######## exec_controller ########
exec_controller/congestion.png
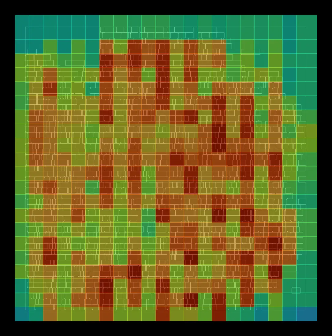
## config.mk

```make
export PLATFORM = sky130hd
export DESIGN_NAME = exec_controller
export DESIGN_NICKNAME = d
export VERILOG_FILES = /design/src/rtl/exec_ctrl_pkg.sv /design/src/rtl/stop_detect.sv /design/src/rtl/exec_controller.sv
export SDC_FILE = /design/constraint.sdc
export NUM_CORES = 1
export LEC_CHECK = 0
export CAP_MARGIN = 15
export CORE_AREA = 5 5 143 145
export DETAILED_ROUTE_END_ITERATION = 8
export DIE_AREA = 0 0 148 150
export GPL_TIMING_DRIVEN = 1
export PLACE_DENSITY = 0.77
export SETUP_SLACK_MARGIN = 0.4
export SYNTH_ARGS = -nofsm -noshare
export SYNTH_HDL_FRONTEND = slang
export SYNTH_SLANG_ARGS = --single-unit
```

## constraint.sdc

```tcl
create_clock -name clk -period 2.98 [get_ports clk]
set_clock_uncertainty 0.05 [all_clocks]
set_input_delay 0.447 -clock clk [delete_from_list [all_inputs] [get_ports clk]]
set_output_delay 0.447 -clock clk [all_outputs]
set_load 0.02 [all_outputs]
```

## src/rtl/exec_ctrl_pkg.sv

```systemverilog
// Shared types and constants for the RV32 run-control sequencer.
package exec_ctrl_pkg;

  localparam int unsigned XLEN = 32;

  typedef enum logic [2:0] {
    ST_CORE_RST = 3'd0,
    ST_IDLE     = 3'd1,
    ST_RUN      = 3'd2,
    ST_STEP     = 3'd3,
    ST_HALTED   = 3'd4
  } state_e;

  typedef enum logic [1:0] {
    OP_RUN   = 2'd0,
    OP_STEP  = 2'd1,
    OP_HALT  = 2'd2,
    OP_RESET = 2'd3
  } cmd_op_e;

  typedef enum logic [2:0] {
    CAUSE_NONE    = 3'd0,
    CAUSE_HOST    = 3'd1,
    CAUSE_BREAK   = 3'd2,
    CAUSE_EBREAK  = 3'd3,
    CAUSE_ILLEGAL = 3'd4,
    CAUSE_LIMIT   = 3'd5,
    CAUSE_STEP    = 3'd6
  } halt_cause_e;

  localparam logic [XLEN-1:0] EBREAK_INSN  = 32'h0010_0073;
  localparam logic [XLEN-1:0] ILLEGAL_ZERO = 32'h0000_0000;
  localparam logic [XLEN-1:0] ILLEGAL_ONES = 32'hFFFF_FFFF;

  // One retired-instruction trace record.
  typedef struct packed {
    logic [XLEN-1:0] pc;
    logic [XLEN-1:0] instr;
  } trace_rec_t;

  // Encodings that are never valid RV32 instructions (erased/blank memory).
  function automatic logic is_illegal(input logic [XLEN-1:0] insn);
    return (insn == ILLEGAL_ZERO) || (insn == ILLEGAL_ONES);
  endfunction

endpackage

```

## src/rtl/stop_detect.sv

```systemverilog
// Combinational stop detector: illegal > EBREAK > PC breakpoint.
module stop_detect
  import exec_ctrl_pkg::*;
(
  input  logic [XLEN-1:0] pc,
  input  logic [XLEN-1:0] instruction,
  input  logic            bp_en,
  input  logic [XLEN-1:0] bp_addr,
  input  logic            skip_bp,
  output logic            stop,
  output halt_cause_e     cause
);

  // Priority-ordered stop reason for the instruction about to execute.
  always_comb begin
    stop  = 1'b0;
    cause = CAUSE_NONE;
    if (is_illegal(instruction)) begin
      stop  = 1'b1;
      cause = CAUSE_ILLEGAL;
    end else if (instruction == EBREAK_INSN) begin
      stop  = 1'b1;
      cause = CAUSE_EBREAK;
    end else if (bp_en && (pc == bp_addr) && !skip_bp) begin
      stop  = 1'b1;
      cause = CAUSE_BREAK;
    end
  end

endmodule

```

## src/rtl/exec_controller.sv

```systemverilog
// Run-control sequencer: gates core commit, sequences core reset, executes
// host RUN/STEP/HALT/RESET commands and emits a per-retire trace record.
module exec_controller
  import exec_ctrl_pkg::*;
#(
  parameter int unsigned CNT_W      = 32,
  parameter int unsigned RST_CYCLES = 2
) (
  input  logic             clk,
  input  logic             reset,
  input  logic             cmd_valid,
  input  logic [1:0]       cmd_op,
  output logic             cmd_ready,
  output logic             cmd_err,
  input  logic             bp_en,
  input  logic [XLEN-1:0]  bp_addr,
  input  logic [CNT_W-1:0] run_limit,
  input  logic [XLEN-1:0]  pc,
  input  logic [XLEN-1:0]  instruction,
  output logic             core_en,
  output logic             core_reset,
  output logic             halted,
  output logic [2:0]       halt_cause,
  output logic [CNT_W-1:0] retired,
  output logic             trace_valid,
  output logic [XLEN-1:0]  trace_pc,
  output logic [XLEN-1:0]  trace_instr
);

  localparam int unsigned   RST_W    = (RST_CYCLES > 1) ? $clog2(RST_CYCLES) : 1;
  localparam logic [RST_W-1:0] RST_LOAD = RST_W'(RST_CYCLES - 1);

  state_e           state_q, state_d;
  logic [RST_W-1:0] rst_cnt_q, rst_cnt_d;
  halt_cause_e      cause_q, cause_d;
  logic [CNT_W-1:0] retired_q, retired_d;
  logic [CNT_W-1:0] run_cnt_q, run_cnt_d;
  logic             skip_bp_q, skip_bp_d;
  logic             cmd_err_q, cmd_err_d;
  logic             trace_valid_q;
  trace_rec_t       trace_q;

  cmd_op_e          op;
  logic             cmd_acc_c;
  logic             reset_req_c;
  logic             halt_req_c;
  logic             limit_hit_c;
  logic             stop_c;
  halt_cause_e      stop_cause_c;

  assign op          = cmd_op_e'(cmd_op);
  assign cmd_acc_c   = cmd_valid && (state_q != ST_CORE_RST);
  assign reset_req_c = cmd_acc_c && (op == OP_RESET);
  assign halt_req_c  = cmd_acc_c && (op == OP_HALT);
  assign limit_hit_c = (run_limit != '0) && ((run_cnt_q + CNT_W'(1)) == run_limit);

  stop_detect u_stop_detect (
    .pc          (pc),
    .instruction (instruction),
    .bp_en       (bp_en),
    .bp_addr     (bp_addr),
    .skip_bp     (skip_bp_q),
    .stop        (stop_c),
    .cause       (stop_cause_c)
  );

  // State register.
  always_ff @(posedge clk or negedge reset) begin
    if (!reset) state_q <= ST_CORE_RST;
    else        state_q <= state_d;
  end

  // Next state plus next values of the run-control registers.
  always_comb begin
    state_d   = state_q;
    rst_cnt_d = rst_cnt_q;
    cause_d   = cause_q;
    retired_d = retired_q;
    run_cnt_d = run_cnt_q;
    skip_bp_d = skip_bp_q;
    cmd_err_d = 1'b0;

    if (reset_req_c) begin
      state_d   = ST_CORE_RST;
      rst_cnt_d = RST_LOAD;
      cause_d   = CAUSE_NONE;
      retired_d = '0;
      run_cnt_d = '0;
    end else begin
      case (state_q)
        ST_CORE_RST: begin
          retired_d = '0;
          run_cnt_d = '0;
          if (rst_cnt_q == '0) state_d = ST_IDLE;
          else                 rst_cnt_d = rst_cnt_q - RST_W'(1);
        end
        ST_IDLE, ST_HALTED: begin
          if (cmd_acc_c) begin
            if (op == OP_RUN) begin
              state_d   = ST_RUN;
              run_cnt_d = '0;
              skip_bp_d = 1'b1;
              cause_d   = CAUSE_NONE;
            end else if (op == OP_STEP) begin
              state_d   = ST_STEP;
              skip_bp_d = 1'b1;
              cause_d   = CAUSE_NONE;
            end else begin
              cmd_err_d = 1'b1;
            end
          end
        end
        ST_RUN: begin
          cmd_err_d = cmd_acc_c && !halt_req_c;
          if (stop_c) begin
            state_d = ST_HALTED;
            cause_d = stop_cause_c;
          end else begin
            retired_d = retired_q + CNT_W'(1);
            run_cnt_d = run_cnt_q + CNT_W'(1);
            skip_bp_d = 1'b0;
            if (halt_req_c) begin
              state_d = ST_HALTED;
              cause_d = CAUSE_HOST;
            end else if (limit_hit_c) begin
              state_d = ST_HALTED;
              cause_d = CAUSE_LIMIT;
            end
          end
        end
        ST_STEP: begin
          cmd_err_d = cmd_acc_c;
          state_d   = ST_HALTED;
          if (stop_c) begin
            cause_d = stop_cause_c;
          end else begin
            retired_d = retired_q + CNT_W'(1);
            run_cnt_d = run_cnt_q + CNT_W'(1);
            skip_bp_d = 1'b0;
            cause_d   = CAUSE_STEP;
          end
        end
        default: begin
          state_d   = ST_CORE_RST;
          rst_cnt_d = RST_LOAD;
        end
      endcase
    end
  end

  // Outputs decoded from state; core_en also drops on stop or RESET command.
  always_comb begin
    cmd_ready  = (state_q != ST_CORE_RST);
    core_reset = (state_q == ST_CORE_RST);
    halted     = (state_q == ST_HALTED);
    core_en    = ((state_q == ST_RUN) || (state_q == ST_STEP)) && !stop_c && !reset_req_c;
  end

  // Run-control counters, status and trace registers.
  always_ff @(posedge clk or negedge reset) begin
    if (!reset) begin
      rst_cnt_q     <= RST_LOAD;
      cause_q       <= CAUSE_NONE;
      retired_q     <= '0;
      run_cnt_q     <= '0;
      skip_bp_q     <= 1'b0;
      cmd_err_q     <= 1'b0;
      trace_valid_q <= 1'b0;
      trace_q       <= '0;
    end else begin
      rst_cnt_q     <= rst_cnt_d;
      cause_q       <= cause_d;
      retired_q     <= retired_d;
      run_cnt_q     <= run_cnt_d;
      skip_bp_q     <= skip_bp_d;
      cmd_err_q     <= cmd_err_d;
      trace_valid_q <= core_en;
      if (core_en) trace_q <= '{pc: pc, instr: instruction};
    end
  end

  assign cmd_err     = cmd_err_q;
  assign halt_cause  = cause_q;
  assign retired     = retired_q;
  assign trace_valid = trace_valid_q;
  assign trace_pc    = trace_q.pc;
  assign trace_instr = trace_q.instr;

endmodule

```

==> qor.json <==
{
  "setup_repair_after_global_routing_missed_its_margin": {"value": "true"},
  "timing.rr.end": {"value": "halt_cause[0]$_DFFE_PN0P_"},
  "drt-vias-per-instance": {"value": 5.60},
  "cp-endpoint": {"value": "halt_cause[0]$_DFFE_PN0P_"},
  "final_cell_count_no_fill": {"value": 1689},
  "synthAdderAreaFrac": {"value": 0.426, "unit": "%"},
  "timing.critical_path.from_type": {"value": "flip-flop"},
  "power.share.sequential": {"value": 27.6, "unit": "%"},
  "finalHoldViolCount": {"value": 2},
  "highest_power_group": {"value": "combinational logic"},
  "cp_data_required_time": {"value": 3.22, "unit": "ns"},
  "cts_buffers": {"value": 17},
  "diodes": {"value": 0},
  "critPathBufInv": {"value": 1},
  "floorplan.die_area": {"value": 0.0222, "unit": "mm2"},
  "finalSetupViolCount": {"value": 5},
  "dpl_worst_slack": {"value": -0.561, "unit": "ns"},
  "holdWs": {"value": -0.00298, "unit": "ns"},
  "rows": {"value": 51},
  "p_switching": {"value": 3.95, "unit": "mW"},
  "setup_tns": {"value": -0.249, "unit": "ns"},
  "failing_checks": {"value": "hold timing, setup timing"},
  "setup.reg_to_reg.worst_slack": {"value": -0.09, "unit": "ns"},
  "dieHeight": {"value": 150, "unit": "um"},
  "fp_nets": {"value": 1141},
  "yosys-mux-area-fraction": {"value": 0.380, "unit": "%"},
  "count_of_input_and_output_buffers": {"value": 238},
  "status": {"value": "finished, violations left"},
  "share_clk_of_total_power": {"value": 22.9, "unit": "%"},
  "finalWorstSetupSlack": {"value": -0.0933, "unit": "ns"}
}
Notes on exec_controller/congestion.png above:
met1 track utilization from global routing: 36.2%
busiest layer in global routing: met2
met2 GRT Util: 50.2%

layout make-up:
class                   count  share of cell area (%)
inverters                   8                   0.238
clock inverters            15                    1.40
repair buffers            469                    31.5
clock buffers              17                    3.11
well taps                 238                    2.18
multi-input cells         804                    36.3
flip-flops and latches    138                    25.3
layer usage:
| metal | part of all wire, % | global-route usage (%) | up-vias |
|---|---|---|---|
| li1 | - | - | 4381 |
| met1 | 40 | 36.2 | 4589 |
| met3 | 8.0 | 7.36 | 70 |
| met4 | 2.9 | 10.2 | 0 |
| met2 | 49 | 50.2 | 413 |
| met5 | 0 | 0 | - |

######## forward_cell_link_arb_flat ########
forward_cell_link_arb_flat/wires.png
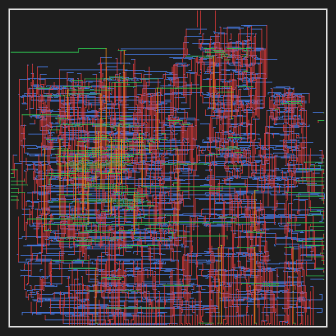
forward_cell_link_arb_flat/congestion.png
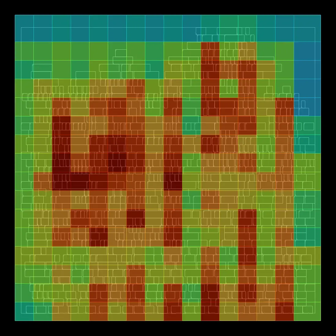
forward_cell_link_arb_flat/layer_met3.png
The bar under the picture is 20 um long. Cells faint in the background.
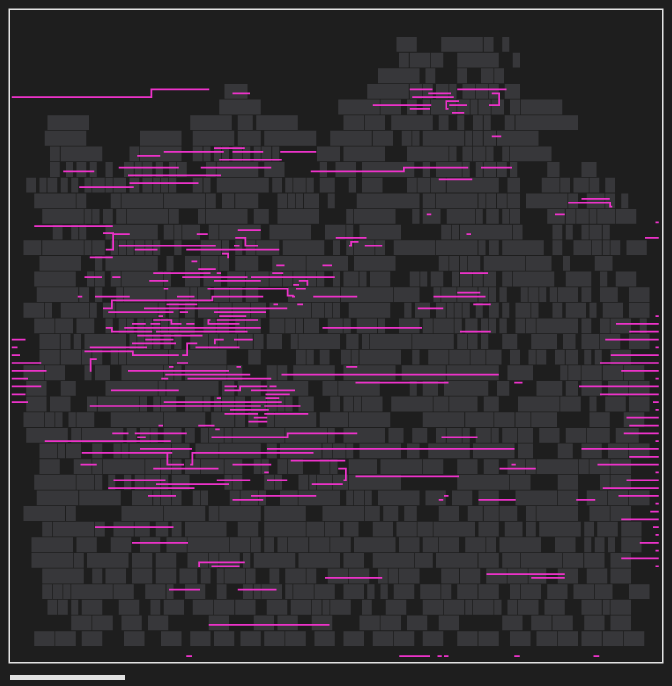
===== src/rtl/forward_cell_link_arb_if.sv =====
// Cell-link forwarder bus bundle: NUM_IN AXI-Stream inputs, input-0 CRC status, outgoing cell-link stream.
// The slave modport is the forwarder's view; the master modport is the sources/sink view.
interface forward_cell_link_arb_if #(
  parameter int NUM_IN = 3
);
  logic [NUM_IN-1:0]    rxTVALID;
  logic [NUM_IN-1:0]    rxTLAST;
  logic [32*NUM_IN-1:0] rxTDATA;
  logic [NUM_IN-1:0]    rxTREADY;
  logic                 cellLinkRxCRCvalid;
  logic                 cellLinkRxCRCpass;
  logic                 cellLinkTxTVALID;
  logic                 cellLinkTxTLAST;
  logic [31:0]          cellLinkTxTDATA;

  modport slave (
    input  rxTVALID, rxTLAST, rxTDATA, cellLinkRxCRCvalid, cellLinkRxCRCpass,
    output rxTREADY, cellLinkTxTVALID, cellLinkTxTLAST, cellLinkTxTDATA
  );

  modport master (
    output rxTVALID, rxTLAST, rxTDATA, cellLinkRxCRCvalid, cellLinkRxCRCpass,
    input  rxTREADY, cellLinkTxTVALID, cellLinkTxTLAST, cellLinkTxTDATA
  );
endinterface


===== src/rtl/forward_cell_link_arb.sv =====
// Packet-boundary round-robin merger of cell-link sources with per-interval duplicate suppression.
// Optional statistics counters are built when FORWARD_CELL_LINK_STATS_EN is defined.
module forward_cell_link_arb #(
  parameter int                      NUM_IN          = 3,
  parameter int                      MAX_CELLS       = 32,
  parameter int                      NUM_PROTO       = 2,
  parameter logic [16*NUM_PROTO-1:0] PROTO_MAGICS    = {16'hB6CF, 16'hA5BE},
  parameter int                      WATCHDOG_CYCLES = 127
) (
  input  logic                   auroraUserClk,
  input  logic                   auroraReset,
  input  logic                   auroraFAstrobe,
  forward_cell_link_arb_if.slave bus
`ifdef FORWARD_CELL_LINK_STATS_EN
  ,
  output logic [15:0]            fwdCount,
  output logic [15:0]            dupCount,
  output logic [15:0]            dropCount,
  output logic [15:0]            timeoutCount
`endif
);
  localparam int CIW = $clog2(MAX_CELLS);
  localparam int GW  = (NUM_IN > 1) ? $clog2(NUM_IN) : 1;
  localparam int PW  = (NUM_PROTO > 1) ? $clog2(NUM_PROTO) : 1;
  localparam int WW  = 10;
  localparam logic [31:0] TERM_WORD = 32'h4000_0000;

  typedef enum logic [2:0] {S_IDLE, S_HDR, S_FWD, S_DRAIN, S_TERM} state_t;

  state_t                              state_q, state_d;
  logic [GW-1:0]                       grant_q, grant_d;
  logic [GW-1:0]                       ptr_q, ptr_d;
  logic [WW-1:0]                       wd_q, wd_d;
  logic                                ended_q, ended_d;
  logic [NUM_PROTO-1:0][MAX_CELLS-1:0] bmp_q, bmp_d;
  logic                                tx_vld_q, tx_vld_d;
  logic                                tx_last_q, tx_last_d;
  logic [31:0]                         tx_data_q, tx_data_d;

  logic [NUM_IN-1:0] rdy;
  logic              found;
  logic [GW-1:0]     sel, cand;
  logic [31:0]       beat_data;
  logic              beat_last, beat_acc;
  logic [CIW-1:0]    cell_idx;
  logic              hit, bit_seen;
  logic [PW-1:0]     hit_p;
  logic              ev_fwd, ev_dup, ev_drop, ev_tmo;

  function automatic logic [GW-1:0] add_wrap(input logic [GW-1:0] a, input int unsigned k);
    int unsigned t;
    t = 32'(a) + k;
    if (t >= 32'(NUM_IN)) t = t - 32'(NUM_IN);
    return GW'(t);
  endfunction

  // Failed or missing CRC on the incoming link's last beat is flagged in bit 30.
  function automatic logic [31:0] crc_mark(input logic [31:0] d, input logic link_last,
                                           input logic crc_vld, input logic crc_ok);
    logic [31:0] r;
    r = d;
    if (link_last) r[30] = d[30] | ~crc_vld | ~crc_ok;
    return r;
  endfunction

  always_comb begin
    rdy = '0;
    if (state_q == S_HDR || state_q == S_FWD || state_q == S_DRAIN) rdy[grant_q] = 1'b1;
  end

  assign beat_data = bus.rxTDATA[32*grant_q +: 32];
  assign beat_last = bus.rxTLAST[grant_q];
  assign beat_acc  = bus.rxTVALID[grant_q] & rdy[grant_q];
  assign cell_idx  = beat_data[10 +: CIW];

  always_comb begin
    found = 1'b0;
    sel   = ptr_q;
    cand  = '0;
    for (int i = 0; i < NUM_IN; i++) begin
      cand = add_wrap(ptr_q, 32'(i));
      if (!found && bus.rxTVALID[cand]) begin
        found = 1'b1;
        sel   = cand;
      end
    end
  end

  always_comb begin
    hit   = 1'b0;
    hit_p = '0;
    for (int p = 0; p < NUM_PROTO; p++) begin
      if (!hit && beat_data[31:16] == PROTO_MAGICS[16*p +: 16]) begin
        hit   = 1'b1;
        hit_p = PW'(p);
      end
    end
  end

  // A header seen on the strobe cycle is judged against the freshly cleared bitmap.
  assign bit_seen = auroraFAstrobe ? 1'b0 : bmp_q[hit_p][cell_idx];

  always_comb begin
    state_d   = state_q;
    grant_d   = grant_q;
    ptr_d     = ptr_q;
    wd_d      = wd_q;
    ended_d   = ended_q;
    bmp_d     = auroraFAstrobe ? '0 : bmp_q;
    tx_vld_d  = 1'b0;
    tx_last_d = 1'b0;
    tx_data_d = '0;
    ev_fwd    = 1'b0;
    ev_dup    = 1'b0;
    ev_drop   = 1'b0;
    ev_tmo    = 1'b0;
    case (state_q)
      S_IDLE: begin
        if (found) begin
          grant_d = sel;
          state_d = S_HDR;
        end
      end
      S_HDR: begin
        if (beat_acc) begin
          if (beat_last) begin
            state_d = S_IDLE;
            ptr_d   = add_wrap(grant_q, 32'd1);
            ev_drop = 1'b1;
          end else if (hit && !bit_seen) begin
            bmp_d[hit_p][cell_idx] = 1'b1;
            tx_vld_d  = 1'b1;
            tx_data_d = beat_data;
            wd_d      = '0;
            state_d   = S_FWD;
            ev_fwd    = 1'b1;
          end else begin
            state_d = S_DRAIN;
            ev_dup  = hit;
            ev_drop = ~hit;
          end
        end
      end
      S_FWD: begin
        if (auroraFAstrobe) begin
          tx_vld_d  = 1'b1;
          tx_last_d = 1'b1;
          tx_data_d = TERM_WORD;
          ended_d   = beat_acc & beat_last;
          state_d   = S_TERM;
        end else if (beat_acc) begin
          tx_vld_d  = 1'b1;
          tx_last_d = beat_last;
          tx_data_d = crc_mark(beat_data, (grant_q == '0) && beat_last,
                               bus.cellLinkRxCRCvalid, bus.cellLinkRxCRCpass);
          wd_d      = '0;
          if (beat_last) begin
            state_d = S_IDLE;
            ptr_d   = add_wrap(grant_q, 32'd1);
          end
        end else if (wd_q == WW'(WATCHDOG_CYCLES - 1)) begin
          tx_vld_d  = 1'b1;
          tx_last_d = 1'b1;
          tx_data_d = TERM_WORD;
          ended_d   = 1'b0;
          state_d   = S_TERM;
          ev_tmo    = 1'b1;
        end else begin
          wd_d = wd_q + WW'(1);
        end
      end
      S_TERM: begin
        state_d = ended_q ? S_IDLE : S_DRAIN;
        if (ended_q) ptr_d = add_wrap(grant_q, 32'd1);
      end
      S_DRAIN: begin
        if (beat_acc && beat_last) begin
          state_d = S_IDLE;
          ptr_d   = add_wrap(grant_q, 32'd1);
        end
      end
      default: state_d = S_IDLE;
    endcase
  end

  always_ff @(posedge auroraUserClk) begin
    if (auroraReset) begin
      state_q   <= S_IDLE;
      grant_q   <= '0;
      ptr_q     <= '0;
      wd_q      <= '0;
      ended_q   <= 1'b0;
      bmp_q     <= '0;
      tx_vld_q  <= 1'b0;
      tx_last_q <= 1'b0;
      tx_data_q <= '0;
    end else begin
      state_q   <= state_d;
      grant_q   <= grant_d;
      ptr_q     <= ptr_d;
      wd_q      <= wd_d;
      ended_q   <= ended_d;
      bmp_q     <= bmp_d;
      tx_vld_q  <= tx_vld_d;
      tx_last_q <= tx_last_d;
      tx_data_q <= tx_data_d;
    end
  end

  assign bus.rxTREADY         = rdy;
  assign bus.cellLinkTxTVALID = tx_vld_q;
  assign bus.cellLinkTxTLAST  = tx_last_q;
  assign bus.cellLinkTxTDATA  = tx_data_q;

`ifdef FORWARD_CELL_LINK_STATS_EN
  logic [15:0] fwd_cnt_q, dup_cnt_q, drop_cnt_q, tmo_cnt_q;
  logic [15:0] fwd_lat_q, dup_lat_q, drop_lat_q, tmo_lat_q;

  function automatic logic [15:0] sat_inc(input logic [15:0] c, input logic ev);
    return (ev && c != 16'hFFFF) ? c + 16'd1 : c;
  endfunction

  // Counts run over one FA interval and are published at the next strobe.
  always_ff @(posedge auroraUserClk) begin
    if (auroraReset) begin
      fwd_cnt_q  <= '0;
      dup_cnt_q  <= '0;
      drop_cnt_q <= '0;
      tmo_cnt_q  <= '0;
      fwd_lat_q  <= '0;
      dup_lat_q  <= '0;
      drop_lat_q <= '0;
      tmo_lat_q  <= '0;
    end else if (auroraFAstrobe) begin
      fwd_lat_q  <= fwd_cnt_q;
      dup_lat_q  <= dup_cnt_q;
      drop_lat_q <= drop_cnt_q;
      tmo_lat_q  <= tmo_cnt_q;
      fwd_cnt_q  <= {15'd0, ev_fwd};
      dup_cnt_q  <= {15'd0, ev_dup};
      drop_cnt_q <= {15'd0, ev_drop};
      tmo_cnt_q  <= {15'd0, ev_tmo};
    end else begin
      fwd_cnt_q  <= sat_inc(fwd_cnt_q, ev_fwd);
      dup_cnt_q  <= sat_inc(dup_cnt_q, ev_dup);
      drop_cnt_q <= sat_inc(drop_cnt_q, ev_drop);
      tmo_cnt_q  <= sat_inc(tmo_cnt_q, ev_tmo);
    end
  end

  assign fwdCount     = fwd_lat_q;
  assign dupCount     = dup_lat_q;
  assign dropCount    = drop_lat_q;
  assign timeoutCount = tmo_lat_q;
`else
  logic stats_unused;
  assign stats_unused = ev_fwd ^ ev_dup ^ ev_drop ^ ev_tmo;
`endif
endmodule


===== src/flat_wrapper.sv =====
// flat-port wrapper written by rule: the top's interface ports become plain ports
module forward_cell_link_arb_flat 
#(
  parameter int                      NUM_IN          = 3,
  parameter int                      MAX_CELLS       = 32,
  parameter int                      NUM_PROTO       = 2,
  parameter logic [16*NUM_PROTO-1:0] PROTO_MAGICS    = {16'hB6CF, 16'hA5BE},
  parameter int                      WATCHDOG_CYCLES = 127
)
  (auroraUserClk, auroraReset, auroraFAstrobe, bus_rxTVALID, bus_rxTLAST, bus_rxTDATA, bus_cellLinkRxCRCvalid, bus_cellLinkRxCRCpass, bus_rxTREADY, bus_cellLinkTxTVALID, bus_cellLinkTxTLAST, bus_cellLinkTxTDATA);
  forward_cell_link_arb_if #(.NUM_IN(NUM_IN)) bus_i ();
  input  logic auroraUserClk;
  input  logic auroraReset;
  input  logic auroraFAstrobe;
  input wire logic [$bits(bus_i.rxTVALID)-1:0] bus_rxTVALID;
  input wire logic [$bits(bus_i.rxTLAST)-1:0] bus_rxTLAST;
  input wire logic [$bits(bus_i.rxTDATA)-1:0] bus_rxTDATA;
  input wire logic [$bits(bus_i.cellLinkRxCRCvalid)-1:0] bus_cellLinkRxCRCvalid;
  input wire logic [$bits(bus_i.cellLinkRxCRCpass)-1:0] bus_cellLinkRxCRCpass;
  output wire logic [$bits(bus_i.rxTREADY)-1:0] bus_rxTREADY;
  output wire logic [$bits(bus_i.cellLinkTxTVALID)-1:0] bus_cellLinkTxTVALID;
  output wire logic [$bits(bus_i.cellLinkTxTLAST)-1:0] bus_cellLinkTxTLAST;
  output wire logic [$bits(bus_i.cellLinkTxTDATA)-1:0] bus_cellLinkTxTDATA;
  assign bus_i.rxTVALID = bus_rxTVALID;
  assign bus_i.rxTLAST = bus_rxTLAST;
  assign bus_i.rxTDATA = bus_rxTDATA;
  assign bus_i.cellLinkRxCRCvalid = bus_cellLinkRxCRCvalid;
  assign bus_i.cellLinkRxCRCpass = bus_cellLinkRxCRCpass;
  assign bus_rxTREADY = bus_i.rxTREADY;
  assign bus_cellLinkTxTVALID = bus_i.cellLinkTxTVALID;
  assign bus_cellLinkTxTLAST = bus_i.cellLinkTxTLAST;
  assign bus_cellLinkTxTDATA = bus_i.cellLinkTxTDATA;
  forward_cell_link_arb #(.NUM_IN(NUM_IN), .MAX_CELLS(MAX_CELLS), .NUM_PROTO(NUM_PROTO), .PROTO_MAGICS(PROTO_MAGICS), .WATCHDOG_CYCLES(WATCHDOG_CYCLES)) u_core (.auroraUserClk(auroraUserClk), .auroraReset(auroraReset), .auroraFAstrobe(auroraFAstrobe), .bus(bus_i));
endmodule

===== config.mk =====
export PLATFORM = sky130hd
export DESIGN_NAME = forward_cell_link_arb_flat
export DESIGN_NICKNAME = d
export VERILOG_FILES = /design/src/rtl/forward_cell_link_arb_if.sv /design/src/rtl/forward_cell_link_arb.sv /design/src/flat_wrapper.sv
export SDC_FILE = /design/constraint.sdc
export NUM_CORES = 1
export LEC_CHECK = 0
export CORE_MARGIN = 2
export CORE_UTILIZATION = 50
export DETAILED_ROUTE_END_ITERATION = 6
export GPL_ROUTABILITY_DRIVEN = 0
export PLACE_DENSITY = 0.81
export SETUP_SLACK_MARGIN = 0.05
export SKIP_LAST_GASP = 1
export SYNTH_ARGS = -nofsm -noshare
export SYNTH_HDL_FRONTEND = slang
export SYNTH_SLANG_ARGS = --single-unit

===== constraint.sdc =====
create_clock -name auroraUserClk -period 5.4 [get_ports auroraUserClk]
set_input_delay 1.35 -clock auroraUserClk [delete_from_list [all_inputs] [get_ports auroraUserClk]]
set_output_delay 1.35 -clock auroraUserClk [all_outputs]
set_load 0.01 [all_outputs]

==> qor.json <==
{
  "status": {"value": "completed"},
  "timing.critical_path.slowest_stage_cell": {"value": "sky130_fd_sc_hd__or4b_1"},
  "finish.net_count": {"value": 993},
  "path_cells": {"value": "clkdlybuf4s50_1, mux2_2, a22oi_1, nand4_1, or4b_1, or2_0, a2111oi_4, o31ai_1, and3_1, or4_1, o21ai_1"},
  "total_power_after_layout": {"value": 2.63, "unit": "mW"},
  "grt_pass1_wl": {"value": 31100, "unit": "um"},
  "netlist_instances": {"value": 745},
  "slowest_delay": {"value": 0.74, "unit": "ns"},
  "cp-endpoint": {"value": "u_core.bmp_q[42]$_SDFF_PP0_"},
  "post_route_core_utilization": {"value": 70.4, "unit": "%"},
  "tool_warnings": {"value": 31},
  "count_of_distinct_cell_types_in_the_synthesized_netlist": {"value": 62},
  "yosysChipArea": {"value": 0.00599, "unit": "mm2"},
  "finalHoldViolCount": {"value": 0},
  "dr_wl_met2": {"value": 9340, "unit": "um"},
  "dieHeight": {"value": 113, "unit": "um"},
  "via_count_of_the_first_global_routing_pass": {"value": 6202},
  "max_fo_critical_path": {"value": 9},
  "synth_async_sr_flop_share": {"value": 0, "unit": "%"},
  "number_of_antenna_violations_at_the_first_check_in_global_routing": {"value": 0},
  "layout.cells.most_common": {"value": "sky130_fd_sc_hd__clkdlybuf4s50_1"},
  "yosys_most_used_dff": {"value": "sky130_fd_sc_hd__dfxtp_1"},
  "min_path_type": {"value": "reg2reg"},
  "edf_count": {"value": 0},
  "finalSetupViolCount": {"value": 0},
  "cts.htree.levels": {"value": 4},
  "p_leak": {"value": 2.76, "unit": "nW"},
  "tritoncts": {"value": "built"},
  "globalRouteMet2Util": {"value": 51.4, "unit": "%"},
  "synth_stat.cells": {"value": 745},
  "skew": {"value": 0.0138, "unit": "ns"},
  "floorplan.die_area": {"value": 0.0129, "unit": "mm2"},
  "hold_path.startpoint": {"value": "u_core.bmp_q[5]$_SDFF_PP0_"},
  "top_area_share": {"value": 38.8, "unit": "%"},
  "reg2reg_depth": {"value": 10},
  "met1Wirelength": {"value": 8110, "unit": "um"},
  "post_cts.repair.setup_buffers": {"value": 0},
  "drt-vias-per-instance": {"value": 6.22},
  "fmaxAchievable": {"value": 0.203, "unit": "GHz"},
  "cts_buffers": {"value": 17},
  "groute.layer.met3.usage": {"value": 7.17, "unit": "%"},
  "floorplan.core_util": {"value": 51.8, "unit": "%"},
  "grt_max_degree": {"value": 65},
  "final_cell_count_no_fill": {"value": 1033},
  "total_number_of_yosys_warnings": {"value": 0},
  "worstSkewPairLatency": {"value": 0.41, "unit": "ns"},
  "rows": {"value": 39},
  "place_area": {"value": 0.00754, "unit": "mm2"},
  "drv_slew": {"value": 0},
  "final_layout_size_suffix_gt1_share": {"value": 9.21, "unit": "%"},
  "placedCellCount": {"value": 1002},
  "critPathLaunch": {"value": "bus_rxTDATA[20]"},
  "wl_met3": {"value": 1500, "unit": "um"},
  "hpwl": {"value": 13600, "unit": "um"},
  "yosys-mux-area-fraction": {"value": 8.36, "unit": "%"},
  "path_delay_family": {"value": "simple AND/OR/NAND/NOR gates"},
  "io-pin-count": {"value": 144},
  "dpl_worst_slack": {"value": 0.213, "unit": "ns"},
  "setup_repair_after_global_routing_missed_its_margin": {"value": "false"},
  "hold_path_depth": {"value": 2},
  "syn_avg_cell_area": {"value": 8.04, "unit": "um2"},
  "layout.cell_area.non_filler": {"value": 0.00814, "unit": "mm2"},
  "critPathArrivalTime": {"value": 5.25, "unit": "ns"}
}
About forward_cell_link_arb_flat/wires.png:
[metal 3] green | wire length: 1500 um
[metal 1] blue | wire length: 8110 um
[metal 4] orange | wire length: 648 um
[metal 2] red | wire length: 9340 um

About forward_cell_link_arb_flat/congestion.png:
detailed-route wire length per cell: 19.0 um
met1 track utilization from global routing: 37.6%
Total GRT Usage: 30.4%
busiest layer in global routing: met2

About forward_cell_link_arb_flat/layer_met3.png:
wire length on this layer: 1500 um
share of all routed wire: 7.7%

## layout make-up
type	instances	area [um2]	share of cell area, %
clock inverter	8	98.8	1.21
tap	143	179	2.20
inverter	14	52.6	0.646
sequential	116	2320	28.6
clock buffer	23	498	6.12
multi-input combinational	563	3360	41.3
timing repair buffer	166	1620	20.0
## power breakdown
part	switching [mW]	internal, mW	leakage, nW
sequential	0.0211	0.867	0.936
combinational	0.361	0.253	1.53
clock	0.391	0.736	0.291
total	0.774	1.86	2.76

######## stm1_rx_deframer_flat ########
--- config.mk ---
export PLATFORM = sky130hd
export DESIGN_NAME = stm1_rx_deframer_flat
export DESIGN_NICKNAME = d
export VERILOG_FILES = /design/src/rtl/stm1_rx_deframer_pkg.sv /design/src/rtl/stm1_rx_deframer_if.sv /design/src/rtl/stm1_a1a2_detector.sv /design/src/rtl/stm1_rx_deframer.sv /design/src/flat_wrapper.sv
export SDC_FILE = /design/constraint.sdc
export NUM_CORES = 1
export LEC_CHECK = 0
export CAP_MARGIN = 20
export CORE_AREA = 2 2 121 123
export CTS_CLUSTER_SIZE = 30
export DETAILED_ROUTE_END_ITERATION = 7
export DIE_AREA = 0 0 123 125
export GPL_TIMING_DRIVEN = 1
export MAX_ROUTING_LAYER = met4
export RECOVER_POWER = 25
export SKIP_LAST_GASP = 1
export SLEW_MARGIN = 20
export SYNTH_ARGS = -nofsm -noshare
export SYNTH_HDL_FRONTEND = slang
export SYNTH_SLANG_ARGS = --single-unit
--- constraint.sdc ---
create_clock -name clk -period 3.2 [get_ports clk]
set_clock_uncertainty 0.15 [all_clocks]
set_input_delay 0.64 -clock clk [delete_from_list [all_inputs] [get_ports clk]]
set_output_delay 0.64 -clock clk [all_outputs]
set_load 0.01 [all_outputs]
--- src/rtl/stm1_rx_deframer_pkg.sv ---
// ---------------------------------------------------------------------------
// stm1_rx_deframer_pkg
// Shared constants and types for the STM-1 receive deframer.
//   STM1_Length / STM1_Width : frame geometry (columns per row, rows per frame)
//   A1_BYTE / A2_BYTE        : framing bytes, word is A1 A1 A1 A2 A2 A2
//   SOH_COLS                 : overhead columns stripped at the start of each row
//   framer_state_t           : frame alignment state
// ---------------------------------------------------------------------------
package stm1_rx_deframer_pkg;

    localparam int STM1_Length      = 270;
    localparam int STM1_Width       = 9;
    localparam int STM1_FRAME_BYTES = STM1_Length * STM1_Width;
    localparam int SOH_COLS         = 9;

    localparam logic [7:0] A1_BYTE = 8'hF6;
    localparam logic [7:0] A2_BYTE = 8'h28;

    // Framing word length in bytes; the word occupies row 0, columns 0..FW_BYTES-1.
    localparam int FW_BYTES = 6;
    localparam logic [47:0] FRAME_WORD = {A1_BYTE, A1_BYTE, A1_BYTE,
                                          A2_BYTE, A2_BYTE, A2_BYTE};

    typedef enum logic [1:0] {
        HUNT    = 2'd0,
        PRESYNC = 2'd1,
        SYNC    = 2'd2
    } framer_state_t;

endpackage

--- src/rtl/stm1_rx_deframer_if.sv ---
// ---------------------------------------------------------------------------
// stm1_rx_deframer_if
// Byte-stream input and VC-4 output bundle of the STM-1 receive deframer.
//   din / din_valid          : received unscrambled byte stream
//   vc4_data/valid/sof       : VC-4 bytes (POH column included)
//   vc4_row / vc4_col        : position of the VC-4 byte (0..8, 0..260)
//   in_sync / lof            : frame alignment status
//   b1_err / b1_err_cnt      : B1 parity error pulse and saturating count
// Modports: slave = deframer, master = byte source / VC-4 sink.
// ---------------------------------------------------------------------------
interface stm1_rx_deframer_if;

    logic [7:0]  din;
    logic        din_valid;
    logic [7:0]  vc4_data;
    logic        vc4_valid;
    logic        vc4_sof;
    logic [3:0]  vc4_row;
    logic [8:0]  vc4_col;
    logic        in_sync;
    logic        lof;
    logic        b1_err;
    logic [15:0] b1_err_cnt;

    modport slave (
        input  din, din_valid,
        output vc4_data, vc4_valid, vc4_sof, vc4_row, vc4_col,
               in_sync, lof, b1_err, b1_err_cnt
    );

    modport master (
        output din, din_valid,
        input  vc4_data, vc4_valid, vc4_sof, vc4_row, vc4_col,
               in_sync, lof, b1_err, b1_err_cnt
    );

endinterface

--- src/rtl/stm1_a1a2_detector.sv ---
// ---------------------------------------------------------------------------
// stm1_a1a2_detector
// Sliding A1A1A1A2A2A2 detector over the valid byte stream.
//   clk, rst_n    : clock, async active-low reset
//   din_i         : received byte
//   din_valid_i   : byte qualifier; the window only shifts on valid bytes
//   match_o       : combinational, high in the cycle of the sixth framing byte
// The window is the five previously accepted bytes plus the byte currently
// presented, so only five bytes need to be stored.
// ---------------------------------------------------------------------------
module stm1_a1a2_detector
    import stm1_rx_deframer_pkg::*;
(
    input  logic       clk,
    input  logic       rst_n,
    input  logic [7:0] din_i,
    input  logic       din_valid_i,
    output logic       match_o
);

    logic [39:0] sr_q;

    always_ff @(posedge clk or negedge rst_n) begin
        if (!rst_n) begin
            sr_q <= '0;
        end else if (din_valid_i) begin
            sr_q <= {sr_q[31:0], din_i};
        end
    end

    assign match_o = din_valid_i && ({sr_q, din_i} == FRAME_WORD);

endmodule

--- src/rtl/stm1_rx_deframer.sv ---
// ---------------------------------------------------------------------------
// stm1_rx_deframer
// Receive STM-1 deframer: hunts A1/A2 framing, tracks row/column in the
// STM1_LENGTH x STM1_WIDTH frame, strips the overhead columns and emits the
// VC-4 bytes one cycle after they are accepted.
//   clk, rst_n : clock, async active-low reset
//   bus        : stm1_rx_deframer_if.slave (byte input, VC-4 output, status)
// Optional build macro: STM1_B1_CHECK_EN enables the B1 (BIP-8) check;
// without it b1_err and b1_err_cnt are tied to 0.
//
// state   | meaning
// HUNT    | searching every valid byte for the framing word
// PRESYNC | one candidate found, waiting to confirm one frame later
// SYNC    | aligned, emitting VC-4; LOF_FRAMES consecutive misses -> HUNT
// ---------------------------------------------------------------------------
module stm1_rx_deframer
    import stm1_rx_deframer_pkg::*;
#(
    parameter int STM1_LENGTH = STM1_Length,
    parameter int STM1_WIDTH  = STM1_Width,
    parameter int LOF_FRAMES  = 4
) (
    input  logic               clk,
    input  logic               rst_n,
    stm1_rx_deframer_if.slave  bus
);

    localparam int MISS_W = (LOF_FRAMES < 2) ? 1 : $clog2(LOF_FRAMES + 1);

    localparam logic [8:0] LAST_COL    = 9'(STM1_LENGTH - 1);
    localparam logic [3:0] LAST_ROW    = 4'(STM1_WIDTH - 1);
    localparam logic [8:0] FW_LAST_COL = 9'(FW_BYTES - 1);
    localparam logic [8:0] SOH_COL     = 9'(SOH_COLS);
    localparam logic [MISS_W-1:0] MISS_LIMIT = MISS_W'(LOF_FRAMES - 1);

    framer_state_t     state_q;
    logic [8:0]        col_q;
    logic [3:0]        row_q;
    logic [MISS_W-1:0] miss_q;
    logic              in_sync_q;
    logic              lof_q;
    logic              vc4_valid_q;
    logic              vc4_sof_q;
    logic [7:0]        vc4_data_q;
    logic [3:0]        vc4_row_q;
    logic [8:0]        vc4_col_q;

    logic match;
    logic at_last_col;
    logic at_last_row;
    logic at_fw;

    stm1_a1a2_detector u_det (
        .clk         (clk),
        .rst_n       (rst_n),
        .din_i       (bus.din),
        .din_valid_i (bus.din_valid),
        .match_o     (match)
    );

    assign at_last_col = (col_q == LAST_COL);
    assign at_last_row = (row_q == LAST_ROW);
    // Position of the byte that completes the framing word.
    assign at_fw       = (row_q == 4'd0) && (col_q == FW_LAST_COL);

    always_ff @(posedge clk or negedge rst_n) begin
        if (!rst_n) begin
            state_q     <= HUNT;
            col_q       <= '0;
            row_q       <= '0;
            miss_q      <= '0;
            in_sync_q   <= 1'b0;
            lof_q       <= 1'b1;
            vc4_valid_q <= 1'b0;
            vc4_sof_q   <= 1'b0;
            vc4_data_q  <= '0;
            vc4_row_q   <= '0;
            vc4_col_q   <= '0;
        end else begin
            vc4_valid_q <= 1'b0;
            vc4_sof_q   <= 1'b0;
            if (bus.din_valid) begin
                if (at_last_col) begin
                    col_q <= '0;
                    row_q <= at_last_row ? 4'd0 : row_q + 4'd1;
                end else begin
                    col_q <= col_q + 9'd1;
                end

                if (state_q == SYNC && col_q >= SOH_COL) begin
                    vc4_valid_q <= 1'b1;
                    vc4_sof_q   <= (row_q == 4'd0) && (col_q == SOH_COL);
                    vc4_data_q  <= bus.din;
                    vc4_row_q   <= row_q;
                    vc4_col_q   <= col_q - SOH_COL;
                end

                case (state_q)
                    HUNT: begin
                        if (match) begin
                            // Realign so the next valid byte is row 0, the
                            // column just after the framing word.
                            state_q <= PRESYNC;
                            col_q   <= FW_LAST_COL + 9'd1;
                            row_q   <= 4'd0;
                        end
                    end
                    PRESYNC: begin
                        if (at_fw) begin
                            if (match) begin
                                state_q   <= SYNC;
                                in_sync_q <= 1'b1;
                                lof_q     <= 1'b0;
                                miss_q    <= '0;
                            end else begin
                                state_q <= HUNT;
                            end
                        end
                    end
                    SYNC: begin
                        if (at_fw) begin
                            if (match) begin
                                miss_q <= '0;
                            end else if (miss_q == MISS_LIMIT) begin
                                state_q   <= HUNT;
                                in_sync_q <= 1'b0;
                                lof_q     <= 1'b1;
                                miss_q    <= '0;
                            end else begin
                                miss_q <= miss_q + MISS_W'(1);
                            end
                        end
                    end
                    default: state_q <= HUNT;
                endcase
            end
        end
    end

    assign bus.vc4_data  = vc4_data_q;
    assign bus.vc4_valid = vc4_valid_q;
    assign bus.vc4_sof   = vc4_sof_q;
    assign bus.vc4_row   = vc4_row_q;
    assign bus.vc4_col   = vc4_col_q;
    assign bus.in_sync   = in_sync_q;
    assign bus.lof       = lof_q;

`ifdef STM1_B1_CHECK_EN
    logic [7:0]  bip_acc_q;
    logic [7:0]  bip_exp_q;
    logic        acc_full_q;
    logic        exp_ok_q;
    logic        b1_err_q;
    logic [15:0] b1_cnt_q;
    logic        at_b1;
    logic        at_frame_end;

    assign at_b1        = (row_q == 4'd1) && (col_q == 9'd0);
    assign at_frame_end = at_last_row && at_last_col;

    // acc_full_q marks that the running BIP started at a frame boundary;
    // the frame in which SYNC was reached is partial and its B1 is skipped.
    always_ff @(posedge clk or negedge rst_n) begin
        if (!rst_n) begin
            bip_acc_q  <= '0;
            bip_exp_q  <= '0;
            acc_full_q <= 1'b0;
            exp_ok_q   <= 1'b0;
            b1_err_q   <= 1'b0;
            b1_cnt_q   <= '0;
        end else begin
            b1_err_q <= 1'b0;
            if (bus.din_valid) begin
                if (state_q != SYNC) begin
                    bip_acc_q  <= '0;
                    acc_full_q <= 1'b0;
                    exp_ok_q   <= 1'b0;
                end else begin
                    if (at_b1 && exp_ok_q && (bus.din != bip_exp_q)) begin
                        b1_err_q <= 1'b1;
                        if (b1_cnt_q != 16'hFFFF) begin
                            b1_cnt_q <= b1_cnt_q + 16'd1;
                        end
                    end
                    if (at_frame_end) begin
                        bip_exp_q  <= bip_acc_q ^ bus.din;
                        exp_ok_q   <= acc_full_q;
                        bip_acc_q  <= '0;
                        acc_full_q <= 1'b1;
                    end else begin
                        bip_acc_q <= bip_acc_q ^ bus.din;
                    end
                end
            end
        end
    end

    assign bus.b1_err     = b1_err_q;
    assign bus.b1_err_cnt = b1_cnt_q;
`else
    assign bus.b1_err     = 1'b0;
    assign bus.b1_err_cnt = '0;
`endif

endmodule
--- src/flat_wrapper.sv ---
// flat-port wrapper written by rule: the top's interface ports become plain ports
module stm1_rx_deframer_flat import stm1_rx_deframer_pkg::*;
#(
    parameter int STM1_LENGTH = STM1_Length,
    parameter int STM1_WIDTH  = STM1_Width,
    parameter int LOF_FRAMES  = 4
)
  (clk, rst_n, bus_din, bus_din_valid, bus_vc4_data, bus_vc4_valid, bus_vc4_sof, bus_vc4_row, bus_vc4_col, bus_in_sync, bus_lof, bus_b1_err, bus_b1_err_cnt);
  stm1_rx_deframer_if bus_i ();
  input  logic clk;
  input  logic rst_n;
  input wire logic [$bits(bus_i.din)-1:0] bus_din;
  input wire logic [$bits(bus_i.din_valid)-1:0] bus_din_valid;
  output wire logic [$bits(bus_i.vc4_data)-1:0] bus_vc4_data;
  output wire logic [$bits(bus_i.vc4_valid)-1:0] bus_vc4_valid;
  output wire logic [$bits(bus_i.vc4_sof)-1:0] bus_vc4_sof;
  output wire logic [$bits(bus_i.vc4_row)-1:0] bus_vc4_row;
  output wire logic [$bits(bus_i.vc4_col)-1:0] bus_vc4_col;
  output wire logic [$bits(bus_i.in_sync)-1:0] bus_in_sync;
  output wire logic [$bits(bus_i.lof)-1:0] bus_lof;
  output wire logic [$bits(bus_i.b1_err)-1:0] bus_b1_err;
  output wire logic [$bits(bus_i.b1_err_cnt)-1:0] bus_b1_err_cnt;
  assign bus_i.din = bus_din;
  assign bus_i.din_valid = bus_din_valid;
  assign bus_vc4_data = bus_i.vc4_data;
  assign bus_vc4_valid = bus_i.vc4_valid;
  assign bus_vc4_sof = bus_i.vc4_sof;
  assign bus_vc4_row = bus_i.vc4_row;
  assign bus_vc4_col = bus_i.vc4_col;
  assign bus_in_sync = bus_i.in_sync;
  assign bus_lof = bus_i.lof;
  assign bus_b1_err = bus_i.b1_err;
  assign bus_b1_err_cnt = bus_i.b1_err_cnt;
  stm1_rx_deframer #(.STM1_LENGTH(STM1_LENGTH), .STM1_WIDTH(STM1_WIDTH), .LOF_FRAMES(LOF_FRAMES)) u_core (.clk(clk), .rst_n(rst_n), .bus(bus_i));
endmodule
==> qor.json <==
{
  "chipWidth": {"value": 123, "unit": "um"},
  "simple_gate_area_share": {"value": 18.3, "unit": "%"},
  "dieHeight": {"value": 125, "unit": "um"},
  "combPwrFrac": {"value": 17.4, "unit": "%"},
  "cp_data_required_time": {"value": 3.26, "unit": "ns"},
  "total_power_after_layout": {"value": 3.05, "unit": "mW"},
  "dpl_worst_slack": {"value": 0.340, "unit": "ns"},
  "hold_end": {"value": "u_core.bus.lof$_DFFE_PN1P_"},
  "share_clk_of_total_power": {"value": 36.5, "unit": "%"},
  "min_path_type": {"value": "reg2reg"},
  "syn_avg_cell_area": {"value": 10.7, "unit": "um2"},
  "drv.max_cap_violation_count": {"value": 0},
  "clk-power": {"value": 1.11, "unit": "mW"},
  "synthTopCellsByArea": {"value": "sky130_fd_sc_hd__dfrtp_1 50%, sky130_fd_sc_hd__mux2_2 11%, sky130_fd_sc_hd__nand2_1 4.6%"},
  "cts_hold_repair.buffers": {"value": 0},
  "grt_max_degree": {"value": 50},
  "post_route_core_utilization": {"value": 34.7, "unit": "%"},
  "status": {"value": "completed"},
  "highest_power_group": {"value": "sequential cells"},
  "critPathBufInv": {"value": 1},
  "post_layout_min_period": {"value": 2.49, "unit": "ns"},
  "yosys-mux-area-fraction": {"value": 11.4, "unit": "%"},
  "count_of_cell_instances_traversed_by_the_critical_path": {"value": 6},
  "drc": {"value": 0},
  "powerComb": {"value": 530, "unit": "uW"},
  "timing.critical_path.slowest_stage_cell": {"value": "sky130_fd_sc_hd__or4b_4"},
  "setup.reg_to_reg.worst_slack": {"value": 0.82, "unit": "ns"},
  "diodes": {"value": 0},
  "floorplan.die_area": {"value": 0.0154, "unit": "mm2"},
  "power.share.switching": {"value": 27.9, "unit": "%"},
  "grt_remaining_overflow": {"value": 0},
  "topCombFamilyByArea": {"value": "simple AND/OR/NAND/NOR gates"},
  "number_of_signal_net_buffers_in_the_layout": {"value": 42},
  "synth_stat.cells": {"value": 387},
  "number_of_antenna_violations_at_the_first_check_in_global_routing": {"value": 0},
  "comb_cells": {"value": 261},
  "yosysSeqAreaShare": {"value": 50.2, "unit": "%"},
  "drv_slew": {"value": 0},
  "power-per-cell-area": {"value": 619, "unit": "mW/mm2"},
  "slew-limit-headroom": {"value": 17.3, "unit": "%"},
  "route.antenna.remaining_nets": {"value": 0},
  "design.seq.count": {"value": 83},
  "critPathArrivalTime": {"value": 2.55, "unit": "ns"},
  "bufAreaShareNonClock": {"value": 7.98, "unit": "%"},
  "timing.critical_path.from_type": {"value": "primary input"},
  "setup_tns": {"value": 0, "unit": "ns"},
  "met1_track_utilization_from_global_routing": {"value": 15.5, "unit": "%"},
  "p_switching": {"value": 849, "unit": "uW"},
  "final_cell_count_no_fill": {"value": 609},
  "edf_count": {"value": 0},
  "dominant-cell-class": {"value": "flip-flops and latches"}
}
[kinds of logic after synthesis]
group,after synthesis
buf+inv,59
other cells,1
xor+xnor,6
mux,42
simple gates,129
flops,83
fa+ha+maj,9
compound gates,58
[registers in the layout (all words and copies together) (netlist names)]
signal / flops
u_core.row_q: 4
u_core.bus.lof: 1
u_core.bus.vc4_col: 9
u_core.bus.vc4_sof: 1
u_core.u_det.sr_q: 40
u_core.bus.vc4_data: 8
u_core.col_q: 9
u_core.state_q: 2
u_core.miss_q: 3
u_core.bus.vc4_row: 4
u_core.bus.in_sync: 1
u_core.bus.vc4_valid: 1
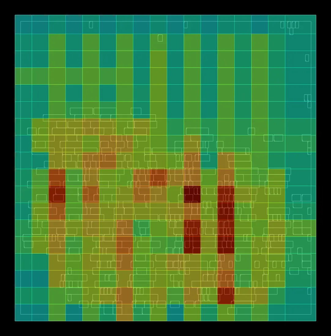
stm1_rx_deframer_flat/congestion.png
met2 GRT Util: 18.3%
detailed-route wire length per cell: 13.8 um

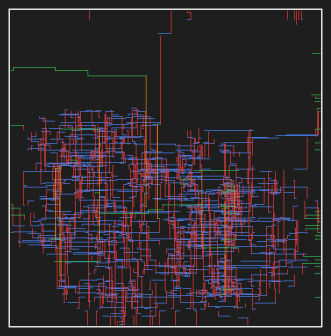
stm1_rx_deframer_flat/wires.png
[metal 3] green | wire length: 314 um
[metal 2] red | wire length: 3920 um
[metal 4] orange | wire length: 280 um
[metal 1] blue | wire length: 3900 um


######## tdm_demux_1to8 ########
--- config.mk ---
export PLATFORM = sky130hd
export DESIGN_NAME = tdm_demux_1to8
export DESIGN_NICKNAME = d
export VERILOG_FILES = /design/src/rtl/tdm_pkg.sv /design/src/rtl/tdm_slot_counter.sv /design/src/rtl/tdm_demux_1to8.sv
export SDC_FILE = /design/constraint.sdc
export NUM_CORES = 1
export LEC_CHECK = 0
export CAP_MARGIN = 25
export CORE_ASPECT_RATIO = 1.4
export CORE_MARGIN = 8
export CORE_UTILIZATION = 58
export DETAILED_ROUTE_END_ITERATION = 6
export HOLD_SLACK_MARGIN = 0.03
export PLACE_DENSITY = 0.85
export SYNTH_ARGS = -nofsm -noshare
export SYNTH_HDL_FRONTEND = slang
export SYNTH_SLANG_ARGS = --single-unit
--- constraint.sdc ---
create_clock -name clk -period 4.1 [get_ports clk]
set_input_delay 0.41 -clock clk [delete_from_list [all_inputs] [get_ports clk]]
set_output_delay 0.41 -clock clk [all_outputs]
set_load 0.05 [all_outputs]
--- src/rtl/tdm_pkg.sv ---
// Shared TDM link definitions, used by both the transmit and receive ends.
package tdm_pkg;
  localparam int TDM_NCH   = 8;
  localparam int TDM_SEL_W = 3;

  typedef enum logic [1:0] {
    HUNT   = 2'd0,
    CHECK  = 2'd1,
    LOCKED = 2'd2
  } tdm_state_e;
endpackage

--- src/rtl/tdm_slot_counter.sv ---
// Modulo-NCH slot index counter: clear to 0, realign-load to 1, advance on enable.
module tdm_slot_counter
  import tdm_pkg::*;
#(
  parameter int NCH   = TDM_NCH,
  parameter int SEL_W = TDM_SEL_W
) (
  input  logic             clk,
  input  logic             rst_n,
  input  logic             i_clr,
  input  logic             i_load,
  input  logic             i_en,
  output logic [SEL_W-1:0] o_slot,
  output logic             o_last
);

  logic [SEL_W-1:0] r_slot;

  // NCH is a power of two, so the natural wrap of the adder is the modulo.
  always_ff @(posedge clk or negedge rst_n) begin
    if (!rst_n) begin
      r_slot <= '0;
    end else if (i_clr) begin
      r_slot <= '0;
    end else if (i_load) begin
      r_slot <= SEL_W'(1);
    end else if (i_en) begin
      r_slot <= r_slot + SEL_W'(1);
    end
  end

  assign o_slot = r_slot;
  assign o_last = (r_slot == SEL_W'(NCH - 1));

endmodule

--- src/rtl/tdm_demux_1to8.sv ---
// 1:8 TDM receiver: fsync alignment, flywheel slot tracking, lock FSM and frame output.
module tdm_demux_1to8
  import tdm_pkg::*;
#(
  parameter int NCH         = TDM_NCH,
  parameter int SEL_W       = TDM_SEL_W,
  parameter int LOCK_FRAMES = 2,
  parameter int LOSS_ERRS   = 2
) (
  input  logic             clk,
  input  logic             rst_n,
  input  logic             din_valid,
  input  logic             din,
  input  logic             fsync,
  output logic [NCH-1:0]   dout,
  output logic             dout_valid,
  output logic [SEL_W-1:0] slot,
  output logic             locked,
  output logic             sync_err
);

  localparam int GOOD_W = $clog2(LOCK_FRAMES + 1);
  localparam int ERR_W  = $clog2(LOSS_ERRS + 1);
  localparam logic [GOOD_W-1:0] GOOD_MAX = GOOD_W'(LOCK_FRAMES);
  localparam logic [ERR_W-1:0]  ERR_MAX  = ERR_W'(LOSS_ERRS);

  tdm_state_e        r_state;
  tdm_state_e        w_state_next;
  logic [GOOD_W-1:0] r_good, w_good_next, w_good_inc;
  logic [ERR_W-1:0]  r_errs, w_errs_next, w_errs_inc;
  logic [NCH-1:0]    r_shadow;
  logic [NCH-1:0]    r_dout;
  logic              r_dout_valid;
  logic              r_sync_err;

  logic              w_cnt_clr, w_cnt_load, w_cnt_en;
  logic [SEL_W-1:0]  w_slot;
  logic              w_last;
  logic              w_slot0;
  logic              w_shadow_we;
  logic [SEL_W-1:0]  w_wr_idx;
  logic              w_sync_err_next;
  logic              w_deliver;

  tdm_slot_counter #(
    .NCH   (NCH),
    .SEL_W (SEL_W)
  ) u_slot_counter (
    .clk    (clk),
    .rst_n  (rst_n),
    .i_clr  (w_cnt_clr),
    .i_load (w_cnt_load),
    .i_en   (w_cnt_en),
    .o_slot (w_slot),
    .o_last (w_last)
  );

  assign w_slot0    = (w_slot == '0);
  assign w_good_inc = (r_good == GOOD_MAX) ? r_good : r_good + GOOD_W'(1);
  assign w_errs_inc = (r_errs == ERR_MAX) ? r_errs : r_errs + ERR_W'(1);
  // A realigning beat is slot 0 regardless of where the counter currently points.
  assign w_wr_idx   = w_cnt_load ? '0 : w_slot;
  // Frame completes on the last-slot beat even if this same beat drops lock.
  assign w_deliver  = din_valid && (r_state == LOCKED) && w_last;

  always_comb begin
    w_state_next    = r_state;
    w_good_next     = r_good;
    w_errs_next     = r_errs;
    w_cnt_clr       = 1'b0;
    w_cnt_load      = 1'b0;
    w_cnt_en        = 1'b0;
    w_shadow_we     = 1'b0;
    w_sync_err_next = 1'b0;
    if (din_valid) begin
      case (r_state)
        HUNT: begin
          if (fsync) begin
            w_state_next = CHECK;
            w_good_next  = '0;
            w_cnt_load   = 1'b1;
            w_shadow_we  = 1'b1;
          end
        end
        CHECK: begin
          w_shadow_we = 1'b1;
          w_cnt_en    = 1'b1;
          if (w_slot0 && fsync) begin
            w_good_next = w_good_inc;
            if (w_good_inc >= GOOD_MAX) begin
              w_state_next = LOCKED;
            end
          end else if (w_slot0) begin
            w_sync_err_next = 1'b1;
            w_state_next    = HUNT;
            w_good_next     = '0;
            w_cnt_clr       = 1'b1;
          end else if (fsync) begin
            w_sync_err_next = 1'b1;
            w_good_next     = '0;
            w_cnt_load      = 1'b1;
          end
        end
        LOCKED: begin
          w_shadow_we = 1'b1;
          w_cnt_en    = 1'b1;
          if (w_slot0 != fsync) begin
            w_sync_err_next = 1'b1;
            if (w_errs_inc >= ERR_MAX) begin
              w_state_next = HUNT;
              w_errs_next  = '0;
              w_good_next  = '0;
              w_cnt_clr    = 1'b1;
            end else begin
              w_errs_next = w_errs_inc;
            end
          end else if (w_slot0) begin
            w_errs_next = '0;
          end
        end
        default: begin
          w_state_next = HUNT;
          w_cnt_clr    = 1'b1;
        end
      endcase
    end
  end

  always_ff @(posedge clk or negedge rst_n) begin
    if (!rst_n) begin
      r_state      <= HUNT;
      r_good       <= '0;
      r_errs       <= '0;
      r_shadow     <= '0;
      r_dout       <= '0;
      r_dout_valid <= 1'b0;
      r_sync_err   <= 1'b0;
    end else begin
      r_state      <= w_state_next;
      r_good       <= w_good_next;
      r_errs       <= w_errs_next;
      r_dout_valid <= w_deliver;
      r_sync_err   <= w_sync_err_next;
      if (w_shadow_we) begin
        r_shadow[w_wr_idx] <= din;
      end
      if (w_deliver) begin
        r_dout <= {din, r_shadow[NCH-2:0]};
      end
    end
  end

  assign dout       = r_dout;
  assign dout_valid = r_dout_valid;
  assign slot       = w_slot;
  assign locked     = (r_state == LOCKED);
  assign sync_err   = r_sync_err;

endmodule

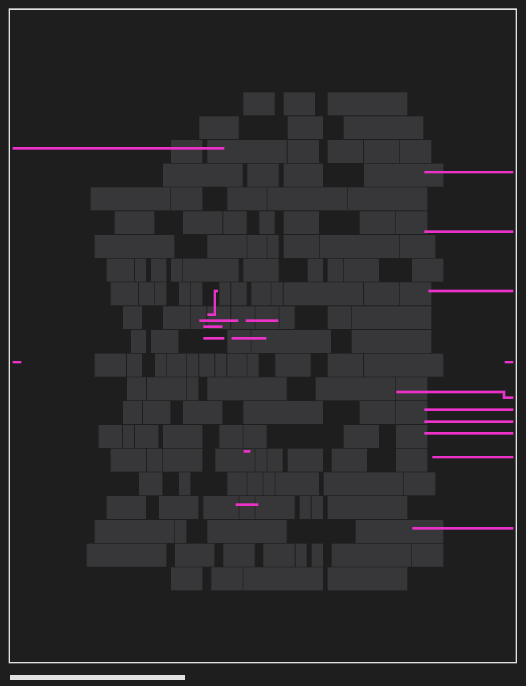
tdm_demux_1to8/layer_met3.png
The bar under the picture is 20 um long. Cells faint in the background.
wire length on this layer: 140 um
share of all routed wire: 5.1%
main direction: horizontal
nets with wire on the layer: 18
longest straight run: 23.9 um

==> qor.json <==
{
  "critPathArrivalTime": {"value": 2.82, "unit": "ns"},
  "simple_gate_area_share": {"value": 12.6, "unit": "%"},
  "highest_power_group": {"value": "combinational logic"},
  "drv_slew": {"value": 0},
  "wl_met3": {"value": 139, "unit": "um"},
  "timing.rr.end": {"value": "r_shadow[6]$_DFFE_PN0P_"},
  "dr_wl_met2": {"value": 1490, "unit": "um"},
  "dieHeight": {"value": 74.7, "unit": "um"},
  "slowest_delay": {"value": 0.49, "unit": "ns"},
  "fmaxAchievable": {"value": 0.384, "unit": "GHz"},
  "cp_data_required_time": {"value": 4.31, "unit": "ns"},
  "finish.net_count": {"value": 164},
  "clkSlewWorstSetupHoldPaths": {"value": 0.13, "unit": "ns"},
  "timing_worst_slew_pin_value": {"value": 0.600, "unit": "ns"},
  "synth_stat.cells": {"value": 124},
  "globalRouteMet2Util": {"value": 28.2, "unit": "%"},
  "post_layout_min_period": {"value": 2.61, "unit": "ns"},
  "dpl_worst_slack": {"value": 1.43, "unit": "ns"},
  "yosysChipArea": {"value": 0.00143, "unit": "mm2"},
  "netlist_area": {"value": 0.00143, "unit": "mm2"},
  "placedCellCount": {"value": 163},
  "drc": {"value": 0},
  "critPathCaptureType": {"value": "flip-flop"},
  "synth.top_cells.by_count": {"value": "26 x sky130_fd_sc_hd__dfrtp_1, 16 x sky130_fd_sc_hd__mux2_2, 14 x sky130_fd_sc_hd__ha_1"},
  "critPathLaunch": {"value": "u_slot_counter.o_slot[0]$_DFFE_PN0P_"},
  "status": {"value": "completed"},
  "root_buffer": {"value": "sky130_fd_sc_hd__clkbuf_4"},
  "top_area_share": {"value": 45.6, "unit": "%"},
  "grt_pass1_wl": {"value": 4950, "unit": "um"},
  "gp_congestion": {"value": 0.899},
  "worst_r2r_startpoint": {"value": "u_slot_counter.o_slot[0]$_DFFE_PN0P_"},
  "cp-endpoint": {"value": "r_shadow[6]$_DFFE_PN0P_"},
  "sequentialPower": {"value": 380, "unit": "uW"},
  "drv.max_cap_violation_count": {"value": 0},
  "share_clk_of_total_power": {"value": 12.5, "unit": "%"},
  "drt_first_iter_violations": {"value": 27},
  "synth_compound_gate_area_share": {"value": 11.6, "unit": "%"},
  "final_layout_size_suffix_gt1_share": {"value": 18.8, "unit": "%"},
  "count_of_input_and_output_buffers": {"value": 18},
  "diodes": {"value": 0},
  "groute.layer.met3.usage": {"value": 3.42, "unit": "%"},
  "met1_track_utilization_from_global_routing": {"value": 14.9, "unit": "%"},
  "cts_buffers": {"value": 3},
  "critical_path_class": {"value": "reg2reg"},
  "synthAdderAreaFrac": {"value": 12.3, "unit": "%"},
  "firstDrtPassIters": {"value": 4},
  "finalWorstSetupSlack": {"value": 1.49, "unit": "ns"},
  "path_delay_family": {"value": "simple AND/OR/NAND/NOR gates"},
  "path_common_cell": {"value": "sky130_fd_sc_hd__ha_1"},
  "max_fo_critical_path": {"value": 8},
  "grt_usage": {"value": 14.5, "unit": "%"},
  "hpwl": {"value": 2170, "unit": "um"}
}
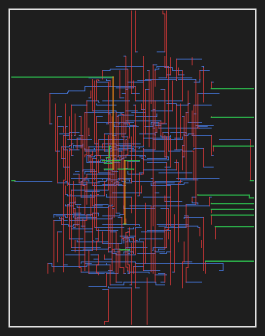
tdm_demux_1to8/wires.png
[metal 1] blue | wire length: 1090 um
[metal 2] red | wire length: 1490 um
[metal 4] orange | wire length: 36.7 um
[metal 3] green | wire length: 140 um

==> final cells by class <==
cell class,count,area (um2),share of cell area [%]
Timing Repair Buffer,19,208,12.4
Clock buffer,4,36.3,2.17
Tap cell,23,28.8,1.72
Multi-Input combinational cell,82,701,41.9
Sequential cell,26,651,38.9
Inverter,13,48.8,2.92
==> state kept, by name, indices dropped and copies added, names as in the netlist <==
name	flops
r_state	2
u_slot_counter.o_slot	3
dout_valid	1
r_shadow	7
r_errs	2
sync_err	1
dout	8
r_good	2

######## div3_fixup ########
==> src/rtl/div3_fixup.sv <==
// rtl/div3_fixup.sv - corrects approximate divide-by-3 quotients against buffered dividends
module div3_fixup #(
    parameter int DWIDTH     = 8,
    parameter int FIFO_DEPTH = 8
) (
    input  logic                          clk,
    input  logic                          rst,
    input  logic [DWIDTH-1:0]             i_n,
    input  logic                          i_n_valid,
    input  logic [DWIDTH-1:0]             i_q,
    input  logic                          i_q_valid,
    output logic [DWIDTH-1:0]             o_q,
    output logic [1:0]                    o_r,
    output logic                          o_valid,
    input  logic                          i_ready,
    output logic [$clog2(FIFO_DEPTH):0]   o_level,
    output logic [3:0]                    o_err
);

    localparam int AW = $clog2(FIFO_DEPTH);
    localparam int EW = DWIDTH + 3;
    localparam logic [AW:0]          LVL_FULL = (AW+1)'(FIFO_DEPTH);
    localparam logic signed [EW-1:0] E_N6 = EW'(-6);
    localparam logic signed [EW-1:0] E_N3 = EW'(-3);
    localparam logic signed [EW-1:0] E_P3 = EW'(3);
    localparam logic signed [EW-1:0] E_P6 = EW'(6);
    localparam logic signed [EW-1:0] E_P8 = EW'(8);

    // dividend FIFO
    logic [DWIDTH-1:0] r_mem [FIFO_DEPTH];
    logic [AW-1:0]     r_wr_ptr;
    logic [AW-1:0]     r_rd_ptr;
    logic [AW:0]       r_level;
    logic              w_fifo_full;
    logic              w_fifo_empty;
    logic              w_push;
    logic              w_pop;

    // stage 1: popped dividend paired with its approximate quotient
    logic              r_s1_valid;
    logic [DWIDTH-1:0] r_s1_n;
    logic [DWIDTH-1:0] r_s1_q;

    // stage 2: residual and correction
    logic signed [EW-1:0] w_e;
    logic [DWIDTH-1:0]    w_cq;
    logic [1:0]           w_cr;
    logic                 w_range_err;

    // two-entry output buffer, entry 0 is the head
    logic [DWIDTH-1:0] r_b0_q;
    logic [DWIDTH-1:0] r_b1_q;
    logic [1:0]        r_b0_r;
    logic [1:0]        r_b1_r;
    logic [1:0]        r_bcnt;
    logic              w_out_pop;
    logic              w_buf_acc;
    logic              w_wr_hi;

    logic [3:0]        r_err;

    assign w_fifo_full  = (r_level == LVL_FULL);
    assign w_fifo_empty = (r_level == '0);
    assign w_push       = i_n_valid && !w_fifo_full;
    // pop decision uses the pre-push level, so a same-cycle push cannot be popped
    assign w_pop        = i_q_valid && !w_fifo_empty;

    // dividend storage, no reset needed since occupancy is tracked by pointers
    always_ff @(posedge clk) begin
        if (w_push) begin
            r_mem[r_wr_ptr] <= i_n;
        end
    end

    // FIFO pointers and occupancy; pointers wrap naturally at power-of-two depth
    always_ff @(posedge clk or posedge rst) begin
        if (rst) begin
            r_wr_ptr <= '0;
            r_rd_ptr <= '0;
            r_level  <= '0;
        end else begin
            if (w_push) begin
                r_wr_ptr <= r_wr_ptr + 1'b1;
            end
            if (w_pop) begin
                r_rd_ptr <= r_rd_ptr + 1'b1;
            end
            case ({w_push, w_pop})
                2'b10:   r_level <= r_level + 1'b1;
                2'b01:   r_level <= r_level - 1'b1;
                default: r_level <= r_level;
            endcase
        end
    end

    // stage 1 register captures the FIFO head together with the incoming quotient
    always_ff @(posedge clk or posedge rst) begin
        if (rst) begin
            r_s1_valid <= 1'b0;
            r_s1_n     <= '0;
            r_s1_q     <= '0;
        end else begin
            r_s1_valid <= w_pop;
            if (w_pop) begin
                r_s1_n <= r_mem[r_rd_ptr];
                r_s1_q <= i_q;
            end
        end
    end

    // residual e = n - 3q, wide enough that no operand combination truncates
    assign w_e = signed'({3'b000, r_s1_n})
               - signed'({2'b00, r_s1_q, 1'b0})
               - signed'({3'b000, r_s1_q});

    // pick a quotient adjustment of -2..+2; remainder only needs low two bits of e - 3k
    always_comb begin
        w_range_err = 1'b0;
        w_cq        = r_s1_q;
        w_cr        = 2'd0;
        if (w_e < E_N6 || w_e > E_P8) begin
            w_range_err = 1'b1;
        end else if (w_e < E_N3) begin
            w_cq = r_s1_q - DWIDTH'(2);
            w_cr = w_e[1:0] + 2'd2;
        end else if (w_e[EW-1]) begin
            w_cq = r_s1_q - DWIDTH'(1);
            w_cr = w_e[1:0] + 2'd3;
        end else if (w_e < E_P3) begin
            w_cr = w_e[1:0];
        end else if (w_e < E_P6) begin
            w_cq = r_s1_q + DWIDTH'(1);
            w_cr = w_e[1:0] + 2'd1;
        end else begin
            w_cq = r_s1_q + DWIDTH'(2);
            w_cr = w_e[1:0] + 2'd2;
        end
    end

    assign w_out_pop = (r_bcnt != 2'd0) && i_ready;
    // a full buffer still accepts when its head leaves in the same cycle
    assign w_buf_acc = r_s1_valid && ((r_bcnt != 2'd2) || w_out_pop);
    assign w_wr_hi   = ((r_bcnt - {1'b0, w_out_pop}) == 2'd1);

    // output buffer: shift on pop, then write at the first free slot
    always_ff @(posedge clk or posedge rst) begin
        if (rst) begin
            r_b0_q <= '0;
            r_b0_r <= '0;
            r_b1_q <= '0;
            r_b1_r <= '0;
            r_bcnt <= '0;
        end else begin
            if (w_out_pop) begin
                r_b0_q <= r_b1_q;
                r_b0_r <= r_b1_r;
            end
            if (w_buf_acc) begin
                if (w_wr_hi) begin
                    r_b1_q <= w_cq;
                    r_b1_r <= w_cr;
                end else begin
                    r_b0_q <= w_cq;
                    r_b0_r <= w_cr;
                end
            end
            r_bcnt <= r_bcnt + {1'b0, w_buf_acc} - {1'b0, w_out_pop};
        end
    end

    // sticky error flags
    always_ff @(posedge clk or posedge rst) begin
        if (rst) begin
            r_err <= '0;
        end else begin
            r_err <= r_err | {r_s1_valid && w_range_err,
                              r_s1_valid && !w_buf_acc,
                              i_q_valid && w_fifo_empty,
                              i_n_valid && w_fifo_full};
        end
    end

    assign o_valid = (r_bcnt != 2'd0);
    assign o_q     = r_b0_q;
    assign o_r     = r_b0_r;
    assign o_level = r_level;
    assign o_err   = r_err;

endmodule

==> config.mk <==
export PLATFORM = sky130hd
export DESIGN_NAME = div3_fixup
export DESIGN_NICKNAME = d
export VERILOG_FILES = /design/src/rtl/div3_fixup.sv
export SDC_FILE = /design/constraint.sdc
export NUM_CORES = 1
export LEC_CHECK = 0
export CAP_MARGIN = 10
export CORE_MARGIN = 1.5
export CORE_UTILIZATION = 50
export DETAILED_ROUTE_END_ITERATION = 16
export PLACE_DENSITY = 0.69
export SLEW_MARGIN = 20
export SYNTH_ARGS = -nofsm -noshare
export SYNTH_HDL_FRONTEND = slang
export SYNTH_SLANG_ARGS = --single-unit
==> constraint.sdc <==
create_clock -name clk -period 5.4 [get_ports clk]
set_input_delay 1.35 -clock clk [delete_from_list [all_inputs] [get_ports clk]]
set_output_delay 1.35 -clock clk [all_outputs]
set_load 0.1 [all_outputs]
==> qor.json <==
{
  "status": {"value": "completed"},
  "slew-limit-headroom": {"value": 33.0, "unit": "%"},
  "hold_path_depth": {"value": 1},
  "post_layout_min_period": {"value": 4.67, "unit": "ns"},
  "cp_data_required_time": {"value": 5.71, "unit": "ns"},
  "layout.clock_buffers": {"value": 17},
  "critPathCaptureType": {"value": "flip-flop"},
  "synth.top_cells.by_count": {"value": "64 x sky130_fd_sc_hd__edfxtp_1, 58 x sky130_fd_sc_hd__nand2_1, 53 x sky130_fd_sc_hd__dfrtp_1"},
  "route.antenna.remaining_nets": {"value": 0},
  "gp_congestion": {"value": 0.865},
  "via_count": {"value": 4448},
  "hpwl": {"value": 9680, "unit": "um"},
  "critPathBufInv": {"value": 2},
  "ctsResizeCount": {"value": 0},
  "critPathArrivalTime": {"value": 4.97, "unit": "ns"},
  "count_of_cell_instances_traversed_by_the_critical_path": {"value": 16},
  "critical_path_class": {"value": "reg2reg"},
  "setup_repair_after_global_routing_missed_its_margin": {"value": "false"},
  "floorplan.core_util": {"value": 51.9, "unit": "%"},
  "number_of_antenna_violations_at_the_first_check_in_global_routing": {"value": 0},
  "timing_worst_slew_pin_value": {"value": 1.00, "unit": "ns"},
  "top_cell": {"value": "sky130_fd_sc_hd__edfxtp_1"},
  "final_cell_count_no_fill": {"value": 768},
  "yosysSeqAreaShare": {"value": 51.2, "unit": "%"},
  "ctsLongestPathBuffers": {"value": 2},
  "cts.htree.levels": {"value": 4},
  "synth_async_sr_flop_share": {"value": 45.3, "unit": "%"},
  "tool_warnings": {"value": 29},
  "numSynthFlops": {"value": 117},
  "synth_stat.cells": {"value": 546},
  "met1_track_utilization_from_global_routing": {"value": 29.4, "unit": "%"},
  "final_cell_mix": {"value": "64 x sky130_fd_sc_hd__edfxtp_1, 58 x sky130_fd_sc_hd__nand2_1, 52 x sky130_fd_sc_hd__dfrtp_1"},
  "slowest_delay": {"value": 0.63, "unit": "ns"},
  "cts.sink_count": {"value": 117},
  "cts_buffers": {"value": 17},
  "dr_wl_met2": {"value": 7110, "unit": "um"},
  "comb_cells": {"value": 377},
  "timing.critical_path.from_type": {"value": "flip-flop"},
  "design.seq.count": {"value": 117},
  "netlist_area": {"value": 0.00634, "unit": "mm2"},
  "max_fo_critical_path": {"value": 21},
  "place_area": {"value": 0.00691, "unit": "mm2"},
  "layout-area-overhead-vs-synth": {"value": 18.6, "unit": "%"},
  "number_of_signal_net_buffers_in_the_layout": {"value": 45},
  "timing.rr.end": {"value": "o_q[6]$_DFF_PP0_"},
  "finalHoldViolCount": {"value": 0},
  "finish.net_count": {"value": 638},
  "tritoncts": {"value": "built"},
  "setup.reg_to_reg.worst_slack": {"value": 0.73, "unit": "ns"},
  "synthTopCellsByArea": {"value": "sky130_fd_sc_hd__edfxtp_1 30%, sky130_fd_sc_hd__dfrtp_1 21%, sky130_fd_sc_hd__mux4_2 5.7%"},
  "fmaxAchievable": {"value": 0.214, "unit": "GHz"},
  "fp_nets": {"value": 597},
  "comb_area": {"value": 0.00291, "unit": "mm2"},
  "synth.largest_area_cell": {"value": "sky130_fd_sc_hd__edfxtp_1"},
  "clkCellAreaFrac": {"value": 8.04, "unit": "%"},
  "wl_met3": {"value": 558, "unit": "um"},
  "cp-endpoint": {"value": "o_q[6]$_DFF_PP0_"},
  "sequential_cell_area_share": {"value": 43.2, "unit": "%"},
  "fillCellCount": {"value": 981},
  "edf_count": {"value": 64},
  "total_number_of_yosys_warnings": {"value": 0},
  "hold_end": {"value": "o_err[2]$_DFF_PP0_"},
  "path_cells": {"value": "inv_1, ha_1, o211ai_1, a21o_1, nand2_1, xor2_1, ha_1, nand4_1, o221a_4, a21oi_1, buf_4, or4b_1, o32ai_4, o2111a_2, nand3_1, and3_1"}
}
==> kinds of logic after synthesis <==
logic type / count (synthesis) / share of synthesized area [%]
fa+ha+maj: 30 / 6.28
simple gates: 151 / 11.4
buf+inv: 52 / 3.16
compound gates: 129 / 14.6
flops: 117 / 51.2
mux: 39 / 9.42
xor+xnor: 28 / 3.87
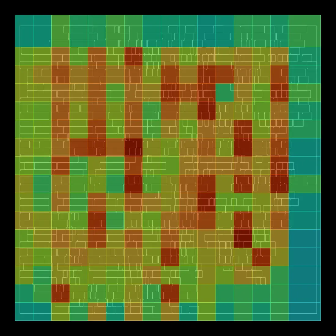
div3_fixup/congestion.png
met2 GRT Util: 38.0%
post-route core utilization: 61.5%
Total GRT Usage: 22.9%
met3 track utilization from global routing: 5.96%


######## seq_detector_prog ########
seq_detector_prog/layer_met3.png
The bar under the picture is 20 um long. Cells faint in the background.
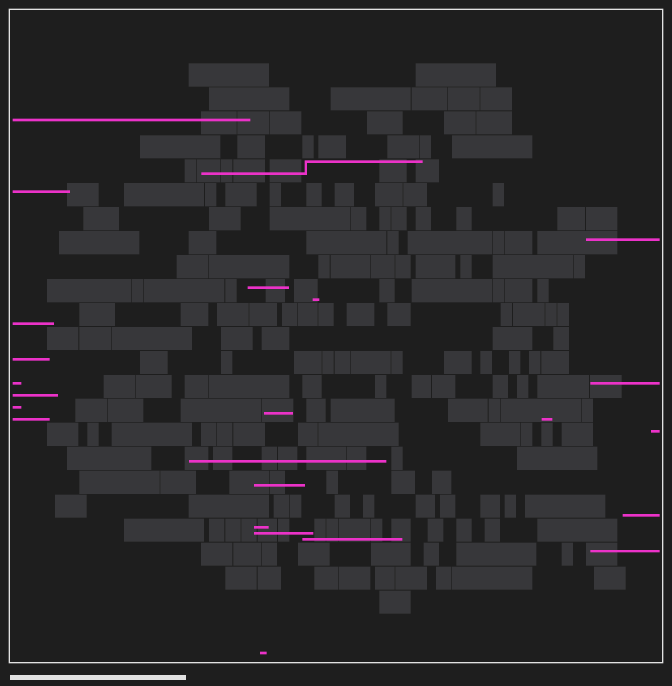
seq_detector_prog/congestion.png
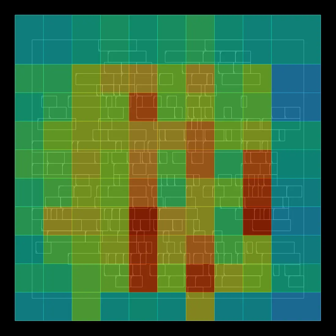
<file path="src/rtl/seq_det_pkg.sv">
// seq_det_pkg: shared constants for the programmable sequence detector.
//   DEF_PATTERN / DEF_LEN : pattern loaded at reset (0101, length 4), which
//                           lets the block stand in for the fixed 0101 detector.
//   OVL_ON / OVL_OFF      : values of overlap_en.
//   len_w()               : width needed to hold a length of 0..max_len.
package seq_det_pkg;

  localparam int   DEF_PATTERN = 'b0101;
  localparam int   DEF_LEN     = 4;
  localparam logic OVL_ON      = 1'b1;
  localparam logic OVL_OFF     = 1'b0;

  function automatic int len_w(input int max_len);
    return $clog2(max_len + 1);
  endfunction

endpackage

</file>
<file path="src/rtl/seq_detector_prog_sat_counter.sv">
// sat_counter: W-bit up counter that saturates at all-ones.
//   clk   : rising-edge clock
//   reset : asynchronous active-low reset (count -> 0)
//   inc   : add one when not saturated
//   clr   : synchronous clear, has priority over inc
//   cnt   : current count
module sat_counter #(
  parameter int W = 8
) (
  input  logic         clk,
  input  logic         reset,
  input  logic         inc,
  input  logic         clr,
  output logic [W-1:0] cnt
);

  logic [W-1:0] r_cnt;

  always_ff @(posedge clk or negedge reset) begin
    if (!reset)                      r_cnt <= '0;
    else if (clr)                    r_cnt <= '0;
    else if (inc && (r_cnt != '1))   r_cnt <= r_cnt + 1'b1;
  end

  assign cnt = r_cnt;

endmodule

</file>
<file path="src/rtl/seq_detector_prog.sv">
// seq_detector_prog: programmable serial bit-pattern detector.
//   clk, reset   : rising-edge clock, asynchronous active-low reset
//   pat_load     : latch pattern/pat_len and flush the history
//   pattern      : pattern[pat_len-1] is the first bit, pattern[0] the last
//   pat_len      : active length, 1..MAX_LEN; anything else disables detection
//   overlap_en   : 1 keeps history after a hit, 0 restarts the fill count
//   d, d_valid   : serial bit and its qualifier
//   clear_count  : synchronous clear of match_count
//   match        : registered one-cycle pulse after the completing bit
//   match_count  : saturating number of matches
module seq_detector_prog
  import seq_det_pkg::*;
#(
  parameter  int MAX_LEN = 8,
  parameter  int CNT_W   = 8,
  localparam int LEN_W   = len_w(MAX_LEN)
) (
  input  logic               clk,
  input  logic               reset,
  input  logic               pat_load,
  input  logic [MAX_LEN-1:0] pattern,
  input  logic [LEN_W-1:0]   pat_len,
  input  logic               overlap_en,
  input  logic               d,
  input  logic               d_valid,
  input  logic               clear_count,
  output logic               match,
  output logic [CNT_W-1:0]   match_count
);

  localparam logic [LEN_W-1:0] FILL_MAX = LEN_W'(MAX_LEN);

  logic [MAX_LEN-1:0] r_pat;
  logic [LEN_W-1:0]   r_len;
  logic [MAX_LEN-1:0] r_hist;
  logic [LEN_W-1:0]   r_fill;
  logic               r_match;

  logic [MAX_LEN-1:0] w_hist_nxt;
  logic [LEN_W-1:0]   w_fill_nxt;
  logic [MAX_LEN-1:0] w_mask;
  logic               w_len_ok;
  logic               w_hit;

  assign w_hist_nxt = {r_hist[MAX_LEN-2:0], d};
  assign w_fill_nxt = (r_fill == FILL_MAX) ? r_fill : r_fill + 1'b1;

  // Ones in the low r_len bits; a shift by MAX_LEN leaves all ones.
  assign w_mask   = ~({MAX_LEN{1'b1}} << r_len);
  assign w_len_ok = (r_len != '0) && (r_len <= FILL_MAX);

  // Load wins over a simultaneous data bit, so it also suppresses the hit.
  assign w_hit = d_valid && !pat_load && w_len_ok && (w_fill_nxt >= r_len) &&
                 (((w_hist_nxt ^ r_pat) & w_mask) == '0);

  always_ff @(posedge clk or negedge reset) begin
    if (!reset) begin
      r_pat   <= MAX_LEN'(DEF_PATTERN);
      r_len   <= LEN_W'(DEF_LEN);
      r_hist  <= '0;
      r_fill  <= '0;
      r_match <= 1'b0;
    end else if (pat_load) begin
      r_pat   <= pattern;
      r_len   <= pat_len;
      r_hist  <= '0;
      r_fill  <= '0;
      r_match <= 1'b0;
    end else if (d_valid) begin
      r_hist  <= w_hist_nxt;
      // Non-overlapping mode forces a full fresh pattern after each hit.
      r_fill  <= (w_hit && (overlap_en == OVL_OFF)) ? '0 : w_fill_nxt;
      r_match <= w_hit;
    end else begin
      r_match <= 1'b0;
    end
  end

  assign match = r_match;

  sat_counter #(.W(CNT_W)) u_cnt (
    .clk   (clk),
    .reset (reset),
    .inc   (w_hit),
    .clr   (clear_count),
    .cnt   (match_count)
  );

endmodule
</file>
<file path="config.mk">
export PLATFORM = sky130hd
export DESIGN_NAME = seq_detector_prog
export DESIGN_NICKNAME = d
export VERILOG_FILES = /design/src/rtl/seq_det_pkg.sv /design/src/rtl/seq_detector_prog_sat_counter.sv /design/src/rtl/seq_detector_prog.sv
export SDC_FILE = /design/constraint.sdc
export NUM_CORES = 1
export LEC_CHECK = 0
export ABC_CLOCK_PERIOD_IN_PS = 7270
export CORE_MARGIN = 4
export CORE_UTILIZATION = 40
export CTS_BUF_LIST = sky130_fd_sc_hd__clkbuf_4
export DETAILED_ROUTE_END_ITERATION = 6
export GPL_TIMING_DRIVEN = 1
export RECOVER_POWER = 50
export SYNTH_ARGS = -nofsm -noshare
export SYNTH_HDL_FRONTEND = slang
export SYNTH_SLANG_ARGS = --single-unit
</file>
<file path="constraint.sdc">
create_clock -name clk -period 7.27 [get_ports clk]
set_input_delay 1.454 -clock clk [delete_from_list [all_inputs] [get_ports clk]]
set_output_delay 1.454 -clock clk [all_outputs]
set_load 0.01 [all_outputs]
</file>
==> qor.json <==
{
  "status": {"value": "finished, violations left"},
  "failing_checks": {"value": "capacitance limit, slew limit"},
  "finalSetupViolCount": {"value": 0},
  "synth_compound_gate_area_share": {"value": 13.1, "unit": "%"},
  "drv.max_cap_violation_count": {"value": 1},
  "cp_data_required_time": {"value": 7.52, "unit": "ns"},
  "cts.sink_count": {"value": 32},
  "drc": {"value": 0},
  "synth.largest_area_cell": {"value": "sky130_fd_sc_hd__dfrtp_1"},
  "count_of_input_and_output_buffers": {"value": 27},
  "synthAdderAreaFrac": {"value": 5.03, "unit": "%"},
  "grt_max_degree": {"value": 33},
  "number_of_antenna_violations_at_the_first_check_in_global_routing": {"value": 0},
  "path_common_cell": {"value": "sky130_fd_sc_hd__a211oi_2"},
  "final_cell_mix": {"value": "29 x sky130_fd_sc_hd__dfrtp_1, 25 x sky130_fd_sc_hd__clkdlybuf4s50_1, 14 x sky130_fd_sc_hd__nand2_1, 14 x sky130_fd_sc_hd__nor2_1"},
  "grt_remaining_overflow": {"value": 0},
  "ctsResizeCount": {"value": 0},
  "max_fo_critical_path": {"value": 27},
  "place_area": {"value": 0.00206, "unit": "mm2"},
  "share_clk_of_total_power": {"value": 29.0, "unit": "%"},
  "root_buffer": {"value": "sky130_fd_sc_hd__clkbuf_4"},
  "bufAreaShareNonClock": {"value": 13.2, "unit": "%"},
  "comb_area": {"value": 862, "unit": "um2"},
  "sequential_cell_area_share": {"value": 38.2, "unit": "%"},
  "power-per-cell-area": {"value": 167, "unit": "mW/mm2"},
  "final.signal_inverter_count": {"value": 12},
  "synth_async_sr_flop_share": {"value": 100, "unit": "%"},
  "p_leak": {"value": 0.899, "unit": "nW"},
  "critPathCaptureType": {"value": "flip-flop"},
  "layout.clock_buffers": {"value": 7},
  "p_switching": {"value": 93.2, "unit": "uW"},
  "layout.cells.most_common": {"value": "sky130_fd_sc_hd__dfrtp_1"},
  "number_of_signal_net_buffers_in_the_layout": {"value": 29},
  "drv_slew": {"value": 33},
  "timing.critical_path.from_type": {"value": "primary input"},
  "power.share.switching": {"value": 26.4, "unit": "%"},
  "route.antenna.remaining_nets": {"value": 0},
  "clk-power": {"value": 102, "unit": "uW"},
  "critPathLaunch": {"value": "pat_load"},
  "edf_count": {"value": 0},
  "diodes": {"value": 0},
  "powerComb": {"value": 54.4, "unit": "uW"},
  "power.share.sequential": {"value": 55.6, "unit": "%"}
}
About seq_detector_prog/layer_met3.png:
nets with wire on the layer: 19
share of all routed wire: 4.4%
wire length on this layer: 161 um
longest straight run: 26.7 um
main direction: horizontal

About seq_detector_prog/congestion.png:
detailed-route wire length per cell: 14.6 um
met3 track utilization from global routing: 4.73%
post-route core utilization: 51.2%
busiest layer in global routing: met2
Total GRT Usage: 14.9%

==> layer usage <==
layer | GRT usage [%] | wire length [um] | vias up
met1 | 19.5 | 1740 | 629
met3 | 4.73 | 160 | 7
met5 | 0 | 0 | -
met4 | 6.24 | 79 | 0
li1 | - | - | 664
met2 | 22.9 | 1710 | 30
==> through the flow <==
step	power, mW	hold WS (ns)	setup slack (ns)
floorplan	0.232	0.496	4.37
global placement	0.253	0.518	3.43
detailed placement	0.255	0.523	3.33
CTS	0.359	0.550	3.69
global route	0.374	0.575	3.24
finish	0.353	0.540	3.43

######## ifb_fetch_unit_flat ########
$ cat config.mk
export PLATFORM = sky130hd
export DESIGN_NAME = ifb_fetch_unit_flat
export DESIGN_NICKNAME = d
export VERILOG_FILES = /design/src/rtl/ifb_pkg.sv /design/src/rtl/ifb_if.sv /design/src/rtl/ifb_fifo.sv /design/src/rtl/ifb_fetch_unit.sv /design/src/flat_wrapper.sv
export SDC_FILE = /design/constraint.sdc
export NUM_CORES = 1
export LEC_CHECK = 0
export ABC_AREA = 0
export CAP_MARGIN = 20
export CORE_MARGIN = 8
export CORE_UTILIZATION = 40
export DETAILED_ROUTE_END_ITERATION = 6
export PLACE_DENSITY = 0.75
export SYNTH_ARGS = -nofsm -noshare
export SYNTH_HDL_FRONTEND = slang
export SYNTH_HIERARCHICAL = 1
export SYNTH_SLANG_ARGS = --single-unit
export TNS_END_PERCENT = 1
$ cat constraint.sdc
create_clock -name clk -period 4.5 [get_ports clk]
set_input_delay 0.675 -clock clk [delete_from_list [all_inputs] [get_ports clk]]
set_output_delay 0.675 -clock clk [all_outputs]
set_load 0.005 [all_outputs]
$ cat src/rtl/ifb_pkg.sv
// ifb_pkg: shared types and defaults for the instruction-fetch front end.
//   RESET_PC_DEF - default first fetch address after reset
//   ADDR_W_DEF   - default instruction-memory word-address width
//   ifb_entry_t  - buffered {pc, ins} pair
//   state_t      - fetch FSM states
package ifb_pkg;
  localparam logic [31:0] RESET_PC_DEF = 32'h0000_3000;
  localparam int ADDR_W_DEF = 10;
  typedef struct packed {
    logic [31:0] pc;
    logic [31:0] ins;
  } ifb_entry_t;
  typedef enum logic [1:0] {ST_RST, ST_SQUASH, ST_RUN} state_t;
endpackage

$ cat src/rtl/ifb_if.sv
// ifb_if: instruction-memory bus, downstream valid/ready stream and redirect.
//   master - fetch unit side (drives imem_req/imem_addr and the out stream)
//   slave  - memory / decode / branch-unit side
interface ifb_if #(parameter int ADDR_W = 10);
  logic              imem_req;
  logic [ADDR_W-1:0] imem_addr;
  logic [31:0]       imem_rdata;
  logic              out_valid;
  logic              out_ready;
  logic [31:0]       out_ins;
  logic [31:0]       out_pc;
  logic              redirect;
  logic [31:0]       redirect_pc;
  modport master(output imem_req, imem_addr, out_valid, out_ins, out_pc,
                 input imem_rdata, out_ready, redirect, redirect_pc);
  modport slave(input imem_req, imem_addr, out_valid, out_ins, out_pc,
                output imem_rdata, out_ready, redirect, redirect_pc);
endinterface

$ cat src/rtl/ifb_fifo.sv
// ifb_fifo: synchronous FIFO of ifb_entry_t with flush.
//   clk, rst         - clock, synchronous active-high reset
//   flush            - empties the FIFO; wins over push, may coincide with pop
//   push, din        - write an entry
//   pop, dout        - read the head entry (dout is the head, combinational)
//   full, empty, count - occupancy status
module ifb_fifo import ifb_pkg::*; #(
  parameter int DEPTH = 4
) (
  input  logic                   clk,
  input  logic                   rst,
  input  logic                   flush,
  input  logic                   push,
  input  logic                   pop,
  input  ifb_entry_t             din,
  output ifb_entry_t             dout,
  output logic                   full,
  output logic                   empty,
  output logic [$clog2(DEPTH):0] count
);
  localparam int AW = $clog2(DEPTH);
  ifb_entry_t mem [DEPTH];
  // Pointers carry one extra bit so full and empty are distinguishable.
  logic [AW:0] wr, rd;
  assign count = wr - rd;
  assign empty = wr == rd;
  assign full  = count == (AW+1)'(DEPTH);
  assign dout  = mem[rd[AW-1:0]];
  always_ff @(posedge clk) begin
    if (rst || flush) begin
      wr <= '0;
      rd <= '0;
    end else begin
      if (push) wr <= wr + (AW+1)'(1);
      if (pop)  rd <= rd + (AW+1)'(1);
    end
  end
  always_ff @(posedge clk)
    if (push && !flush) mem[wr[AW-1:0]] <= din;
endmodule

$ cat src/rtl/ifb_fetch_unit.sv
// ifb_fetch_unit: fetch PC generation, imem reads, instruction buffering, redirect.
//   clk, rst   - clock, synchronous active-high reset
//   bus        - ifb_if.master: imem_req/imem_addr/imem_rdata, out_valid/out_ready/
//                out_ins/out_pc, redirect/redirect_pc
//   perf_fetch, perf_flush, perf_stall - counters, live only with IFB_PERF_EN defined
module ifb_fetch_unit import ifb_pkg::*; #(
  parameter int          DEPTH    = 4,
  parameter logic [31:0] RESET_PC = RESET_PC_DEF,
  parameter int          ADDR_W   = ADDR_W_DEF
) (
  input  logic        clk,
  input  logic        rst,
  ifb_if.master       bus,
  output logic [31:0] perf_fetch,
  output logic [31:0] perf_flush,
  output logic [31:0] perf_stall
);
  localparam int CW = $clog2(DEPTH) + 1;
  state_t          state;
  logic [31:0]     fetch_pc, req_pc_q;
  logic            req_v_q, issue, push, pop, full, empty;
  logic [CW-1:0]   count;
  ifb_entry_t      head, din;
  // Credit counts the in-flight request, so a returning word always has room.
  assign issue = !rst && state == ST_RUN && !bus.redirect && !full &&
                 (int'(count) + int'(req_v_q) < DEPTH);
  assign push = !rst && req_v_q && !bus.redirect;
  assign pop  = bus.out_valid && bus.out_ready;
  assign din  = '{pc: req_pc_q, ins: bus.imem_rdata};
  assign bus.imem_req  = issue;
  assign bus.imem_addr = rst ? RESET_PC[ADDR_W+1:2] : fetch_pc[ADDR_W+1:2];
  assign bus.out_valid = !rst && !empty;
  assign bus.out_ins   = bus.out_valid ? head.ins : '0;
  assign bus.out_pc    = bus.out_valid ? head.pc : '0;
  ifb_fifo #(.DEPTH(DEPTH)) u_fifo (
    .clk(clk), .rst(rst), .flush(bus.redirect), .push(push), .pop(pop),
    .din(din), .dout(head), .full(full), .empty(empty), .count(count)
  );
  // Reset lands directly in SQUASH so the first post-reset cycle is the squash cycle.
  always_ff @(posedge clk) begin
    if (rst) begin
      state    <= ST_SQUASH;
      fetch_pc <= RESET_PC;
      req_pc_q <= '0;
      req_v_q  <= 1'b0;
    end else begin
      state    <= (bus.redirect || state == ST_RST) ? ST_SQUASH : ST_RUN;
      req_v_q  <= issue;
      req_pc_q <= issue ? fetch_pc : req_pc_q;
      fetch_pc <= bus.redirect ? (bus.redirect_pc & ~32'd3) :
                  issue        ? fetch_pc + 32'd4 : fetch_pc;
    end
  end
`ifdef IFB_PERF_EN
  always_ff @(posedge clk) begin
    if (rst) begin
      perf_fetch <= '0;
      perf_flush <= '0;
      perf_stall <= '0;
    end else begin
      perf_fetch <= perf_fetch + 32'(push);
      perf_flush <= perf_flush + 32'(bus.redirect);
      perf_stall <= perf_stall + 32'(bus.out_valid && !bus.out_ready);
    end
  end
`else
  assign perf_fetch = '0;
  assign perf_flush = '0;
  assign perf_stall = '0;
`endif
endmodule

$ cat src/flat_wrapper.sv
// flat-port wrapper written by rule: the top's interface ports become plain ports
module ifb_fetch_unit_flat import ifb_pkg::*;
#(
  parameter int          DEPTH    = 4,
  parameter logic [31:0] RESET_PC = RESET_PC_DEF,
  parameter int          ADDR_W   = ADDR_W_DEF
)
  (clk, rst, perf_fetch, perf_flush, perf_stall, bus_imem_req, bus_imem_addr, bus_out_valid, bus_out_ins, bus_out_pc, bus_imem_rdata, bus_out_ready, bus_redirect, bus_redirect_pc);
  ifb_if #(.ADDR_W(ADDR_W)) bus_i ();
  input  logic clk;
  input  logic rst;
  output logic [31:0] perf_fetch;
  output logic [31:0] perf_flush;
  output logic [31:0] perf_stall;
  output wire logic [$bits(bus_i.imem_req)-1:0] bus_imem_req;
  output wire logic [$bits(bus_i.imem_addr)-1:0] bus_imem_addr;
  output wire logic [$bits(bus_i.out_valid)-1:0] bus_out_valid;
  output wire logic [$bits(bus_i.out_ins)-1:0] bus_out_ins;
  output wire logic [$bits(bus_i.out_pc)-1:0] bus_out_pc;
  input wire logic [$bits(bus_i.imem_rdata)-1:0] bus_imem_rdata;
  input wire logic [$bits(bus_i.out_ready)-1:0] bus_out_ready;
  input wire logic [$bits(bus_i.redirect)-1:0] bus_redirect;
  input wire logic [$bits(bus_i.redirect_pc)-1:0] bus_redirect_pc;
  assign bus_imem_req = bus_i.imem_req;
  assign bus_imem_addr = bus_i.imem_addr;
  assign bus_out_valid = bus_i.out_valid;
  assign bus_out_ins = bus_i.out_ins;
  assign bus_out_pc = bus_i.out_pc;
  assign bus_i.imem_rdata = bus_imem_rdata;
  assign bus_i.out_ready = bus_out_ready;
  assign bus_i.redirect = bus_redirect;
  assign bus_i.redirect_pc = bus_redirect_pc;
  ifb_fetch_unit #(.DEPTH(DEPTH), .RESET_PC(RESET_PC), .ADDR_W(ADDR_W)) u_core (.clk(clk), .rst(rst), .bus(bus_i), .perf_fetch(perf_fetch), .perf_flush(perf_flush), .perf_stall(perf_stall));
endmodule
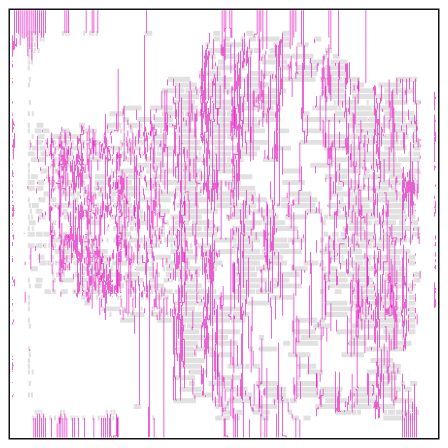
ifb_fetch_unit_flat/layer_met2.png
Cells faint in the background.
longest straight run: 74.1 um
main direction: vertical

==> qor.json <==
{
  "floorplan.die_area": {"value": 0.0411, "unit": "mm2"},
  "tritoncts": {"value": "built"},
  "wl_met3": {"value": 1740, "unit": "um"},
  "fillCellCount": {"value": 2956},
  "numSynthFlops": {"value": 327},
  "cts_hold_repair.buffers": {"value": 0},
  "critPathArrivalTime": {"value": 3.20, "unit": "ns"},
  "drt_first_iter_violations": {"value": 503},
  "finalWorstSetupSlack": {"value": 0.622, "unit": "ns"},
  "comb_cells": {"value": 546},
  "layout.clock_buffers": {"value": 48},
  "final_layout_size_suffix_gt1_share": {"value": 14.2, "unit": "%"},
  "fmaxAchievable": {"value": 0.258, "unit": "GHz"},
  "nWellTaps": {"value": 455},
  "slew-limit-headroom": {"value": 35.0, "unit": "%"},
  "power.share.switching": {"value": 19.7, "unit": "%"},
  "groute.layer.met3.usage": {"value": 2.87, "unit": "%"},
  "status": {"value": "completed"},
  "diodes": {"value": 0},
  "synth.largest_area_cell": {"value": "sky130_fd_sc_hd__edfxtp_1"},
  "drv.max_cap_violation_count": {"value": 0},
  "combPwrFrac": {"value": 2.8, "unit": "%"},
  "comb_area": {"value": 0.00419, "unit": "mm2"},
  "synth_stat.cells": {"value": 927},
  "largest_reg_flops": {"value": 256},
  "count_of_distinct_cell_types_in_the_synthesized_netlist": {"value": 61},
  "topCombFamilyByArea": {"value": "multiplexers"},
  "tool_warnings": {"value": 32},
  "count_of_input_and_output_buffers": {"value": 141},
  "grt_max_degree": {"value": 66},
  "rows": {"value": 68},
  "cts.htree.levels": {"value": 2},
  "chipWidth": {"value": 203, "unit": "um"},
  "grt_pass1_wl": {"value": 45000, "unit": "um"},
  "grt_busiest_layer": {"value": "met2"},
  "placeableCoreArea": {"value": 0.0345, "unit": "mm2"},
  "cp_data_required_time": {"value": 3.83, "unit": "ns"},
  "clk-power": {"value": 2.90, "unit": "mW"},
  "netlist_area": {"value": 0.0140, "unit": "mm2"},
  "sequential_cell_area_share": {"value": 54.7, "unit": "%"},
  "number_of_signal_net_buffers_in_the_layout": {"value": 156},
  "power.share.sequential": {"value": 51.6, "unit": "%"},
  "top_area_share": {"value": 55.1, "unit": "%"},
  "synth_compound_gate_area_share": {"value": 3.70, "unit": "%"},
  "dpl_worst_slack": {"value": 1.12, "unit": "ns"},
  "syn_avg_cell_area": {"value": 15.1, "unit": "um2"},
  "met1Wirelength": {"value": 13200, "unit": "um"},
  "post_route_core_utilization": {"value": 48.4, "unit": "%"},
  "share_clk_of_total_power": {"value": 45.6, "unit": "%"},
  "simple_gate_area_share": {"value": 10.4, "unit": "%"},
  "post_layout_min_period": {"value": 3.88, "unit": "ns"},
  "floorplan.core_util": {"value": 40.5, "unit": "%"},
  "holdWs": {"value": 0.491, "unit": "ns"},
  "gp_congestion": {"value": 0.823},
  "logic_share_of_the_area": {"value": 25.1, "unit": "%"},
  "final_cell_count_no_fill": {"value": 1559}
}
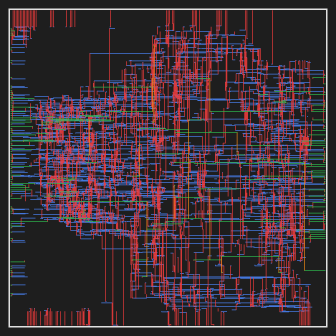
ifb_fetch_unit_flat/wires.png
[metal 3] green | wire length: 1740 um
[metal 2] red | wire length: 13800 um
[metal 1] blue | wire length: 13200 um
[metal 4] orange | wire length: 419 um

-- worst max-delay path: stages, from the launching register on --
cell and delay (ns):
sky130_fd_sc_hd__dfxtp_1 0.40, sky130_fd_sc_hd__inv_1 0.11, sky130_fd_sc_hd__ha_1 0.21, sky130_fd_sc_hd__inv_1 0.06, sky130_fd_sc_hd__fa_1 0.45, sky130_fd_sc_hd__or3b_2 0.45, sky130_fd_sc_hd__mux2i_1 0.29, sky130_fd_sc_hd__nor4b_4 0.11
sky130_fd_sc_hd__nand3_2 0.11, sky130_fd_sc_hd__inv_2 0.04, sky130_fd_sc_hd__clkdlybuf4s50_1 0.47

######## ppu_lcd_vout_gen ########
ppu_lcd_vout_gen/clk_routes.png
The bar under the picture is 20 um long.
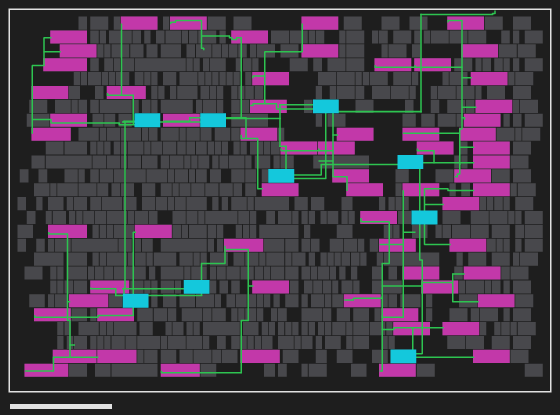
ppu_lcd_vout_gen/congestion.png
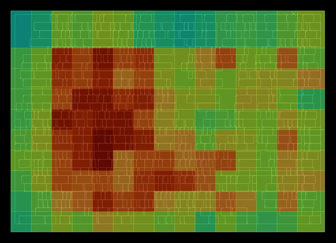
ppu_lcd_vout_gen/wires.png
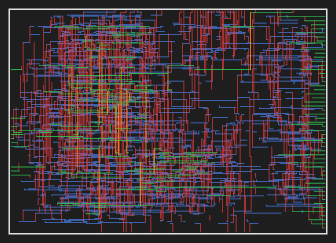
**src/rtl/ppu_lcd_vout_gen.sv**
```systemverilog
// LCD scan-out: parametrised timing, power-of-two scaled 256x240 game window, double-buffer page handshake.
// Pins lag the counters by RD_LAT+1 clocks. No backpressure: a free-running raster that never stalls.
// Build option PPU_VOUT_TESTPAT_EN adds i_testpat (8 vertical colour bars in the game window).
module ppu_lcd_vout_gen #(
  parameter int H_TOTAL  = 1056,
  parameter int H_START  = 46,
  parameter int H_ACTIVE = 800,
  parameter int HSD_W    = 30,
  parameter int V_TOTAL  = 525,
  parameter int V_START  = 23,
  parameter int V_ACTIVE = 480,
  parameter int VSD_W    = 13,
  parameter int SCALE_SH = 1,
  parameter int GX0      = 0,
  parameter int GY0      = 0,
  parameter int RD_LAT   = 1
) (
  input  logic        i_lcd_clk,
  input  logic        i_lcd_rst,
  output logic [16:0] o_vbuf_addr,
  input  logic [23:0] i_vbuf_rgb,
  input  logic [23:0] i_border_rgb,
  input  logic        i_flip_x,
  input  logic        i_flip_y,
  input  logic        i_frame_done,
`ifdef PPU_VOUT_TESTPAT_EN
  input  logic        i_testpat,
`endif
  output logic        o_wr_page,
  output logic        o_frame_start,
  output logic        o_vblank,
  output logic [7:0]  o_repeat_cnt,
  output logic [7:0]  o_lcd_r,
  output logic [7:0]  o_lcd_g,
  output logic [7:0]  o_lcd_b,
  output logic        o_lcd_hsd,
  output logic        o_lcd_vsd,
  output logic        o_lcd_de
);

  localparam int XW    = $clog2(H_TOTAL);
  localparam int YW    = $clog2(V_TOTAL);
  localparam int WIN_W = 256 << SCALE_SH;
  localparam int WIN_H = 240 << SCALE_SH;

  typedef struct packed {
    logic       hsd;
    logic       vsd;
    logic       de;
    logic       win;
`ifdef PPU_VOUT_TESTPAT_EN
    logic       tp;
    logic [2:0] bar;
`endif
  } pipe_t;

  logic [XW-1:0] x;
  logic [YW-1:0] line;
  logic [31:0]   xi, li, ax, ay, vy;
  logic          x_last, frame_last;
  logic          c_de, c_win;
  logic [7:0]    gx_s, gy_s, gx, gy;
  logic          page, pending, flip_x_q, flip_y_q;
  logic [23:0]   rgb_q, win_rgb;
  pipe_t         c_stage, d;
  pipe_t         pipe [RD_LAT];

  assign xi         = 32'(x);
  assign li         = 32'(line);
  assign x_last     = (xi == H_TOTAL - 1);
  assign frame_last = x_last && (li == V_TOTAL - 1);

  always_ff @(posedge i_lcd_clk) begin
    if (i_lcd_rst) begin
      x    <= '0;
      line <= '0;
    end else if (x_last) begin
      x    <= '0;
      line <= (li == V_TOTAL - 1) ? '0 : line + 1'b1;
    end else begin
      x <= x + 1'b1;
    end
  end

  // Unsigned offsets: positions left of / above the window wrap to huge values and fail the bound.
  assign ax    = xi - 32'(H_START + GX0);
  assign ay    = li - 32'(V_START + GY0);
  assign vy    = li - 32'(V_START + GY0);
  assign c_de  = (xi >= H_START) && (xi < H_START + H_ACTIVE) &&
                 (li >= V_START) && (li < V_START + V_ACTIVE);
  assign c_win = c_de && (ax < 32'(WIN_W)) && (ay < 32'(WIN_H));

  assign gx_s        = 8'(ax >> SCALE_SH);
  assign gy_s        = 8'(ay >> SCALE_SH);
  assign gx          = flip_x_q ? 8'd255 - gx_s : gx_s;
  assign gy          = flip_y_q ? 8'd239 - gy_s : gy_s;
  assign o_vbuf_addr = {page, gy, gx};

  assign o_frame_start = (x == '0) && (line == '0) && !i_lcd_rst;
  assign o_vblank      = !(vy < 32'(WIN_H));
  assign o_wr_page     = ~page;

`ifdef PPU_VOUT_TESTPAT_EN
  logic testpat_q;
`endif

  always_ff @(posedge i_lcd_clk) begin
    if (i_lcd_rst) begin
      page         <= 1'b1;
      pending      <= 1'b0;
      o_repeat_cnt <= '0;
      flip_x_q     <= 1'b0;
      flip_y_q     <= 1'b0;
`ifdef PPU_VOUT_TESTPAT_EN
      testpat_q    <= 1'b0;
`endif
    end else begin
      if (o_frame_start) begin
        flip_x_q  <= i_flip_x;
        flip_y_q  <= i_flip_y;
`ifdef PPU_VOUT_TESTPAT_EN
        testpat_q <= i_testpat;
`endif
      end
      // A done pulse landing on the final clock still counts for this frame's swap.
      if (frame_last) begin
        if (pending || i_frame_done) begin
          page         <= ~page;
          pending      <= 1'b0;
          o_repeat_cnt <= '0;
        end else if (o_repeat_cnt != 8'hFF) begin
          o_repeat_cnt <= o_repeat_cnt + 8'd1;
        end
      end else if (i_frame_done) begin
        pending <= 1'b1;
      end
    end
  end

  always_comb begin
    c_stage     = '0;
    c_stage.hsd = (xi >= HSD_W);
    c_stage.vsd = (li >= VSD_W);
    c_stage.de  = c_de;
    c_stage.win = c_win;
`ifdef PPU_VOUT_TESTPAT_EN
    c_stage.tp  = testpat_q;
    c_stage.bar = gx_s[7:5];
`endif
  end

  always_ff @(posedge i_lcd_clk) begin
    if (i_lcd_rst) begin
      for (int i = 0; i < RD_LAT; i++) pipe[i] <= '0;
    end else begin
      pipe[0] <= c_stage;
      for (int i = 1; i < RD_LAT; i++) pipe[i] <= pipe[i-1];
    end
  end

  assign d = pipe[RD_LAT-1];

`ifdef PPU_VOUT_TESTPAT_EN
  assign win_rgb = d.tp ? {{8{d.bar[0]}}, {8{d.bar[1]}}, {8{d.bar[2]}}} : i_vbuf_rgb;
`else
  assign win_rgb = i_vbuf_rgb;
`endif

  always_ff @(posedge i_lcd_clk) begin
    if (i_lcd_rst) begin
      rgb_q     <= '0;
      o_lcd_hsd <= 1'b0;
      o_lcd_vsd <= 1'b0;
      o_lcd_de  <= 1'b0;
    end else begin
      o_lcd_hsd <= d.hsd;
      o_lcd_vsd <= d.vsd;
      o_lcd_de  <= d.de;
      if (d.win)     rgb_q <= win_rgb;
      else if (d.de) rgb_q <= i_border_rgb;
      else           rgb_q <= '0;
    end
  end

  assign o_lcd_r = rgb_q[23:16];
  assign o_lcd_g = rgb_q[15:8];
  assign o_lcd_b = rgb_q[7:0];

endmodule

```
**config.mk**
```make
export PLATFORM = sky130hd
export DESIGN_NAME = ppu_lcd_vout_gen
export DESIGN_NICKNAME = d
export VERILOG_FILES = /design/src/rtl/ppu_lcd_vout_gen.sv
export SDC_FILE = /design/constraint.sdc
export NUM_CORES = 1
export LEC_CHECK = 0
export ABC_AREA = 1
export CORE_ASPECT_RATIO = 0.7
export CORE_UTILIZATION = 48
export CTS_CLUSTER_SIZE = 16
export DETAILED_ROUTE_END_ITERATION = 16
export GPL_ROUTABILITY_DRIVEN = 0
export PLACE_DENSITY = 0.81
export SLEW_MARGIN = 20
export SYNTH_ARGS = -nofsm -noshare
export SYNTH_HDL_FRONTEND = slang
export SYNTH_SLANG_ARGS = --single-unit
export TNS_END_PERCENT = 30
```
**constraint.sdc**
```tcl
create_clock -name i_lcd_clk -period 1.88 [get_ports i_lcd_clk]
set_clock_uncertainty 0.05 [all_clocks]
set_input_delay 0.188 -clock i_lcd_clk [delete_from_list [all_inputs] [get_ports i_lcd_clk]]
set_output_delay 0.188 -clock i_lcd_clk [all_outputs]
set_load 0.005 [all_outputs]
```
==> qor.json <==
{
  "final_layout_size_suffix_gt1_share": {"value": 25.5, "unit": "%"},
  "clkCellAreaFrac": {"value": 3.97, "unit": "%"},
  "ctsLongestPathBuffers": {"value": 2},
  "tool_warnings": {"value": 32},
  "cts.htree.levels": {"value": 3},
  "sequential_cell_area_share": {"value": 23.0, "unit": "%"},
  "share_clk_of_total_power": {"value": 44.5, "unit": "%"},
  "status": {"value": "finished, violations left"},
  "yosysChipArea": {"value": 0.00362, "unit": "mm2"},
  "finalWorstSetupSlack": {"value": -0.147, "unit": "ns"},
  "tritoncts": {"value": "built"},
  "registers.top_by_ff_count": {"value": "rgb_q"},
  "logic_share_of_the_area": {"value": 40.5, "unit": "%"},
  "syn_avg_cell_area": {"value": 6.83, "unit": "um2"},
  "grt_remaining_overflow": {"value": 0},
  "grt_pass1_wl": {"value": 17500, "unit": "um"},
  "drt_first_iter_violations": {"value": 459},
  "top_area_share": {"value": 35.4, "unit": "%"},
  "finalSetupViolCount": {"value": 7},
  "powerComb": {"value": 309, "unit": "uW"},
  "layout_top_registers": {"value": "rgb_q: 24 flops, x: 11 flops, line: 10 flops"},
  "final.signal_inverter_count": {"value": 58},
  "setup.reg_to_reg.worst_slack": {"value": -0.07, "unit": "ns"},
  "via_count": {"value": 4237},
  "p_leak": {"value": 2.46, "unit": "nW"},
  "timing.critical_path.slowest_stage_cell": {"value": "sky130_fd_sc_hd__dfxtp_2"},
  "drv_slew": {"value": 0},
  "cts.sink_count": {"value": 64},
  "floorplan.core_util": {"value": 49.7, "unit": "%"},
  "netlist_area": {"value": 0.00362, "unit": "mm2"},
  "ir_drop": {"value": 482, "unit": "uV"},
  "critPathArrivalTime": {"value": 1.79, "unit": "ns"},
  "reg2reg_depth": {"value": 16},
  "cp-endpoint": {"value": "o_vbuf_addr[15]"},
  "finalHoldViolCount": {"value": 0},
  "layout.clock_buffers": {"value": 9},
  "ctsResizeCount": {"value": 83},
  "critPathBufInv": {"value": 3},
  "layout.cell_area.non_filler": {"value": 0.00567, "unit": "mm2"},
  "power.share.sequential": {"value": 45.3, "unit": "%"},
  "grt_max_degree": {"value": 42},
  "root_buffer": {"value": "sky130_fd_sc_hd__clkbuf_8"},
  "drv.max_cap_violation_count": {"value": 0},
  "highest_power_group": {"value": "sequential cells"},
  "drc": {"value": 1},
  "top_cell": {"value": "sky130_fd_sc_hd__nand2_1"},
  "max_fo_critical_path": {"value": 5},
  "failing_checks": {"value": "DRC, setup timing"},
  "yosys_most_used_dff": {"value": "sky130_fd_sc_hd__dfxtp_1"},
  "holdWs": {"value": 0.338, "unit": "ns"},
  "power.share.switching": {"value": 24.2, "unit": "%"}
}
## Picture notes: ppu_lcd_vout_gen/clk_routes.png
[clock wires] green | length: 914 um
[clock drivers] cyan | count: 9
[flip-flops] magenta | count: 64
flops lie: all over the die

## Picture notes: ppu_lcd_vout_gen/congestion.png
detailed-route wire length per cell: 14.9 um
met3 track utilization from global routing: 6.67%
met2 GRT Util: 48.1%

## Picture notes: ppu_lcd_vout_gen/wires.png
[metal 1] blue | wire length: 4730 um
[metal 2] red | wire length: 5570 um
[metal 3] green | wire length: 1170 um
[metal 4] orange | wire length: 333 um

## kinds of logic (layout without fill, tap and decap cells)
logic type      Yosys count  in the layout  synth area share [%]
compound gates           60             60                  8.47
xor+xnor                 26             26                  6.29
fa+ha+maj                 9              9                  3.11
buf+inv                  77            242                  8.99
flops                    64             64                  35.4
simple gates            294            294                  37.7
## per-layer routing
layer	share of wire, %	routed length, um	track usage [%]	vias to the layer above
li1	-	-	-	1990
met3	9.9	1170	6.67	42
met4	2.8	332	11.1	0
met2	47	5570	48.1	266
met5	0	0	0	-
met1	40	4730	35.9	1939

######## fir_ctrl ########
fir_ctrl/layer_met3.png
The bar under the picture is 20 um long. Cells faint in the background.
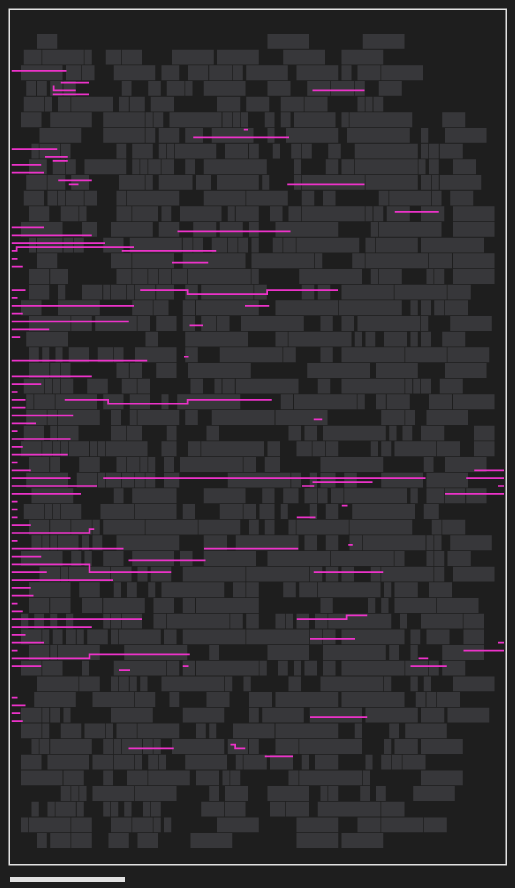
fir_ctrl/wires.png
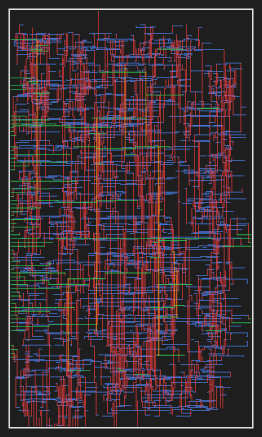
[src/rtl/fir_ctrl.sv]
// fir_ctrl - sequencing controller for the bit-serial symmetric FIR.
//
// Holds a shadow coefficient bank written over a register port and, on
// commit, shifts it MSB-first (coefficient NCoeffs-1 first, coefficient 0
// last) into the FIR coefficient chain. Samples arrive on a valid/ready
// handshake; each accepted sample gets one fir_start pulse. The result
// returned with fir_done lands in a one-entry output buffer. A result that
// overwrites an unread one is counted in drop_cnt.
//
// Optional feature: define FIR_CTRL_WATCHDOG_EN to enable a watchdog that
// abandons a RUN without fir_done after WdogCycles and sets the sticky fault.
//
// Ports:
//   clk, rst                      clock, synchronous active-high reset
//   cfg_we/cfg_addr/cfg_data      shadow coefficient write port
//   cfg_sym, cfg_commit, cfg_busy symmetry select, load request, busy flag
//   in_valid/in_ready/in_data     sample input handshake
//   out_valid/out_ready/out_data  filtered output handshake
//   drop_cnt, fault               saturating drop counter, watchdog fault
//   fir_start, fir_coeff_load, fir_coeff_in, fir_sym, fir_lock, fir_x
//                                 controls to the FIR
//   fir_done, fir_y               FIR completion pulse and result
//
// state  | meaning
// IDLE   | waiting for a commit (priority) or an input sample
// LOAD   | streaming the snapshotted bank into the FIR, one bit per cycle
// SETTLE | one cycle with coeff_load low so the FIR returns to idle
// RUN    | sample issued, waiting for fir_done
module fir_ctrl #(
  parameter int DataWidth  = 12,
  parameter int NCoeffs    = 5,
  parameter int WdogCycles = 2 * NCoeffs * DataWidth
) (
  input  logic                       clk,
  input  logic                       rst,
  input  logic                       cfg_we,
  input  logic [$clog2(NCoeffs)-1:0] cfg_addr,
  input  logic [DataWidth-1:0]       cfg_data,
  input  logic                       cfg_sym,
  input  logic                       cfg_commit,
  output logic                       cfg_busy,
  input  logic                       in_valid,
  output logic                       in_ready,
  input  logic [DataWidth-1:0]       in_data,
  output logic                       out_valid,
  input  logic                       out_ready,
  output logic [DataWidth-1:0]       out_data,
  output logic [7:0]                 drop_cnt,
  output logic                       fault,
  output logic                       fir_start,
  output logic                       fir_coeff_load,
  output logic                       fir_coeff_in,
  output logic                       fir_sym,
  output logic                       fir_lock,
  output logic [DataWidth-1:0]       fir_x,
  input  logic                       fir_done,
  input  logic [DataWidth-1:0]       fir_y
);

  localparam int LoadBits = NCoeffs * DataWidth;
  localparam int LoadCntW = $clog2(LoadBits);

  typedef enum logic [1:0] {IDLE, LOAD, SETTLE, RUN} state_t;

  state_t                state;
  logic [DataWidth-1:0]  bank [NCoeffs];
  logic [LoadBits-1:0]   bank_flat;
  logic [LoadBits-1:0]   load_sreg;
  logic [LoadCntW-1:0]   load_cnt;
  logic                  commit_pending;

`ifdef FIR_CTRL_WATCHDOG_EN
  localparam int WdogW = $clog2(WdogCycles + 1);
  logic [WdogW-1:0] wdog_cnt;
  logic             fault_q;
  assign fault = fault_q;
`else
  assign fault = 1'b0;
`endif

  // Coefficient NCoeffs-1 sits in the top bits so it leaves first.
  always_comb begin
    bank_flat = '0;
    for (int i = 0; i < NCoeffs; i++) begin
      bank_flat[i*DataWidth +: DataWidth] = bank[i];
    end
  end

  always_ff @(posedge clk) begin
    if (rst) begin
      for (int i = 0; i < NCoeffs; i++) begin
        bank[i] <= '0;
      end
    end else if (cfg_we && (int'(cfg_addr) < NCoeffs)) begin
      bank[cfg_addr] <= cfg_data;
    end
  end

  // A commit presented in IDLE wins over a sample in the same cycle.
  assign in_ready = !rst && (state == IDLE) && !commit_pending && !cfg_commit;
  assign cfg_busy = commit_pending || (state == LOAD) || (state == SETTLE);
  assign fir_lock = 1'b0;

  always_ff @(posedge clk) begin
    if (rst) begin
      state          <= IDLE;
      commit_pending <= 1'b0;
      load_sreg      <= '0;
      load_cnt       <= '0;
      fir_start      <= 1'b0;
      fir_coeff_load <= 1'b0;
      fir_coeff_in   <= 1'b0;
      fir_sym        <= 1'b1;
      fir_x          <= '0;
      out_valid      <= 1'b0;
      out_data       <= '0;
      drop_cnt       <= '0;
`ifdef FIR_CTRL_WATCHDOG_EN
      wdog_cnt       <= '0;
      fault_q        <= 1'b0;
`endif
    end else begin
      fir_start <= 1'b0;
      if (out_valid && out_ready) begin
        out_valid <= 1'b0;
      end
      if (cfg_commit && (state != IDLE)) begin
        commit_pending <= 1'b1;
      end

      case (state)
        IDLE: begin
          if (commit_pending || cfg_commit) begin
            state          <= LOAD;
            commit_pending <= 1'b0;
            fir_sym        <= cfg_sym;
            load_sreg      <= bank_flat;
            load_cnt       <= LoadCntW'(LoadBits - 1);
            fir_coeff_load <= 1'b1;
            fir_coeff_in   <= bank_flat[LoadBits-1];
          end else if (in_valid) begin
            fir_x     <= in_data;
            fir_start <= 1'b1;
            state     <= RUN;
`ifdef FIR_CTRL_WATCHDOG_EN
            wdog_cnt  <= WdogW'(WdogCycles - 1);
`endif
          end
        end

        LOAD: begin
          if (load_cnt == '0) begin
            state          <= SETTLE;
            fir_coeff_load <= 1'b0;
            fir_coeff_in   <= 1'b0;
          end else begin
            load_cnt     <= load_cnt - LoadCntW'(1);
            load_sreg    <= {load_sreg[LoadBits-2:0], 1'b0};
            fir_coeff_in <= load_sreg[LoadBits-2];
          end
        end

        SETTLE: begin
          state <= IDLE;
        end

        RUN: begin
          if (fir_done) begin
            out_data  <= fir_y;
            out_valid <= 1'b1;
            if (out_valid && !out_ready && (drop_cnt != 8'hFF)) begin
              drop_cnt <= drop_cnt + 8'd1;
            end
            state <= IDLE;
          end
`ifdef FIR_CTRL_WATCHDOG_EN
          else if (wdog_cnt == '0) begin
            // Abandon the sample; the output buffer is left untouched.
            fault_q <= 1'b1;
            state   <= IDLE;
          end else begin
            wdog_cnt <= wdog_cnt - WdogW'(1);
          end
`endif
        end

        default: state <= IDLE;
      endcase
    end
  end

endmodule
[config.mk]
export PLATFORM = sky130hd
export DESIGN_NAME = fir_ctrl
export DESIGN_NICKNAME = d
export VERILOG_FILES = /design/src/rtl/fir_ctrl.sv
export SDC_FILE = /design/constraint.sdc
export NUM_CORES = 1
export LEC_CHECK = 0
export CORE_ASPECT_RATIO = 1.75
export CORE_MARGIN = 1.5
export CORE_UTILIZATION = 55
export CTS_CLUSTER_SIZE = 8
export DETAILED_ROUTE_END_ITERATION = 6
export PLACE_DENSITY_LB_ADDON = 0.05
export SYNTH_ARGS = -nofsm -noshare
export SYNTH_HDL_FRONTEND = slang
export SYNTH_SLANG_ARGS = --single-unit
[constraint.sdc]
create_clock -name clk -period 2.4 [get_ports clk]
set_input_delay 0.36 -clock clk [delete_from_list [all_inputs] [get_ports clk]]
set_output_delay 0.36 -clock clk [all_outputs]
set_load 0.02 [all_outputs]
==> qor.json <==
{
  "placedCellCount": {"value": 821},
  "setup_tns": {"value": 0, "unit": "ns"},
  "top_signal_layer_used": {"value": "met4"},
  "finalWorstSetupSlack": {"value": 0.0941, "unit": "ns"},
  "status": {"value": "completed"},
  "grt_usage": {"value": 24.6, "unit": "%"},
  "p_leak": {"value": 3.28, "unit": "nW"},
  "worst_r2r_startpoint": {"value": "load_cnt[0]$_SDFFE_PP0P_"},
  "tritoncts": {"value": "built"},
  "numSynthFlops": {"value": 165},
  "reg2reg_depth": {"value": 7},
  "drv.max_cap_violation_count": {"value": 0},
  "yosysChipArea": {"value": 0.00663, "unit": "mm2"},
  "layout.cell_area.non_filler": {"value": 0.00830, "unit": "mm2"},
  "max_fo_critical_path": {"value": 9},
  "grt_busiest_layer": {"value": "met2"},
  "path_cells": {"value": "nor2b_1, or3_1, clkdlybuf4s50_1"},
  "io-pin-count": {"value": 88},
  "placeableCoreArea": {"value": 0.0116, "unit": "mm2"},
  "final_cell_count_no_fill": {"value": 853},
  "chipWidth": {"value": 86.0, "unit": "um"},
  "dieHeight": {"value": 148, "unit": "um"},
  "total_power_after_layout": {"value": 8.13, "unit": "mW"},
  "drt_first_iter_violations": {"value": 258},
  "finalHoldViolCount": {"value": 0},
  "timing.critical_path.slowest_stage_cell": {"value": "sky130_fd_sc_hd__clkdlybuf4s50_1"},
  "fillCellCount": {"value": 887},
  "critical_path_class": {"value": "reg2out"},
  "syn_avg_cell_area": {"value": 10.5, "unit": "um2"},
  "post_layout_min_period": {"value": 2.31, "unit": "ns"},
  "globalRouteMet2Util": {"value": 43.6, "unit": "%"},
  "slew-limit-headroom": {"value": 60.4, "unit": "%"},
  "post_route_core_utilization": {"value": 71.3, "unit": "%"},
  "synth_async_sr_flop_share": {"value": 0, "unit": "%"},
  "hold_end": {"value": "out_data[5]$_SDFFE_PP0P_"},
  "min_path_type": {"value": "reg2reg"},
  "xor_share": {"value": 0.528, "unit": "%"},
  "timing.critical_path.from_type": {"value": "flip-flop"},
  "grt_remaining_overflow": {"value": 0},
  "cts.sink_count": {"value": 165},
  "critPathBufInv": {"value": 1},
  "tool_warnings": {"value": 29},
  "floorplan.core_util": {"value": 56.9, "unit": "%"},
  "drc": {"value": 0}
}
Notes on fir_ctrl/layer_met3.png above:
longest straight run: 55.7 um
nets with wire on the layer: 87

Notes on fir_ctrl/wires.png above:
[metal 3] green | wire length: 841 um
[metal 2] red | wire length: 7630 um
[metal 4] orange | wire length: 343 um
[metal 1] blue | wire length: 5850 um

-- power breakdown --
group	internal, mW	leakage (nW)	switching (mW)
logic	0.639	1.51	0.747
clock network	2.06	0.332	1.09
registers	3.33	1.44	0.264
-- timing repair --
item	CTS	global route
endpoints found under the setup margin	0	2
buffers inserted	0	0
gates resized	0	2
-- cells by family after synthesis --
logic type,after synthesis
AND-OR/OR-AND,169
other,1
multiplexers,3
buffers and inverters,106
AND/OR/NAND/NOR,178
flip-flops,165
adder cells (fa/ha/maj),3
XOR/XNOR,4

######## control_sequencer ########
[src/rtl/control_sequencer.sv]
// control_sequencer: T0..T4 microsequencer driving the bus/register/ALU control lines.
// Optional SEQ_EARLY_END_EN: return to T0 right after an instruction's last active step.
module control_sequencer #(
    parameter int N = 8
) (
    input  logic           clk,
    input  logic           rst_n,
    input  logic [N/2-1:0] opcode,
    input  logic           run,
    output logic           pc_oe,
    output logic           pc_inc,
    output logic           pc_load,
    output logic           mar_load,
    output logic           ram_oe,
    output logic           ram_we,
    output logic           load_ir,
    output logic           output_enable_ir,
    output logic           a_load,
    output logic           a_oe,
    output logic           b_load,
    output logic           alu_oe,
    output logic           alu_sub,
    output logic           out_load,
    output logic [2:0]     tstate,
    output logic           halted
);
    typedef enum logic [2:0] {T0, T1, T2, T3, T4} t_state_e;
    localparam logic [N/2-1:0] OP_LDA = (N/2)'(1);
    localparam logic [N/2-1:0] OP_ADD = (N/2)'(2);
    localparam logic [N/2-1:0] OP_SUB = (N/2)'(3);
    localparam logic [N/2-1:0] OP_STA = (N/2)'(4);
    localparam logic [N/2-1:0] OP_LDI = (N/2)'(5);
    localparam logic [N/2-1:0] OP_JMP = (N/2)'(6);
    localparam logic [N/2-1:0] OP_OUT = (N/2)'(14);
    localparam logic [N/2-1:0] OP_HLT = (N/2)'(15);
    t_state_e state, next_state;
    logic next_halted;
    always_ff @(posedge clk or negedge rst_n) begin
        if (!rst_n) begin
            state  <= T0;
            halted <= 1'b0;
        end else begin
            state  <= next_state;
            halted <= next_halted;
        end
    end
    assign tstate = state;
    // rst_n gates the decode so fetch controls stay low while reset is held
    always_comb begin
        next_state       = state;
        next_halted      = halted;
        pc_oe            = 1'b0;
        pc_inc           = 1'b0;
        pc_load          = 1'b0;
        mar_load         = 1'b0;
        ram_oe           = 1'b0;
        ram_we           = 1'b0;
        load_ir          = 1'b0;
        output_enable_ir = 1'b0;
        a_load           = 1'b0;
        a_oe             = 1'b0;
        b_load           = 1'b0;
        alu_oe           = 1'b0;
        alu_sub          = 1'b0;
        out_load         = 1'b0;
        if (rst_n && run && !halted) begin
            next_state = (state == T4) ? T0 : t_state_e'(state + 3'd1);
            unique case (state)
                T0: begin
                    pc_oe    = 1'b1;
                    mar_load = 1'b1;
                end
                T1: begin
                    ram_oe  = 1'b1;
                    load_ir = 1'b1;
                    pc_inc  = 1'b1;
                end
                T2: begin
                    case (opcode)
                        OP_LDA, OP_ADD, OP_SUB, OP_STA: begin
                            output_enable_ir = 1'b1;
                            mar_load         = 1'b1;
                        end
                        OP_LDI: begin
                            output_enable_ir = 1'b1;
                            a_load           = 1'b1;
                        end
                        OP_JMP: begin
                            output_enable_ir = 1'b1;
                            pc_load          = 1'b1;
                        end
                        OP_OUT: begin
                            a_oe     = 1'b1;
                            out_load = 1'b1;
                        end
                        OP_HLT: begin
                            next_halted = 1'b1;
                            next_state  = T2;
                        end
                        default: ;
                    endcase
                end
                T3: begin
                    case (opcode)
                        OP_LDA: begin
                            ram_oe = 1'b1;
                            a_load = 1'b1;
                        end
                        OP_ADD, OP_SUB: begin
                            ram_oe = 1'b1;
                            b_load = 1'b1;
                        end
                        OP_STA: begin
                            a_oe   = 1'b1;
                            ram_we = 1'b1;
                        end
                        default: ;
                    endcase
                end
                T4: begin
                    alu_oe  = (opcode == OP_ADD) || (opcode == OP_SUB);
                    a_load  = (opcode == OP_ADD) || (opcode == OP_SUB);
                    alu_sub = (opcode == OP_SUB);
                end
                default: next_state = T0;
            endcase
`ifdef SEQ_EARLY_END_EN
            if ((state == T2 && !(opcode inside {OP_LDA, OP_ADD, OP_SUB, OP_STA, OP_HLT})) ||
                (state == T3 && (opcode inside {OP_LDA, OP_STA})))
                next_state = T0;
`endif
        end
    end
endmodule
[config.mk]
export PLATFORM = sky130hd
export DESIGN_NAME = control_sequencer
export DESIGN_NICKNAME = d
export VERILOG_FILES = /design/src/rtl/control_sequencer.sv
export SDC_FILE = /design/constraint.sdc
export NUM_CORES = 1
export LEC_CHECK = 0
export CAP_MARGIN = 25
export CORE_AREA = 2 2 39 41
export CTS_BUF_LIST = sky130_fd_sc_hd__clkbuf_2 sky130_fd_sc_hd__clkbuf_4 sky130_fd_sc_hd__clkbuf_8
export CTS_CLUSTER_SIZE = 8
export DETAILED_ROUTE_END_ITERATION = 7
export DIE_AREA = 0 0 41 43
export HOLD_SLACK_MARGIN = 0.08
export PLACE_DENSITY = 0.81
export SYNTH_ARGS = -nofsm -noshare
export SYNTH_HDL_FRONTEND = slang
export SYNTH_SLANG_ARGS = --single-unit
[constraint.sdc]
create_clock -name clk -period 4.1 [get_ports clk]
set_input_delay 0.615 -clock clk [delete_from_list [all_inputs] [get_ports clk]]
set_output_delay 0.615 -clock clk [all_outputs]
set_load 0.1 [all_outputs]
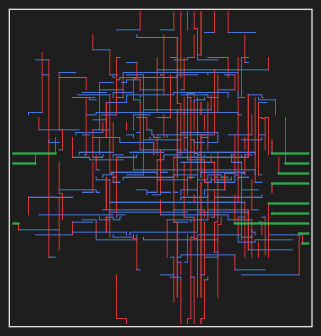
control_sequencer/wires.png
[metal 2] red | wire length: 730 um
[metal 3] green | wire length: 48.9 um
[metal 1] blue | wire length: 645 um

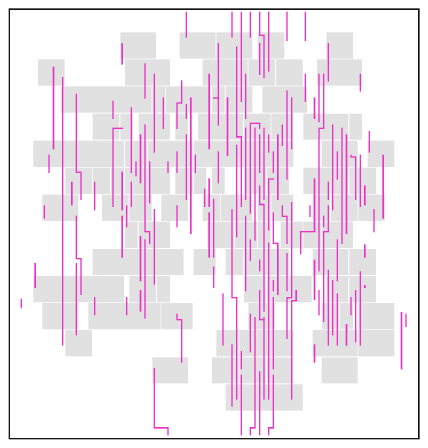
control_sequencer/layer_met2.png
Cells faint in the background.
nets with wire on the layer: 89
longest straight run: 26.9 um

==> qor.json <==
{
  "status": {"value": "completed"},
  "power.share.switching": {"value": 25.1, "unit": "%"},
  "diodes": {"value": 0},
  "path_delay_family": {"value": "buffers and inverters"},
  "finalHoldViolCount": {"value": 0},
  "cp-endpoint": {"value": "a_load"},
  "yosysSeqAreaShare": {"value": 17.1, "unit": "%"},
  "via_count": {"value": 622},
  "cts.htree.levels": {"value": 1},
  "dominant-cell-class": {"value": "combinational gates"},
  "drv.max_cap_violation_count": {"value": 0},
  "tool_warnings": {"value": 29},
  "reg2reg_depth": {"value": 5},
  "chipWidth": {"value": 41, "unit": "um"},
  "final_cell_mix": {"value": "14 x sky130_fd_sc_hd__buf_4, 10 x sky130_fd_sc_hd__clkdlybuf4s50_1"},
  "timing.critical_path.from_type": {"value": "primary input"},
  "synth.largest_area_cell": {"value": "sky130_fd_sc_hd__dfrtp_1"},
  "setup_tns": {"value": 0, "unit": "ns"},
  "ir_drop": {"value": 123, "unit": "uV"},
  "ctsResizeCount": {"value": 0},
  "grt_usage": {"value": 18.4, "unit": "%"},
  "yosys_most_used_dff": {"value": "sky130_fd_sc_hd__dfrtp_1"},
  "grt_busiest_layer": {"value": "met2"},
  "total_number_of_yosys_warnings": {"value": 0}
}
## layer usage
metal	wire length [um]	share of wire, %
met2	730	51
met1	645	45
met3	48	3.4
met5	0	0
met4	0	0
## through the flow
stage / hold WS [ns] / setup WS [ns] / utilization (%) / std cells / cell area [um2]
6_report: 0.518 / 1.12 / 62.1 / 109 / 860
5_1_grt: 0.590 / 1.00 / 62.1 / 109 / 860
4_1_cts: 0.520 / 1.12 / 62.1 / 109 / 860
3_5_place_dp: 0.507 / 1.12 / 60.5 / 106 / 837
3_3_place_gp: 0.513 / 1.15 / 60.5 / 106 / 837
2_1_floorplan: 0.319 / 0.0472 / - / 72 / 664

######## line_buffer_regfile ########
line_buffer_regfile/clk_routes.png
The bar under the picture is 100 um long.
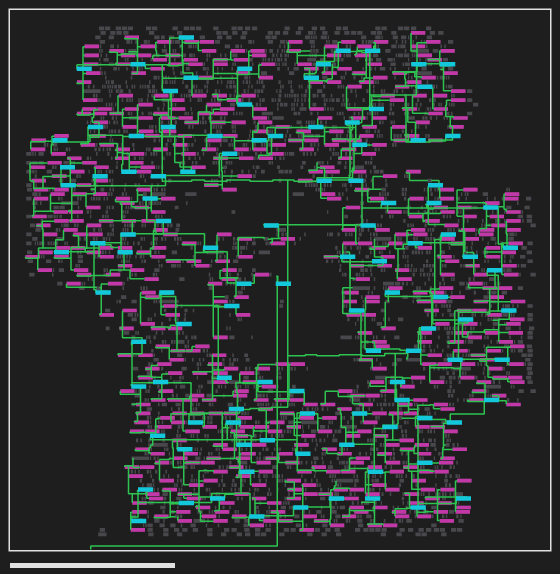
line_buffer_regfile/congestion.png
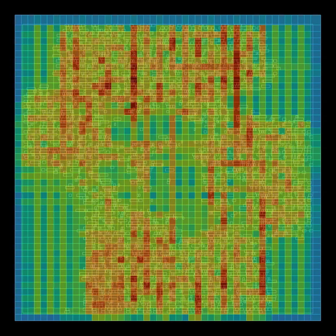
File: src/rtl/line_buffer_regfile_pkg.sv
`default_nettype none
// ============================================================================
// Module   : line_buffer_regfile_pkg
// Desc     : Shared constants and types for the line-buffer APB register file
// Revision : 1.0 - initial release
// ============================================================================
package line_buffer_regfile_pkg;

  // Byte offsets of the register map
  localparam int unsigned CFG_BASE    = 'h000;
  localparam int unsigned COMMIT_OFS  = 'h100;
  localparam int unsigned IRQ_STS_OFS = 'h104;
  localparam int unsigned IRQ_EN_OFS  = 'h108;
  localparam int unsigned VERSION_OFS = 'h10C;

  localparam logic [31:0] VERSION_DEFAULT = 32'h0002_0000;

  // APB slave transfer states
  typedef enum logic [1:0] {
    ST_IDLE   = 2'd0,
    ST_WR_ACC = 2'd1,
    ST_RD_CAP = 2'd2,
    ST_RD_ACC = 2'd3
  } apb_state_t;

endpackage
`default_nettype wire

File: src/rtl/line_buffer_irq_sts.sv
`default_nettype none
// ============================================================================
// Module   : line_buffer_irq_sts
// Desc     : Sticky W1C interrupt-status bank with enable mask and
//            registered level interrupt
// Revision : 1.0 - initial release
// ============================================================================
module line_buffer_irq_sts #(
  parameter int NUM_STS = 16
) (
  input  logic               pclk,
  input  logic               presetn,
  input  logic [NUM_STS-1:0] i_sts_event,
  input  logic               i_clr_we,
  input  logic               i_en_we,
  input  logic [NUM_STS-1:0] i_wdata,
  output logic [NUM_STS-1:0] o_irq_sts,
  output logic [NUM_STS-1:0] o_irq_en,
  output logic               o_irq
);

  logic [NUM_STS-1:0] r_sts;
  logic [NUM_STS-1:0] r_en;
  logic               r_irq;
  logic [NUM_STS-1:0] w_clr;

  assign w_clr = i_clr_we ? i_wdata : '0;

  // Sticky status: an event in the same cycle as a clear keeps the bit set
  always_ff @(posedge pclk or negedge presetn) begin
    if (!presetn) r_sts <= '0;
    else          r_sts <= (r_sts & ~w_clr) | i_sts_event;
  end

  // Interrupt enable mask
  always_ff @(posedge pclk or negedge presetn) begin
    if (!presetn)     r_en <= '0;
    else if (i_en_we) r_en <= i_wdata;
  end

  // Level interrupt, one cycle behind the status/enable registers
  always_ff @(posedge pclk or negedge presetn) begin
    if (!presetn) r_irq <= 1'b0;
    else          r_irq <= |(r_sts & r_en);
  end

  assign o_irq_sts = r_sts;
  assign o_irq_en  = r_en;
  assign o_irq     = r_irq;

endmodule
`default_nettype wire

File: src/rtl/line_buffer_regfile.sv
`default_nettype none
// ============================================================================
// Module   : line_buffer_regfile
// Desc     : APB register file with shadow/active configuration words
//            committed on frame_sync and a sticky interrupt-status bank
// Revision : 1.0 - initial release
// ============================================================================
module line_buffer_regfile
  import line_buffer_regfile_pkg::*;
#(
  parameter int          NUM_CFG = 8,
  parameter int          NUM_STS = 16,
  parameter int          ADDR_W  = 12,
  parameter logic [31:0] VERSION = VERSION_DEFAULT
) (
  input  logic                  pclk,
  input  logic                  presetn,
  input  logic                  psel,
  input  logic                  penable,
  input  logic                  pwrite,
  input  logic [ADDR_W-1:0]     paddr,
  input  logic [31:0]           pwdata,
  output logic                  pready,
  output logic [31:0]           prdata,
  output logic                  pslverr,
  input  logic                  frame_sync,
  input  logic [NUM_STS-1:0]    sts_event,
  output logic [NUM_CFG*32-1:0] cfg_active,
  output logic                  commit_done,
  output logic                  irq
);

  localparam int WIDX_W = ADDR_W - 2;

  localparam logic [WIDX_W-1:0] C_CFG_IDX     = WIDX_W'(CFG_BASE >> 2);
  localparam logic [WIDX_W-1:0] C_CFG_WORDS   = WIDX_W'(NUM_CFG);
  localparam logic [WIDX_W-1:0] C_COMMIT_IDX  = WIDX_W'(COMMIT_OFS >> 2);
  localparam logic [WIDX_W-1:0] C_IRQ_STS_IDX = WIDX_W'(IRQ_STS_OFS >> 2);
  localparam logic [WIDX_W-1:0] C_IRQ_EN_IDX  = WIDX_W'(IRQ_EN_OFS >> 2);
  localparam logic [WIDX_W-1:0] C_VERSION_IDX = WIDX_W'(VERSION_OFS >> 2);

  apb_state_t         r_state;
  logic [31:0]        r_shadow [NUM_CFG];
  logic [31:0]        r_active [NUM_CFG];
  logic               r_pending;

  logic [WIDX_W-1:0]  w_idx;
  logic [WIDX_W-1:0]  w_cfg_off;
  logic               w_hit_cfg, w_hit_commit, w_hit_sts, w_hit_en, w_hit_ver;
  logic               w_err;
  logic               w_wr;
  logic               w_commit_wr;
  logic               w_apply;
  logic [31:0]        w_rdata;
  logic [NUM_STS-1:0] w_irq_sts;
  logic [NUM_STS-1:0] w_irq_en;
  logic               w_unused_addr_lsb;

  // Word-granular decode; the byte lane bits carry no meaning
  assign w_idx             = paddr[ADDR_W-1:2];
  assign w_unused_addr_lsb = ^paddr[1:0];
  assign w_cfg_off         = w_idx - C_CFG_IDX;
  assign w_hit_cfg         = (w_cfg_off < C_CFG_WORDS);
  assign w_hit_commit      = (w_idx == C_COMMIT_IDX);
  assign w_hit_sts         = (w_idx == C_IRQ_STS_IDX);
  assign w_hit_en          = (w_idx == C_IRQ_EN_IDX);
  assign w_hit_ver         = (w_idx == C_VERSION_IDX);
  assign w_err = !(w_hit_cfg | w_hit_commit | w_hit_sts | w_hit_en | w_hit_ver)
               | (pwrite & w_hit_ver);

  // The write lands at the edge closing the single ACCESS cycle
  assign w_wr        = (r_state == ST_WR_ACC) && psel && penable && !w_err;
  assign w_commit_wr = w_wr && w_hit_commit && pwdata[0];
  assign w_apply     = frame_sync && r_pending;

  // Read-back mux; unmapped offsets return zero
  always_comb begin
    w_rdata = '0;
    if (w_hit_cfg) begin
      for (int i = 0; i < NUM_CFG; i++) begin
        if (w_cfg_off == WIDX_W'(i)) w_rdata = r_shadow[i];
      end
    end
    else if (w_hit_commit) w_rdata = {31'd0, r_pending};
    else if (w_hit_sts)    w_rdata = 32'(w_irq_sts);
    else if (w_hit_en)     w_rdata = 32'(w_irq_en);
    else if (w_hit_ver)    w_rdata = VERSION;
  end

  // APB slave FSM with registered pready/pslverr/prdata
  always_ff @(posedge pclk or negedge presetn) begin
    if (!presetn) begin
      r_state <= ST_IDLE;
      pready  <= 1'b0;
      pslverr <= 1'b0;
      prdata  <= '0;
    end
    else begin
      case (r_state)
        ST_IDLE: begin
          pready  <= 1'b0;
          pslverr <= 1'b0;
          if (psel && !penable) begin
            if (pwrite) begin
              r_state <= ST_WR_ACC;
              pready  <= 1'b1;
              pslverr <= w_err;
            end
            else begin
              r_state <= ST_RD_CAP;
            end
          end
        end
        ST_RD_CAP: begin
          if (psel) begin
            r_state <= ST_RD_ACC;
            pready  <= 1'b1;
            pslverr <= w_err;
            prdata  <= w_err ? '0 : w_rdata;
          end
          else begin
            r_state <= ST_IDLE;
          end
        end
        default: begin
          r_state <= ST_IDLE;
          pready  <= 1'b0;
          pslverr <= 1'b0;
        end
      endcase
    end
  end

  // Shadow writes, commit request and frame-synchronous shadow->active copy
  always_ff @(posedge pclk or negedge presetn) begin
    if (!presetn) begin
      for (int i = 0; i < NUM_CFG; i++) begin
        r_shadow[i] <= '0;
        r_active[i] <= '0;
      end
      r_pending   <= 1'b0;
      commit_done <= 1'b0;
    end
    else begin
      commit_done <= w_apply;
      // A request arriving with this frame_sync stays pending for the next one
      r_pending   <= (r_pending && !frame_sync) || w_commit_wr;
      for (int i = 0; i < NUM_CFG; i++) begin
        if (w_apply) r_active[i] <= r_shadow[i];
        if (w_wr && w_hit_cfg && (w_cfg_off == WIDX_W'(i))) r_shadow[i] <= pwdata;
      end
    end
  end

  generate
    for (genvar g = 0; g < NUM_CFG; g++) begin : g_cfg_word
      assign cfg_active[32*g +: 32] = r_active[g];
    end
  endgenerate

  line_buffer_irq_sts #(
    .NUM_STS (NUM_STS)
  ) u_irq_sts (
    .pclk        (pclk),
    .presetn     (presetn),
    .i_sts_event (sts_event),
    .i_clr_we    (w_wr && w_hit_sts),
    .i_en_we     (w_wr && w_hit_en),
    .i_wdata     (pwdata[NUM_STS-1:0]),
    .o_irq_sts   (w_irq_sts),
    .o_irq_en    (w_irq_en),
    .o_irq       (irq)
  );

endmodule
`default_nettype wire
File: config.mk
export PLATFORM = sky130hd
export DESIGN_NAME = line_buffer_regfile
export DESIGN_NICKNAME = d
export VERILOG_FILES = /design/src/rtl/line_buffer_regfile_pkg.sv /design/src/rtl/line_buffer_irq_sts.sv /design/src/rtl/line_buffer_regfile.sv
export SDC_FILE = /design/constraint.sdc
export NUM_CORES = 1
export LEC_CHECK = 0
export ABC_AREA = 1
export CORE_MARGIN = 8
export CORE_UTILIZATION = 25
export CTS_CLUSTER_DIAMETER = 40
export DETAILED_ROUTE_END_ITERATION = 8
export MAX_ROUTING_LAYER = met4
export PLACE_DENSITY = 0.48
export SYNTH_ARGS = -nofsm -noshare
export SYNTH_HDL_FRONTEND = slang
export SYNTH_SLANG_ARGS = --single-unit
File: constraint.sdc
create_clock -name pclk -period 4.8 [get_ports pclk]
set_input_delay 0.48 -clock pclk [delete_from_list [all_inputs] [get_ports pclk]]
set_output_delay 0.48 -clock pclk [all_outputs]
set_load 0.03 [all_outputs]
==> qor.json <==
{
  "status": {"value": "completed"},
  "simple_gate_area_share": {"value": 20.1, "unit": "%"},
  "drt_first_iter_violations": {"value": 1564},
  "finalClockPeriodUsage": {"value": 65.6, "unit": "%"},
  "count_of_cell_instances_traversed_by_the_critical_path": {"value": 10},
  "combPwrFrac": {"value": 3.0, "unit": "%"},
  "finalSetupViolCount": {"value": 0},
  "grt_remaining_overflow": {"value": 0},
  "drv.max_cap_violation_count": {"value": 0},
  "cts.sink_count": {"value": 583},
  "ctsResizeCount": {"value": 0},
  "place_area": {"value": 0.0293, "unit": "mm2"},
  "hold_path_depth": {"value": 2},
  "skew": {"value": 0.0218, "unit": "ns"},
  "synth.top_cells.by_count": {"value": "1053 x sky130_fd_sc_hd__nand2_1, 583 x sky130_fd_sc_hd__dfrtp_1, 470 x sky130_fd_sc_hd__o21ai_0"},
  "top_cell": {"value": "sky130_fd_sc_hd__nand2_1"},
  "setup.reg_to_reg.worst_slack": {"value": 2.01, "unit": "ns"},
  "post_route_core_utilization": {"value": 34.4, "unit": "%"},
  "fmaxAchievable": {"value": 0.318, "unit": "GHz"},
  "critPathCaptureType": {"value": "flip-flop"},
  "critPathBufInv": {"value": 2},
  "power.share.switching": {"value": 23.1, "unit": "%"},
  "yosysSeqAreaShare": {"value": 59.9, "unit": "%"},
  "rows": {"value": 114},
  "total_power_after_layout": {"value": 13.4, "unit": "mW"},
  "synth_compound_gate_area_share": {"value": 12.5, "unit": "%"},
  "holdWs": {"value": 0.410, "unit": "ns"},
  "layout.cells.most_common": {"value": "sky130_fd_sc_hd__nand2_1"},
  "synthAdderAreaFrac": {"value": 0, "unit": "%"},
  "floorplan.die_area": {"value": 0.108, "unit": "mm2"},
  "post_layout_min_period": {"value": 3.15, "unit": "ns"},
  "io-pin-count": {"value": 358},
  "clk-power": {"value": 8.05, "unit": "mW"},
  "floorplan.core_util": {"value": 25.2, "unit": "%"},
  "path_cells": {"value": "clkdlybuf4s50_1, nor2_4, nand2_2, nor2_2, nand2_2, nor2_2, nand2_2, buf_4, nand2_1, o21ai_0"},
  "synth.largest_area_cell": {"value": "sky130_fd_sc_hd__dfrtp_1"},
  "worstSkewPairLatency": {"value": 0.65, "unit": "ns"},
  "timing_worst_slew_pin_value": {"value": 0.979, "unit": "ns"},
  "synthTopCellsByArea": {"value": "sky130_fd_sc_hd__dfrtp_1 60%, sky130_fd_sc_hd__nand2_1 16%, sky130_fd_sc_hd__o21ai_0 9.7%"},
  "timing.critical_path.from_type": {"value": "primary input"},
  "final_layout_size_suffix_gt1_share": {"value": 8.05, "unit": "%"},
  "layout-area-overhead-vs-synth": {"value": 36.5, "unit": "%"},
  "critPathArrivalTime": {"value": 3.64, "unit": "ns"},
  "yosysChipArea": {"value": 0.0243, "unit": "mm2"},
  "yosys-mux-area-fraction": {"value": 0, "unit": "%"},
  "sequentialPower": {"value": 4.95, "unit": "mW"},
  "synth_stat.cells": {"value": 2868},
  "cell_internal_pwr": {"value": 10.3, "unit": "mW"},
  "cts_buffers": {"value": 108},
  "grt_usage": {"value": 17.5, "unit": "%"},
  "count_of_input_and_output_buffers": {"value": 355},
  "chipWidth": {"value": 328, "unit": "um"},
  "final_cell_count_no_fill": {"value": 4596},
  "finalHoldViolCount": {"value": 0},
  "drt-total-wl": {"value": 94400, "unit": "um"},
  "slowest_delay": {"value": 0.57, "unit": "ns"},
  "cp-endpoint": {"value": "r_shadow[214]$_DFFE_PN0P_"}
}
About line_buffer_regfile/clk_routes.png:
[clock drivers] cyan | count: 108
[clock wires] green | length: 9440 um
[flip-flops] magenta | count: 583
routed clock nets: 109
flops lie: all over the die

About line_buffer_regfile/congestion.png:
met3 track utilization from global routing: 4.24%
busiest layer in global routing: met2
detailed-route wire length per cell: 20.5 um

cell type report:
type	count	area, um2
inverter	309	1170
clock buffer	129	2990
clock inverter	74	901
sequential	583	14600
tap	1276	1600
multi-input combinational	1823	7980
antenna	3	7.51
fill	10022	63300
timing repair buffer	399	4000
what timing repair did:
item	in CTS	in global routing
endpoints found under the hold margin	90	0
buffers inserted	0	0
hold buffers	1	0
routing by layer:
metal  wire length (um)  global-route usage [%]  share of wire [%]
met3               6760                    4.24                7.2
met1              43600                    23.9                 46
met2              41700                    25.7                 44
met4               2390                    5.26                2.5
met5                  0                       -                  0

######## code_len_expander ########
code_len_expander/layer_met2.png
Cells faint in the background.
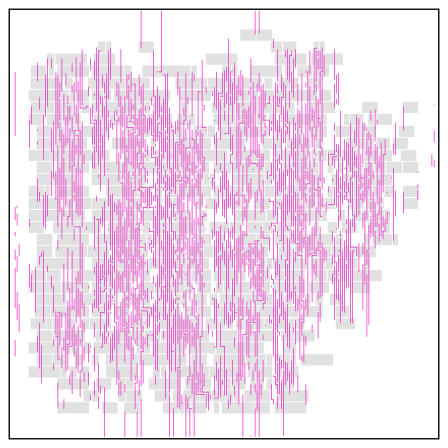
code_len_expander/wires.png
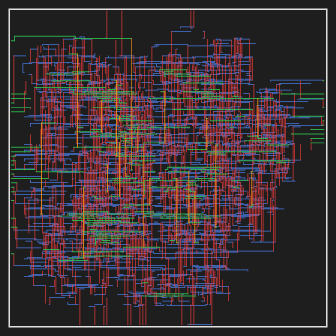
## src/rtl/code_len_expander.sv

```systemverilog
// Expands the DEFLATE code-length symbol stream (literals 0..15, repeats 16/17/18)
// into a flat table of code lengths written one entry per cycle into the buffer memory.
module code_len_expander #(
  parameter int ADDR_W = 9,
  parameter int LEN_W  = 5
) (
  input  logic              clk,
  input  logic              rst,
  input  logic              start,
  input  logic [ADDR_W-1:0] code_num,
  input  logic              sym_vld,
  input  logic [LEN_W-1:0]  sym,
  output logic              sym_rdy,
  output logic              ext_req,
  output logic [2:0]        ext_len,
  input  logic              ext_vld,
  input  logic [6:0]        ext_data,
  output logic              buf_winc,
  output logic [ADDR_W-1:0] buf_addr,
  output logic [LEN_W-1:0]  buf_data,
  output logic              busy,
  output logic              done,
  output logic              err
);

  typedef enum logic [2:0] {S_IDLE, S_SYM, S_EXT, S_FILL, S_ERR} state_t;

  state_t            r_state;
  logic [ADDR_W-1:0] r_code_num;
  logic [ADDR_W-1:0] r_wr_cnt;
  logic [LEN_W-1:0]  r_prev_len;
  logic              r_have_prev;
  logic [LEN_W-1:0]  r_val;
  logic [ADDR_W:0]   r_run;
  logic              r_sym_rdy;
  logic              r_ext_req;
  logic [2:0]        r_ext_len;
  logic              r_buf_winc;
  logic [ADDR_W-1:0] r_buf_addr;
  logic [LEN_W-1:0]  r_buf_data;
  logic              r_busy;
  logic              r_done;
  logic              r_err;

  logic [ADDR_W:0]   w_run;
  logic [ADDR_W:0]   w_sum;
  logic [ADDR_W:0]   w_wr_nxt;

  // Run length of the pending repeat; the requested extra-bit count identifies the repeat code.
  always_comb begin
    w_run = '0;
    case (r_ext_len)
      3'd2:    w_run = (ADDR_W+1)'(ext_data[1:0]) + (ADDR_W+1)'(3);
      3'd3:    w_run = (ADDR_W+1)'(ext_data[2:0]) + (ADDR_W+1)'(3);
      3'd7:    w_run = (ADDR_W+1)'(ext_data[6:0]) + (ADDR_W+1)'(11);
      default: w_run = '0;
    endcase
  end

  assign w_sum    = {1'b0, r_wr_cnt} + w_run;
  assign w_wr_nxt = {1'b0, r_wr_cnt} + (ADDR_W+1)'(1);

  // Control FSM with all outputs registered; write pulses and done default low every cycle.
  always_ff @(posedge clk) begin
    if (rst) begin
      r_state     <= S_IDLE;
      r_code_num  <= '0;
      r_wr_cnt    <= '0;
      r_prev_len  <= '0;
      r_have_prev <= 1'b0;
      r_val       <= '0;
      r_run       <= '0;
      r_sym_rdy   <= 1'b0;
      r_ext_req   <= 1'b0;
      r_ext_len   <= 3'd0;
      r_buf_winc  <= 1'b0;
      r_buf_addr  <= '0;
      r_buf_data  <= '0;
      r_busy      <= 1'b0;
      r_done      <= 1'b0;
      r_err       <= 1'b0;
    end else begin
      r_buf_winc <= 1'b0;
      r_done     <= 1'b0;
      case (r_state)
        S_IDLE, S_ERR: begin
          if (start) begin
            r_code_num  <= code_num;
            r_wr_cnt    <= '0;
            r_prev_len  <= '0;
            r_have_prev <= 1'b0;
            r_err       <= 1'b0;
            if (code_num == '0) begin
              r_done  <= 1'b1;
              r_state <= S_IDLE;
            end else begin
              r_busy    <= 1'b1;
              r_sym_rdy <= 1'b1;
              r_state   <= S_SYM;
            end
          end
        end
        S_SYM: begin
          if (r_wr_cnt == r_code_num) begin
            r_done    <= 1'b1;
            r_busy    <= 1'b0;
            r_sym_rdy <= 1'b0;
            r_state   <= S_IDLE;
          end else if (sym_vld && r_sym_rdy) begin
            if (sym < LEN_W'(16)) begin
              r_buf_winc  <= 1'b1;
              r_buf_addr  <= r_wr_cnt;
              r_buf_data  <= sym;
              r_wr_cnt    <= w_wr_nxt[ADDR_W-1:0];
              r_prev_len  <= sym;
              r_have_prev <= 1'b1;
              r_sym_rdy   <= (w_wr_nxt < {1'b0, r_code_num});
            end else if (sym == LEN_W'(16) && r_have_prev) begin
              r_val     <= r_prev_len;
              r_ext_len <= 3'd2;
              r_ext_req <= 1'b1;
              r_sym_rdy <= 1'b0;
              r_state   <= S_EXT;
            end else if (sym == LEN_W'(17) || sym == LEN_W'(18)) begin
              r_val      <= '0;
              r_prev_len <= '0;
              r_ext_len  <= (sym == LEN_W'(17)) ? 3'd3 : 3'd7;
              r_ext_req  <= 1'b1;
              r_sym_rdy  <= 1'b0;
              r_state    <= S_EXT;
            end else begin
              r_err     <= 1'b1;
              r_busy    <= 1'b0;
              r_sym_rdy <= 1'b0;
              r_state   <= S_ERR;
            end
          end
        end
        S_EXT: begin
          if (ext_vld) begin
            r_ext_req <= 1'b0;
            r_ext_len <= 3'd0;
            // An overflowing run is rejected whole, before any entry of it is written.
            if (w_sum > {1'b0, r_code_num}) begin
              r_err   <= 1'b1;
              r_busy  <= 1'b0;
              r_state <= S_ERR;
            end else begin
              r_buf_winc <= 1'b1;
              r_buf_addr <= r_wr_cnt;
              r_buf_data <= r_val;
              r_wr_cnt   <= w_wr_nxt[ADDR_W-1:0];
              r_run      <= w_run - (ADDR_W+1)'(1);
              r_state    <= S_FILL;
            end
          end
        end
        S_FILL: begin
          r_buf_winc <= 1'b1;
          r_buf_addr <= r_wr_cnt;
          r_buf_data <= r_val;
          r_wr_cnt   <= w_wr_nxt[ADDR_W-1:0];
          r_run      <= r_run - (ADDR_W+1)'(1);
          if (r_run == (ADDR_W+1)'(1)) begin
            r_sym_rdy <= (w_wr_nxt < {1'b0, r_code_num});
            r_state   <= S_SYM;
          end
        end
        default: begin
          r_state <= S_IDLE;
        end
      endcase
    end
  end

  assign sym_rdy  = r_sym_rdy;
  assign ext_req  = r_ext_req;
  assign ext_len  = r_ext_len;
  assign buf_winc = r_buf_winc;
  assign buf_addr = r_buf_addr;
  assign buf_data = r_buf_data;
  assign busy     = r_busy;
  assign done     = r_done;
  assign err      = r_err;

endmodule
```

## config.mk

```make
export PLATFORM = sky130hd
export DESIGN_NAME = code_len_expander
export DESIGN_NICKNAME = d
export VERILOG_FILES = /design/src/rtl/code_len_expander.sv
export SDC_FILE = /design/constraint.sdc
export NUM_CORES = 1
export LEC_CHECK = 0
export ABC_CLOCK_PERIOD_IN_PS = 6800
export CAP_MARGIN = 25
export CORE_MARGIN = 4
export CORE_UTILIZATION = 57
export DETAILED_ROUTE_END_ITERATION = 7
export PLACE_DENSITY = 0.91
export SLEW_MARGIN = 0
export SYNTH_ARGS = -nofsm -noshare
export SYNTH_HDL_FRONTEND = slang
export SYNTH_SLANG_ARGS = --single-unit
```

## constraint.sdc

```tcl
create_clock -name clk -period 6.8 [get_ports clk]
set_input_delay 2.04 -clock clk [delete_from_list [all_inputs] [get_ports clk]]
set_output_delay 2.04 -clock clk [all_outputs]
set_load 0.02 [all_outputs]
```

==> qor.json <==
{
  "worst_r2r_startpoint": {"value": "ext_len[2]$_SDFFE_PP0P_"},
  "drt-vias-per-instance": {"value": 6.59},
  "finalHoldViolCount": {"value": 0},
  "yosys-mux-area-fraction": {"value": 2.95, "unit": "%"},
  "max_fo_critical_path": {"value": 19},
  "drt-total-wl": {"value": 12700, "unit": "um"},
  "drt_first_iter_violations": {"value": 401},
  "grt_max_degree": {"value": 49},
  "avgRoutedWirePerCell": {"value": 18.1, "unit": "um"},
  "setup_tns": {"value": 0, "unit": "ns"},
  "finish.net_count": {"value": 655},
  "path_cells": {"value": "clkdlybuf4s50_1, inv_1, ha_1, nand2b_1, a31oi_1, nor2_1, ha_1, a21o_1, a21oi_1, nor2b_1, o21ai_0, nand2b_1, xor2_1, ha_1, a22o_1, nor4_1, o221a_2, nor3_1, o21ai_1, buf_6, a21oi_1, a311oi_2"},
  "yosys_most_used_dff": {"value": "sky130_fd_sc_hd__dfxtp_1"},
  "ctsResizeCount": {"value": 0},
  "hold_path_depth": {"value": 2},
  "place_area": {"value": 0.00493, "unit": "mm2"},
  "synth.top_cells.by_count": {"value": "64 x sky130_fd_sc_hd__nand2_1, 63 x sky130_fd_sc_hd__dfxtp_1, 60 x sky130_fd_sc_hd__a21oi_1"},
  "post_cts.repair.setup_buffers": {"value": 0},
  "diodes": {"value": 0},
  "synth_compound_gate_area_share": {"value": 24.8, "unit": "%"},
  "chipWidth": {"value": 96.8, "unit": "um"},
  "min_path_type": {"value": "reg2reg"},
  "grt_pass1_wl": {"value": 21500, "unit": "um"},
  "cp_data_required_time": {"value": 7.05, "unit": "ns"},
  "count_of_distinct_cell_types_in_the_synthesized_netlist": {"value": 75},
  "via_count_of_the_first_global_routing_pass": {"value": 4596},
  "syn_avg_cell_area": {"value": 7.89, "unit": "um2"},
  "synth_stat.cells": {"value": 570},
  "reg2reg_depth": {"value": 20},
  "critPathCaptureType": {"value": "flip-flop"},
  "critPathArrivalTime": {"value": 6.72, "unit": "ns"},
  "fp_nets": {"value": 628},
  "yosysSeqAreaShare": {"value": 28.1, "unit": "%"},
  "count_of_cell_instances_traversed_by_the_critical_path": {"value": 22},
  "edf_count": {"value": 0},
  "status": {"value": "completed"},
  "layout.cells.most_common": {"value": "sky130_fd_sc_hd__nand2_1"},
  "drc": {"value": 0},
  "cts_buffers": {"value": 9},
  "finalWorstSetupSlack": {"value": 0.331, "unit": "ns"},
  "topCombFamilyByArea": {"value": "AND-OR/OR-AND gates"},
  "final_cell_mix": {"value": "64 x sky130_fd_sc_hd__nand2_1, 63 x sky130_fd_sc_hd__dfxtp_1, 60 x sky130_fd_sc_hd__a21oi_1"},
  "worstSkewPairLatency": {"value": 0.35, "unit": "ns"},
  "layout.cell_area.non_filler": {"value": 0.00515, "unit": "mm2"},
  "grt_usage": {"value": 26.8, "unit": "%"},
  "number_of_antenna_violations_at_the_first_check_in_global_routing": {"value": 0},
  "placeableCoreArea": {"value": 0.00769, "unit": "mm2"},
  "grt_remaining_overflow": {"value": 0},
  "via_count": {"value": 4630},
  "simple_gate_area_share": {"value": 23.0, "unit": "%"},
  "setup.reg_to_reg.worst_slack": {"value": 2.18, "unit": "ns"},
  "path_delay_family": {"value": "AND-OR/OR-AND gates"},
  "registers.top_by_ff_count": {"value": "r_run"},
  "yosysChipArea": {"value": 0.00450, "unit": "mm2"},
  "ctsLongestPathBuffers": {"value": 2},
  "drv.max_cap_violation_count": {"value": 0},
  "cts.sink_count": {"value": 63}
}
Notes on code_len_expander/layer_met2.png above:
nets with wire on the layer: 583
wire length on this layer: 6080 um
main direction: vertical

Notes on code_len_expander/wires.png above:
[metal 3] green | wire length: 1140 um
[metal 1] blue | wire length: 5110 um
[metal 2] red | wire length: 6080 um
[metal 4] orange | wire length: 359 um

[final cells by class]
class                   instances  area (um2)
flip-flops and latches         63        1260
fillers                       610        2540
clock inverters                 4        70.1
well taps                     102         128
repair buffers                 50         499
clock buffers                  11         141
multi-input cells             449        2960
inverters                      24        90.1
[routing by layer]
layer  GRT usage, %  routed length (um)  part of all wire, %
met1           33.3                5110                   40
met5              0                   0                    0
met2           45.3                6080                   48
met3           5.62                1140                  9.0
met4           10.4                 359                  2.8
[where the power goes]
group	switching, mW	internal, mW	leakage, nW
registers	0.0860	0.436	0.512
clock network	0.146	0.213	0.109
logic	0.458	0.296	1.37

######## wolfram_row_stepper ########
wolfram_row_stepper/wires.png
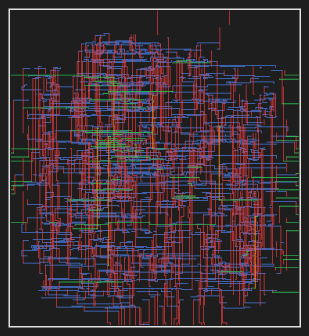
## src/rtl/wolfram_pkg.sv

```systemverilog
// ============================================================================
// wolfram_pkg -- shared FSM encoding and WIDTH limits for the row stepper
// Rev 1.0
// ============================================================================
`default_nettype none

package wolfram_pkg;

  localparam int WIDTH_MIN = 3;
  localparam int WIDTH_MAX = 64;

  typedef enum logic [2:0] {
    S_IDLE   = 3'd0,
    S_DRIVE  = 3'd1,
    S_SAMPLE = 3'd2,
    S_COMMIT = 3'd3,
    S_DONE   = 3'd4
  } state_t;

  function automatic int idx_bits(input int width);
    return (width <= 2) ? 1 : $clog2(width);
  endfunction

endpackage

`default_nettype wire

```

## src/rtl/wolfram_nbhd_mux.sv

```systemverilog
// ============================================================================
// wolfram_nbhd_mux -- selects the toroidally wrapped {left,centre,right} cells
// Rev 1.0
// ============================================================================
`default_nettype none

module wolfram_nbhd_mux
  import wolfram_pkg::*;
#(
  parameter int WIDTH = 16,
  parameter int IDXW  = idx_bits(WIDTH)
) (
  input  logic [WIDTH-1:0] row,
  input  logic [IDXW-1:0]  idx,
  output logic             left,
  output logic             centre,
  output logic             right
);

  localparam logic [IDXW-1:0] c_last = IDXW'(WIDTH - 1);

  logic [IDXW-1:0] w_left_idx;
  logic [IDXW-1:0] w_right_idx;

  // Left is the higher-numbered cell; both ends wrap around the ring.
  always_comb begin
    w_left_idx  = (idx == c_last) ? '0 : idx + 1'b1;
    w_right_idx = (idx == '0) ? c_last : idx - 1'b1;
  end

  assign left   = row[w_left_idx];
  assign centre = row[idx];
  assign right  = row[w_right_idx];

endmodule

`default_nettype wire

```

## src/rtl/wolfram_row_stepper.sv

```systemverilog
// ============================================================================
// wolfram_row_stepper -- serial elementary-CA row stepper using an external rule gate
// Rev 1.0
// ============================================================================
`default_nettype none

module wolfram_row_stepper
  import wolfram_pkg::*;
#(
  parameter int WIDTH = 16
) (
  input  logic             clk,
  input  logic             rst_n,
  input  logic             start,
  input  logic [WIDTH-1:0] seed,
  input  logic [7:0]       gens,
  output logic             nb_in1,
  output logic             nb_in2,
  output logic             nb_in3,
  input  logic             nb_out,
  output logic             busy,
  output logic             done,
  output logic [WIDTH-1:0] row,
  output logic [7:0]       gen_count
);

  localparam int              IDXW       = idx_bits(WIDTH);
  localparam logic [IDXW-1:0] c_last_idx = IDXW'(WIDTH - 1);

  if (WIDTH < WIDTH_MIN || WIDTH > WIDTH_MAX) begin : g_width_check
    $error("wolfram_row_stepper: WIDTH out of range");
  end

  state_t           r_state;
  logic [WIDTH-1:0] r_work;
  logic [WIDTH-1:0] r_next;
  logic [IDXW-1:0]  r_idx;
  logic [7:0]       r_gens;

  logic [WIDTH-1:0] w_mux_row;
  logic [IDXW-1:0]  w_mux_idx;
  logic             w_left;
  logic             w_centre;
  logic             w_right;
  logic [7:0]       w_gen_next;

  // The nb_* outputs are registered, so the mux looks at the row and index
  // that will be current in the upcoming DRIVE cycle.
  always_comb begin
    w_mux_row = r_work;
    w_mux_idx = '0;
    case (r_state)
      S_IDLE:   w_mux_row = seed;
      S_SAMPLE: w_mux_idx = (r_idx == c_last_idx) ? '0 : r_idx + 1'b1;
      S_COMMIT: w_mux_row = r_next;
      default:  ;
    endcase
  end

  assign w_gen_next = gen_count + 8'd1;

  wolfram_nbhd_mux #(
    .WIDTH (WIDTH),
    .IDXW  (IDXW)
  ) u_nbhd_mux (
    .row    (w_mux_row),
    .idx    (w_mux_idx),
    .left   (w_left),
    .centre (w_centre),
    .right  (w_right)
  );

  always_ff @(posedge clk or negedge rst_n) begin
    if (!rst_n) begin
      r_state   <= S_IDLE;
      r_work    <= '0;
      r_next    <= '0;
      r_idx     <= '0;
      r_gens    <= '0;
      row       <= '0;
      gen_count <= '0;
      busy      <= 1'b0;
      done      <= 1'b0;
      nb_in1    <= 1'b0;
      nb_in2    <= 1'b0;
      nb_in3    <= 1'b0;
    end else begin
      done <= 1'b0;
      case (r_state)
        S_IDLE: begin
          if (start) begin
            r_work    <= seed;
            row       <= seed;
            gen_count <= '0;
            r_idx     <= '0;
            r_gens    <= gens;
            busy      <= 1'b1;
            if (gens == 8'd0) begin
              r_state <= S_DONE;
              done    <= 1'b1;
            end else begin
              r_state <= S_DRIVE;
              {nb_in1, nb_in2, nb_in3} <= {w_left, w_centre, w_right};
            end
          end
        end
        S_DRIVE: r_state <= S_SAMPLE;
        S_SAMPLE: begin
          r_next[r_idx] <= nb_out;
          if (r_idx == c_last_idx) begin
            r_state <= S_COMMIT;
            {nb_in1, nb_in2, nb_in3} <= 3'b000;
          end else begin
            r_idx   <= r_idx + 1'b1;
            r_state <= S_DRIVE;
            {nb_in1, nb_in2, nb_in3} <= {w_left, w_centre, w_right};
          end
        end
        S_COMMIT: begin
          r_work    <= r_next;
          row       <= r_next;
          gen_count <= w_gen_next;
          r_idx     <= '0;
          if (w_gen_next == r_gens) begin
            r_state <= S_DONE;
            done    <= 1'b1;
          end else begin
            r_state <= S_DRIVE;
            {nb_in1, nb_in2, nb_in3} <= {w_left, w_centre, w_right};
          end
        end
        S_DONE: begin
          r_state <= S_IDLE;
          busy    <= 1'b0;
        end
        default: begin
          r_state <= S_IDLE;
          busy    <= 1'b0;
          {nb_in1, nb_in2, nb_in3} <= 3'b000;
        end
      endcase
    end
  end

endmodule

`default_nettype wire

```

## config.mk

```make
export PLATFORM = sky130hd
export DESIGN_NAME = wolfram_row_stepper
export DESIGN_NICKNAME = d
export VERILOG_FILES = /design/src/rtl/wolfram_pkg.sv /design/src/rtl/wolfram_nbhd_mux.sv /design/src/rtl/wolfram_row_stepper.sv
export SDC_FILE = /design/constraint.sdc
export NUM_CORES = 1
export LEC_CHECK = 0
export ABC_AREA = 1
export ABC_CLOCK_PERIOD_IN_PS = 3800
export CORE_ASPECT_RATIO = 1.1
export CORE_MARGIN = 4
export CORE_UTILIZATION = 46
export CTS_CLUSTER_DIAMETER = 100
export DETAILED_ROUTE_END_ITERATION = 8
export PLACE_DENSITY = 0.69
export SLEW_MARGIN = 30
export SYNTH_ARGS = -nofsm -noshare
export SYNTH_HDL_FRONTEND = slang
export SYNTH_HIERARCHICAL = 1
export SYNTH_SLANG_ARGS = --single-unit
```

## constraint.sdc

```tcl
create_clock -name clk -period 3.8 [get_ports clk]
set_clock_uncertainty 0.15 [all_clocks]
set_input_delay 1.14 -clock clk [delete_from_list [all_inputs] [get_ports clk]]
set_output_delay 1.14 -clock clk [all_outputs]
set_load 0.05 [all_outputs]
```

==> qor.json <==
{
  "netlist_area": {"value": 0.00393, "unit": "mm2"},
  "numSynthFlops": {"value": 60},
  "avgRoutedWirePerCell": {"value": 16.1, "unit": "um"},
  "sequential_cell_area": {"value": 0.00150, "unit": "mm2"},
  "design.seq.count": {"value": 60},
  "grt_pass1_wl": {"value": 18800, "unit": "um"},
  "nWellTaps": {"value": 111},
  "number_of_antenna_violations_at_the_first_check_in_global_routing": {"value": 0},
  "synthTopCellsByArea": {"value": "sky130_fd_sc_hd__dfrtp_1 38%, sky130_fd_sc_hd__nand2_1 15%, sky130_fd_sc_hd__nand3_1 9.9%"},
  "place_area": {"value": 0.00459, "unit": "mm2"},
  "globalRouteMet2Util": {"value": 41.1, "unit": "%"},
  "clkSlewWorstSetupHoldPaths": {"value": 0.07, "unit": "ns"},
  "hold_path_depth": {"value": 2},
  "wl_met3": {"value": 636, "unit": "um"},
  "top_signal_layer_used": {"value": "met4"},
  "met1_track_utilization_from_global_routing": {"value": 30.5, "unit": "%"},
  "diodes": {"value": 0},
  "firstDrtPassIters": {"value": 5},
  "via_count": {"value": 3882},
  "top_cell": {"value": "sky130_fd_sc_hd__nand2_1"},
  "finalWorstSetupSlack": {"value": 0.641, "unit": "ns"},
  "cell_internal_pwr": {"value": 2.09, "unit": "mW"},
  "bufAreaShareNonClock": {"value": 13.3, "unit": "%"},
  "post_layout_min_period": {"value": 3.16, "unit": "ns"},
  "finalSetupViolCount": {"value": 0},
  "critPathCaptureType": {"value": "flip-flop"},
  "grt_usage": {"value": 24.1, "unit": "%"},
  "hold_end": {"value": "nb_in1$_DFFE_PN0P_"},
  "status": {"value": "completed"},
  "finalHoldViolCount": {"value": 0},
  "synth_async_sr_flop_share": {"value": 100, "unit": "%"},
  "clkCellAreaFrac": {"value": 4.85, "unit": "%"},
  "critPathArrivalTime": {"value": 3.29, "unit": "ns"},
  "logic_share_of_the_area": {"value": 42.6, "unit": "%"},
  "min_path_type": {"value": "reg2reg"},
  "slew-limit-headroom": {"value": 57.4, "unit": "%"},
  "chipWidth": {"value": 96.1, "unit": "um"},
  "placeableCoreArea": {"value": 0.00836, "unit": "mm2"},
  "syn_avg_cell_area": {"value": 7.29, "unit": "um2"},
  "io-pin-count": {"value": 57},
  "setup_repair_after_global_routing_missed_its_margin": {"value": "false"},
  "power-per-cell-area": {"value": 886, "unit": "mW/mm2"},
  "grt_remaining_overflow": {"value": 0},
  "netlist_instances": {"value": 539},
  "layout-area-overhead-vs-synth": {"value": 22.9, "unit": "%"},
  "critical_path_class": {"value": "reg2reg"},
  "final.signal_inverter_count": {"value": 68}
}
About wolfram_row_stepper/wires.png:
[metal 2] red | wire length: 5880 um
[metal 4] orange | wire length: 171 um
[metal 3] green | wire length: 636 um
[metal 1] blue | wire length: 4850 um

==> power groups by stage <==
stage | Clock, mW | Sequential, mW | Combinational, mW
2_1_floorplan | 0 | 1.41 | 1.45
3_3_place_gp | 0 | 1.04 | 2.52
3_5_place_dp | 0 | 1.05 | 2.53
4_1_cts | 0.695 | 1.04 | 2.54
5_1_grt | 0.727 | 1.07 | 2.81
6_report | 0.685 | 1.04 | 2.55
==> sequential cells by signal, summed over array words and instances (netlist names) <==
name / cells
done: 1
gen_count: 8
nb_in3: 1
r_gens: 8
r_next: 16
r_state: 3
busy: 1
nb_in2: 1
r_idx: 4
r_work: 16
nb_in1: 1

######## regfile_sb ########
--- src/rtl/regfile_sb_pkg.sv ---
// Shared types and default geometry for the register file, so decode and
// writeback agree on word width, register count and the link register.
package regfile_sb_pkg;
   localparam int DEF_DATA_W   = 16;
   localparam int DEF_NUM_REGS = 16;
   localparam int DEF_LINK_REG = DEF_NUM_REGS - 1;
   localparam int DEF_ADDR_W   = $clog2(DEF_NUM_REGS);

   typedef logic [DEF_DATA_W-1:0] word_t;
   typedef logic [DEF_ADDR_W-1:0] reg_addr_t;
endpackage

--- src/rtl/regfile_sb_fwd.sv ---
// Next-value mux for one register read: forwards same-cycle write data with
// port 2 priority, and forces register 0 to zero when it is hardwired.
module regfile_sb_fwd #(
   parameter int DATA_W   = 16,
   parameter int ADDR_W   = 4,
   parameter int ZERO_REG = 0
) (
   input  logic [ADDR_W-1:0] addr,
   input  logic [DATA_W-1:0] cur,
   input  logic              wr_en1,
   input  logic [ADDR_W-1:0] wr_addr1,
   input  logic [DATA_W-1:0] wr_data1,
   input  logic              wr_en2,
   input  logic [ADDR_W-1:0] wr_addr2,
   input  logic [DATA_W-1:0] wr_data2,
   output logic [DATA_W-1:0] nxt
);
   always_comb begin
      nxt = cur;
      if (wr_en1 && (wr_addr1 == addr)) nxt = wr_data1;
      if (wr_en2 && (wr_addr2 == addr)) nxt = wr_data2;
      if ((ZERO_REG != 0) && (addr == '0)) nxt = '0;
   end
endmodule

--- src/rtl/regfile_sb.sv ---
// Register file with two write ports, registered reads with optional
// write-through bypass, a per-register busy scoreboard and a link tap.
module regfile_sb
   import regfile_sb_pkg::*;
#(
   parameter int DATA_W   = DEF_DATA_W,
   parameter int NUM_REGS = DEF_NUM_REGS,
   localparam int ADDR_W  = $clog2(NUM_REGS),
   parameter int LINK_REG = NUM_REGS - 1,
   parameter int ZERO_REG = 0,
   parameter int BYPASS   = 1
) (
   input  logic              clk,
   input  logic              rst,
   input  logic [ADDR_W-1:0] rd_addr1,
   input  logic [ADDR_W-1:0] rd_addr2,
   output logic [DATA_W-1:0] rd_data1,
   output logic [DATA_W-1:0] rd_data2,
   output logic              busy1,
   output logic              busy2,
   input  logic              wr_en1,
   input  logic [ADDR_W-1:0] wr_addr1,
   input  logic [DATA_W-1:0] wr_data1,
   input  logic              wr_en2,
   input  logic [ADDR_W-1:0] wr_addr2,
   input  logic [DATA_W-1:0] wr_data2,
   input  logic              rsv_en,
   input  logic [ADDR_W-1:0] rsv_addr,
   output logic [DATA_W-1:0] link_data
);
   localparam logic [ADDR_W-1:0] LINK_ADDR = ADDR_W'(LINK_REG);

   logic [DATA_W-1:0]   regs [NUM_REGS];
   logic [NUM_REGS-1:0] busy;
   logic [NUM_REGS-1:0] busy_nxt;
   logic [DATA_W-1:0]   fwd1, fwd2, fwd_link;
   logic                wr_ok1, wr_ok2, rsv_ok;

   // A hardwired register 0 swallows writes and reservations alike.
   assign wr_ok1 = wr_en1 && !((ZERO_REG != 0) && (wr_addr1 == '0));
   assign wr_ok2 = wr_en2 && !((ZERO_REG != 0) && (wr_addr2 == '0));
   assign rsv_ok = rsv_en && !((ZERO_REG != 0) && (rsv_addr == '0));

   // Reservation is applied last: a new producer overrides a retiring one.
   always_comb begin
      busy_nxt = busy;
      if (wr_ok1) busy_nxt[wr_addr1] = 1'b0;
      if (wr_ok2) busy_nxt[wr_addr2] = 1'b0;
      if (rsv_ok) busy_nxt[rsv_addr] = 1'b1;
   end

   regfile_sb_fwd #(.DATA_W(DATA_W), .ADDR_W(ADDR_W), .ZERO_REG(ZERO_REG)) u_fwd1 (
      .addr(rd_addr1), .cur(regs[rd_addr1]),
      .wr_en1(wr_en1), .wr_addr1(wr_addr1), .wr_data1(wr_data1),
      .wr_en2(wr_en2), .wr_addr2(wr_addr2), .wr_data2(wr_data2),
      .nxt(fwd1)
   );

   regfile_sb_fwd #(.DATA_W(DATA_W), .ADDR_W(ADDR_W), .ZERO_REG(ZERO_REG)) u_fwd2 (
      .addr(rd_addr2), .cur(regs[rd_addr2]),
      .wr_en1(wr_en1), .wr_addr1(wr_addr1), .wr_data1(wr_data1),
      .wr_en2(wr_en2), .wr_addr2(wr_addr2), .wr_data2(wr_data2),
      .nxt(fwd2)
   );

   regfile_sb_fwd #(.DATA_W(DATA_W), .ADDR_W(ADDR_W), .ZERO_REG(ZERO_REG)) u_fwd_link (
      .addr(LINK_ADDR), .cur(regs[LINK_ADDR]),
      .wr_en1(wr_en1), .wr_addr1(wr_addr1), .wr_data1(wr_data1),
      .wr_en2(wr_en2), .wr_addr2(wr_addr2), .wr_data2(wr_data2),
      .nxt(fwd_link)
   );

   always_ff @(posedge clk) begin
      if (!rst) begin
         for (int i = 0; i < NUM_REGS; i++) regs[i] <= '0;
         busy      <= '0;
         rd_data1  <= '0;
         rd_data2  <= '0;
         busy1     <= 1'b0;
         busy2     <= 1'b0;
         link_data <= '0;
      end else begin
         if (wr_ok1) regs[wr_addr1] <= wr_data1;
         if (wr_ok2) regs[wr_addr2] <= wr_data2;
         busy <= busy_nxt;
         if (BYPASS != 0) begin
            rd_data1  <= fwd1;
            rd_data2  <= fwd2;
            link_data <= fwd_link;
            busy1     <= busy_nxt[rd_addr1];
            busy2     <= busy_nxt[rd_addr2];
         end else begin
            rd_data1  <= regs[rd_addr1];
            rd_data2  <= regs[rd_addr2];
            link_data <= regs[LINK_ADDR];
            busy1     <= busy[rd_addr1];
            busy2     <= busy[rd_addr2];
         end
      end
   end
endmodule

--- config.mk ---
export PLATFORM = sky130hd
export DESIGN_NAME = regfile_sb
export DESIGN_NICKNAME = d
export VERILOG_FILES = /design/src/rtl/regfile_sb_pkg.sv /design/src/rtl/regfile_sb_fwd.sv /design/src/rtl/regfile_sb.sv
export SDC_FILE = /design/constraint.sdc
export NUM_CORES = 1
export LEC_CHECK = 0
export CORE_MARGIN = 8
export CORE_UTILIZATION = 32
export DETAILED_ROUTE_END_ITERATION = 10
export GPL_ROUTABILITY_DRIVEN = 1
export GPL_TIMING_DRIVEN = 0
export PLACE_DENSITY = 0.49
export SYNTH_ARGS = -nofsm -noshare
export SYNTH_HDL_FRONTEND = slang
export SYNTH_HIERARCHICAL = 1
export SYNTH_SLANG_ARGS = --single-unit
--- constraint.sdc ---
create_clock -name clk -period 2.2 [get_ports clk]
set_clock_uncertainty 0.15 [all_clocks]
set_input_delay 0.22 -clock clk [delete_from_list [all_inputs] [get_ports clk]]
set_output_delay 0.22 -clock clk [all_outputs]
set_load 0.02 [all_outputs]
==> qor.json <==
{
  "tool_warnings": {"value": 28},
  "dr_wl_met2": {"value": 33900, "unit": "um"},
  "max_fo_critical_path": {"value": 3},
  "p_leak": {"value": 7.82, "unit": "nW"},
  "critical_path_class": {"value": "reg2reg"},
  "xor_share": {"value": 0.940, "unit": "%"},
  "yosysChipArea": {"value": 0.0192, "unit": "mm2"},
  "synth_stat.cells": {"value": 1439},
  "cell_internal_pwr": {"value": 12.0, "unit": "mW"},
  "placeableCoreArea": {"value": 0.0591, "unit": "mm2"},
  "drv.max_cap_violation_count": {"value": 0},
  "combPwrFrac": {"value": 18.9, "unit": "%"},
  "final_cell_count_no_fill": {"value": 2426},
  "count_of_distinct_cell_types_in_the_synthesized_netlist": {"value": 66},
  "hold_path_depth": {"value": 4},
  "floorplan.core_util": {"value": 32.4, "unit": "%"},
  "drt-vias-per-instance": {"value": 5.95},
  "root_buffer": {"value": "sky130_fd_sc_hd__clkbuf_16"},
  "final.signal_inverter_count": {"value": 6},
  "status": {"value": "completed"},
  "finalSetupViolCount": {"value": 0},
  "route.antenna.remaining_nets": {"value": 0},
  "cts.htree.levels": {"value": 2},
  "synth_compound_gate_area_share": {"value": 18.6, "unit": "%"},
  "grt_max_degree": {"value": 17},
  "holdWs": {"value": 0.302, "unit": "ns"},
  "post_cts.repair.setup_buffers": {"value": 11},
  "via_count": {"value": 14443},
  "synthTopCellsByArea": {"value": "sky130_fd_sc_hd__edfxtp_1 40%, sky130_fd_sc_hd__mux4_2 19%, sky130_fd_sc_hd__a22o_1 12%"},
  "drv_slew": {"value": 0}
}
worst max-delay path, stage by stage, from the launching register on:
cell	delay, ns
sky130_fd_sc_hd__edfxtp_1	0.44
sky130_fd_sc_hd__mux4_2	0.52
sky130_fd_sc_hd__mux4_2	0.55
sky130_fd_sc_hd__o31ai_2	0.09
sky130_fd_sc_hd__a31oi_1	0.13
sky130_fd_sc_hd__and2_1	0.19
sequential cells by signal, summed over array words and instances (netlist names):
register / cells
busy: 16
busy1: 1
busy2: 1
link_data: 16
rd_data1: 16
rd_data2: 16
regs: 256
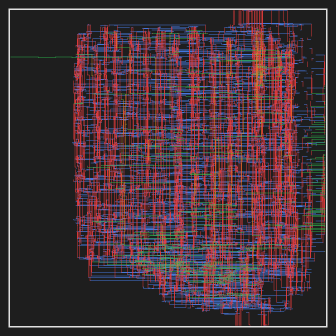
regfile_sb/wires.png
[metal 4] orange | wire length: 1610 um
[metal 2] red | wire length: 33.9 mm
[metal 1] blue | wire length: 28.6 mm
[metal 3] green | wire length: 4420 um

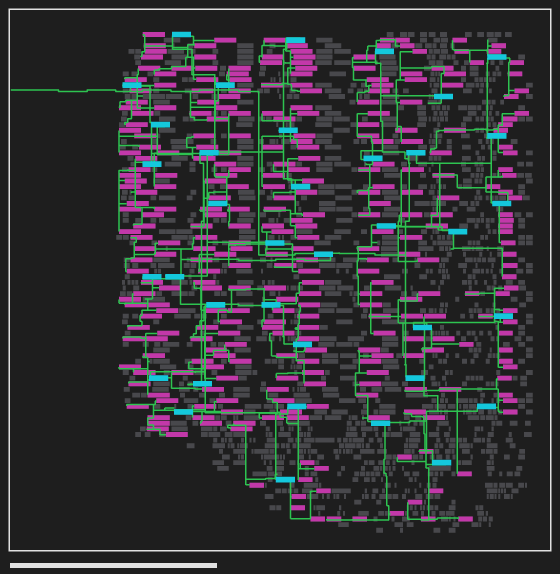
regfile_sb/clk_routes.png
The bar under the picture is 100 um long.
[flip-flops] magenta | count: 322
[clock wires] green | length: 4940 um
[clock drivers] cyan | count: 37
flops lie: all over the die

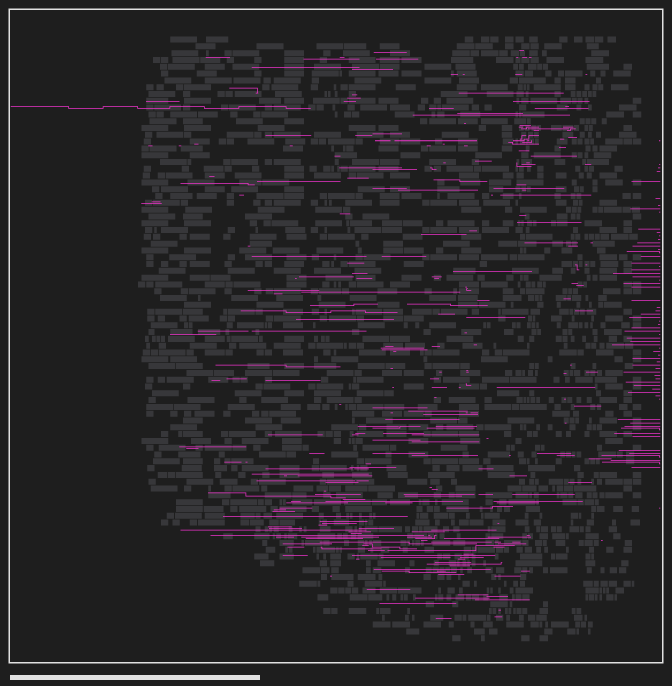
regfile_sb/layer_met3.png
The bar under the picture is 100 um long. Cells faint in the background.
share of all routed wire: 6.5%
longest straight run: 85.1 um
wire length on this layer: 4420 um
nets with wire on the layer: 252


######## phy_scan_ctrl ########
phy_scan_ctrl/layer_met2.png
Cells faint in the background.
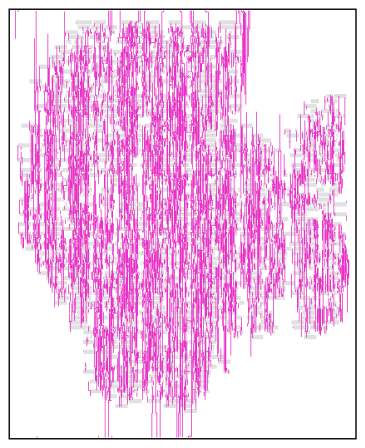
phy_scan_ctrl/clk_routes.png
The bar under the picture is 50 um long.
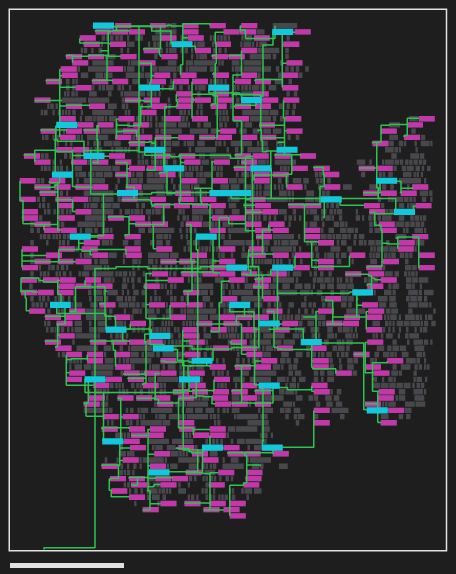
phy_scan_ctrl/congestion.png
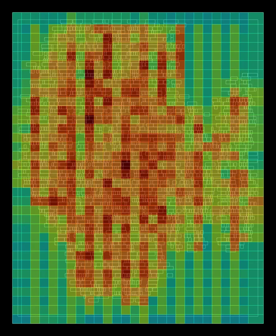
--- config.mk ---
export PLATFORM = sky130hd
export DESIGN_NAME = phy_scan_ctrl
export DESIGN_NICKNAME = d
export VERILOG_FILES = /design/src/rtl/phy_scan_pkg.sv /design/src/rtl/phy_scan_cfg_regs.sv /design/src/rtl/phy_scan_ctrl.sv
export SDC_FILE = /design/constraint.sdc
export NUM_CORES = 1
export LEC_CHECK = 0
export CORE_ASPECT_RATIO = 1.25
export CORE_MARGIN = 4
export CORE_UTILIZATION = 45
export DETAILED_ROUTE_END_ITERATION = 12
export DONT_BUFFER_PORTS = 1
export GPL_TIMING_DRIVEN = 0
export PLACE_DENSITY = 0.72
export SLEW_MARGIN = 20
export SYNTH_ARGS = -nofsm -noshare
export SYNTH_HDL_FRONTEND = slang
export SYNTH_HIERARCHICAL = 1
export SYNTH_SLANG_ARGS = --single-unit
--- constraint.sdc ---
create_clock -name clk -period 8.7 [get_ports clk]
set_input_delay 2.61 -clock clk [delete_from_list [all_inputs] [get_ports clk]]
set_output_delay 2.61 -clock clk [all_outputs]
set_load 0.05 [all_outputs]
--- src/rtl/phy_scan_pkg.sv ---
// Shared types and constants for the phy_channel scan sequencer.
package phy_scan_pkg;

  localparam int unsigned NUM_VCHN = 4;
  localparam int unsigned SLOT_W   = 16;
  localparam int unsigned VCHN_W   = 2;
  localparam int unsigned IDX_W    = VCHN_W + 1;
  localparam int unsigned CFG_W    = 8;
  localparam int unsigned CNT_W    = 16;

  typedef enum logic [2:0] {
    ST_IDLE,
    ST_SYNC,
    ST_SLOT,
    ST_COMPLETE,
    ST_WAIT
  } state_t;

  typedef struct packed {
    logic              en;
    logic [CFG_W-1:0]  len;
    logic [CFG_W-1:0]  delay;
    logic [CFG_W-1:0]  ratio;
    logic [SLOT_W-1:0] slot_len;
  } vchn_cfg_t;

  localparam vchn_cfg_t CFG_RST = '{
    en:       1'b0,
    len:      '0,
    delay:    '0,
    ratio:    CFG_W'(1),
    slot_len: SLOT_W'(1)
  };

  // Lowest enabled vchn at or above 'from'; MSB of the result flags a hit.
  function automatic logic [IDX_W-1:0] find_next_en(input logic [NUM_VCHN-1:0] en,
                                                     input logic [IDX_W-1:0]    from);
    logic [IDX_W-1:0] res;
    res = '0;
    for (int i = 0; i < NUM_VCHN; i++) begin
      if (!res[VCHN_W] && en[i] && (IDX_W'(i) >= from)) res = {1'b1, VCHN_W'(i)};
    end
    return res;
  endfunction

endpackage

--- src/rtl/phy_scan_cfg_regs.sv ---
// Live configuration bank (host writes) and shadow bank frozen at cycle start.
module phy_scan_cfg_regs
  import phy_scan_pkg::*;
(
  input  logic                clk,
  input  logic                rst,
  input  logic                wr,
  input  logic [VCHN_W-1:0]   wr_vchn,
  input  vchn_cfg_t           wr_cfg,
  input  logic                capture,
  input  logic [VCHN_W-1:0]   rd_vchn,
  output logic [CFG_W-1:0]    rd_len_c,
  output logic [CFG_W-1:0]    rd_delay_c,
  output logic [CFG_W-1:0]    rd_ratio_c,
  output logic [SLOT_W-1:0]   rd_slot_len_c,
  output logic [NUM_VCHN-1:0] live_en_c,
  output logic [NUM_VCHN-1:0] shadow_en_c
);

  vchn_cfg_t live   [NUM_VCHN];
  vchn_cfg_t shadow [NUM_VCHN];

  // Capture copies the pre-write live bank, so a same-cycle write lands only in live.
  always_ff @(posedge clk) begin
    if (rst) begin
      for (int i = 0; i < NUM_VCHN; i++) begin
        live[i]   <= CFG_RST;
        shadow[i] <= CFG_RST;
      end
    end else begin
      if (wr) live[wr_vchn] <= wr_cfg;
      if (capture) shadow <= live;
    end
  end

  // While capturing, the shadow is not yet loaded; read the live values it is about to take.
  assign rd_len_c      = capture ? live[rd_vchn].len      : shadow[rd_vchn].len;
  assign rd_delay_c    = capture ? live[rd_vchn].delay    : shadow[rd_vchn].delay;
  assign rd_ratio_c    = capture ? live[rd_vchn].ratio    : shadow[rd_vchn].ratio;
  assign rd_slot_len_c = capture ? live[rd_vchn].slot_len : shadow[rd_vchn].slot_len;

  always_comb begin
    for (int i = 0; i < NUM_VCHN; i++) begin
      live_en_c[i]   = live[i].en;
      shadow_en_c[i] = shadow[i].en;
    end
  end

endmodule

--- src/rtl/phy_scan_ctrl.sv ---
// Scan sequencer: cycle sync, per-slot sync/config for phy_channel, period pacing.
module phy_scan_ctrl
  import phy_scan_pkg::*;
(
  input  logic              clk,
  input  logic              rst,
  input  logic              i_run,
  input  logic [SLOT_W-1:0] i_period,
  input  logic              i_cfg_wr,
  input  logic [VCHN_W-1:0] i_cfg_vchn,
  input  logic              i_cfg_en,
  input  logic [CFG_W-1:0]  i_cfg_len,
  input  logic [CFG_W-1:0]  i_cfg_delay,
  input  logic [CFG_W-1:0]  i_cfg_ratio,
  input  logic [SLOT_W-1:0] i_cfg_slot_len,
  output logic              o_sync,
  output logic              o_slot_sync,
  output logic [VCHN_W-1:0] o_wr_vchn,
  output logic [CFG_W-1:0]  o_data_len,
  output logic [CFG_W-1:0]  o_adc_delay,
  output logic [CFG_W-1:0]  o_ratio,
  output logic              o_complite,
  output logic              o_busy,
  output logic              o_overrun,
  output logic [CNT_W-1:0]  o_cycle_cnt
);

  localparam int unsigned PCW = SLOT_W + 1;

  state_t              state, state_d;
  logic [SLOT_W-1:0]   scnt, pcnt;
  logic [PCW-1:0]      pcnt_inc;
  logic [IDX_W-1:0]    nxt;
  logic                load_slot, overrun_d, capture;
  logic [VCHN_W-1:0]   rd_vchn;
  logic [NUM_VCHN-1:0] live_en, shadow_en;
  logic [CFG_W-1:0]    rd_len, rd_delay, rd_ratio;
  logic [SLOT_W-1:0]   rd_slot_len;
  vchn_cfg_t           wr_cfg;

  assign wr_cfg = '{en: i_cfg_en, len: i_cfg_len, delay: i_cfg_delay,
                    ratio: i_cfg_ratio, slot_len: i_cfg_slot_len};
  assign capture  = (state == ST_SYNC);
  assign rd_vchn  = nxt[VCHN_W-1:0];
  assign pcnt_inc = PCW'(pcnt) + PCW'(1);

  phy_scan_cfg_regs u_cfg_regs (
    .clk           (clk),
    .rst           (rst),
    .wr            (i_cfg_wr),
    .wr_vchn       (i_cfg_vchn),
    .wr_cfg        (wr_cfg),
    .capture       (capture),
    .rd_vchn       (rd_vchn),
    .rd_len_c      (rd_len),
    .rd_delay_c    (rd_delay),
    .rd_ratio_c    (rd_ratio),
    .rd_slot_len_c (rd_slot_len),
    .live_en_c     (live_en),
    .shadow_en_c   (shadow_en)
  );

  always_ff @(posedge clk) begin
    if (rst) state <= ST_IDLE;
    else     state <= state_d;
  end

  always_comb begin
    state_d   = state;
    load_slot = 1'b0;
    overrun_d = 1'b0;
    nxt       = '0;
    case (state)
      ST_IDLE: if (i_run) state_d = ST_SYNC;
      ST_SYNC: begin
        nxt = find_next_en(live_en, '0);
        if (nxt[VCHN_W]) begin
          state_d   = ST_SLOT;
          load_slot = 1'b1;
        end else begin
          state_d = ST_COMPLETE;
        end
      end
      ST_SLOT: begin
        if (scnt == '0) begin
          nxt = find_next_en(shadow_en, IDX_W'(o_wr_vchn) + IDX_W'(1));
          if (nxt[VCHN_W]) load_slot = 1'b1;
          else             state_d   = ST_COMPLETE;
        end
      end
      ST_COMPLETE: state_d = i_run ? ST_WAIT : ST_IDLE;
      // Counter already past period-1 on entry means the cycle overran its period.
      ST_WAIT: begin
        if (pcnt_inc >= PCW'(i_period)) begin
          state_d   = ST_SYNC;
          overrun_d = (i_period != '0) && (pcnt_inc > PCW'(i_period));
        end
      end
      default: state_d = ST_IDLE;
    endcase
  end

  always_ff @(posedge clk) begin
    if (rst) begin
      scnt        <= '0;
      pcnt        <= '0;
      o_sync      <= 1'b0;
      o_slot_sync <= 1'b0;
      o_wr_vchn   <= '0;
      o_data_len  <= '0;
      o_adc_delay <= '0;
      o_ratio     <= '0;
      o_complite  <= 1'b0;
      o_busy      <= 1'b0;
      o_overrun   <= 1'b0;
      o_cycle_cnt <= '0;
    end else begin
      o_sync      <= (state_d == ST_SYNC);
      o_slot_sync <= load_slot;
      o_complite  <= (state_d == ST_COMPLETE);
      o_busy      <= (state_d == ST_SYNC) || (state_d == ST_SLOT) || (state_d == ST_COMPLETE);
      o_overrun   <= overrun_d;
      // pcnt counts clocks since the sync cycle, saturating.
      if (state == ST_SYNC)   pcnt <= SLOT_W'(1);
      else if (pcnt != '1)    pcnt <= pcnt + SLOT_W'(1);
      if (load_slot) begin
        scnt        <= (rd_slot_len == '0) ? '0 : rd_slot_len - SLOT_W'(1);
        o_wr_vchn   <= rd_vchn;
        o_data_len  <= rd_len;
        o_adc_delay <= rd_delay;
        o_ratio     <= rd_ratio;
      end else if (scnt != '0) begin
        scnt <= scnt - SLOT_W'(1);
      end
      if (state_d == ST_COMPLETE) o_cycle_cnt <= o_cycle_cnt + CNT_W'(1);
    end
  end

endmodule

==> qor.json <==
{
  "status": {"value": "completed"},
  "final_cell_mix": {"value": "409 x sky130_fd_sc_hd__dfxtp_1, 350 x sky130_fd_sc_hd__nand2_1, 214 x sky130_fd_sc_hd__a21oi_1"},
  "layout.cell_area.non_filler": {"value": 0.0209, "unit": "mm2"},
  "powerComb": {"value": 775, "unit": "uW"},
  "finalSetupViolCount": {"value": 0},
  "met1Wirelength": {"value": 21500, "unit": "um"},
  "placedCellCount": {"value": 2535},
  "dieHeight": {"value": 237, "unit": "um"},
  "final_cell_count_no_fill": {"value": 2609},
  "finish.net_count": {"value": 2108},
  "drc": {"value": 0},
  "wl_met3": {"value": 4790, "unit": "um"},
  "fp_nets": {"value": 2066},
  "count_of_cell_instances_traversed_by_the_critical_path": {"value": 18},
  "via_count_of_the_first_global_routing_pass": {"value": 15250},
  "ctsLongestPathBuffers": {"value": 3},
  "clk-power": {"value": 1.79, "unit": "mW"},
  "ctsResizeCount": {"value": 0},
  "post_cts.repair.setup_buffers": {"value": 0},
  "dr_wl_met2": {"value": 27700, "unit": "um"},
  "hold_path.startpoint": {"value": "u_cfg_regs/live[90]$_SDFFE_PP0P_"},
  "slew-limit-headroom": {"value": 22.8, "unit": "%"},
  "tritoncts": {"value": "built"},
  "skew": {"value": 0.0226, "unit": "ns"},
  "setup_tns": {"value": 0, "unit": "ns"},
  "grt_usage": {"value": 23.9, "unit": "%"},
  "timing.critical_path.slowest_stage_cell": {"value": "sky130_fd_sc_hd__nor4b_2"},
  "clkSlewWorstSetupHoldPaths": {"value": 0.06, "unit": "ns"},
  "place_area": {"value": 0.0195, "unit": "mm2"},
  "gp_congestion": {"value": 0.896},
  "sequentialPower": {"value": 2.05, "unit": "mW"},
  "setup.reg_to_reg.worst_slack": {"value": 2.50, "unit": "ns"},
  "p_switching": {"value": 1.30, "unit": "mW"},
  "hpwl": {"value": 39500, "unit": "um"},
  "drt-total-wl": {"value": 56200, "unit": "um"},
  "slowest_delay": {"value": 0.76, "unit": "ns"},
  "top_signal_layer_used": {"value": "met5"},
  "timing_worst_slew_pin_value": {"value": 1.16, "unit": "ns"}
}
About phy_scan_ctrl/layer_met2.png:
share of all routed wire: 49%
wire length on this layer: 27.7 mm
nets with wire on the layer: 1704
longest straight run: 112 um

About phy_scan_ctrl/clk_routes.png:
[flip-flops] magenta | count: 409
[clock wires] green | length: 4700 um
[clock drivers] cyan | count: 40
flops lie: all over the die
routed clock nets: 41

About phy_scan_ctrl/congestion.png:
met3 track utilization from global routing: 5.09%
met2 GRT Util: 42.1%
post-route core utilization: 50.7%
detailed-route wire length per cell: 21.6 um
met1 track utilization from global routing: 28.4%

[cell type report]
cell class                      instances  area, um2  share of cell area (%)
Clock inverter                         19        220                    1.05
Clock buffer                           54       1140                    5.47
Sequential cell                       409       8190                    39.2
Tap cell                              552        691                    3.31
Antenna cell                            1       2.50                  0.0120
Multi-Input combinational cell       1388       9790                    46.8
Inverter                               29        109                   0.521
Buffer                                157        751                    3.59
[through the flow]
stage / power, mW / worst slack [ns]
floorplan: 2.64 / 3.89
global placement: 2.83 / 2.64
detailed placement: 2.85 / 2.55
CTS: 4.63 / 2.52
global route: 4.78 / 2.18
finish: 4.62 / 2.50

######## smart_input_conditioner ########
smart_input_conditioner/clk_routes.png
The bar under the picture is 20 um long.
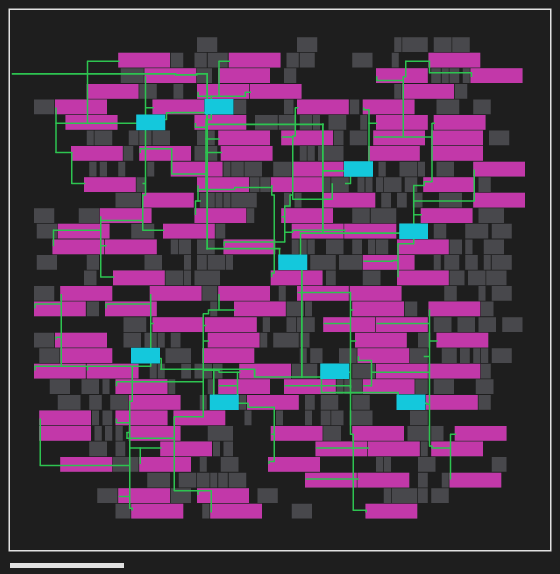
**src/rtl/smart_input_conditioner.sv**
```systemverilog
// smart_input_conditioner: synchronizes and debounces raw switches/buttons, turns buttons
// into manual toggles, and latches smoke/gas hazards until acknowledged.
module smart_input_conditioner #(
    parameter int DEBOUNCE_CYCLES = 16
) (
    input  logic clock,
    input  logic reset_n,
    input  logic sw_mode,
    input  logic sw_motion,
    input  logic sw_smoke,
    input  logic sw_gas,
    input  logic sw_door,
    input  logic sw_temp_high,
    input  logic sw_temp_low,
    input  logic btn_light,
    input  logic btn_fan,
    input  logic btn_ac,
    input  logic btn_heat,
    input  logic btn_cool,
    input  logic btn_alarm_ack,
    output logic mode_select,
    output logic motion_sensor,
    output logic door_sensor,
    output logic temperature_sensor_high,
    output logic temperature_sensor_low,
    output logic temp_fault,
    output logic smoke_sensor,
    output logic gas_leak_sensor,
    output logic manual_light_control,
    output logic manual_fan_control,
    output logic manual_ac_control,
    output logic manual_heating_control,
    output logic manual_cooling_control
);
    localparam int N = 13;
    localparam int CW = $clog2(DEBOUNCE_CYCLES);
    localparam logic [CW-1:0] LAST = CW'(DEBOUNCE_CYCLES - 1);
    localparam logic [1:0] IDLE = 2'd0, ALARM = 2'd1, HELD = 2'd2;

    // bit map: 0 light, 1 fan, 2 ac, 3 heat, 4 cool, 5 ack, 6 mode, 7 motion,
    // 8 smoke, 9 gas, 10 door, 11 temp_high, 12 temp_low
    logic [N-1:0]  raw, s1_q, s2_q, st_q, st_d;
    logic [CW-1:0] cnt_q [N];
    logic [CW-1:0] cnt_d [N];
    logic [6:0]    dly_q;
    logic [5:0]    rise;
    logic [4:0]    tp, tgl_q, tgl_d;
    logic          mode_fall, heat_p, cool_p;
    logic [1:0]    smoke_q, smoke_d, gas_q, gas_d;
    logic [2:0]    temp_q, temp_d;

    assign raw = {sw_temp_low, sw_temp_high, sw_door, sw_gas, sw_smoke, sw_motion, sw_mode,
                  btn_alarm_ack, btn_cool, btn_heat, btn_ac, btn_fan, btn_light};

    function automatic logic [1:0] haz_next(input logic [1:0] s, input logic lvl, input logic ack);
        return lvl ? ALARM : (s == ALARM) ? HELD : (s == HELD && !ack) ? HELD : IDLE;
    endfunction

    always_comb begin
        for (int k = 0; k < N; k++) begin
            st_d[k]  = (s2_q[k] != st_q[k] && cnt_q[k] == LAST) ? s2_q[k] : st_q[k];
            cnt_d[k] = (s2_q[k] != st_q[k] && cnt_q[k] != LAST) ? cnt_q[k] + 1'b1 : '0;
        end
    end

    assign rise      = st_q[5:0] & ~dly_q[5:0];
    assign mode_fall = dly_q[6] & ~st_q[6];
    assign tp        = rise[4:0] & {5{st_q[6]}};
    assign heat_p    = tp[3] & ~tp[4];
    assign cool_p    = tp[4] & ~tp[3];

    // a pulse that turns one of heat/cool on forces the other off
    always_comb begin
        tgl_d[2:0] = mode_fall ? 3'b000 : tgl_q[2:0] ^ tp[2:0];
        tgl_d[3]   = mode_fall ? 1'b0 : heat_p ? ~tgl_q[3] : (cool_p & ~tgl_q[4]) ? 1'b0 : tgl_q[3];
        tgl_d[4]   = mode_fall ? 1'b0 : cool_p ? ~tgl_q[4] : (heat_p & ~tgl_q[3]) ? 1'b0 : tgl_q[4];
    end

    assign smoke_d = haz_next(smoke_q, st_q[8], rise[5]);
    assign gas_d   = haz_next(gas_q, st_q[9], rise[5]);
    assign temp_d  = {st_q[11] & st_q[12], st_q[11] & ~st_q[12], st_q[12] & ~st_q[11]};

    always_ff @(posedge clock or negedge reset_n) begin
        if (!reset_n) begin
            s1_q    <= '0;
            s2_q    <= '0;
            st_q    <= '0;
            dly_q   <= '0;
            tgl_q   <= '0;
            smoke_q <= IDLE;
            gas_q   <= IDLE;
            temp_q  <= '0;
            for (int k = 0; k < N; k++) cnt_q[k] <= '0;
        end else begin
            s1_q    <= raw;
            s2_q    <= s1_q;
            st_q    <= st_d;
            dly_q   <= st_q[6:0];
            tgl_q   <= tgl_d;
            smoke_q <= smoke_d;
            gas_q   <= gas_d;
            temp_q  <= temp_d;
            for (int k = 0; k < N; k++) cnt_q[k] <= cnt_d[k];
        end
    end

    assign mode_select             = st_q[6];
    assign motion_sensor           = st_q[7];
    assign door_sensor             = st_q[10];
    assign temp_fault              = temp_q[2];
    assign temperature_sensor_high = temp_q[1];
    assign temperature_sensor_low  = temp_q[0];
    assign smoke_sensor            = smoke_q != IDLE;
    assign gas_leak_sensor         = gas_q != IDLE;
    assign manual_light_control    = tgl_q[0];
    assign manual_fan_control      = tgl_q[1];
    assign manual_ac_control       = tgl_q[2];
    assign manual_heating_control  = tgl_q[3];
    assign manual_cooling_control  = tgl_q[4];
endmodule

```
**config.mk**
```make
export PLATFORM = sky130hd
export DESIGN_NAME = smart_input_conditioner
export DESIGN_NICKNAME = d
export VERILOG_FILES = /design/src/rtl/smart_input_conditioner.sv
export SDC_FILE = /design/constraint.sdc
export NUM_CORES = 1
export LEC_CHECK = 0
export ABC_CLOCK_PERIOD_IN_PS = 3100
export CAP_MARGIN = 20
export CORE_MARGIN = 4
export CORE_UTILIZATION = 55
export CTS_CLUSTER_DIAMETER = 150
export DETAILED_ROUTE_END_ITERATION = 8
export GPL_TIMING_DRIVEN = 1
export PLACE_DENSITY = 0.75
export SLEW_MARGIN = 5
export SYNTH_ARGS = -nofsm -noshare
export SYNTH_HDL_FRONTEND = slang
export SYNTH_SLANG_ARGS = --single-unit
export TNS_END_PERCENT = 5
```
**constraint.sdc**
```tcl
create_clock -name clock -period 3.1 [get_ports clock]
set_input_delay 0.775 -clock clock [delete_from_list [all_inputs] [get_ports clock]]
set_output_delay 0.775 -clock clock [all_outputs]
set_load 0.05 [all_outputs]
```
==> qor.json <==
{
  "status": {"value": "completed"},
  "drv.max_cap_violation_count": {"value": 0},
  "hpwl": {"value": 3750, "unit": "um"},
  "layout.cells.most_common": {"value": "sky130_fd_sc_hd__dfrtp_1"},
  "cts_hold_repair.buffers": {"value": 0},
  "largest_reg_flops": {"value": 52},
  "numSynthFlops": {"value": 110},
  "setup_repair_after_global_routing_missed_its_margin": {"value": "false"},
  "synth.largest_area_cell": {"value": "sky130_fd_sc_hd__dfrtp_1"},
  "registers.top_by_ff_count": {"value": "cnt_q"},
  "avgRoutedWirePerCell": {"value": 11.5, "unit": "um"},
  "cts.sink_count": {"value": 110},
  "netlist_instances": {"value": 318},
  "hold_path.startpoint": {"value": "s1_q[4]$_DFF_PN0_"},
  "worstSkewPairLatency": {"value": 0.36, "unit": "ns"},
  "final_layout_size_suffix_gt1_share": {"value": 9.89, "unit": "%"},
  "setup_tns": {"value": 0, "unit": "ns"},
  "hold_path_depth": {"value": 0},
  "diodes": {"value": 0},
  "critPathCaptureType": {"value": "output pin"},
  "grt_pass1_wl": {"value": 10000, "unit": "um"},
  "layout-area-overhead-vs-synth": {"value": 14.3, "unit": "%"},
  "rows": {"value": 31},
  "top_cell": {"value": "sky130_fd_sc_hd__dfrtp_1"},
  "drv_slew": {"value": 0},
  "yosys_most_used_dff": {"value": "sky130_fd_sc_hd__dfrtp_1"},
  "timing.rr.end": {"value": "tgl_q[4]$_DFFE_PN0P_"},
  "setup.reg_to_reg.worst_slack": {"value": 1.86, "unit": "ns"},
  "via_count_of_the_first_global_routing_pass": {"value": 2346},
  "grt_busiest_layer": {"value": "met2"},
  "clk-power": {"value": 747, "unit": "uW"},
  "finalSetupViolCount": {"value": 0},
  "finalClockPeriodUsage": {"value": 80.8, "unit": "%"},
  "dieHeight": {"value": 94.5, "unit": "um"},
  "post_layout_min_period": {"value": 2.50, "unit": "ns"},
  "number_of_signal_net_buffers_in_the_layout": {"value": 30},
  "syn_avg_cell_area": {"value": 12.9, "unit": "um2"},
  "count_of_cell_instances_traversed_by_the_critical_path": {"value": 2},
  "io-pin-count": {"value": 28},
  "p_leak": {"value": 2.22, "unit": "nW"},
  "comb_cells": {"value": 194},
  "clkSlewWorstSetupHoldPaths": {"value": 0.09, "unit": "ns"},
  "comb_area": {"value": 0.00131, "unit": "mm2"},
  "drt-total-wl": {"value": 5310, "unit": "um"},
  "sequential_cell_area": {"value": 0.00275, "unit": "mm2"},
  "floorplan.core_util": {"value": 56.7, "unit": "%"},
  "clkCellAreaFrac": {"value": 3.68, "unit": "%"},
  "cts_buffers": {"value": 9},
  "yosys-mux-area-fraction": {"value": 3.56, "unit": "%"},
  "fillCellCount": {"value": 573},
  "ir_drop": {"value": 315, "unit": "uV"},
  "synth_async_sr_flop_share": {"value": 100, "unit": "%"},
  "layout.cell_area.non_filler": {"value": 0.00470, "unit": "mm2"},
  "gp_congestion": {"value": 0.726},
  "route.antenna.remaining_nets": {"value": 0},
  "grt_usage": {"value": 14.5, "unit": "%"},
  "globalRouteMet2Util": {"value": 22.8, "unit": "%"},
  "synth_compound_gate_area_share": {"value": 1.22, "unit": "%"},
  "dominant-cell-class": {"value": "flip-flops and latches"},
  "via_count": {"value": 2230},
  "sequential_cell_area_share": {"value": 58.6, "unit": "%"},
  "final.signal_inverter_count": {"value": 14}
}
## Picture notes: smart_input_conditioner/clk_routes.png
[clock wires] green | length: 1040 um
[flip-flops] magenta | count: 110
[clock drivers] cyan | count: 9
flops lie: all over the die

==> worst max path at each step <==
stage	from	endpoint	slack, ns
finish	smoke_q[0]$_DFF_PN0_	smoke_sensor	0.60
global route	st_q[6]$_DFFE_PN0P_	mode_select	0.50
CTS	gas_q[0]$_DFF_PN0_	gas_leak_sensor	0.56
detailed placement	smoke_q[0]$_DFF_PN0_	smoke_sensor	0.98
global placement	smoke_q[0]$_DFF_PN0_	smoke_sensor	0.98
floorplan	gas_q[0]$_DFF_PN0_	gas_leak_sensor	1.55

######## mesh_resp_collector ########
## config.mk

```make
export PLATFORM = sky130hd
export DESIGN_NAME = mesh_resp_collector
export DESIGN_NICKNAME = d
export VERILOG_FILES = /design/src/rtl/mesh_resp_collector.sv
export SDC_FILE = /design/constraint.sdc
export NUM_CORES = 2
export LEC_CHECK = 0
export CORE_MARGIN = 2
export CORE_UTILIZATION = 50
export DETAILED_ROUTE_END_ITERATION = 10
export PLACE_DENSITY = 0.8
export SLEW_MARGIN = 20
export SYNTH_ARGS = -nofsm -noshare
export SYNTH_HDL_FRONTEND = slang
export SYNTH_SLANG_ARGS = --single-unit
```

## constraint.sdc

```tcl
create_clock -name clk -period 35.9 [get_ports clk]
set_clock_uncertainty 0.05 [all_clocks]
set_input_delay 3.59 -clock clk [delete_from_list [all_inputs] [get_ports clk]]
set_output_delay 3.59 -clock clk [all_outputs]
set_load 0.005 [all_outputs]
```

## src/rtl/mesh_resp_collector.sv

```systemverilog
// Collects mesh response rows, trims padding rows/columns, and queues addressed
// writes plus ROB completions behind a small FIFO toward the accumulator arbiter.
module mesh_resp_collector #(
  parameter int DIM    = 16,
  parameter int ACC_W  = 20,
  parameter int ADDR_W = 14,
  parameter int DEPTH  = 8
) (
  input  logic                     clk,
  input  logic                     rst,
  input  logic                     resp_valid,
  input  logic                     resp_rob_id_valid,
  input  logic [5:0]               resp_rob_id,
  input  logic                     resp_is_acc_addr,
  input  logic                     resp_accumulate,
  input  logic                     resp_is_garbage,
  input  logic [ADDR_W-1:0]        resp_addr,
  input  logic [4:0]               resp_rows,
  input  logic [4:0]               resp_cols,
  input  logic                     resp_last,
  input  logic [DIM*ACC_W-1:0]     resp_data,
  output logic                     wr_valid,
  input  logic                     wr_ready,
  output logic [ADDR_W-1:0]        wr_addr,
  output logic                     wr_is_acc,
  output logic                     wr_accumulate,
  output logic [DIM-1:0]           wr_mask,
  output logic [DIM*ACC_W-1:0]     wr_data,
  output logic                     cmpl_valid,
  output logic [5:0]               cmpl_rob_id,
  output logic [$clog2(DEPTH):0]   free_cnt,
  output logic                     overflow
);

  localparam int PTR_W = $clog2(DEPTH);
  localparam int CNT_W = PTR_W + 1;

  typedef struct packed {
    logic                 is_write;
    logic [ADDR_W-1:0]    addr;
    logic                 is_acc;
    logic                 accumulate;
    logic [DIM-1:0]       mask;
    logic [DIM*ACC_W-1:0] data;
    logic                 is_cmpl;
    logic [5:0]           rob_id;
  } entry_t;

  entry_t            mem [DEPTH];
  entry_t            head;
  entry_t            new_entry;
  logic [PTR_W-1:0]  wr_ptr, rd_ptr;
  logic [CNT_W-1:0]  count, count_nxt;
  logic [4:0]        row_idx;
  logic [DIM-1:0]    row_mask;
  logic              keep, is_cmpl_row, empty, full, push_req, push, pop;

  always_comb begin
    row_mask = '0;
    for (int c = 0; c < DIM; c++) row_mask[c] = (c < int'(resp_cols));
  end

  assign keep        = !resp_is_garbage && (row_idx < resp_rows);
  assign is_cmpl_row = resp_last && resp_rob_id_valid;

  always_comb begin
    new_entry            = '0;
    new_entry.is_write   = keep;
    new_entry.addr       = resp_addr + ADDR_W'(row_idx);
    new_entry.is_acc     = resp_is_acc_addr;
    new_entry.accumulate = resp_accumulate;
    new_entry.mask       = row_mask;
    new_entry.data       = resp_data;
    new_entry.is_cmpl    = is_cmpl_row;
    new_entry.rob_id     = resp_rob_id;
  end

  assign empty = (count == '0);
  assign full  = (count == CNT_W'(DEPTH));
  assign head  = mem[rd_ptr];

  // Non-write entries (completion markers) retire without a handshake.
  assign pop      = !empty && (!head.is_write || wr_ready);
  assign push_req = resp_valid && (keep || is_cmpl_row);
  assign push     = push_req && (!full || pop);

  always_comb begin
    count_nxt = count;
    if (push && !pop)      count_nxt = count + CNT_W'(1);
    else if (!push && pop) count_nxt = count - CNT_W'(1);
  end

  always_comb begin
    wr_valid      = !empty && head.is_write;
    wr_addr       = '0;
    wr_is_acc     = 1'b0;
    wr_accumulate = 1'b0;
    wr_mask       = '0;
    wr_data       = '0;
    if (!empty) begin
      wr_addr       = head.addr;
      wr_is_acc     = head.is_acc;
      wr_accumulate = head.accumulate;
      wr_mask       = head.mask;
      wr_data       = head.data;
    end
  end

  always_ff @(posedge clk) begin
    if (push) mem[wr_ptr] <= new_entry;
  end

  always_ff @(posedge clk or posedge rst) begin
    if (rst) begin
      wr_ptr      <= '0;
      rd_ptr      <= '0;
      count       <= '0;
      row_idx     <= '0;
      free_cnt    <= CNT_W'(DEPTH);
      cmpl_valid  <= 1'b0;
      cmpl_rob_id <= '0;
      overflow    <= 1'b0;
    end else begin
      if (push) wr_ptr <= wr_ptr + PTR_W'(1);
      if (pop)  rd_ptr <= rd_ptr + PTR_W'(1);
      count    <= count_nxt;
      free_cnt <= CNT_W'(DEPTH) - count_nxt;
      if (resp_valid) row_idx <= resp_last ? 5'd0 : row_idx + 5'd1;
      if (push_req && !push) overflow <= 1'b1;
      cmpl_valid <= pop && head.is_cmpl;
      if (pop && head.is_cmpl) cmpl_rob_id <= head.rob_id;
    end
  end

endmodule
```

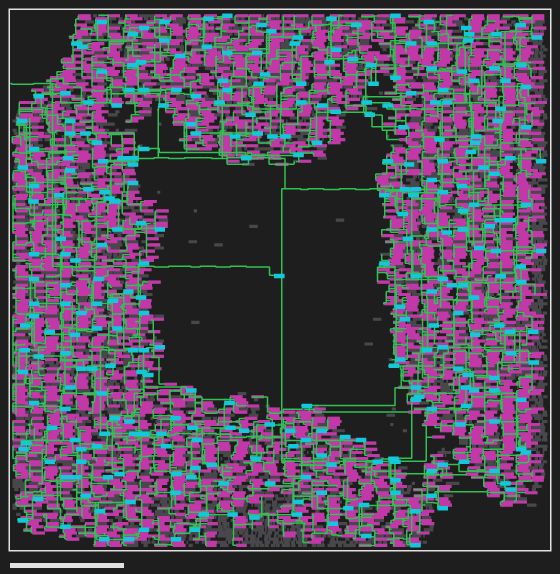
mesh_resp_collector/clk_routes.png
The bar under the picture is 100 um long.
[clock wires] green | length: 31.2 mm
[clock drivers] cyan | count: 302
[flip-flops] magenta | count: 2906
flops lie: all over the die
routed clock nets: 303

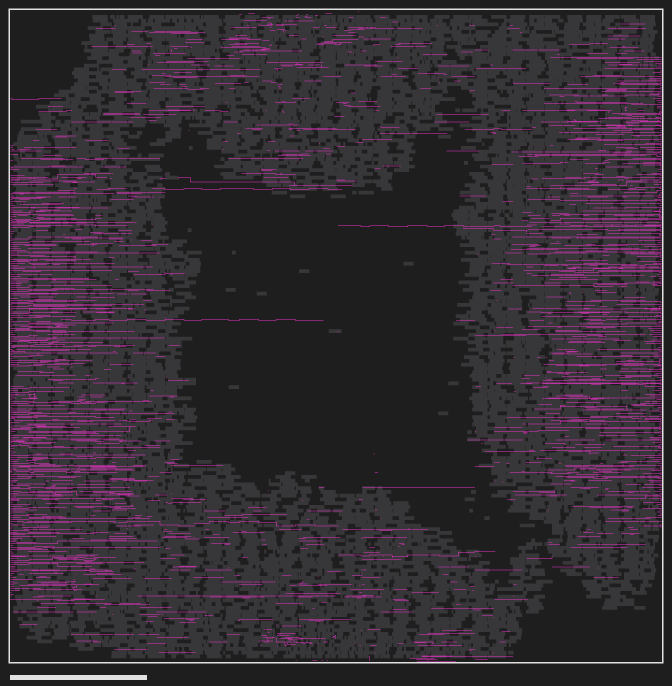
mesh_resp_collector/layer_met3.png
The bar under the picture is 100 um long. Cells faint in the background.
share of all routed wire: 11%
wire length on this layer: 29.2 mm
main direction: horizontal
longest straight run: 144 um

==> stage by stage <==
step / utilization [%] / cell area (um2) / setup slack (ns) / cells / hold WS, ns
final: 59.7 / 131000 / 25.58 / 8871 / 0.453
after global routing: 59.7 / 131000 / 24.90 / 8835 / 0.450
after CTS: 59.6 / 131000 / 25.03 / 8820 / 0.444
after detailed placement: 55.3 / 121000 / 25.20 / 8302 / 0.434
after global placement: 55.3 / 121000 / 25.22 / 8302 / 0.420
after floorplan: - / 111000 / 3.28 / 4779 / 0.407
==> qor.json <==
{
  "synthAdderAreaFrac": {"value": 0.197, "unit": "%"},
  "cp_data_required_time": {"value": 32.26, "unit": "ns"},
  "hold_end": {"value": "overflow$_DFFE_PP0P_"},
  "drv_slew": {"value": 0},
  "drt-vias-per-instance": {"value": 6.00},
  "number_of_antenna_violations_at_the_first_check_in_global_routing": {"value": 77},
  "share_clk_of_total_power": {"value": 28.0, "unit": "%"},
  "power.share.sequential": {"value": 39.0, "unit": "%"},
  "registers.top_by_ff_count": {"value": "mem"},
  "finish.net_count": {"value": 6026},
  "final_cell_mix": {"value": "2880 x sky130_fd_sc_hd__edfxtp_1, 723 x sky130_fd_sc_hd__clkdlybuf4s50_1, 718 x sky130_fd_sc_hd__mux4_2"},
  "floorplan.core_util": {"value": 50.3, "unit": "%"},
  "edf_count": {"value": 2880},
  "setup_tns": {"value": 0, "unit": "ns"},
  "finalClockPeriodUsage": {"value": 28.7, "unit": "%"},
  "syn_avg_cell_area": {"value": 23.1, "unit": "um2"},
  "grt_usage": {"value": 22.5, "unit": "%"},
  "cp-endpoint": {"value": "wr_data[198]"},
  "xor_share": {"value": 0.157, "unit": "%"},
  "drt_first_iter_violations": {"value": 5963},
  "timing.critical_path.from_type": {"value": "flip-flop"},
  "layout.clock_buffers": {"value": 366},
  "floorplan.die_area": {"value": 0.225, "unit": "mm2"},
  "bufAreaShareNonClock": {"value": 6.21, "unit": "%"},
  "chipWidth": {"value": 474, "unit": "um"},
  "simple_gate_area_share": {"value": 1.59, "unit": "%"},
  "layout_top_registers": {"value": "mem: 2880 flops, cmpl_rob_id: 6 flops, row_idx: 5 flops"},
  "sequential_cell_area": {"value": 0.0871, "unit": "mm2"},
  "route.antenna.remaining_nets": {"value": 0},
  "hpwl": {"value": 140000, "unit": "um"},
  "drv.max_cap_violation_count": {"value": 0},
  "wl_met3": {"value": 29200, "unit": "um"},
  "synth_compound_gate_area_share": {"value": 0.326, "unit": "%"},
  "finalHoldViolCount": {"value": 0},
  "cts_buffers": {"value": 302},
  "met1Wirelength": {"value": 95300, "unit": "um"},
  "combPwrFrac": {"value": 33.0, "unit": "%"},
  "drt-total-wl": {"value": 256000, "unit": "um"},
  "count_of_distinct_cell_types_in_the_synthesized_netlist": {"value": 57},
  "hold_path.startpoint": {"value": "overflow$_DFFE_PP0P_"},
  "setup.reg_to_reg.worst_slack": {"value": 28.54, "unit": "ns"},
  "reg2reg_depth": {"value": 11},
  "status": {"value": "completed"},
  "worstSkewPairLatency": {"value": 0.93, "unit": "ns"},
  "dr_wl_met2": {"value": 125000, "unit": "um"},
  "grt_busiest_layer": {"value": "met2"},
  "netlist_instances": {"value": 4779},
  "dominant-cell-class": {"value": "flip-flops and latches"},
  "met1_track_utilization_from_global_routing": {"value": 29.9, "unit": "%"},
  "cts.sink_count": {"value": 2906},
  "hold_path_depth": {"value": 1}
}

######## scaled_mult_seq ########
scaled_mult_seq/clk_routes.png
The bar under the picture is 20 um long.
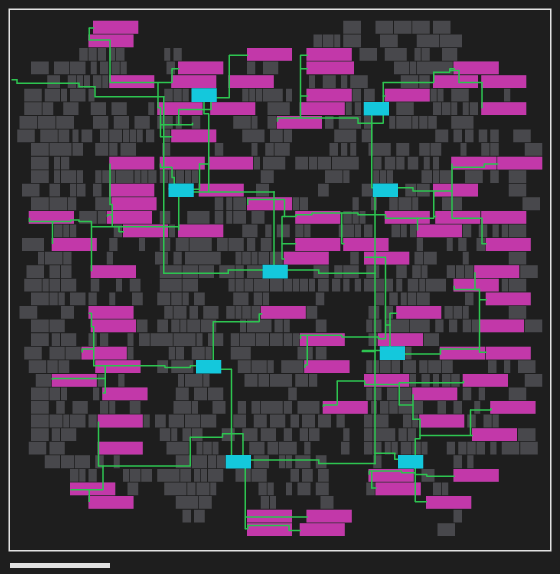
`src/rtl/scaled_mult_seq.sv`:
```
// Sequential shift-add multiplier for the scaled fixed-point word {signed mantissa, unsigned scale}.
// Normalises the product into MW mantissa bits, with optional round-half-up and saturation.
module scaled_mult_seq #(
  parameter  int MW         = 13,
  parameter  int SW         = 3,
  parameter  int ROUND_MODE = 0,
  localparam int W          = MW + SW
) (
  input  logic         clk,
  input  logic         rst,
  input  logic         in_valid,
  output logic         in_ready,
  input  logic [W-1:0] a,
  input  logic [W-1:0] b,
  output logic         out_valid,
  input  logic         out_ready,
  output logic [W-1:0] out_data,
  output logic         ovf
);

  localparam int PW = 2 * MW;
  localparam int CW = $clog2(MW + 1);
  localparam logic [SW:0]   SMAX_V = {1'b0, {SW{1'b1}}};
  localparam logic [SW:0]   ONE_S  = {{SW{1'b0}}, 1'b1};
  localparam logic [CW-1:0] ONE_C  = {{(CW-1){1'b0}}, 1'b1};
  localparam logic [PW-1:0] ONE_P  = {{(PW-1){1'b0}}, 1'b1};
  localparam logic [MW-1:0] ONE_M  = {{(MW-1){1'b0}}, 1'b1};

  typedef enum logic [1:0] {S_IDLE, S_MUL, S_NORM, S_DONE} state_t;

  state_t        state_q, state_d;
  logic          neg_q, neg_d;
  logic [MW-1:0] mcand_q, mcand_d;
  logic [MW-1:0] mplier_q, mplier_d;
  logic [PW-1:0] acc_q, acc_d;
  logic [CW-1:0] cnt_q, cnt_d;
  logic [SW:0]   scale_q, scale_d;
  logic          guard_q, guard_d;
  logic [W-1:0]  out_data_q, out_data_d;
  logic          ovf_q, ovf_d;
  logic          out_valid_q, out_valid_d;
  logic          in_ready_q, in_ready_d;

  logic [MW-1:0] mant_a_s, mant_b_s, abs_a_s, abs_b_s;
  logic [MW:0]   sum_s;
  logic [PW-1:0] step_s, rounded_s;
  logic          round_inc_s, scale_big_s, scale_nz_s;

  // A value fits when every bit above the mantissa sign bit equals that sign bit.
  function automatic logic fits(input logic [PW-1:0] v);
    return (&v[PW-1:MW-1]) | (~|v[PW-1:MW-1]);
  endfunction

  function automatic logic [PW-1:0] asr1(input logic [PW-1:0] v);
    return {v[PW-1], v[PW-1:1]};
  endfunction

  function automatic logic [MW-1:0] sat(input logic neg);
    return neg ? {1'b1, {(MW-1){1'b0}}} : {1'b0, {(MW-1){1'b1}}};
  endfunction

  assign mant_a_s    = a[W-1:SW];
  assign mant_b_s    = b[W-1:SW];
  assign abs_a_s     = mant_a_s[MW-1] ? (~mant_a_s + ONE_M) : mant_a_s;
  assign abs_b_s     = mant_b_s[MW-1] ? (~mant_b_s + ONE_M) : mant_b_s;
  // Right-shifting accumulator: add into the upper half, then shift the whole word down.
  assign sum_s       = {1'b0, acc_q[PW-1:MW]} + {1'b0, (mplier_q[0] ? mcand_q : {MW{1'b0}})};
  assign step_s      = {sum_s, acc_q[MW-1:1]};
  assign round_inc_s = (ROUND_MODE == 1) ? guard_q : 1'b0;
  assign rounded_s   = round_inc_s ? (acc_q + ONE_P) : acc_q;
  assign scale_big_s = scale_q > SMAX_V;
  assign scale_nz_s  = |scale_q;

  // Next-state and datapath computation for every register.
  always_comb begin
    state_d    = state_q;
    neg_d      = neg_q;
    mcand_d    = mcand_q;
    mplier_d   = mplier_q;
    acc_d      = acc_q;
    cnt_d      = cnt_q;
    scale_d    = scale_q;
    guard_d    = guard_q;
    out_data_d = out_data_q;
    ovf_d      = ovf_q;
    case (state_q)
      S_IDLE: begin
        if (in_valid) begin
          neg_d    = mant_a_s[MW-1] ^ mant_b_s[MW-1];
          mcand_d  = abs_a_s;
          mplier_d = abs_b_s;
          scale_d  = {1'b0, a[SW-1:0]} + {1'b0, b[SW-1:0]};
          acc_d    = {PW{1'b0}};
          cnt_d    = {CW{1'b0}};
          guard_d  = 1'b0;
          state_d  = S_MUL;
        end else begin
          state_d  = S_IDLE;
        end
      end
      S_MUL: begin
        mplier_d = {1'b0, mplier_q[MW-1:1]};
        cnt_d    = cnt_q + ONE_C;
        if (cnt_q == CW'(MW - 1)) begin
          acc_d   = neg_q ? (~step_s + ONE_P) : step_s;
          state_d = S_NORM;
        end else begin
          acc_d   = step_s;
        end
      end
      S_NORM: begin
        if ((!fits(acc_q) || scale_big_s) && scale_nz_s) begin
          acc_d   = asr1(acc_q);
          scale_d = scale_q - ONE_S;
          guard_d = acc_q[0];
        end else if (fits(acc_q) && !scale_big_s) begin
          if (fits(rounded_s)) begin
            out_data_d = {rounded_s[MW-1:0], scale_q[SW-1:0]};
            ovf_d      = 1'b0;
            state_d    = S_DONE;
          end else if (scale_nz_s) begin
            acc_d      = asr1(rounded_s);
            scale_d    = scale_q - ONE_S;
            guard_d    = 1'b0;
          end else begin
            out_data_d = {sat(rounded_s[PW-1]), {SW{1'b0}}};
            ovf_d      = 1'b1;
            state_d    = S_DONE;
          end
        end else begin
          out_data_d = {sat(acc_q[PW-1]), {SW{1'b0}}};
          ovf_d      = 1'b1;
          state_d    = S_DONE;
        end
      end
      S_DONE: begin
        if (out_ready) begin
          state_d = S_IDLE;
        end else begin
          state_d = S_DONE;
        end
      end
      default: begin
        state_d = S_IDLE;
      end
    endcase
    in_ready_d  = (state_d == S_IDLE);
    out_valid_d = (state_d == S_DONE);
  end

  // State and output registers; reset discards any operation in flight.
  always_ff @(posedge clk or posedge rst) begin
    if (rst) begin
      state_q     <= S_IDLE;
      neg_q       <= 1'b0;
      mcand_q     <= {MW{1'b0}};
      mplier_q    <= {MW{1'b0}};
      acc_q       <= {PW{1'b0}};
      cnt_q       <= {CW{1'b0}};
      scale_q     <= {(SW+1){1'b0}};
      guard_q     <= 1'b0;
      out_data_q  <= {W{1'b0}};
      ovf_q       <= 1'b0;
      out_valid_q <= 1'b0;
      in_ready_q  <= 1'b1;
    end else begin
      state_q     <= state_d;
      neg_q       <= neg_d;
      mcand_q     <= mcand_d;
      mplier_q    <= mplier_d;
      acc_q       <= acc_d;
      cnt_q       <= cnt_d;
      scale_q     <= scale_d;
      guard_q     <= guard_d;
      out_data_q  <= out_data_d;
      ovf_q       <= ovf_d;
      out_valid_q <= out_valid_d;
      in_ready_q  <= in_ready_d;
    end
  end

  assign in_ready  = in_ready_q;
  assign out_valid = out_valid_q;
  assign out_data  = out_data_q;
  assign ovf       = ovf_q;

endmodule

```
`config.mk`:
```
export PLATFORM = sky130hd
export DESIGN_NAME = scaled_mult_seq
export DESIGN_NICKNAME = d
export VERILOG_FILES = /design/src/rtl/scaled_mult_seq.sv
export SDC_FILE = /design/constraint.sdc
export NUM_CORES = 1
export LEC_CHECK = 0
export CAP_MARGIN = 20
export CORE_UTILIZATION = 49
export CTS_CLUSTER_DIAMETER = 40
export CTS_CLUSTER_SIZE = 28
export DETAILED_ROUTE_END_ITERATION = 6
export HOLD_SLACK_MARGIN = 0.03
export PLACE_DENSITY = 0.7
export SYNTH_ARGS = -nofsm -noshare
export SYNTH_HDL_FRONTEND = slang
export SYNTH_SLANG_ARGS = --single-unit
export TNS_END_PERCENT = 1
```
`constraint.sdc`:
```
create_clock -name clk -period 3.9 [get_ports clk]
set_clock_uncertainty 0.05 [all_clocks]
set_input_delay 0.78 -clock clk [delete_from_list [all_inputs] [get_ports clk]]
set_output_delay 0.78 -clock clk [all_outputs]
set_load 0.005 [all_outputs]
```
==> qor.json <==
{
  "status": {"value": "completed"},
  "drt-total-wl": {"value": 12100, "unit": "um"},
  "cp-endpoint": {"value": "acc_q[25]$_DFFE_PP0P_"},
  "synth_compound_gate_area_share": {"value": 23.0, "unit": "%"},
  "root_buffer": {"value": "sky130_fd_sc_hd__clkbuf_8"},
  "yosysChipArea": {"value": 0.00552, "unit": "mm2"},
  "drv.max_cap_violation_count": {"value": 0},
  "drc": {"value": 0},
  "finalClockPeriodUsage": {"value": 92.0, "unit": "%"},
  "netlist_instances": {"value": 667},
  "hold_path_depth": {"value": 2},
  "drt-vias-per-instance": {"value": 5.74},
  "critPathArrivalTime": {"value": 3.82, "unit": "ns"},
  "synth_async_sr_flop_share": {"value": 100, "unit": "%"},
  "setup_repair_after_global_routing_missed_its_margin": {"value": "false"},
  "netlist_area": {"value": 0.00552, "unit": "mm2"},
  "met1Wirelength": {"value": 5550, "unit": "um"},
  "clkSlewWorstSetupHoldPaths": {"value": 0.08, "unit": "ns"},
  "synthAdderAreaFrac": {"value": 6.61, "unit": "%"},
  "count_of_input_and_output_buffers": {"value": 54},
  "worst_r2r_startpoint": {"value": "mplier_q[0]$_DFFE_PP0P_"},
  "synth.top_cells.by_count": {"value": "87 x sky130_fd_sc_hd__nand2_1, 85 x sky130_fd_sc_hd__o21ai_0, 81 x sky130_fd_sc_hd__dfrtp_1"},
  "diodes": {"value": 0},
  "finalSetupViolCount": {"value": 0},
  "path_cells": {"value": "and2_1, ha_1, fa_1, a211o_1, a211oi_1, nor2_1, xor2_1, or4b_4, or3_1, a211oi_2, nor3_1, o31ai_2"},
  "edf_count": {"value": 0},
  "floorplan.die_area": {"value": 0.0117, "unit": "mm2"},
  "combPwrFrac": {"value": 50.0, "unit": "%"},
  "yosys-mux-area-fraction": {"value": 1.31, "unit": "%"},
  "critPathLaunch": {"value": "mplier_q[0]$_DFFE_PP0P_"},
  "critical_path_class": {"value": "reg2reg"},
  "dieHeight": {"value": 108, "unit": "um"},
  "grt_usage": {"value": 22.4, "unit": "%"},
  "critPathCaptureType": {"value": "flip-flop"},
  "synthTopCellsByArea": {"value": "sky130_fd_sc_hd__dfrtp_1 37%, sky130_fd_sc_hd__o21ai_0 7.7%, sky130_fd_sc_hd__nand2_1 5.9%"},
  "floorplan.core_util": {"value": 50.7, "unit": "%"},
  "chipWidth": {"value": 108, "unit": "um"},
  "top_signal_layer_used": {"value": "met4"},
  "route.antenna.remaining_nets": {"value": 0},
  "ir_drop": {"value": 271, "unit": "uV"},
  "cts.htree.levels": {"value": 3},
  "finalHoldViolCount": {"value": 0},
  "groute.layer.met3.usage": {"value": 4.22, "unit": "%"},
  "power-per-cell-area": {"value": 590, "unit": "mW/mm2"},
  "finalWorstSetupSlack": {"value": 0.312, "unit": "ns"},
  "layout.cells.most_common": {"value": "sky130_fd_sc_hd__nand2_1"},
  "numSynthFlops": {"value": 82},
  "slew-limit-headroom": {"value": 29.9, "unit": "%"},
  "place_area": {"value": 0.00618, "unit": "mm2"},
  "power.share.sequential": {"value": 34.6, "unit": "%"},
  "grt_pass1_wl": {"value": 20900, "unit": "um"},
  "min_path_type": {"value": "reg2reg"}
}
## Picture notes: scaled_mult_seq/clk_routes.png
[clock drivers] cyan | count: 9
[clock wires] green | length: 1070 um
[flip-flops] magenta | count: 82
flops lie: all over the die
routed clock nets: 10

==> final cells by class <==
cell class	instances	area, um2	share of cell area (%)
multi-input combinational	524	3240	51.0
inverter	25	95.1	1.49
tap	140	175	2.75
clock inverter	4	26.3	0.413
sequential	82	2050	32.3
clock buffer	12	155	2.44
timing repair buffer	64	616	9.67
==> power by group through the flow <==
stage | sequential [mW] | combinational [mW] | clock [mW]
floorplan | 1.27 | 1.40 | 0
global placement | 1.30 | 1.83 | 0
detailed placement | 1.32 | 1.88 | 0
CTS | 1.30 | 1.88 | 0.591
global route | 1.34 | 2.13 | 0.623
finish | 1.30 | 1.88 | 0.578

######## prng_range ########
<file path="config.mk">
export PLATFORM = sky130hd
export DESIGN_NAME = prng_range
export DESIGN_NICKNAME = d
export VERILOG_FILES = /design/src/rtl/prng_range.sv
export SDC_FILE = /design/constraint.sdc
export NUM_CORES = 1
export LEC_CHECK = 0
export CAP_MARGIN = 20
export CELL_PAD_IN_SITES_DETAIL_PLACEMENT = 0
export CELL_PAD_IN_SITES_GLOBAL_PLACEMENT = 1
export CORE_MARGIN = 2
export CORE_UTILIZATION = 40
export CTS_CLUSTER_SIZE = 12
export DETAILED_ROUTE_END_ITERATION = 8
export PLACE_DENSITY_LB_ADDON = 0.25
export SLEW_MARGIN = 20
export SYNTH_ARGS = -nofsm -noshare
export SYNTH_HDL_FRONTEND = slang
export SYNTH_SLANG_ARGS = --single-unit
</file>
<file path="constraint.sdc">
create_clock -name clk -period 3.1 [get_ports clk]
set_clock_uncertainty 0.2 [all_clocks]
set_input_delay 0.775 -clock clk [delete_from_list [all_inputs] [get_ports clk]]
set_output_delay 0.775 -clock clk [all_outputs]
set_load 0.01 [all_outputs]
</file>
<file path="src/rtl/prng_range.sv">
// Bounded random-number front end for an external 32-bit prng. Uses rejection sampling
// against the largest multiple of N below 2^31, then a shared restoring divider for the reduction.
module prng_range #(
    parameter logic [31:0] SEED_INIT = 32'h68493A1B,
    parameter int          MAX_TRIES = 16
) (
    input  logic        clk,
    input  logic        rst,
    input  logic        req,
    input  logic [30:0] bound,
    input  logic        seed_load,
    input  logic [31:0] seed_in,
    output logic        busy,
    output logic [30:0] val,
    output logic        val_valid,
    input  logic        val_ready,
    output logic        val_biased,
    output logic        err,
    output logic        prng_start,
    output logic [31:0] prng_seed,
    input  logic        prng_done,
    input  logic [31:0] prng_rand
);

    localparam int               TRY_W    = $clog2(MAX_TRIES + 1);
    localparam logic [TRY_W-1:0] TRY_MAX  = TRY_W'(MAX_TRIES);
    localparam logic [30:0]      RAND_MAX = '1;
    localparam logic [4:0]       DIV_LAST = 5'd30;

    typedef enum logic [2:0] {
        IDLE,
        LIMIT,
        GEN_REQ,
        GEN_WAIT,
        CHECK,
        REDUCE,
        OUT
    } state_t;

    state_t           state, state_nxt;
    logic             rst_meta, rst_sync;
    logic [TRY_W-1:0] tries_q;
    logic [4:0]       div_cnt;
    logic [31:0]      seed_q;
    logic [30:0]      val_q;
    logic             biased_q;
    logic             err_q;

    logic [30:0]      n_q;
    logic [30:0]      limit_q;
    logic [30:0]      r_q;
    logic [30:0]      dvd_q;
    logic [30:0]      rem_q;
    logic [30:0]      rem_nxt;

    logic             accept;
    logic             div_active;
    logic             div_last;
    logic             capture;
    logic             accepted_draw;

    // One restoring-division step: shift in the next dividend bit, subtract N if it fits.
    function automatic logic [30:0] div_step(input logic [30:0] rem,
                                             input logic        bit_in,
                                             input logic [30:0] divisor);
        logic [31:0] trial;
        trial = {rem, bit_in};
        if (trial >= {1'b0, divisor})
            trial = trial - {1'b0, divisor};
        return trial[30:0];
    endfunction

    // Assertion is immediate, release is retimed through two flops.
    always_ff @(posedge clk or negedge rst) begin
        if (!rst) begin
            rst_meta <= 1'b0;
            rst_sync <= 1'b0;
        end else begin
            rst_meta <= 1'b1;
            rst_sync <= rst_meta;
        end
    end

    assign accept        = (state == IDLE) && req && (bound != '0);
    assign div_active    = (state == LIMIT) || (state == REDUCE);
    assign div_last      = div_active && (div_cnt == DIV_LAST);
    assign capture       = (state == GEN_WAIT) && !prng_done;
    assign accepted_draw = (r_q < limit_q);
    assign rem_nxt       = div_step(rem_q, dvd_q[30], n_q);

    always_ff @(posedge clk or negedge rst_sync) begin
        if (!rst_sync)
            state <= IDLE;
        else
            state <= state_nxt;
    end

    always_comb begin
        state_nxt = state;
        case (state)
            IDLE:     if (accept) state_nxt = LIMIT;
            LIMIT:    if (div_last) state_nxt = GEN_REQ;
            GEN_REQ:  if (prng_done) state_nxt = GEN_WAIT;
            GEN_WAIT: if (!prng_done) state_nxt = CHECK;
            CHECK: begin
                if (accepted_draw)
                    state_nxt = REDUCE;
                else if (tries_q < TRY_MAX)
                    state_nxt = GEN_REQ;
                else
                    state_nxt = REDUCE;
            end
            REDUCE:   if (div_last) state_nxt = OUT;
            OUT:      if (val_ready) state_nxt = IDLE;
            default:  state_nxt = IDLE;
        endcase
    end

    always_ff @(posedge clk or negedge rst_sync) begin
        if (!rst_sync) begin
            tries_q  <= '0;
            div_cnt  <= '0;
            seed_q   <= SEED_INIT;
            val_q    <= '0;
            biased_q <= 1'b0;
            err_q    <= 1'b0;
        end else begin
            err_q <= (state == IDLE) && req && (bound == '0);

            // A same-cycle seed load lands before the first draw of the accepted request.
            if ((state == IDLE) && seed_load)
                seed_q <= seed_in;
            else if (capture)
                seed_q <= prng_rand;

            if (accept)
                tries_q <= '0;
            else if ((state_nxt == GEN_REQ) && (state != GEN_REQ))
                tries_q <= tries_q + 1'b1;

            if (div_active)
                div_cnt <= div_last ? 5'd0 : div_cnt + 5'd1;
            else
                div_cnt <= '0;

            if ((state == CHECK) && (state_nxt == REDUCE))
                biased_q <= !accepted_draw;

            if ((state == REDUCE) && div_last)
                val_q <= rem_nxt;
        end
    end

    always_ff @(posedge clk) begin
        if (accept)
            n_q <= bound;

        if (capture)
            r_q <= prng_rand[30:0];

        if (accept) begin
            dvd_q <= RAND_MAX;
            rem_q <= '0;
        end else if (state == CHECK) begin
            dvd_q <= r_q;
            rem_q <= '0;
        end else if (div_active) begin
            dvd_q <= {dvd_q[29:0], 1'b0};
            rem_q <= rem_nxt;
        end

        if ((state == LIMIT) && div_last)
            limit_q <= RAND_MAX - rem_nxt;
    end

    assign busy       = (state != IDLE);
    assign prng_start = (state == GEN_REQ);
    assign val_valid  = (state == OUT);
    assign val        = val_q;
    assign val_biased = biased_q;
    assign err        = err_q;
    assign prng_seed  = seed_q;

endmodule

</file>
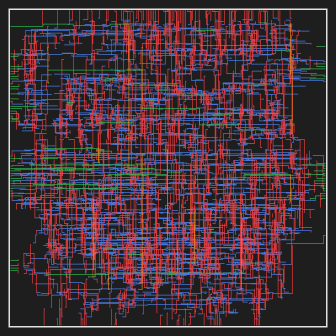
prng_range/wires.png
[metal 3] green | wire length: 1480 um
[metal 2] red | wire length: 15000 um
[metal 4] orange | wire length: 545 um
[metal 1] blue | wire length: 13400 um

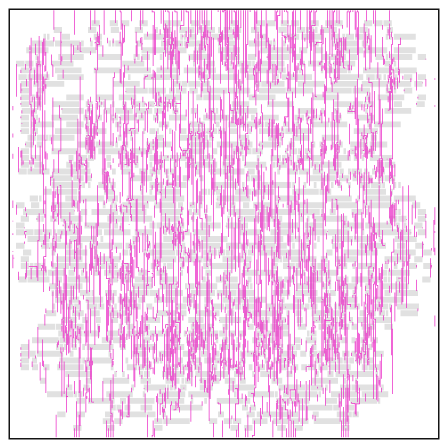
prng_range/layer_met2.png
Cells faint in the background.
nets with wire on the layer: 1342
wire length on this layer: 15000 um
longest straight run: 62.9 um

==> qor.json <==
{
  "status": {"value": "completed"},
  "critPathLaunch": {"value": "dvd_q[30]$_SDFFE_PP1P_"},
  "diodes": {"value": 0},
  "power.share.sequential": {"value": 29.2, "unit": "%"},
  "logic_share_of_the_area": {"value": 33.2, "unit": "%"},
  "power-per-cell-area": {"value": 1060, "unit": "mW/mm2"},
  "total_number_of_yosys_warnings": {"value": 0},
  "finalSetupViolCount": {"value": 0},
  "floorplan.core_util": {"value": 40.8, "unit": "%"},
  "avgRoutedWirePerCell": {"value": 16.8, "unit": "um"},
  "drv.max_cap_violation_count": {"value": 0},
  "timing.critical_path.slowest_stage_cell": {"value": "sky130_fd_sc_hd__fa_2"},
  "dpl_worst_slack": {"value": -0.449, "unit": "ns"},
  "synth_stat.cells": {"value": 1114},
  "gp_congestion": {"value": 0.876},
  "setup_repair_after_global_routing_missed_its_margin": {"value": "true"},
  "dominant-cell-class": {"value": "flip-flops and latches"},
  "grt_pass1_wl": {"value": 48100, "unit": "um"},
  "via_count_of_the_first_global_routing_pass": {"value": 9199},
  "synth.top_cells.by_count": {"value": "170 x sky130_fd_sc_hd__nand2_1, 93 x sky130_fd_sc_hd__edfxtp_1, 74 x sky130_fd_sc_hd__nor2_1"},
  "critPathCaptureType": {"value": "flip-flop"},
  "clkSlewWorstSetupHoldPaths": {"value": 0.06, "unit": "ns"},
  "post_layout_min_period": {"value": 3.09, "unit": "ns"},
  "post_route_core_utilization": {"value": 56.5, "unit": "%"},
  "cp-endpoint": {"value": "rem_q[10]$_SDFFE_PP0P_"},
  "sequential_cell_area": {"value": 0.00606, "unit": "mm2"},
  "layout.clock_buffers": {"value": 40},
  "finalClockPeriodUsage": {"value": 99.6, "unit": "%"},
  "comb_cells": {"value": 753},
  "power.share.switching": {"value": 37.2, "unit": "%"},
  "yosys-mux-area-fraction": {"value": 2.18, "unit": "%"},
  "yosys_most_used_dff": {"value": "sky130_fd_sc_hd__edfxtp_1"},
  "highest_power_group": {"value": "combinational logic"},
  "synthTopCellsByArea": {"value": "sky130_fd_sc_hd__edfxtp_1 25%, sky130_fd_sc_hd__dfrtp_1 15%, sky130_fd_sc_hd__dfxtp_1 11%"},
  "slew-limit-headroom": {"value": 57.2, "unit": "%"},
  "grt_remaining_overflow": {"value": 0},
  "place_area": {"value": 0.0145, "unit": "mm2"},
  "tritoncts": {"value": "built"},
  "worst_r2r_startpoint": {"value": "dvd_q[30]$_SDFFE_PP1P_"},
  "path_delay_family": {"value": "AND-OR/OR-AND gates"},
  "count_of_input_and_output_buffers": {"value": 168},
  "fp_nets": {"value": 1280},
  "share_clk_of_total_power": {"value": 17.3, "unit": "%"},
  "finalWorstSetupSlack": {"value": 0.0139, "unit": "ns"},
  "placedCellCount": {"value": 1752},
  "layout-area-overhead-vs-synth": {"value": 38.5, "unit": "%"},
  "finalHoldViolCount": {"value": 0},
  "drt_first_iter_violations": {"value": 543},
  "path_cells": {"value": "inv_2, ha_4, inv_2, fa_2, a211oi_2, o21bai_1, a211oi_2, buf_4, a21o_4, nand3_4, and2_4, buf_12, mux2i_2, buf_4, a211oi_2"},
  "firstDrtPassIters": {"value": 6},
  "number_of_signal_net_buffers_in_the_layout": {"value": 320},
  "cts_hold_repair.buffers": {"value": 0},
  "floorplan.die_area": {"value": 0.0298, "unit": "mm2"},
  "cell_internal_pwr": {"value": 10.5, "unit": "mW"},
  "synth.largest_area_cell": {"value": "sky130_fd_sc_hd__edfxtp_1"},
  "hpwl": {"value": 22500, "unit": "um"},
  "root_buffer": {"value": "sky130_fd_sc_hd__clkbuf_16"},
  "sequentialPower": {"value": 4.86, "unit": "mW"},
  "drv_slew": {"value": 0},
  "grt_max_degree": {"value": 77},
  "top_area_share": {"value": 24.6, "unit": "%"},
  "worstSkewPairLatency": {"value": 0.54, "unit": "ns"},
  "fillCellCount": {"value": 2389},
  "number_of_antenna_violations_at_the_first_check_in_global_routing": {"value": 0},
  "slowest_delay": {"value": 0.41, "unit": "ns"},
  "critPathArrivalTime": {"value": 3.34, "unit": "ns"},
  "design.seq.count": {"value": 235},
  "edf_count": {"value": 93},
  "min_path_type": {"value": "reg2async"}
}
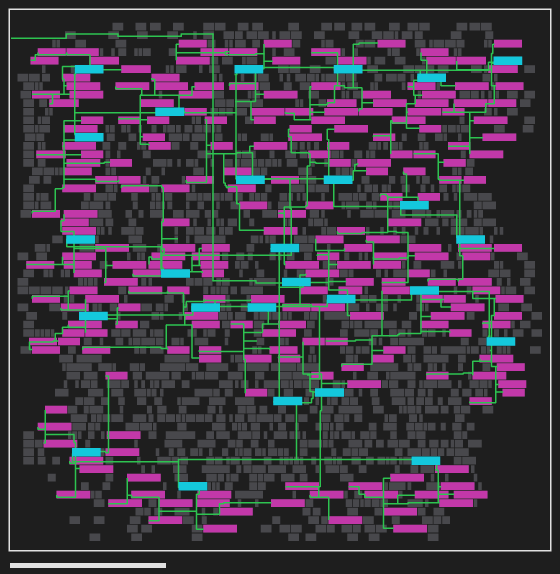
prng_range/clk_routes.png
The bar under the picture is 50 um long.
[clock wires] green | length: 3040 um
[clock drivers] cyan | count: 26
[flip-flops] magenta | count: 235
routed clock nets: 27
flops lie: all over the die

sequential cells by signal (all words and copies together), names as in the netlist:
name        cells
prng_seed      32
dvd_q          31
limit_q        31
n_q            31
r_q            31
rem_q          31
val            31
div_cnt         5
tries_q         5
state           3
err             1
rst_meta        1
rst_sync        1
val_biased      1
per-layer routing:
metal  track usage (%)  up-vias  wire, um
met5                 0        -         0
met2              34.2      214     15000
met3              2.81       41      1480
li1                  -     4588         -
met4              4.77        0       545
met1              26.5     4457     13400

######## apb_uart_rx_periph ########
apb_uart_rx_periph/congestion.png
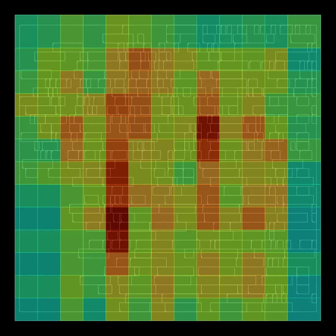
apb_uart_rx_periph/wires.png
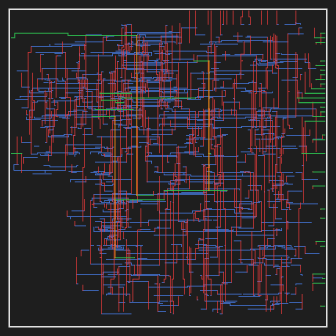
**src/rtl/uart_rx_pkg.sv**
```systemverilog
`default_nettype none
// ============================================================================
// uart_rx_pkg : shared types and constants for the APB UART receive peripheral
// Rev 1.0
// ============================================================================
package uart_rx_pkg;

    typedef enum logic [1:0] {
        IDLE  = 2'd0,
        START = 2'd1,
        DATA  = 2'd2,
        STOP  = 2'd3
    } rx_state_e;

    localparam logic [1:0] ADDR_STATUS = 2'd0;
    localparam logic [1:0] ADDR_RXDATA = 2'd1;
    localparam logic [1:0] ADDR_CTRL   = 2'd2;

    localparam int STAT_EMPTY = 0;
    localparam int STAT_FULL  = 1;
    localparam int STAT_FERR  = 2;
    localparam int STAT_OVR   = 3;

    localparam int OVERSAMPLE = 16;
    localparam int MID_START  = 8;

endpackage
`default_nettype wire

```
**src/rtl/uart_rx_fifo.sv**
```systemverilog
`default_nettype none
// ============================================================================
// uart_rx_fifo : small synchronous FIFO with registered full/empty flags
// Rev 1.0
// ============================================================================
module uart_rx_fifo
    import uart_rx_pkg::*;
#(
    parameter int FIFO_AW = 2,
    parameter int DATA_W  = 8
) (
    input  logic              clk,
    input  logic              rst,
    input  logic              i_push,
    input  logic              i_pop,
    input  logic [DATA_W-1:0] i_data,
    output logic [DATA_W-1:0] o_data,
    output logic              o_full,
    output logic              o_empty
);

    localparam int DEPTH = 2 ** FIFO_AW;

    logic [DATA_W-1:0]  r_mem [DEPTH];
    logic [FIFO_AW-1:0] r_wr_ptr;
    logic [FIFO_AW-1:0] r_rd_ptr;
    logic               r_full;
    logic               r_empty;

    logic               w_do_pop;
    logic               w_do_push;
    logic [FIFO_AW-1:0] w_wr_next;
    logic [FIFO_AW-1:0] w_rd_next;

    // A pop in the same cycle frees the slot, so a push while full is still accepted.
    assign w_do_pop  = i_pop & ~r_empty;
    assign w_do_push = i_push & (~r_full | w_do_pop);
    assign w_wr_next = r_wr_ptr + 1'b1;
    assign w_rd_next = r_rd_ptr + 1'b1;

    always_ff @(posedge clk) begin
        if (w_do_push) begin
            r_mem[r_wr_ptr] <= i_data;
        end
    end

    always_ff @(posedge clk or posedge rst) begin
        if (rst) begin
            r_wr_ptr <= '0;
            r_rd_ptr <= '0;
            r_full   <= 1'b0;
            r_empty  <= 1'b1;
        end else begin
            if (w_do_push) begin
                r_wr_ptr <= w_wr_next;
            end
            if (w_do_pop) begin
                r_rd_ptr <= w_rd_next;
            end
            if (w_do_push && !w_do_pop) begin
                r_empty <= 1'b0;
                r_full  <= (w_wr_next == r_rd_ptr);
            end else if (w_do_pop && !w_do_push) begin
                r_full  <= 1'b0;
                r_empty <= (w_rd_next == r_wr_ptr);
            end
        end
    end

    assign o_data  = r_mem[r_rd_ptr];
    assign o_full  = r_full;
    assign o_empty = r_empty;

endmodule
`default_nettype wire

```
**src/rtl/apb_uart_rx_periph.sv**
```systemverilog
`default_nettype none
// ============================================================================
// apb_uart_rx_periph : APB3 slave receiving 8N1 serial bytes into an RX FIFO
// Rev 1.0
// ============================================================================
module apb_uart_rx_periph
    import uart_rx_pkg::*;
#(
    parameter int CLK_HZ  = 100_000_000,
    parameter int BAUD    = 9600,
    parameter int FIFO_AW = 2
) (
    input  logic        PCLK,
    input  logic        PRESET,
    input  logic [3:0]  PADDR,
    input  logic [31:0] PWDATA,
    input  logic        PWRITE,
    input  logic        PENABLE,
    input  logic        PSEL,
    output logic [31:0] PRDATA,
    output logic        PREADY,
    input  logic        rx,
    output logic        rx_irq
);

    localparam int DIV   = CLK_HZ / (BAUD * OVERSAMPLE);
    localparam int DIV_W = (DIV > 1) ? $clog2(DIV) : 1;
    localparam logic [DIV_W-1:0] c_DIV_LAST  = DIV_W'(DIV - 1);
    localparam logic [3:0]       c_TICK_MID  = 4'(MID_START - 1);
    localparam logic [3:0]       c_TICK_LAST = 4'(OVERSAMPLE - 1);

    logic        r_pready;
    logic [31:0] r_prdata;
    logic        r_rx_meta;
    logic        r_rx_sync;
    logic [DIV_W-1:0] r_div_cnt;
    rx_state_e   r_state;
    rx_state_e   w_state_n;
    logic [3:0]  r_tick_cnt;
    logic [3:0]  w_tick_cnt_n;
    logic [2:0]  r_bit_idx;
    logic [2:0]  w_bit_idx_n;
    logic [7:0]  r_shift;
    logic [7:0]  w_shift_n;
    logic        r_frame_err;
    logic        r_overrun;
    logic        r_rx_en;
    logic        r_irq_en;
    logic        r_irq;

    logic        w_tick;
    logic        w_fire;
    logic        w_rd_fire;
    logic        w_wr_fire;
    logic        w_push_req;
    logic        w_ferr_set;
    logic        w_ovr_set;
    logic        w_pop_req;
    logic        w_w1c_ferr;
    logic        w_w1c_ovr;
    logic        w_full;
    logic        w_empty;
    logic [7:0]  w_head;
    logic [31:0] w_rdata;
    logic        w_unused;

    assign w_unused = ^{PWDATA[31:4], PADDR[1:0]};

    // ------------------------------------------------------------------ APB
    assign w_fire    = PSEL & PENABLE & ~r_pready;
    assign w_rd_fire = w_fire & ~PWRITE;
    assign w_wr_fire = w_fire & PWRITE;

    assign w_pop_req  = w_rd_fire & (PADDR[3:2] == ADDR_RXDATA) & ~w_empty;
    assign w_w1c_ferr = w_wr_fire & (PADDR[3:2] == ADDR_STATUS) & PWDATA[STAT_FERR];
    assign w_w1c_ovr  = w_wr_fire & (PADDR[3:2] == ADDR_STATUS) & PWDATA[STAT_OVR];
    assign w_ovr_set  = w_push_req & w_full & ~w_pop_req;

    always_comb begin
        w_rdata = '0;
        case (PADDR[3:2])
            ADDR_STATUS: begin
                w_rdata[STAT_EMPTY] = w_empty;
                w_rdata[STAT_FULL]  = w_full;
                w_rdata[STAT_FERR]  = r_frame_err;
                w_rdata[STAT_OVR]   = r_overrun;
            end
            ADDR_RXDATA: w_rdata[7:0] = w_empty ? 8'h00 : w_head;
            ADDR_CTRL:   w_rdata[1:0] = {r_irq_en, r_rx_en};
            default:     w_rdata = '0;
        endcase
    end

    always_ff @(posedge PCLK or posedge PRESET) begin
        if (PRESET) begin
            r_pready    <= 1'b0;
            r_prdata    <= '0;
            r_rx_en     <= 1'b0;
            r_irq_en    <= 1'b0;
            r_frame_err <= 1'b0;
            r_overrun   <= 1'b0;
            r_irq       <= 1'b0;
        end else begin
            r_pready <= w_fire;
            if (w_rd_fire) begin
                r_prdata <= w_rdata;
            end
            if (w_wr_fire && (PADDR[3:2] == ADDR_CTRL)) begin
                r_rx_en  <= PWDATA[0];
                r_irq_en <= PWDATA[1];
            end
            // A set event in the same cycle as its W1C leaves the flag set.
            r_frame_err <= w_ferr_set | (r_frame_err & ~w_w1c_ferr);
            r_overrun   <= w_ovr_set  | (r_overrun   & ~w_w1c_ovr);
            r_irq       <= r_irq_en & (~w_empty | r_frame_err | r_overrun);
        end
    end

    assign PREADY = r_pready;
    assign PRDATA = r_prdata;
    assign rx_irq = r_irq;

    // ------------------------------------------------- sync and baud tick
    always_ff @(posedge PCLK or posedge PRESET) begin
        if (PRESET) begin
            r_rx_meta <= 1'b1;
            r_rx_sync <= 1'b1;
            r_div_cnt <= '0;
        end else begin
            r_rx_meta <= rx;
            r_rx_sync <= r_rx_meta;
            if (!r_rx_en || w_tick) begin
                r_div_cnt <= '0;
            end else begin
                r_div_cnt <= r_div_cnt + 1'b1;
            end
        end
    end

    assign w_tick = r_rx_en & (r_div_cnt == c_DIV_LAST);

    // ------------------------------------------------------- receiver FSM
    always_ff @(posedge PCLK or posedge PRESET) begin
        if (PRESET) begin
            r_state    <= IDLE;
            r_tick_cnt <= '0;
            r_bit_idx  <= '0;
            r_shift    <= '0;
        end else begin
            r_state    <= w_state_n;
            r_tick_cnt <= w_tick_cnt_n;
            r_bit_idx  <= w_bit_idx_n;
            r_shift    <= w_shift_n;
        end
    end

    always_comb begin
        w_state_n    = r_state;
        w_tick_cnt_n = r_tick_cnt;
        w_bit_idx_n  = r_bit_idx;
        w_shift_n    = r_shift;
        w_push_req   = 1'b0;
        w_ferr_set   = 1'b0;
        if (!r_rx_en) begin
            w_state_n    = IDLE;
            w_tick_cnt_n = '0;
            w_bit_idx_n  = '0;
        end else begin
            case (r_state)
                IDLE: begin
                    if (!r_rx_sync) begin
                        w_state_n    = START;
                        w_tick_cnt_n = '0;
                        w_bit_idx_n  = '0;
                    end
                end
                START: begin
                    if (w_tick) begin
                        if (r_tick_cnt == c_TICK_MID) begin
                            w_tick_cnt_n = '0;
                            w_state_n    = r_rx_sync ? IDLE : DATA;
                        end else begin
                            w_tick_cnt_n = r_tick_cnt + 1'b1;
                        end
                    end
                end
                DATA: begin
                    if (w_tick) begin
                        if (r_tick_cnt == c_TICK_LAST) begin
                            w_tick_cnt_n         = '0;
                            w_shift_n[r_bit_idx] = r_rx_sync;
                            if (r_bit_idx == 3'd7) begin
                                w_state_n = STOP;
                            end else begin
                                w_bit_idx_n = r_bit_idx + 1'b1;
                            end
                        end else begin
                            w_tick_cnt_n = r_tick_cnt + 1'b1;
                        end
                    end
                end
                STOP: begin
                    if (w_tick) begin
                        if (r_tick_cnt == c_TICK_LAST) begin
                            w_tick_cnt_n = '0;
                            w_state_n    = IDLE;
                            w_push_req   = r_rx_sync;
                            w_ferr_set   = ~r_rx_sync;
                        end else begin
                            w_tick_cnt_n = r_tick_cnt + 1'b1;
                        end
                    end
                end
                default: w_state_n = IDLE;
            endcase
        end
    end

    uart_rx_fifo #(
        .FIFO_AW (FIFO_AW),
        .DATA_W  (8)
    ) u_fifo (
        .clk     (PCLK),
        .rst     (PRESET),
        .i_push  (w_push_req),
        .i_pop   (w_pop_req),
        .i_data  (r_shift),
        .o_data  (w_head),
        .o_full  (w_full),
        .o_empty (w_empty)
    );

endmodule
`default_nettype wire
```
**config.mk**
```make
export PLATFORM = sky130hd
export DESIGN_NAME = apb_uart_rx_periph
export DESIGN_NICKNAME = d
export VERILOG_FILES = /design/src/rtl/uart_rx_pkg.sv /design/src/rtl/uart_rx_fifo.sv /design/src/rtl/apb_uart_rx_periph.sv
export SDC_FILE = /design/constraint.sdc
export NUM_CORES = 1
export LEC_CHECK = 0
export CORE_UTILIZATION = 47
export DETAILED_ROUTE_END_ITERATION = 12
export PLACE_DENSITY_LB_ADDON = 0.15
export SETUP_SLACK_MARGIN = 0.2
export SLEW_MARGIN = 5
export SYNTH_ARGS = -nofsm -noshare
export SYNTH_HDL_FRONTEND = slang
export SYNTH_SLANG_ARGS = --single-unit
export TNS_END_PERCENT = 1
```
**constraint.sdc**
```tcl
create_clock -name PCLK -period 2.2 [get_ports PCLK]
set_clock_uncertainty 0.05 [all_clocks]
set_input_delay 0.22 -clock PCLK [delete_from_list [all_inputs] [get_ports PCLK]]
set_output_delay 0.22 -clock PCLK [all_outputs]
set_load 0.05 [all_outputs]
```
==> qor.json <==
{
  "ctsLongestPathBuffers": {"value": 2},
  "status": {"value": "completed"},
  "setup_repair_after_global_routing_missed_its_margin": {"value": "true"},
  "critPathLaunch": {"value": "r_tick_cnt[0]$_DFFE_PP0P_"},
  "ctsResizeCount": {"value": 1},
  "layout.cell_area.non_filler": {"value": 0.00450, "unit": "mm2"},
  "placedCellCount": {"value": 440},
  "comb_cells": {"value": 205},
  "ir_drop": {"value": 359, "unit": "uV"},
  "number_of_signal_net_buffers_in_the_layout": {"value": 41},
  "top_cell": {"value": "sky130_fd_sc_hd__dfrtp_1"},
  "edf_count": {"value": 32},
  "p_switching": {"value": 1.07, "unit": "mW"},
  "count_of_input_and_output_buffers": {"value": 21},
  "grt_pass1_wl": {"value": 11500, "unit": "um"},
  "place_area": {"value": 0.00425, "unit": "mm2"},
  "power.share.sequential": {"value": 50.6, "unit": "%"},
  "critPathArrivalTime": {"value": 2.15, "unit": "ns"},
  "nWellTaps": {"value": 102},
  "finalClockPeriodUsage": {"value": 89.3, "unit": "%"},
  "sequential_cell_area": {"value": 0.00219, "unit": "mm2"},
  "cts.sink_count": {"value": 81},
  "timing.critical_path.slowest_stage_cell": {"value": "sky130_fd_sc_hd__dfrtp_1"},
  "cts.htree.levels": {"value": 3},
  "root_buffer": {"value": "sky130_fd_sc_hd__clkbuf_8"},
  "synthAdderAreaFrac": {"value": 3.23, "unit": "%"}
}
## Picture notes: apb_uart_rx_periph/congestion.png
met2 GRT Util: 28.7%
detailed-route wire length per cell: 14.5 um

## Picture notes: apb_uart_rx_periph/wires.png
[metal 1] blue | wire length: 2980 um
[metal 4] orange | wire length: 127 um
[metal 2] red | wire length: 3310 um
[metal 3] green | wire length: 231 um

per-layer routing:
| metal | share of wire, % | vias up | wire length [um] |
|---|---|---|---|
| li1 | - | 1143 | - |
| met1 | 45 | 1180 | 2980 |
| met2 | 50 | 51 | 3310 |
| met3 | 3.5 | 8 | 231 |
| met4 | 1.9 | 0 | 126 |
| met5 | 0 | - | 0 |
per-stage QoR:
step	hold slack, ns	total power [mW]	setup TNS (ns)
floorplan	0.174	2.31	0
global placement	0.296	2.48	-1.50
detailed placement	0.298	2.49	-2.06
CTS	0.171	3.56	0
global route	0.185	3.71	0
finish	0.159	3.54	0


==> layout pictures side by side <==
The metal 3 layer.
shot_01.png
The bar under the picture is 50 um long. Cells faint in the background.
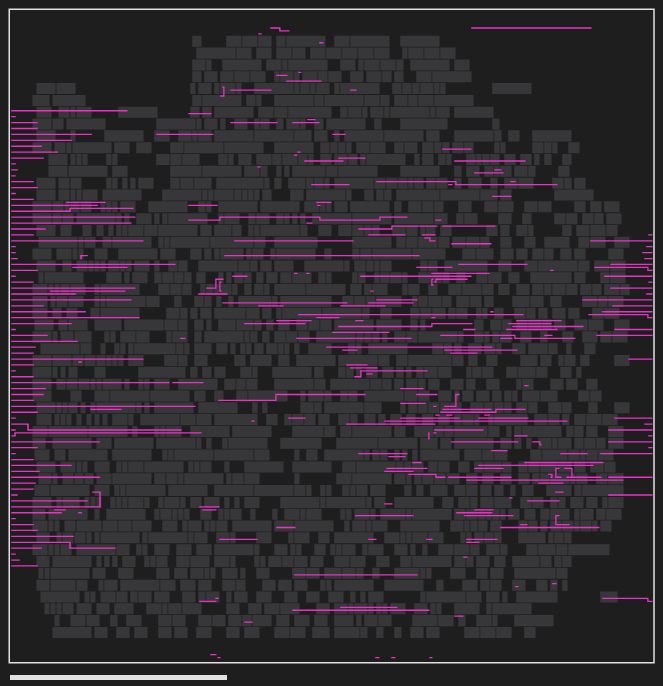
shot_02.png
The bar under the picture is 20 um long. Cells faint in the background.
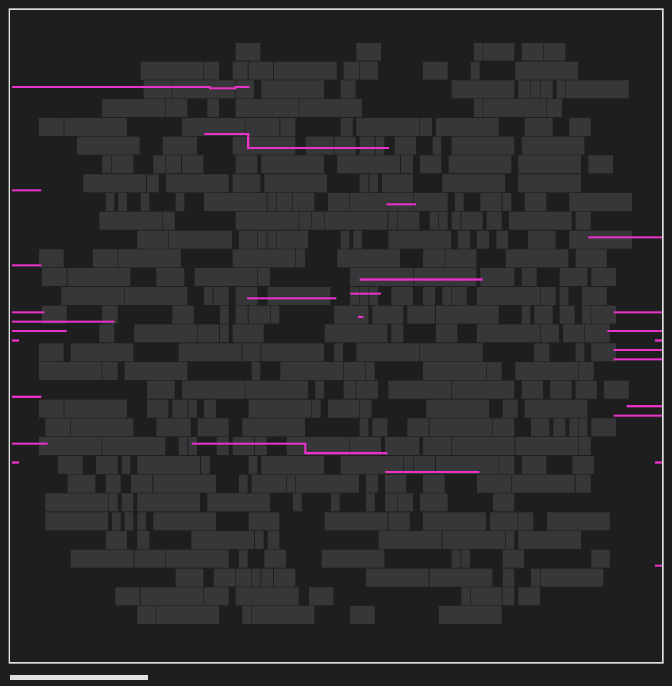
shot_03.png
The bar under the picture is 10 um long. Cells faint in the background.
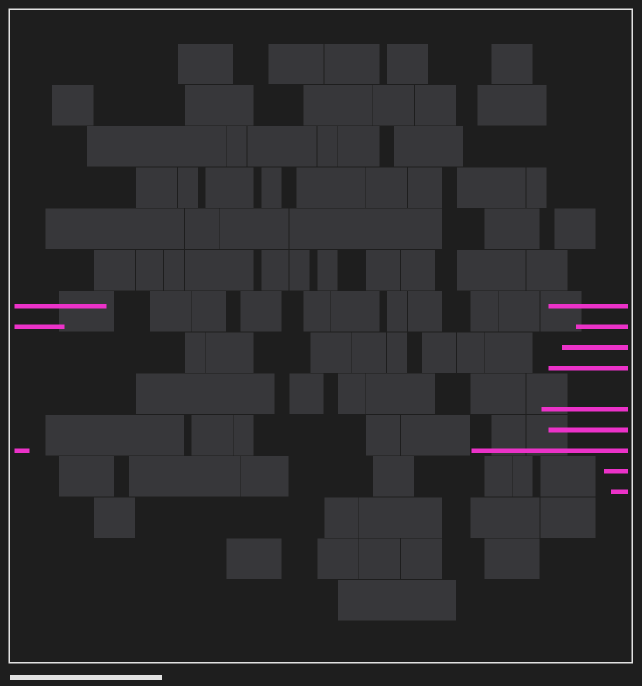
shot_04.png
The bar under the picture is 20 um long. Cells faint in the background.
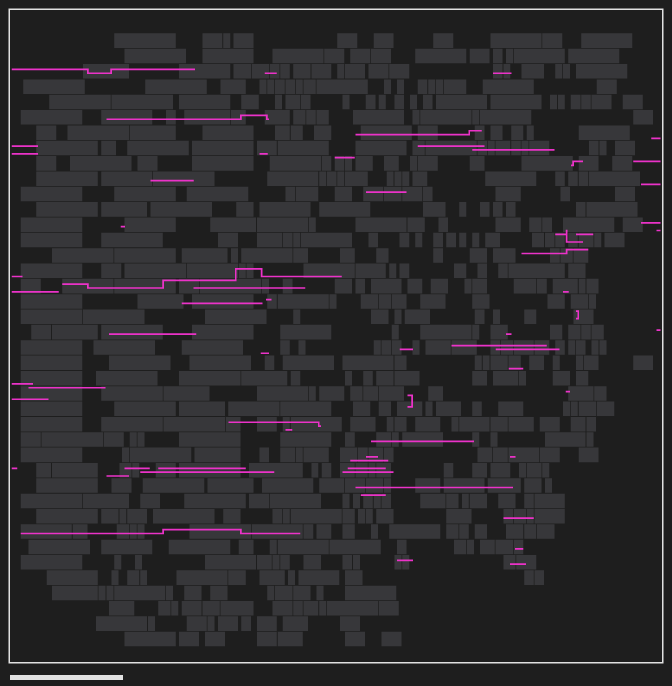
shot_05.png
The bar under the picture is 20 um long. Cells faint in the background.
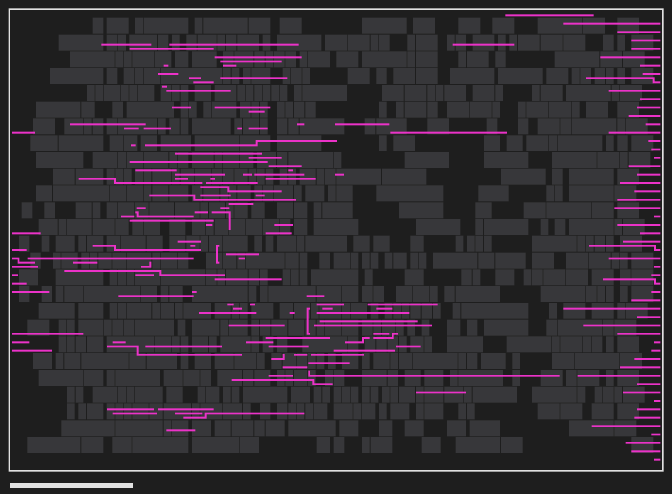
shot_06.png
The bar under the picture is 50 um long. Cells faint in the background.
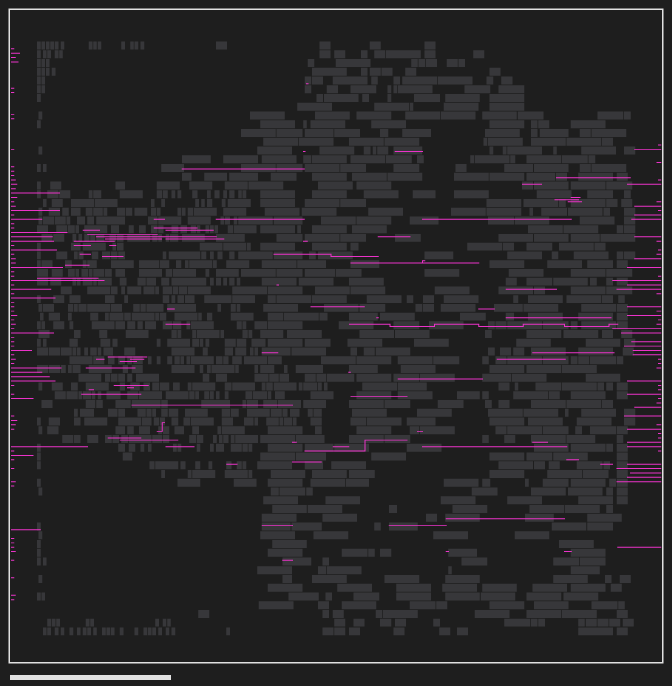
For smart_input_conditioner, see shot_02.png.
For control_sequencer, see shot_03.png.
For ppu_lcd_vout_gen, see shot_05.png.
For exec_controller, see shot_01.png.
For div3_fixup, see shot_04.png.
For ifb_fetch_unit_flat, see shot_06.png.

Key to shot_06.png:
wire length on this layer: 1740 um
main direction: horizontal
longest straight run: 49.9 um
share of all routed wire: 5.9%


==> screenshots <==
Routing congestion.
panel A
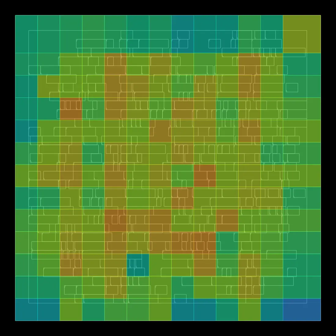
panel B
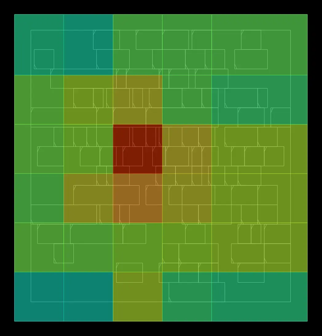
panel C
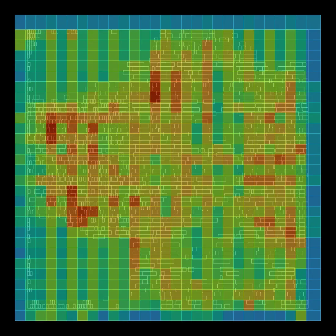
panel D
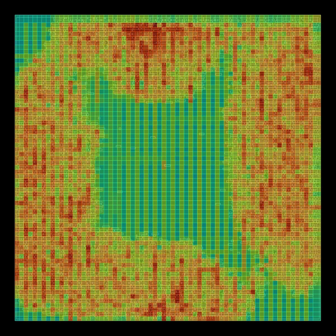
panel E
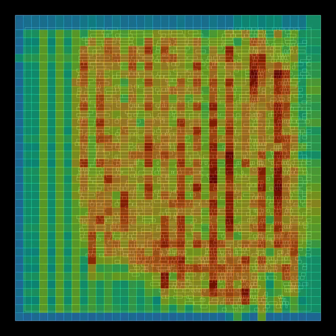
panel F
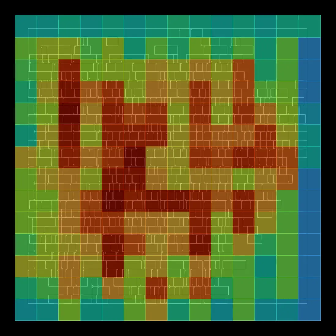
panel E -> regfile_sb
panel C -> ifb_fetch_unit_flat
panel F -> code_len_expander
panel D -> mesh_resp_collector
panel B -> control_sequencer
panel A -> smart_input_conditioner
- lowest utilization: panel E

Power and IR drop assume default switching activity.
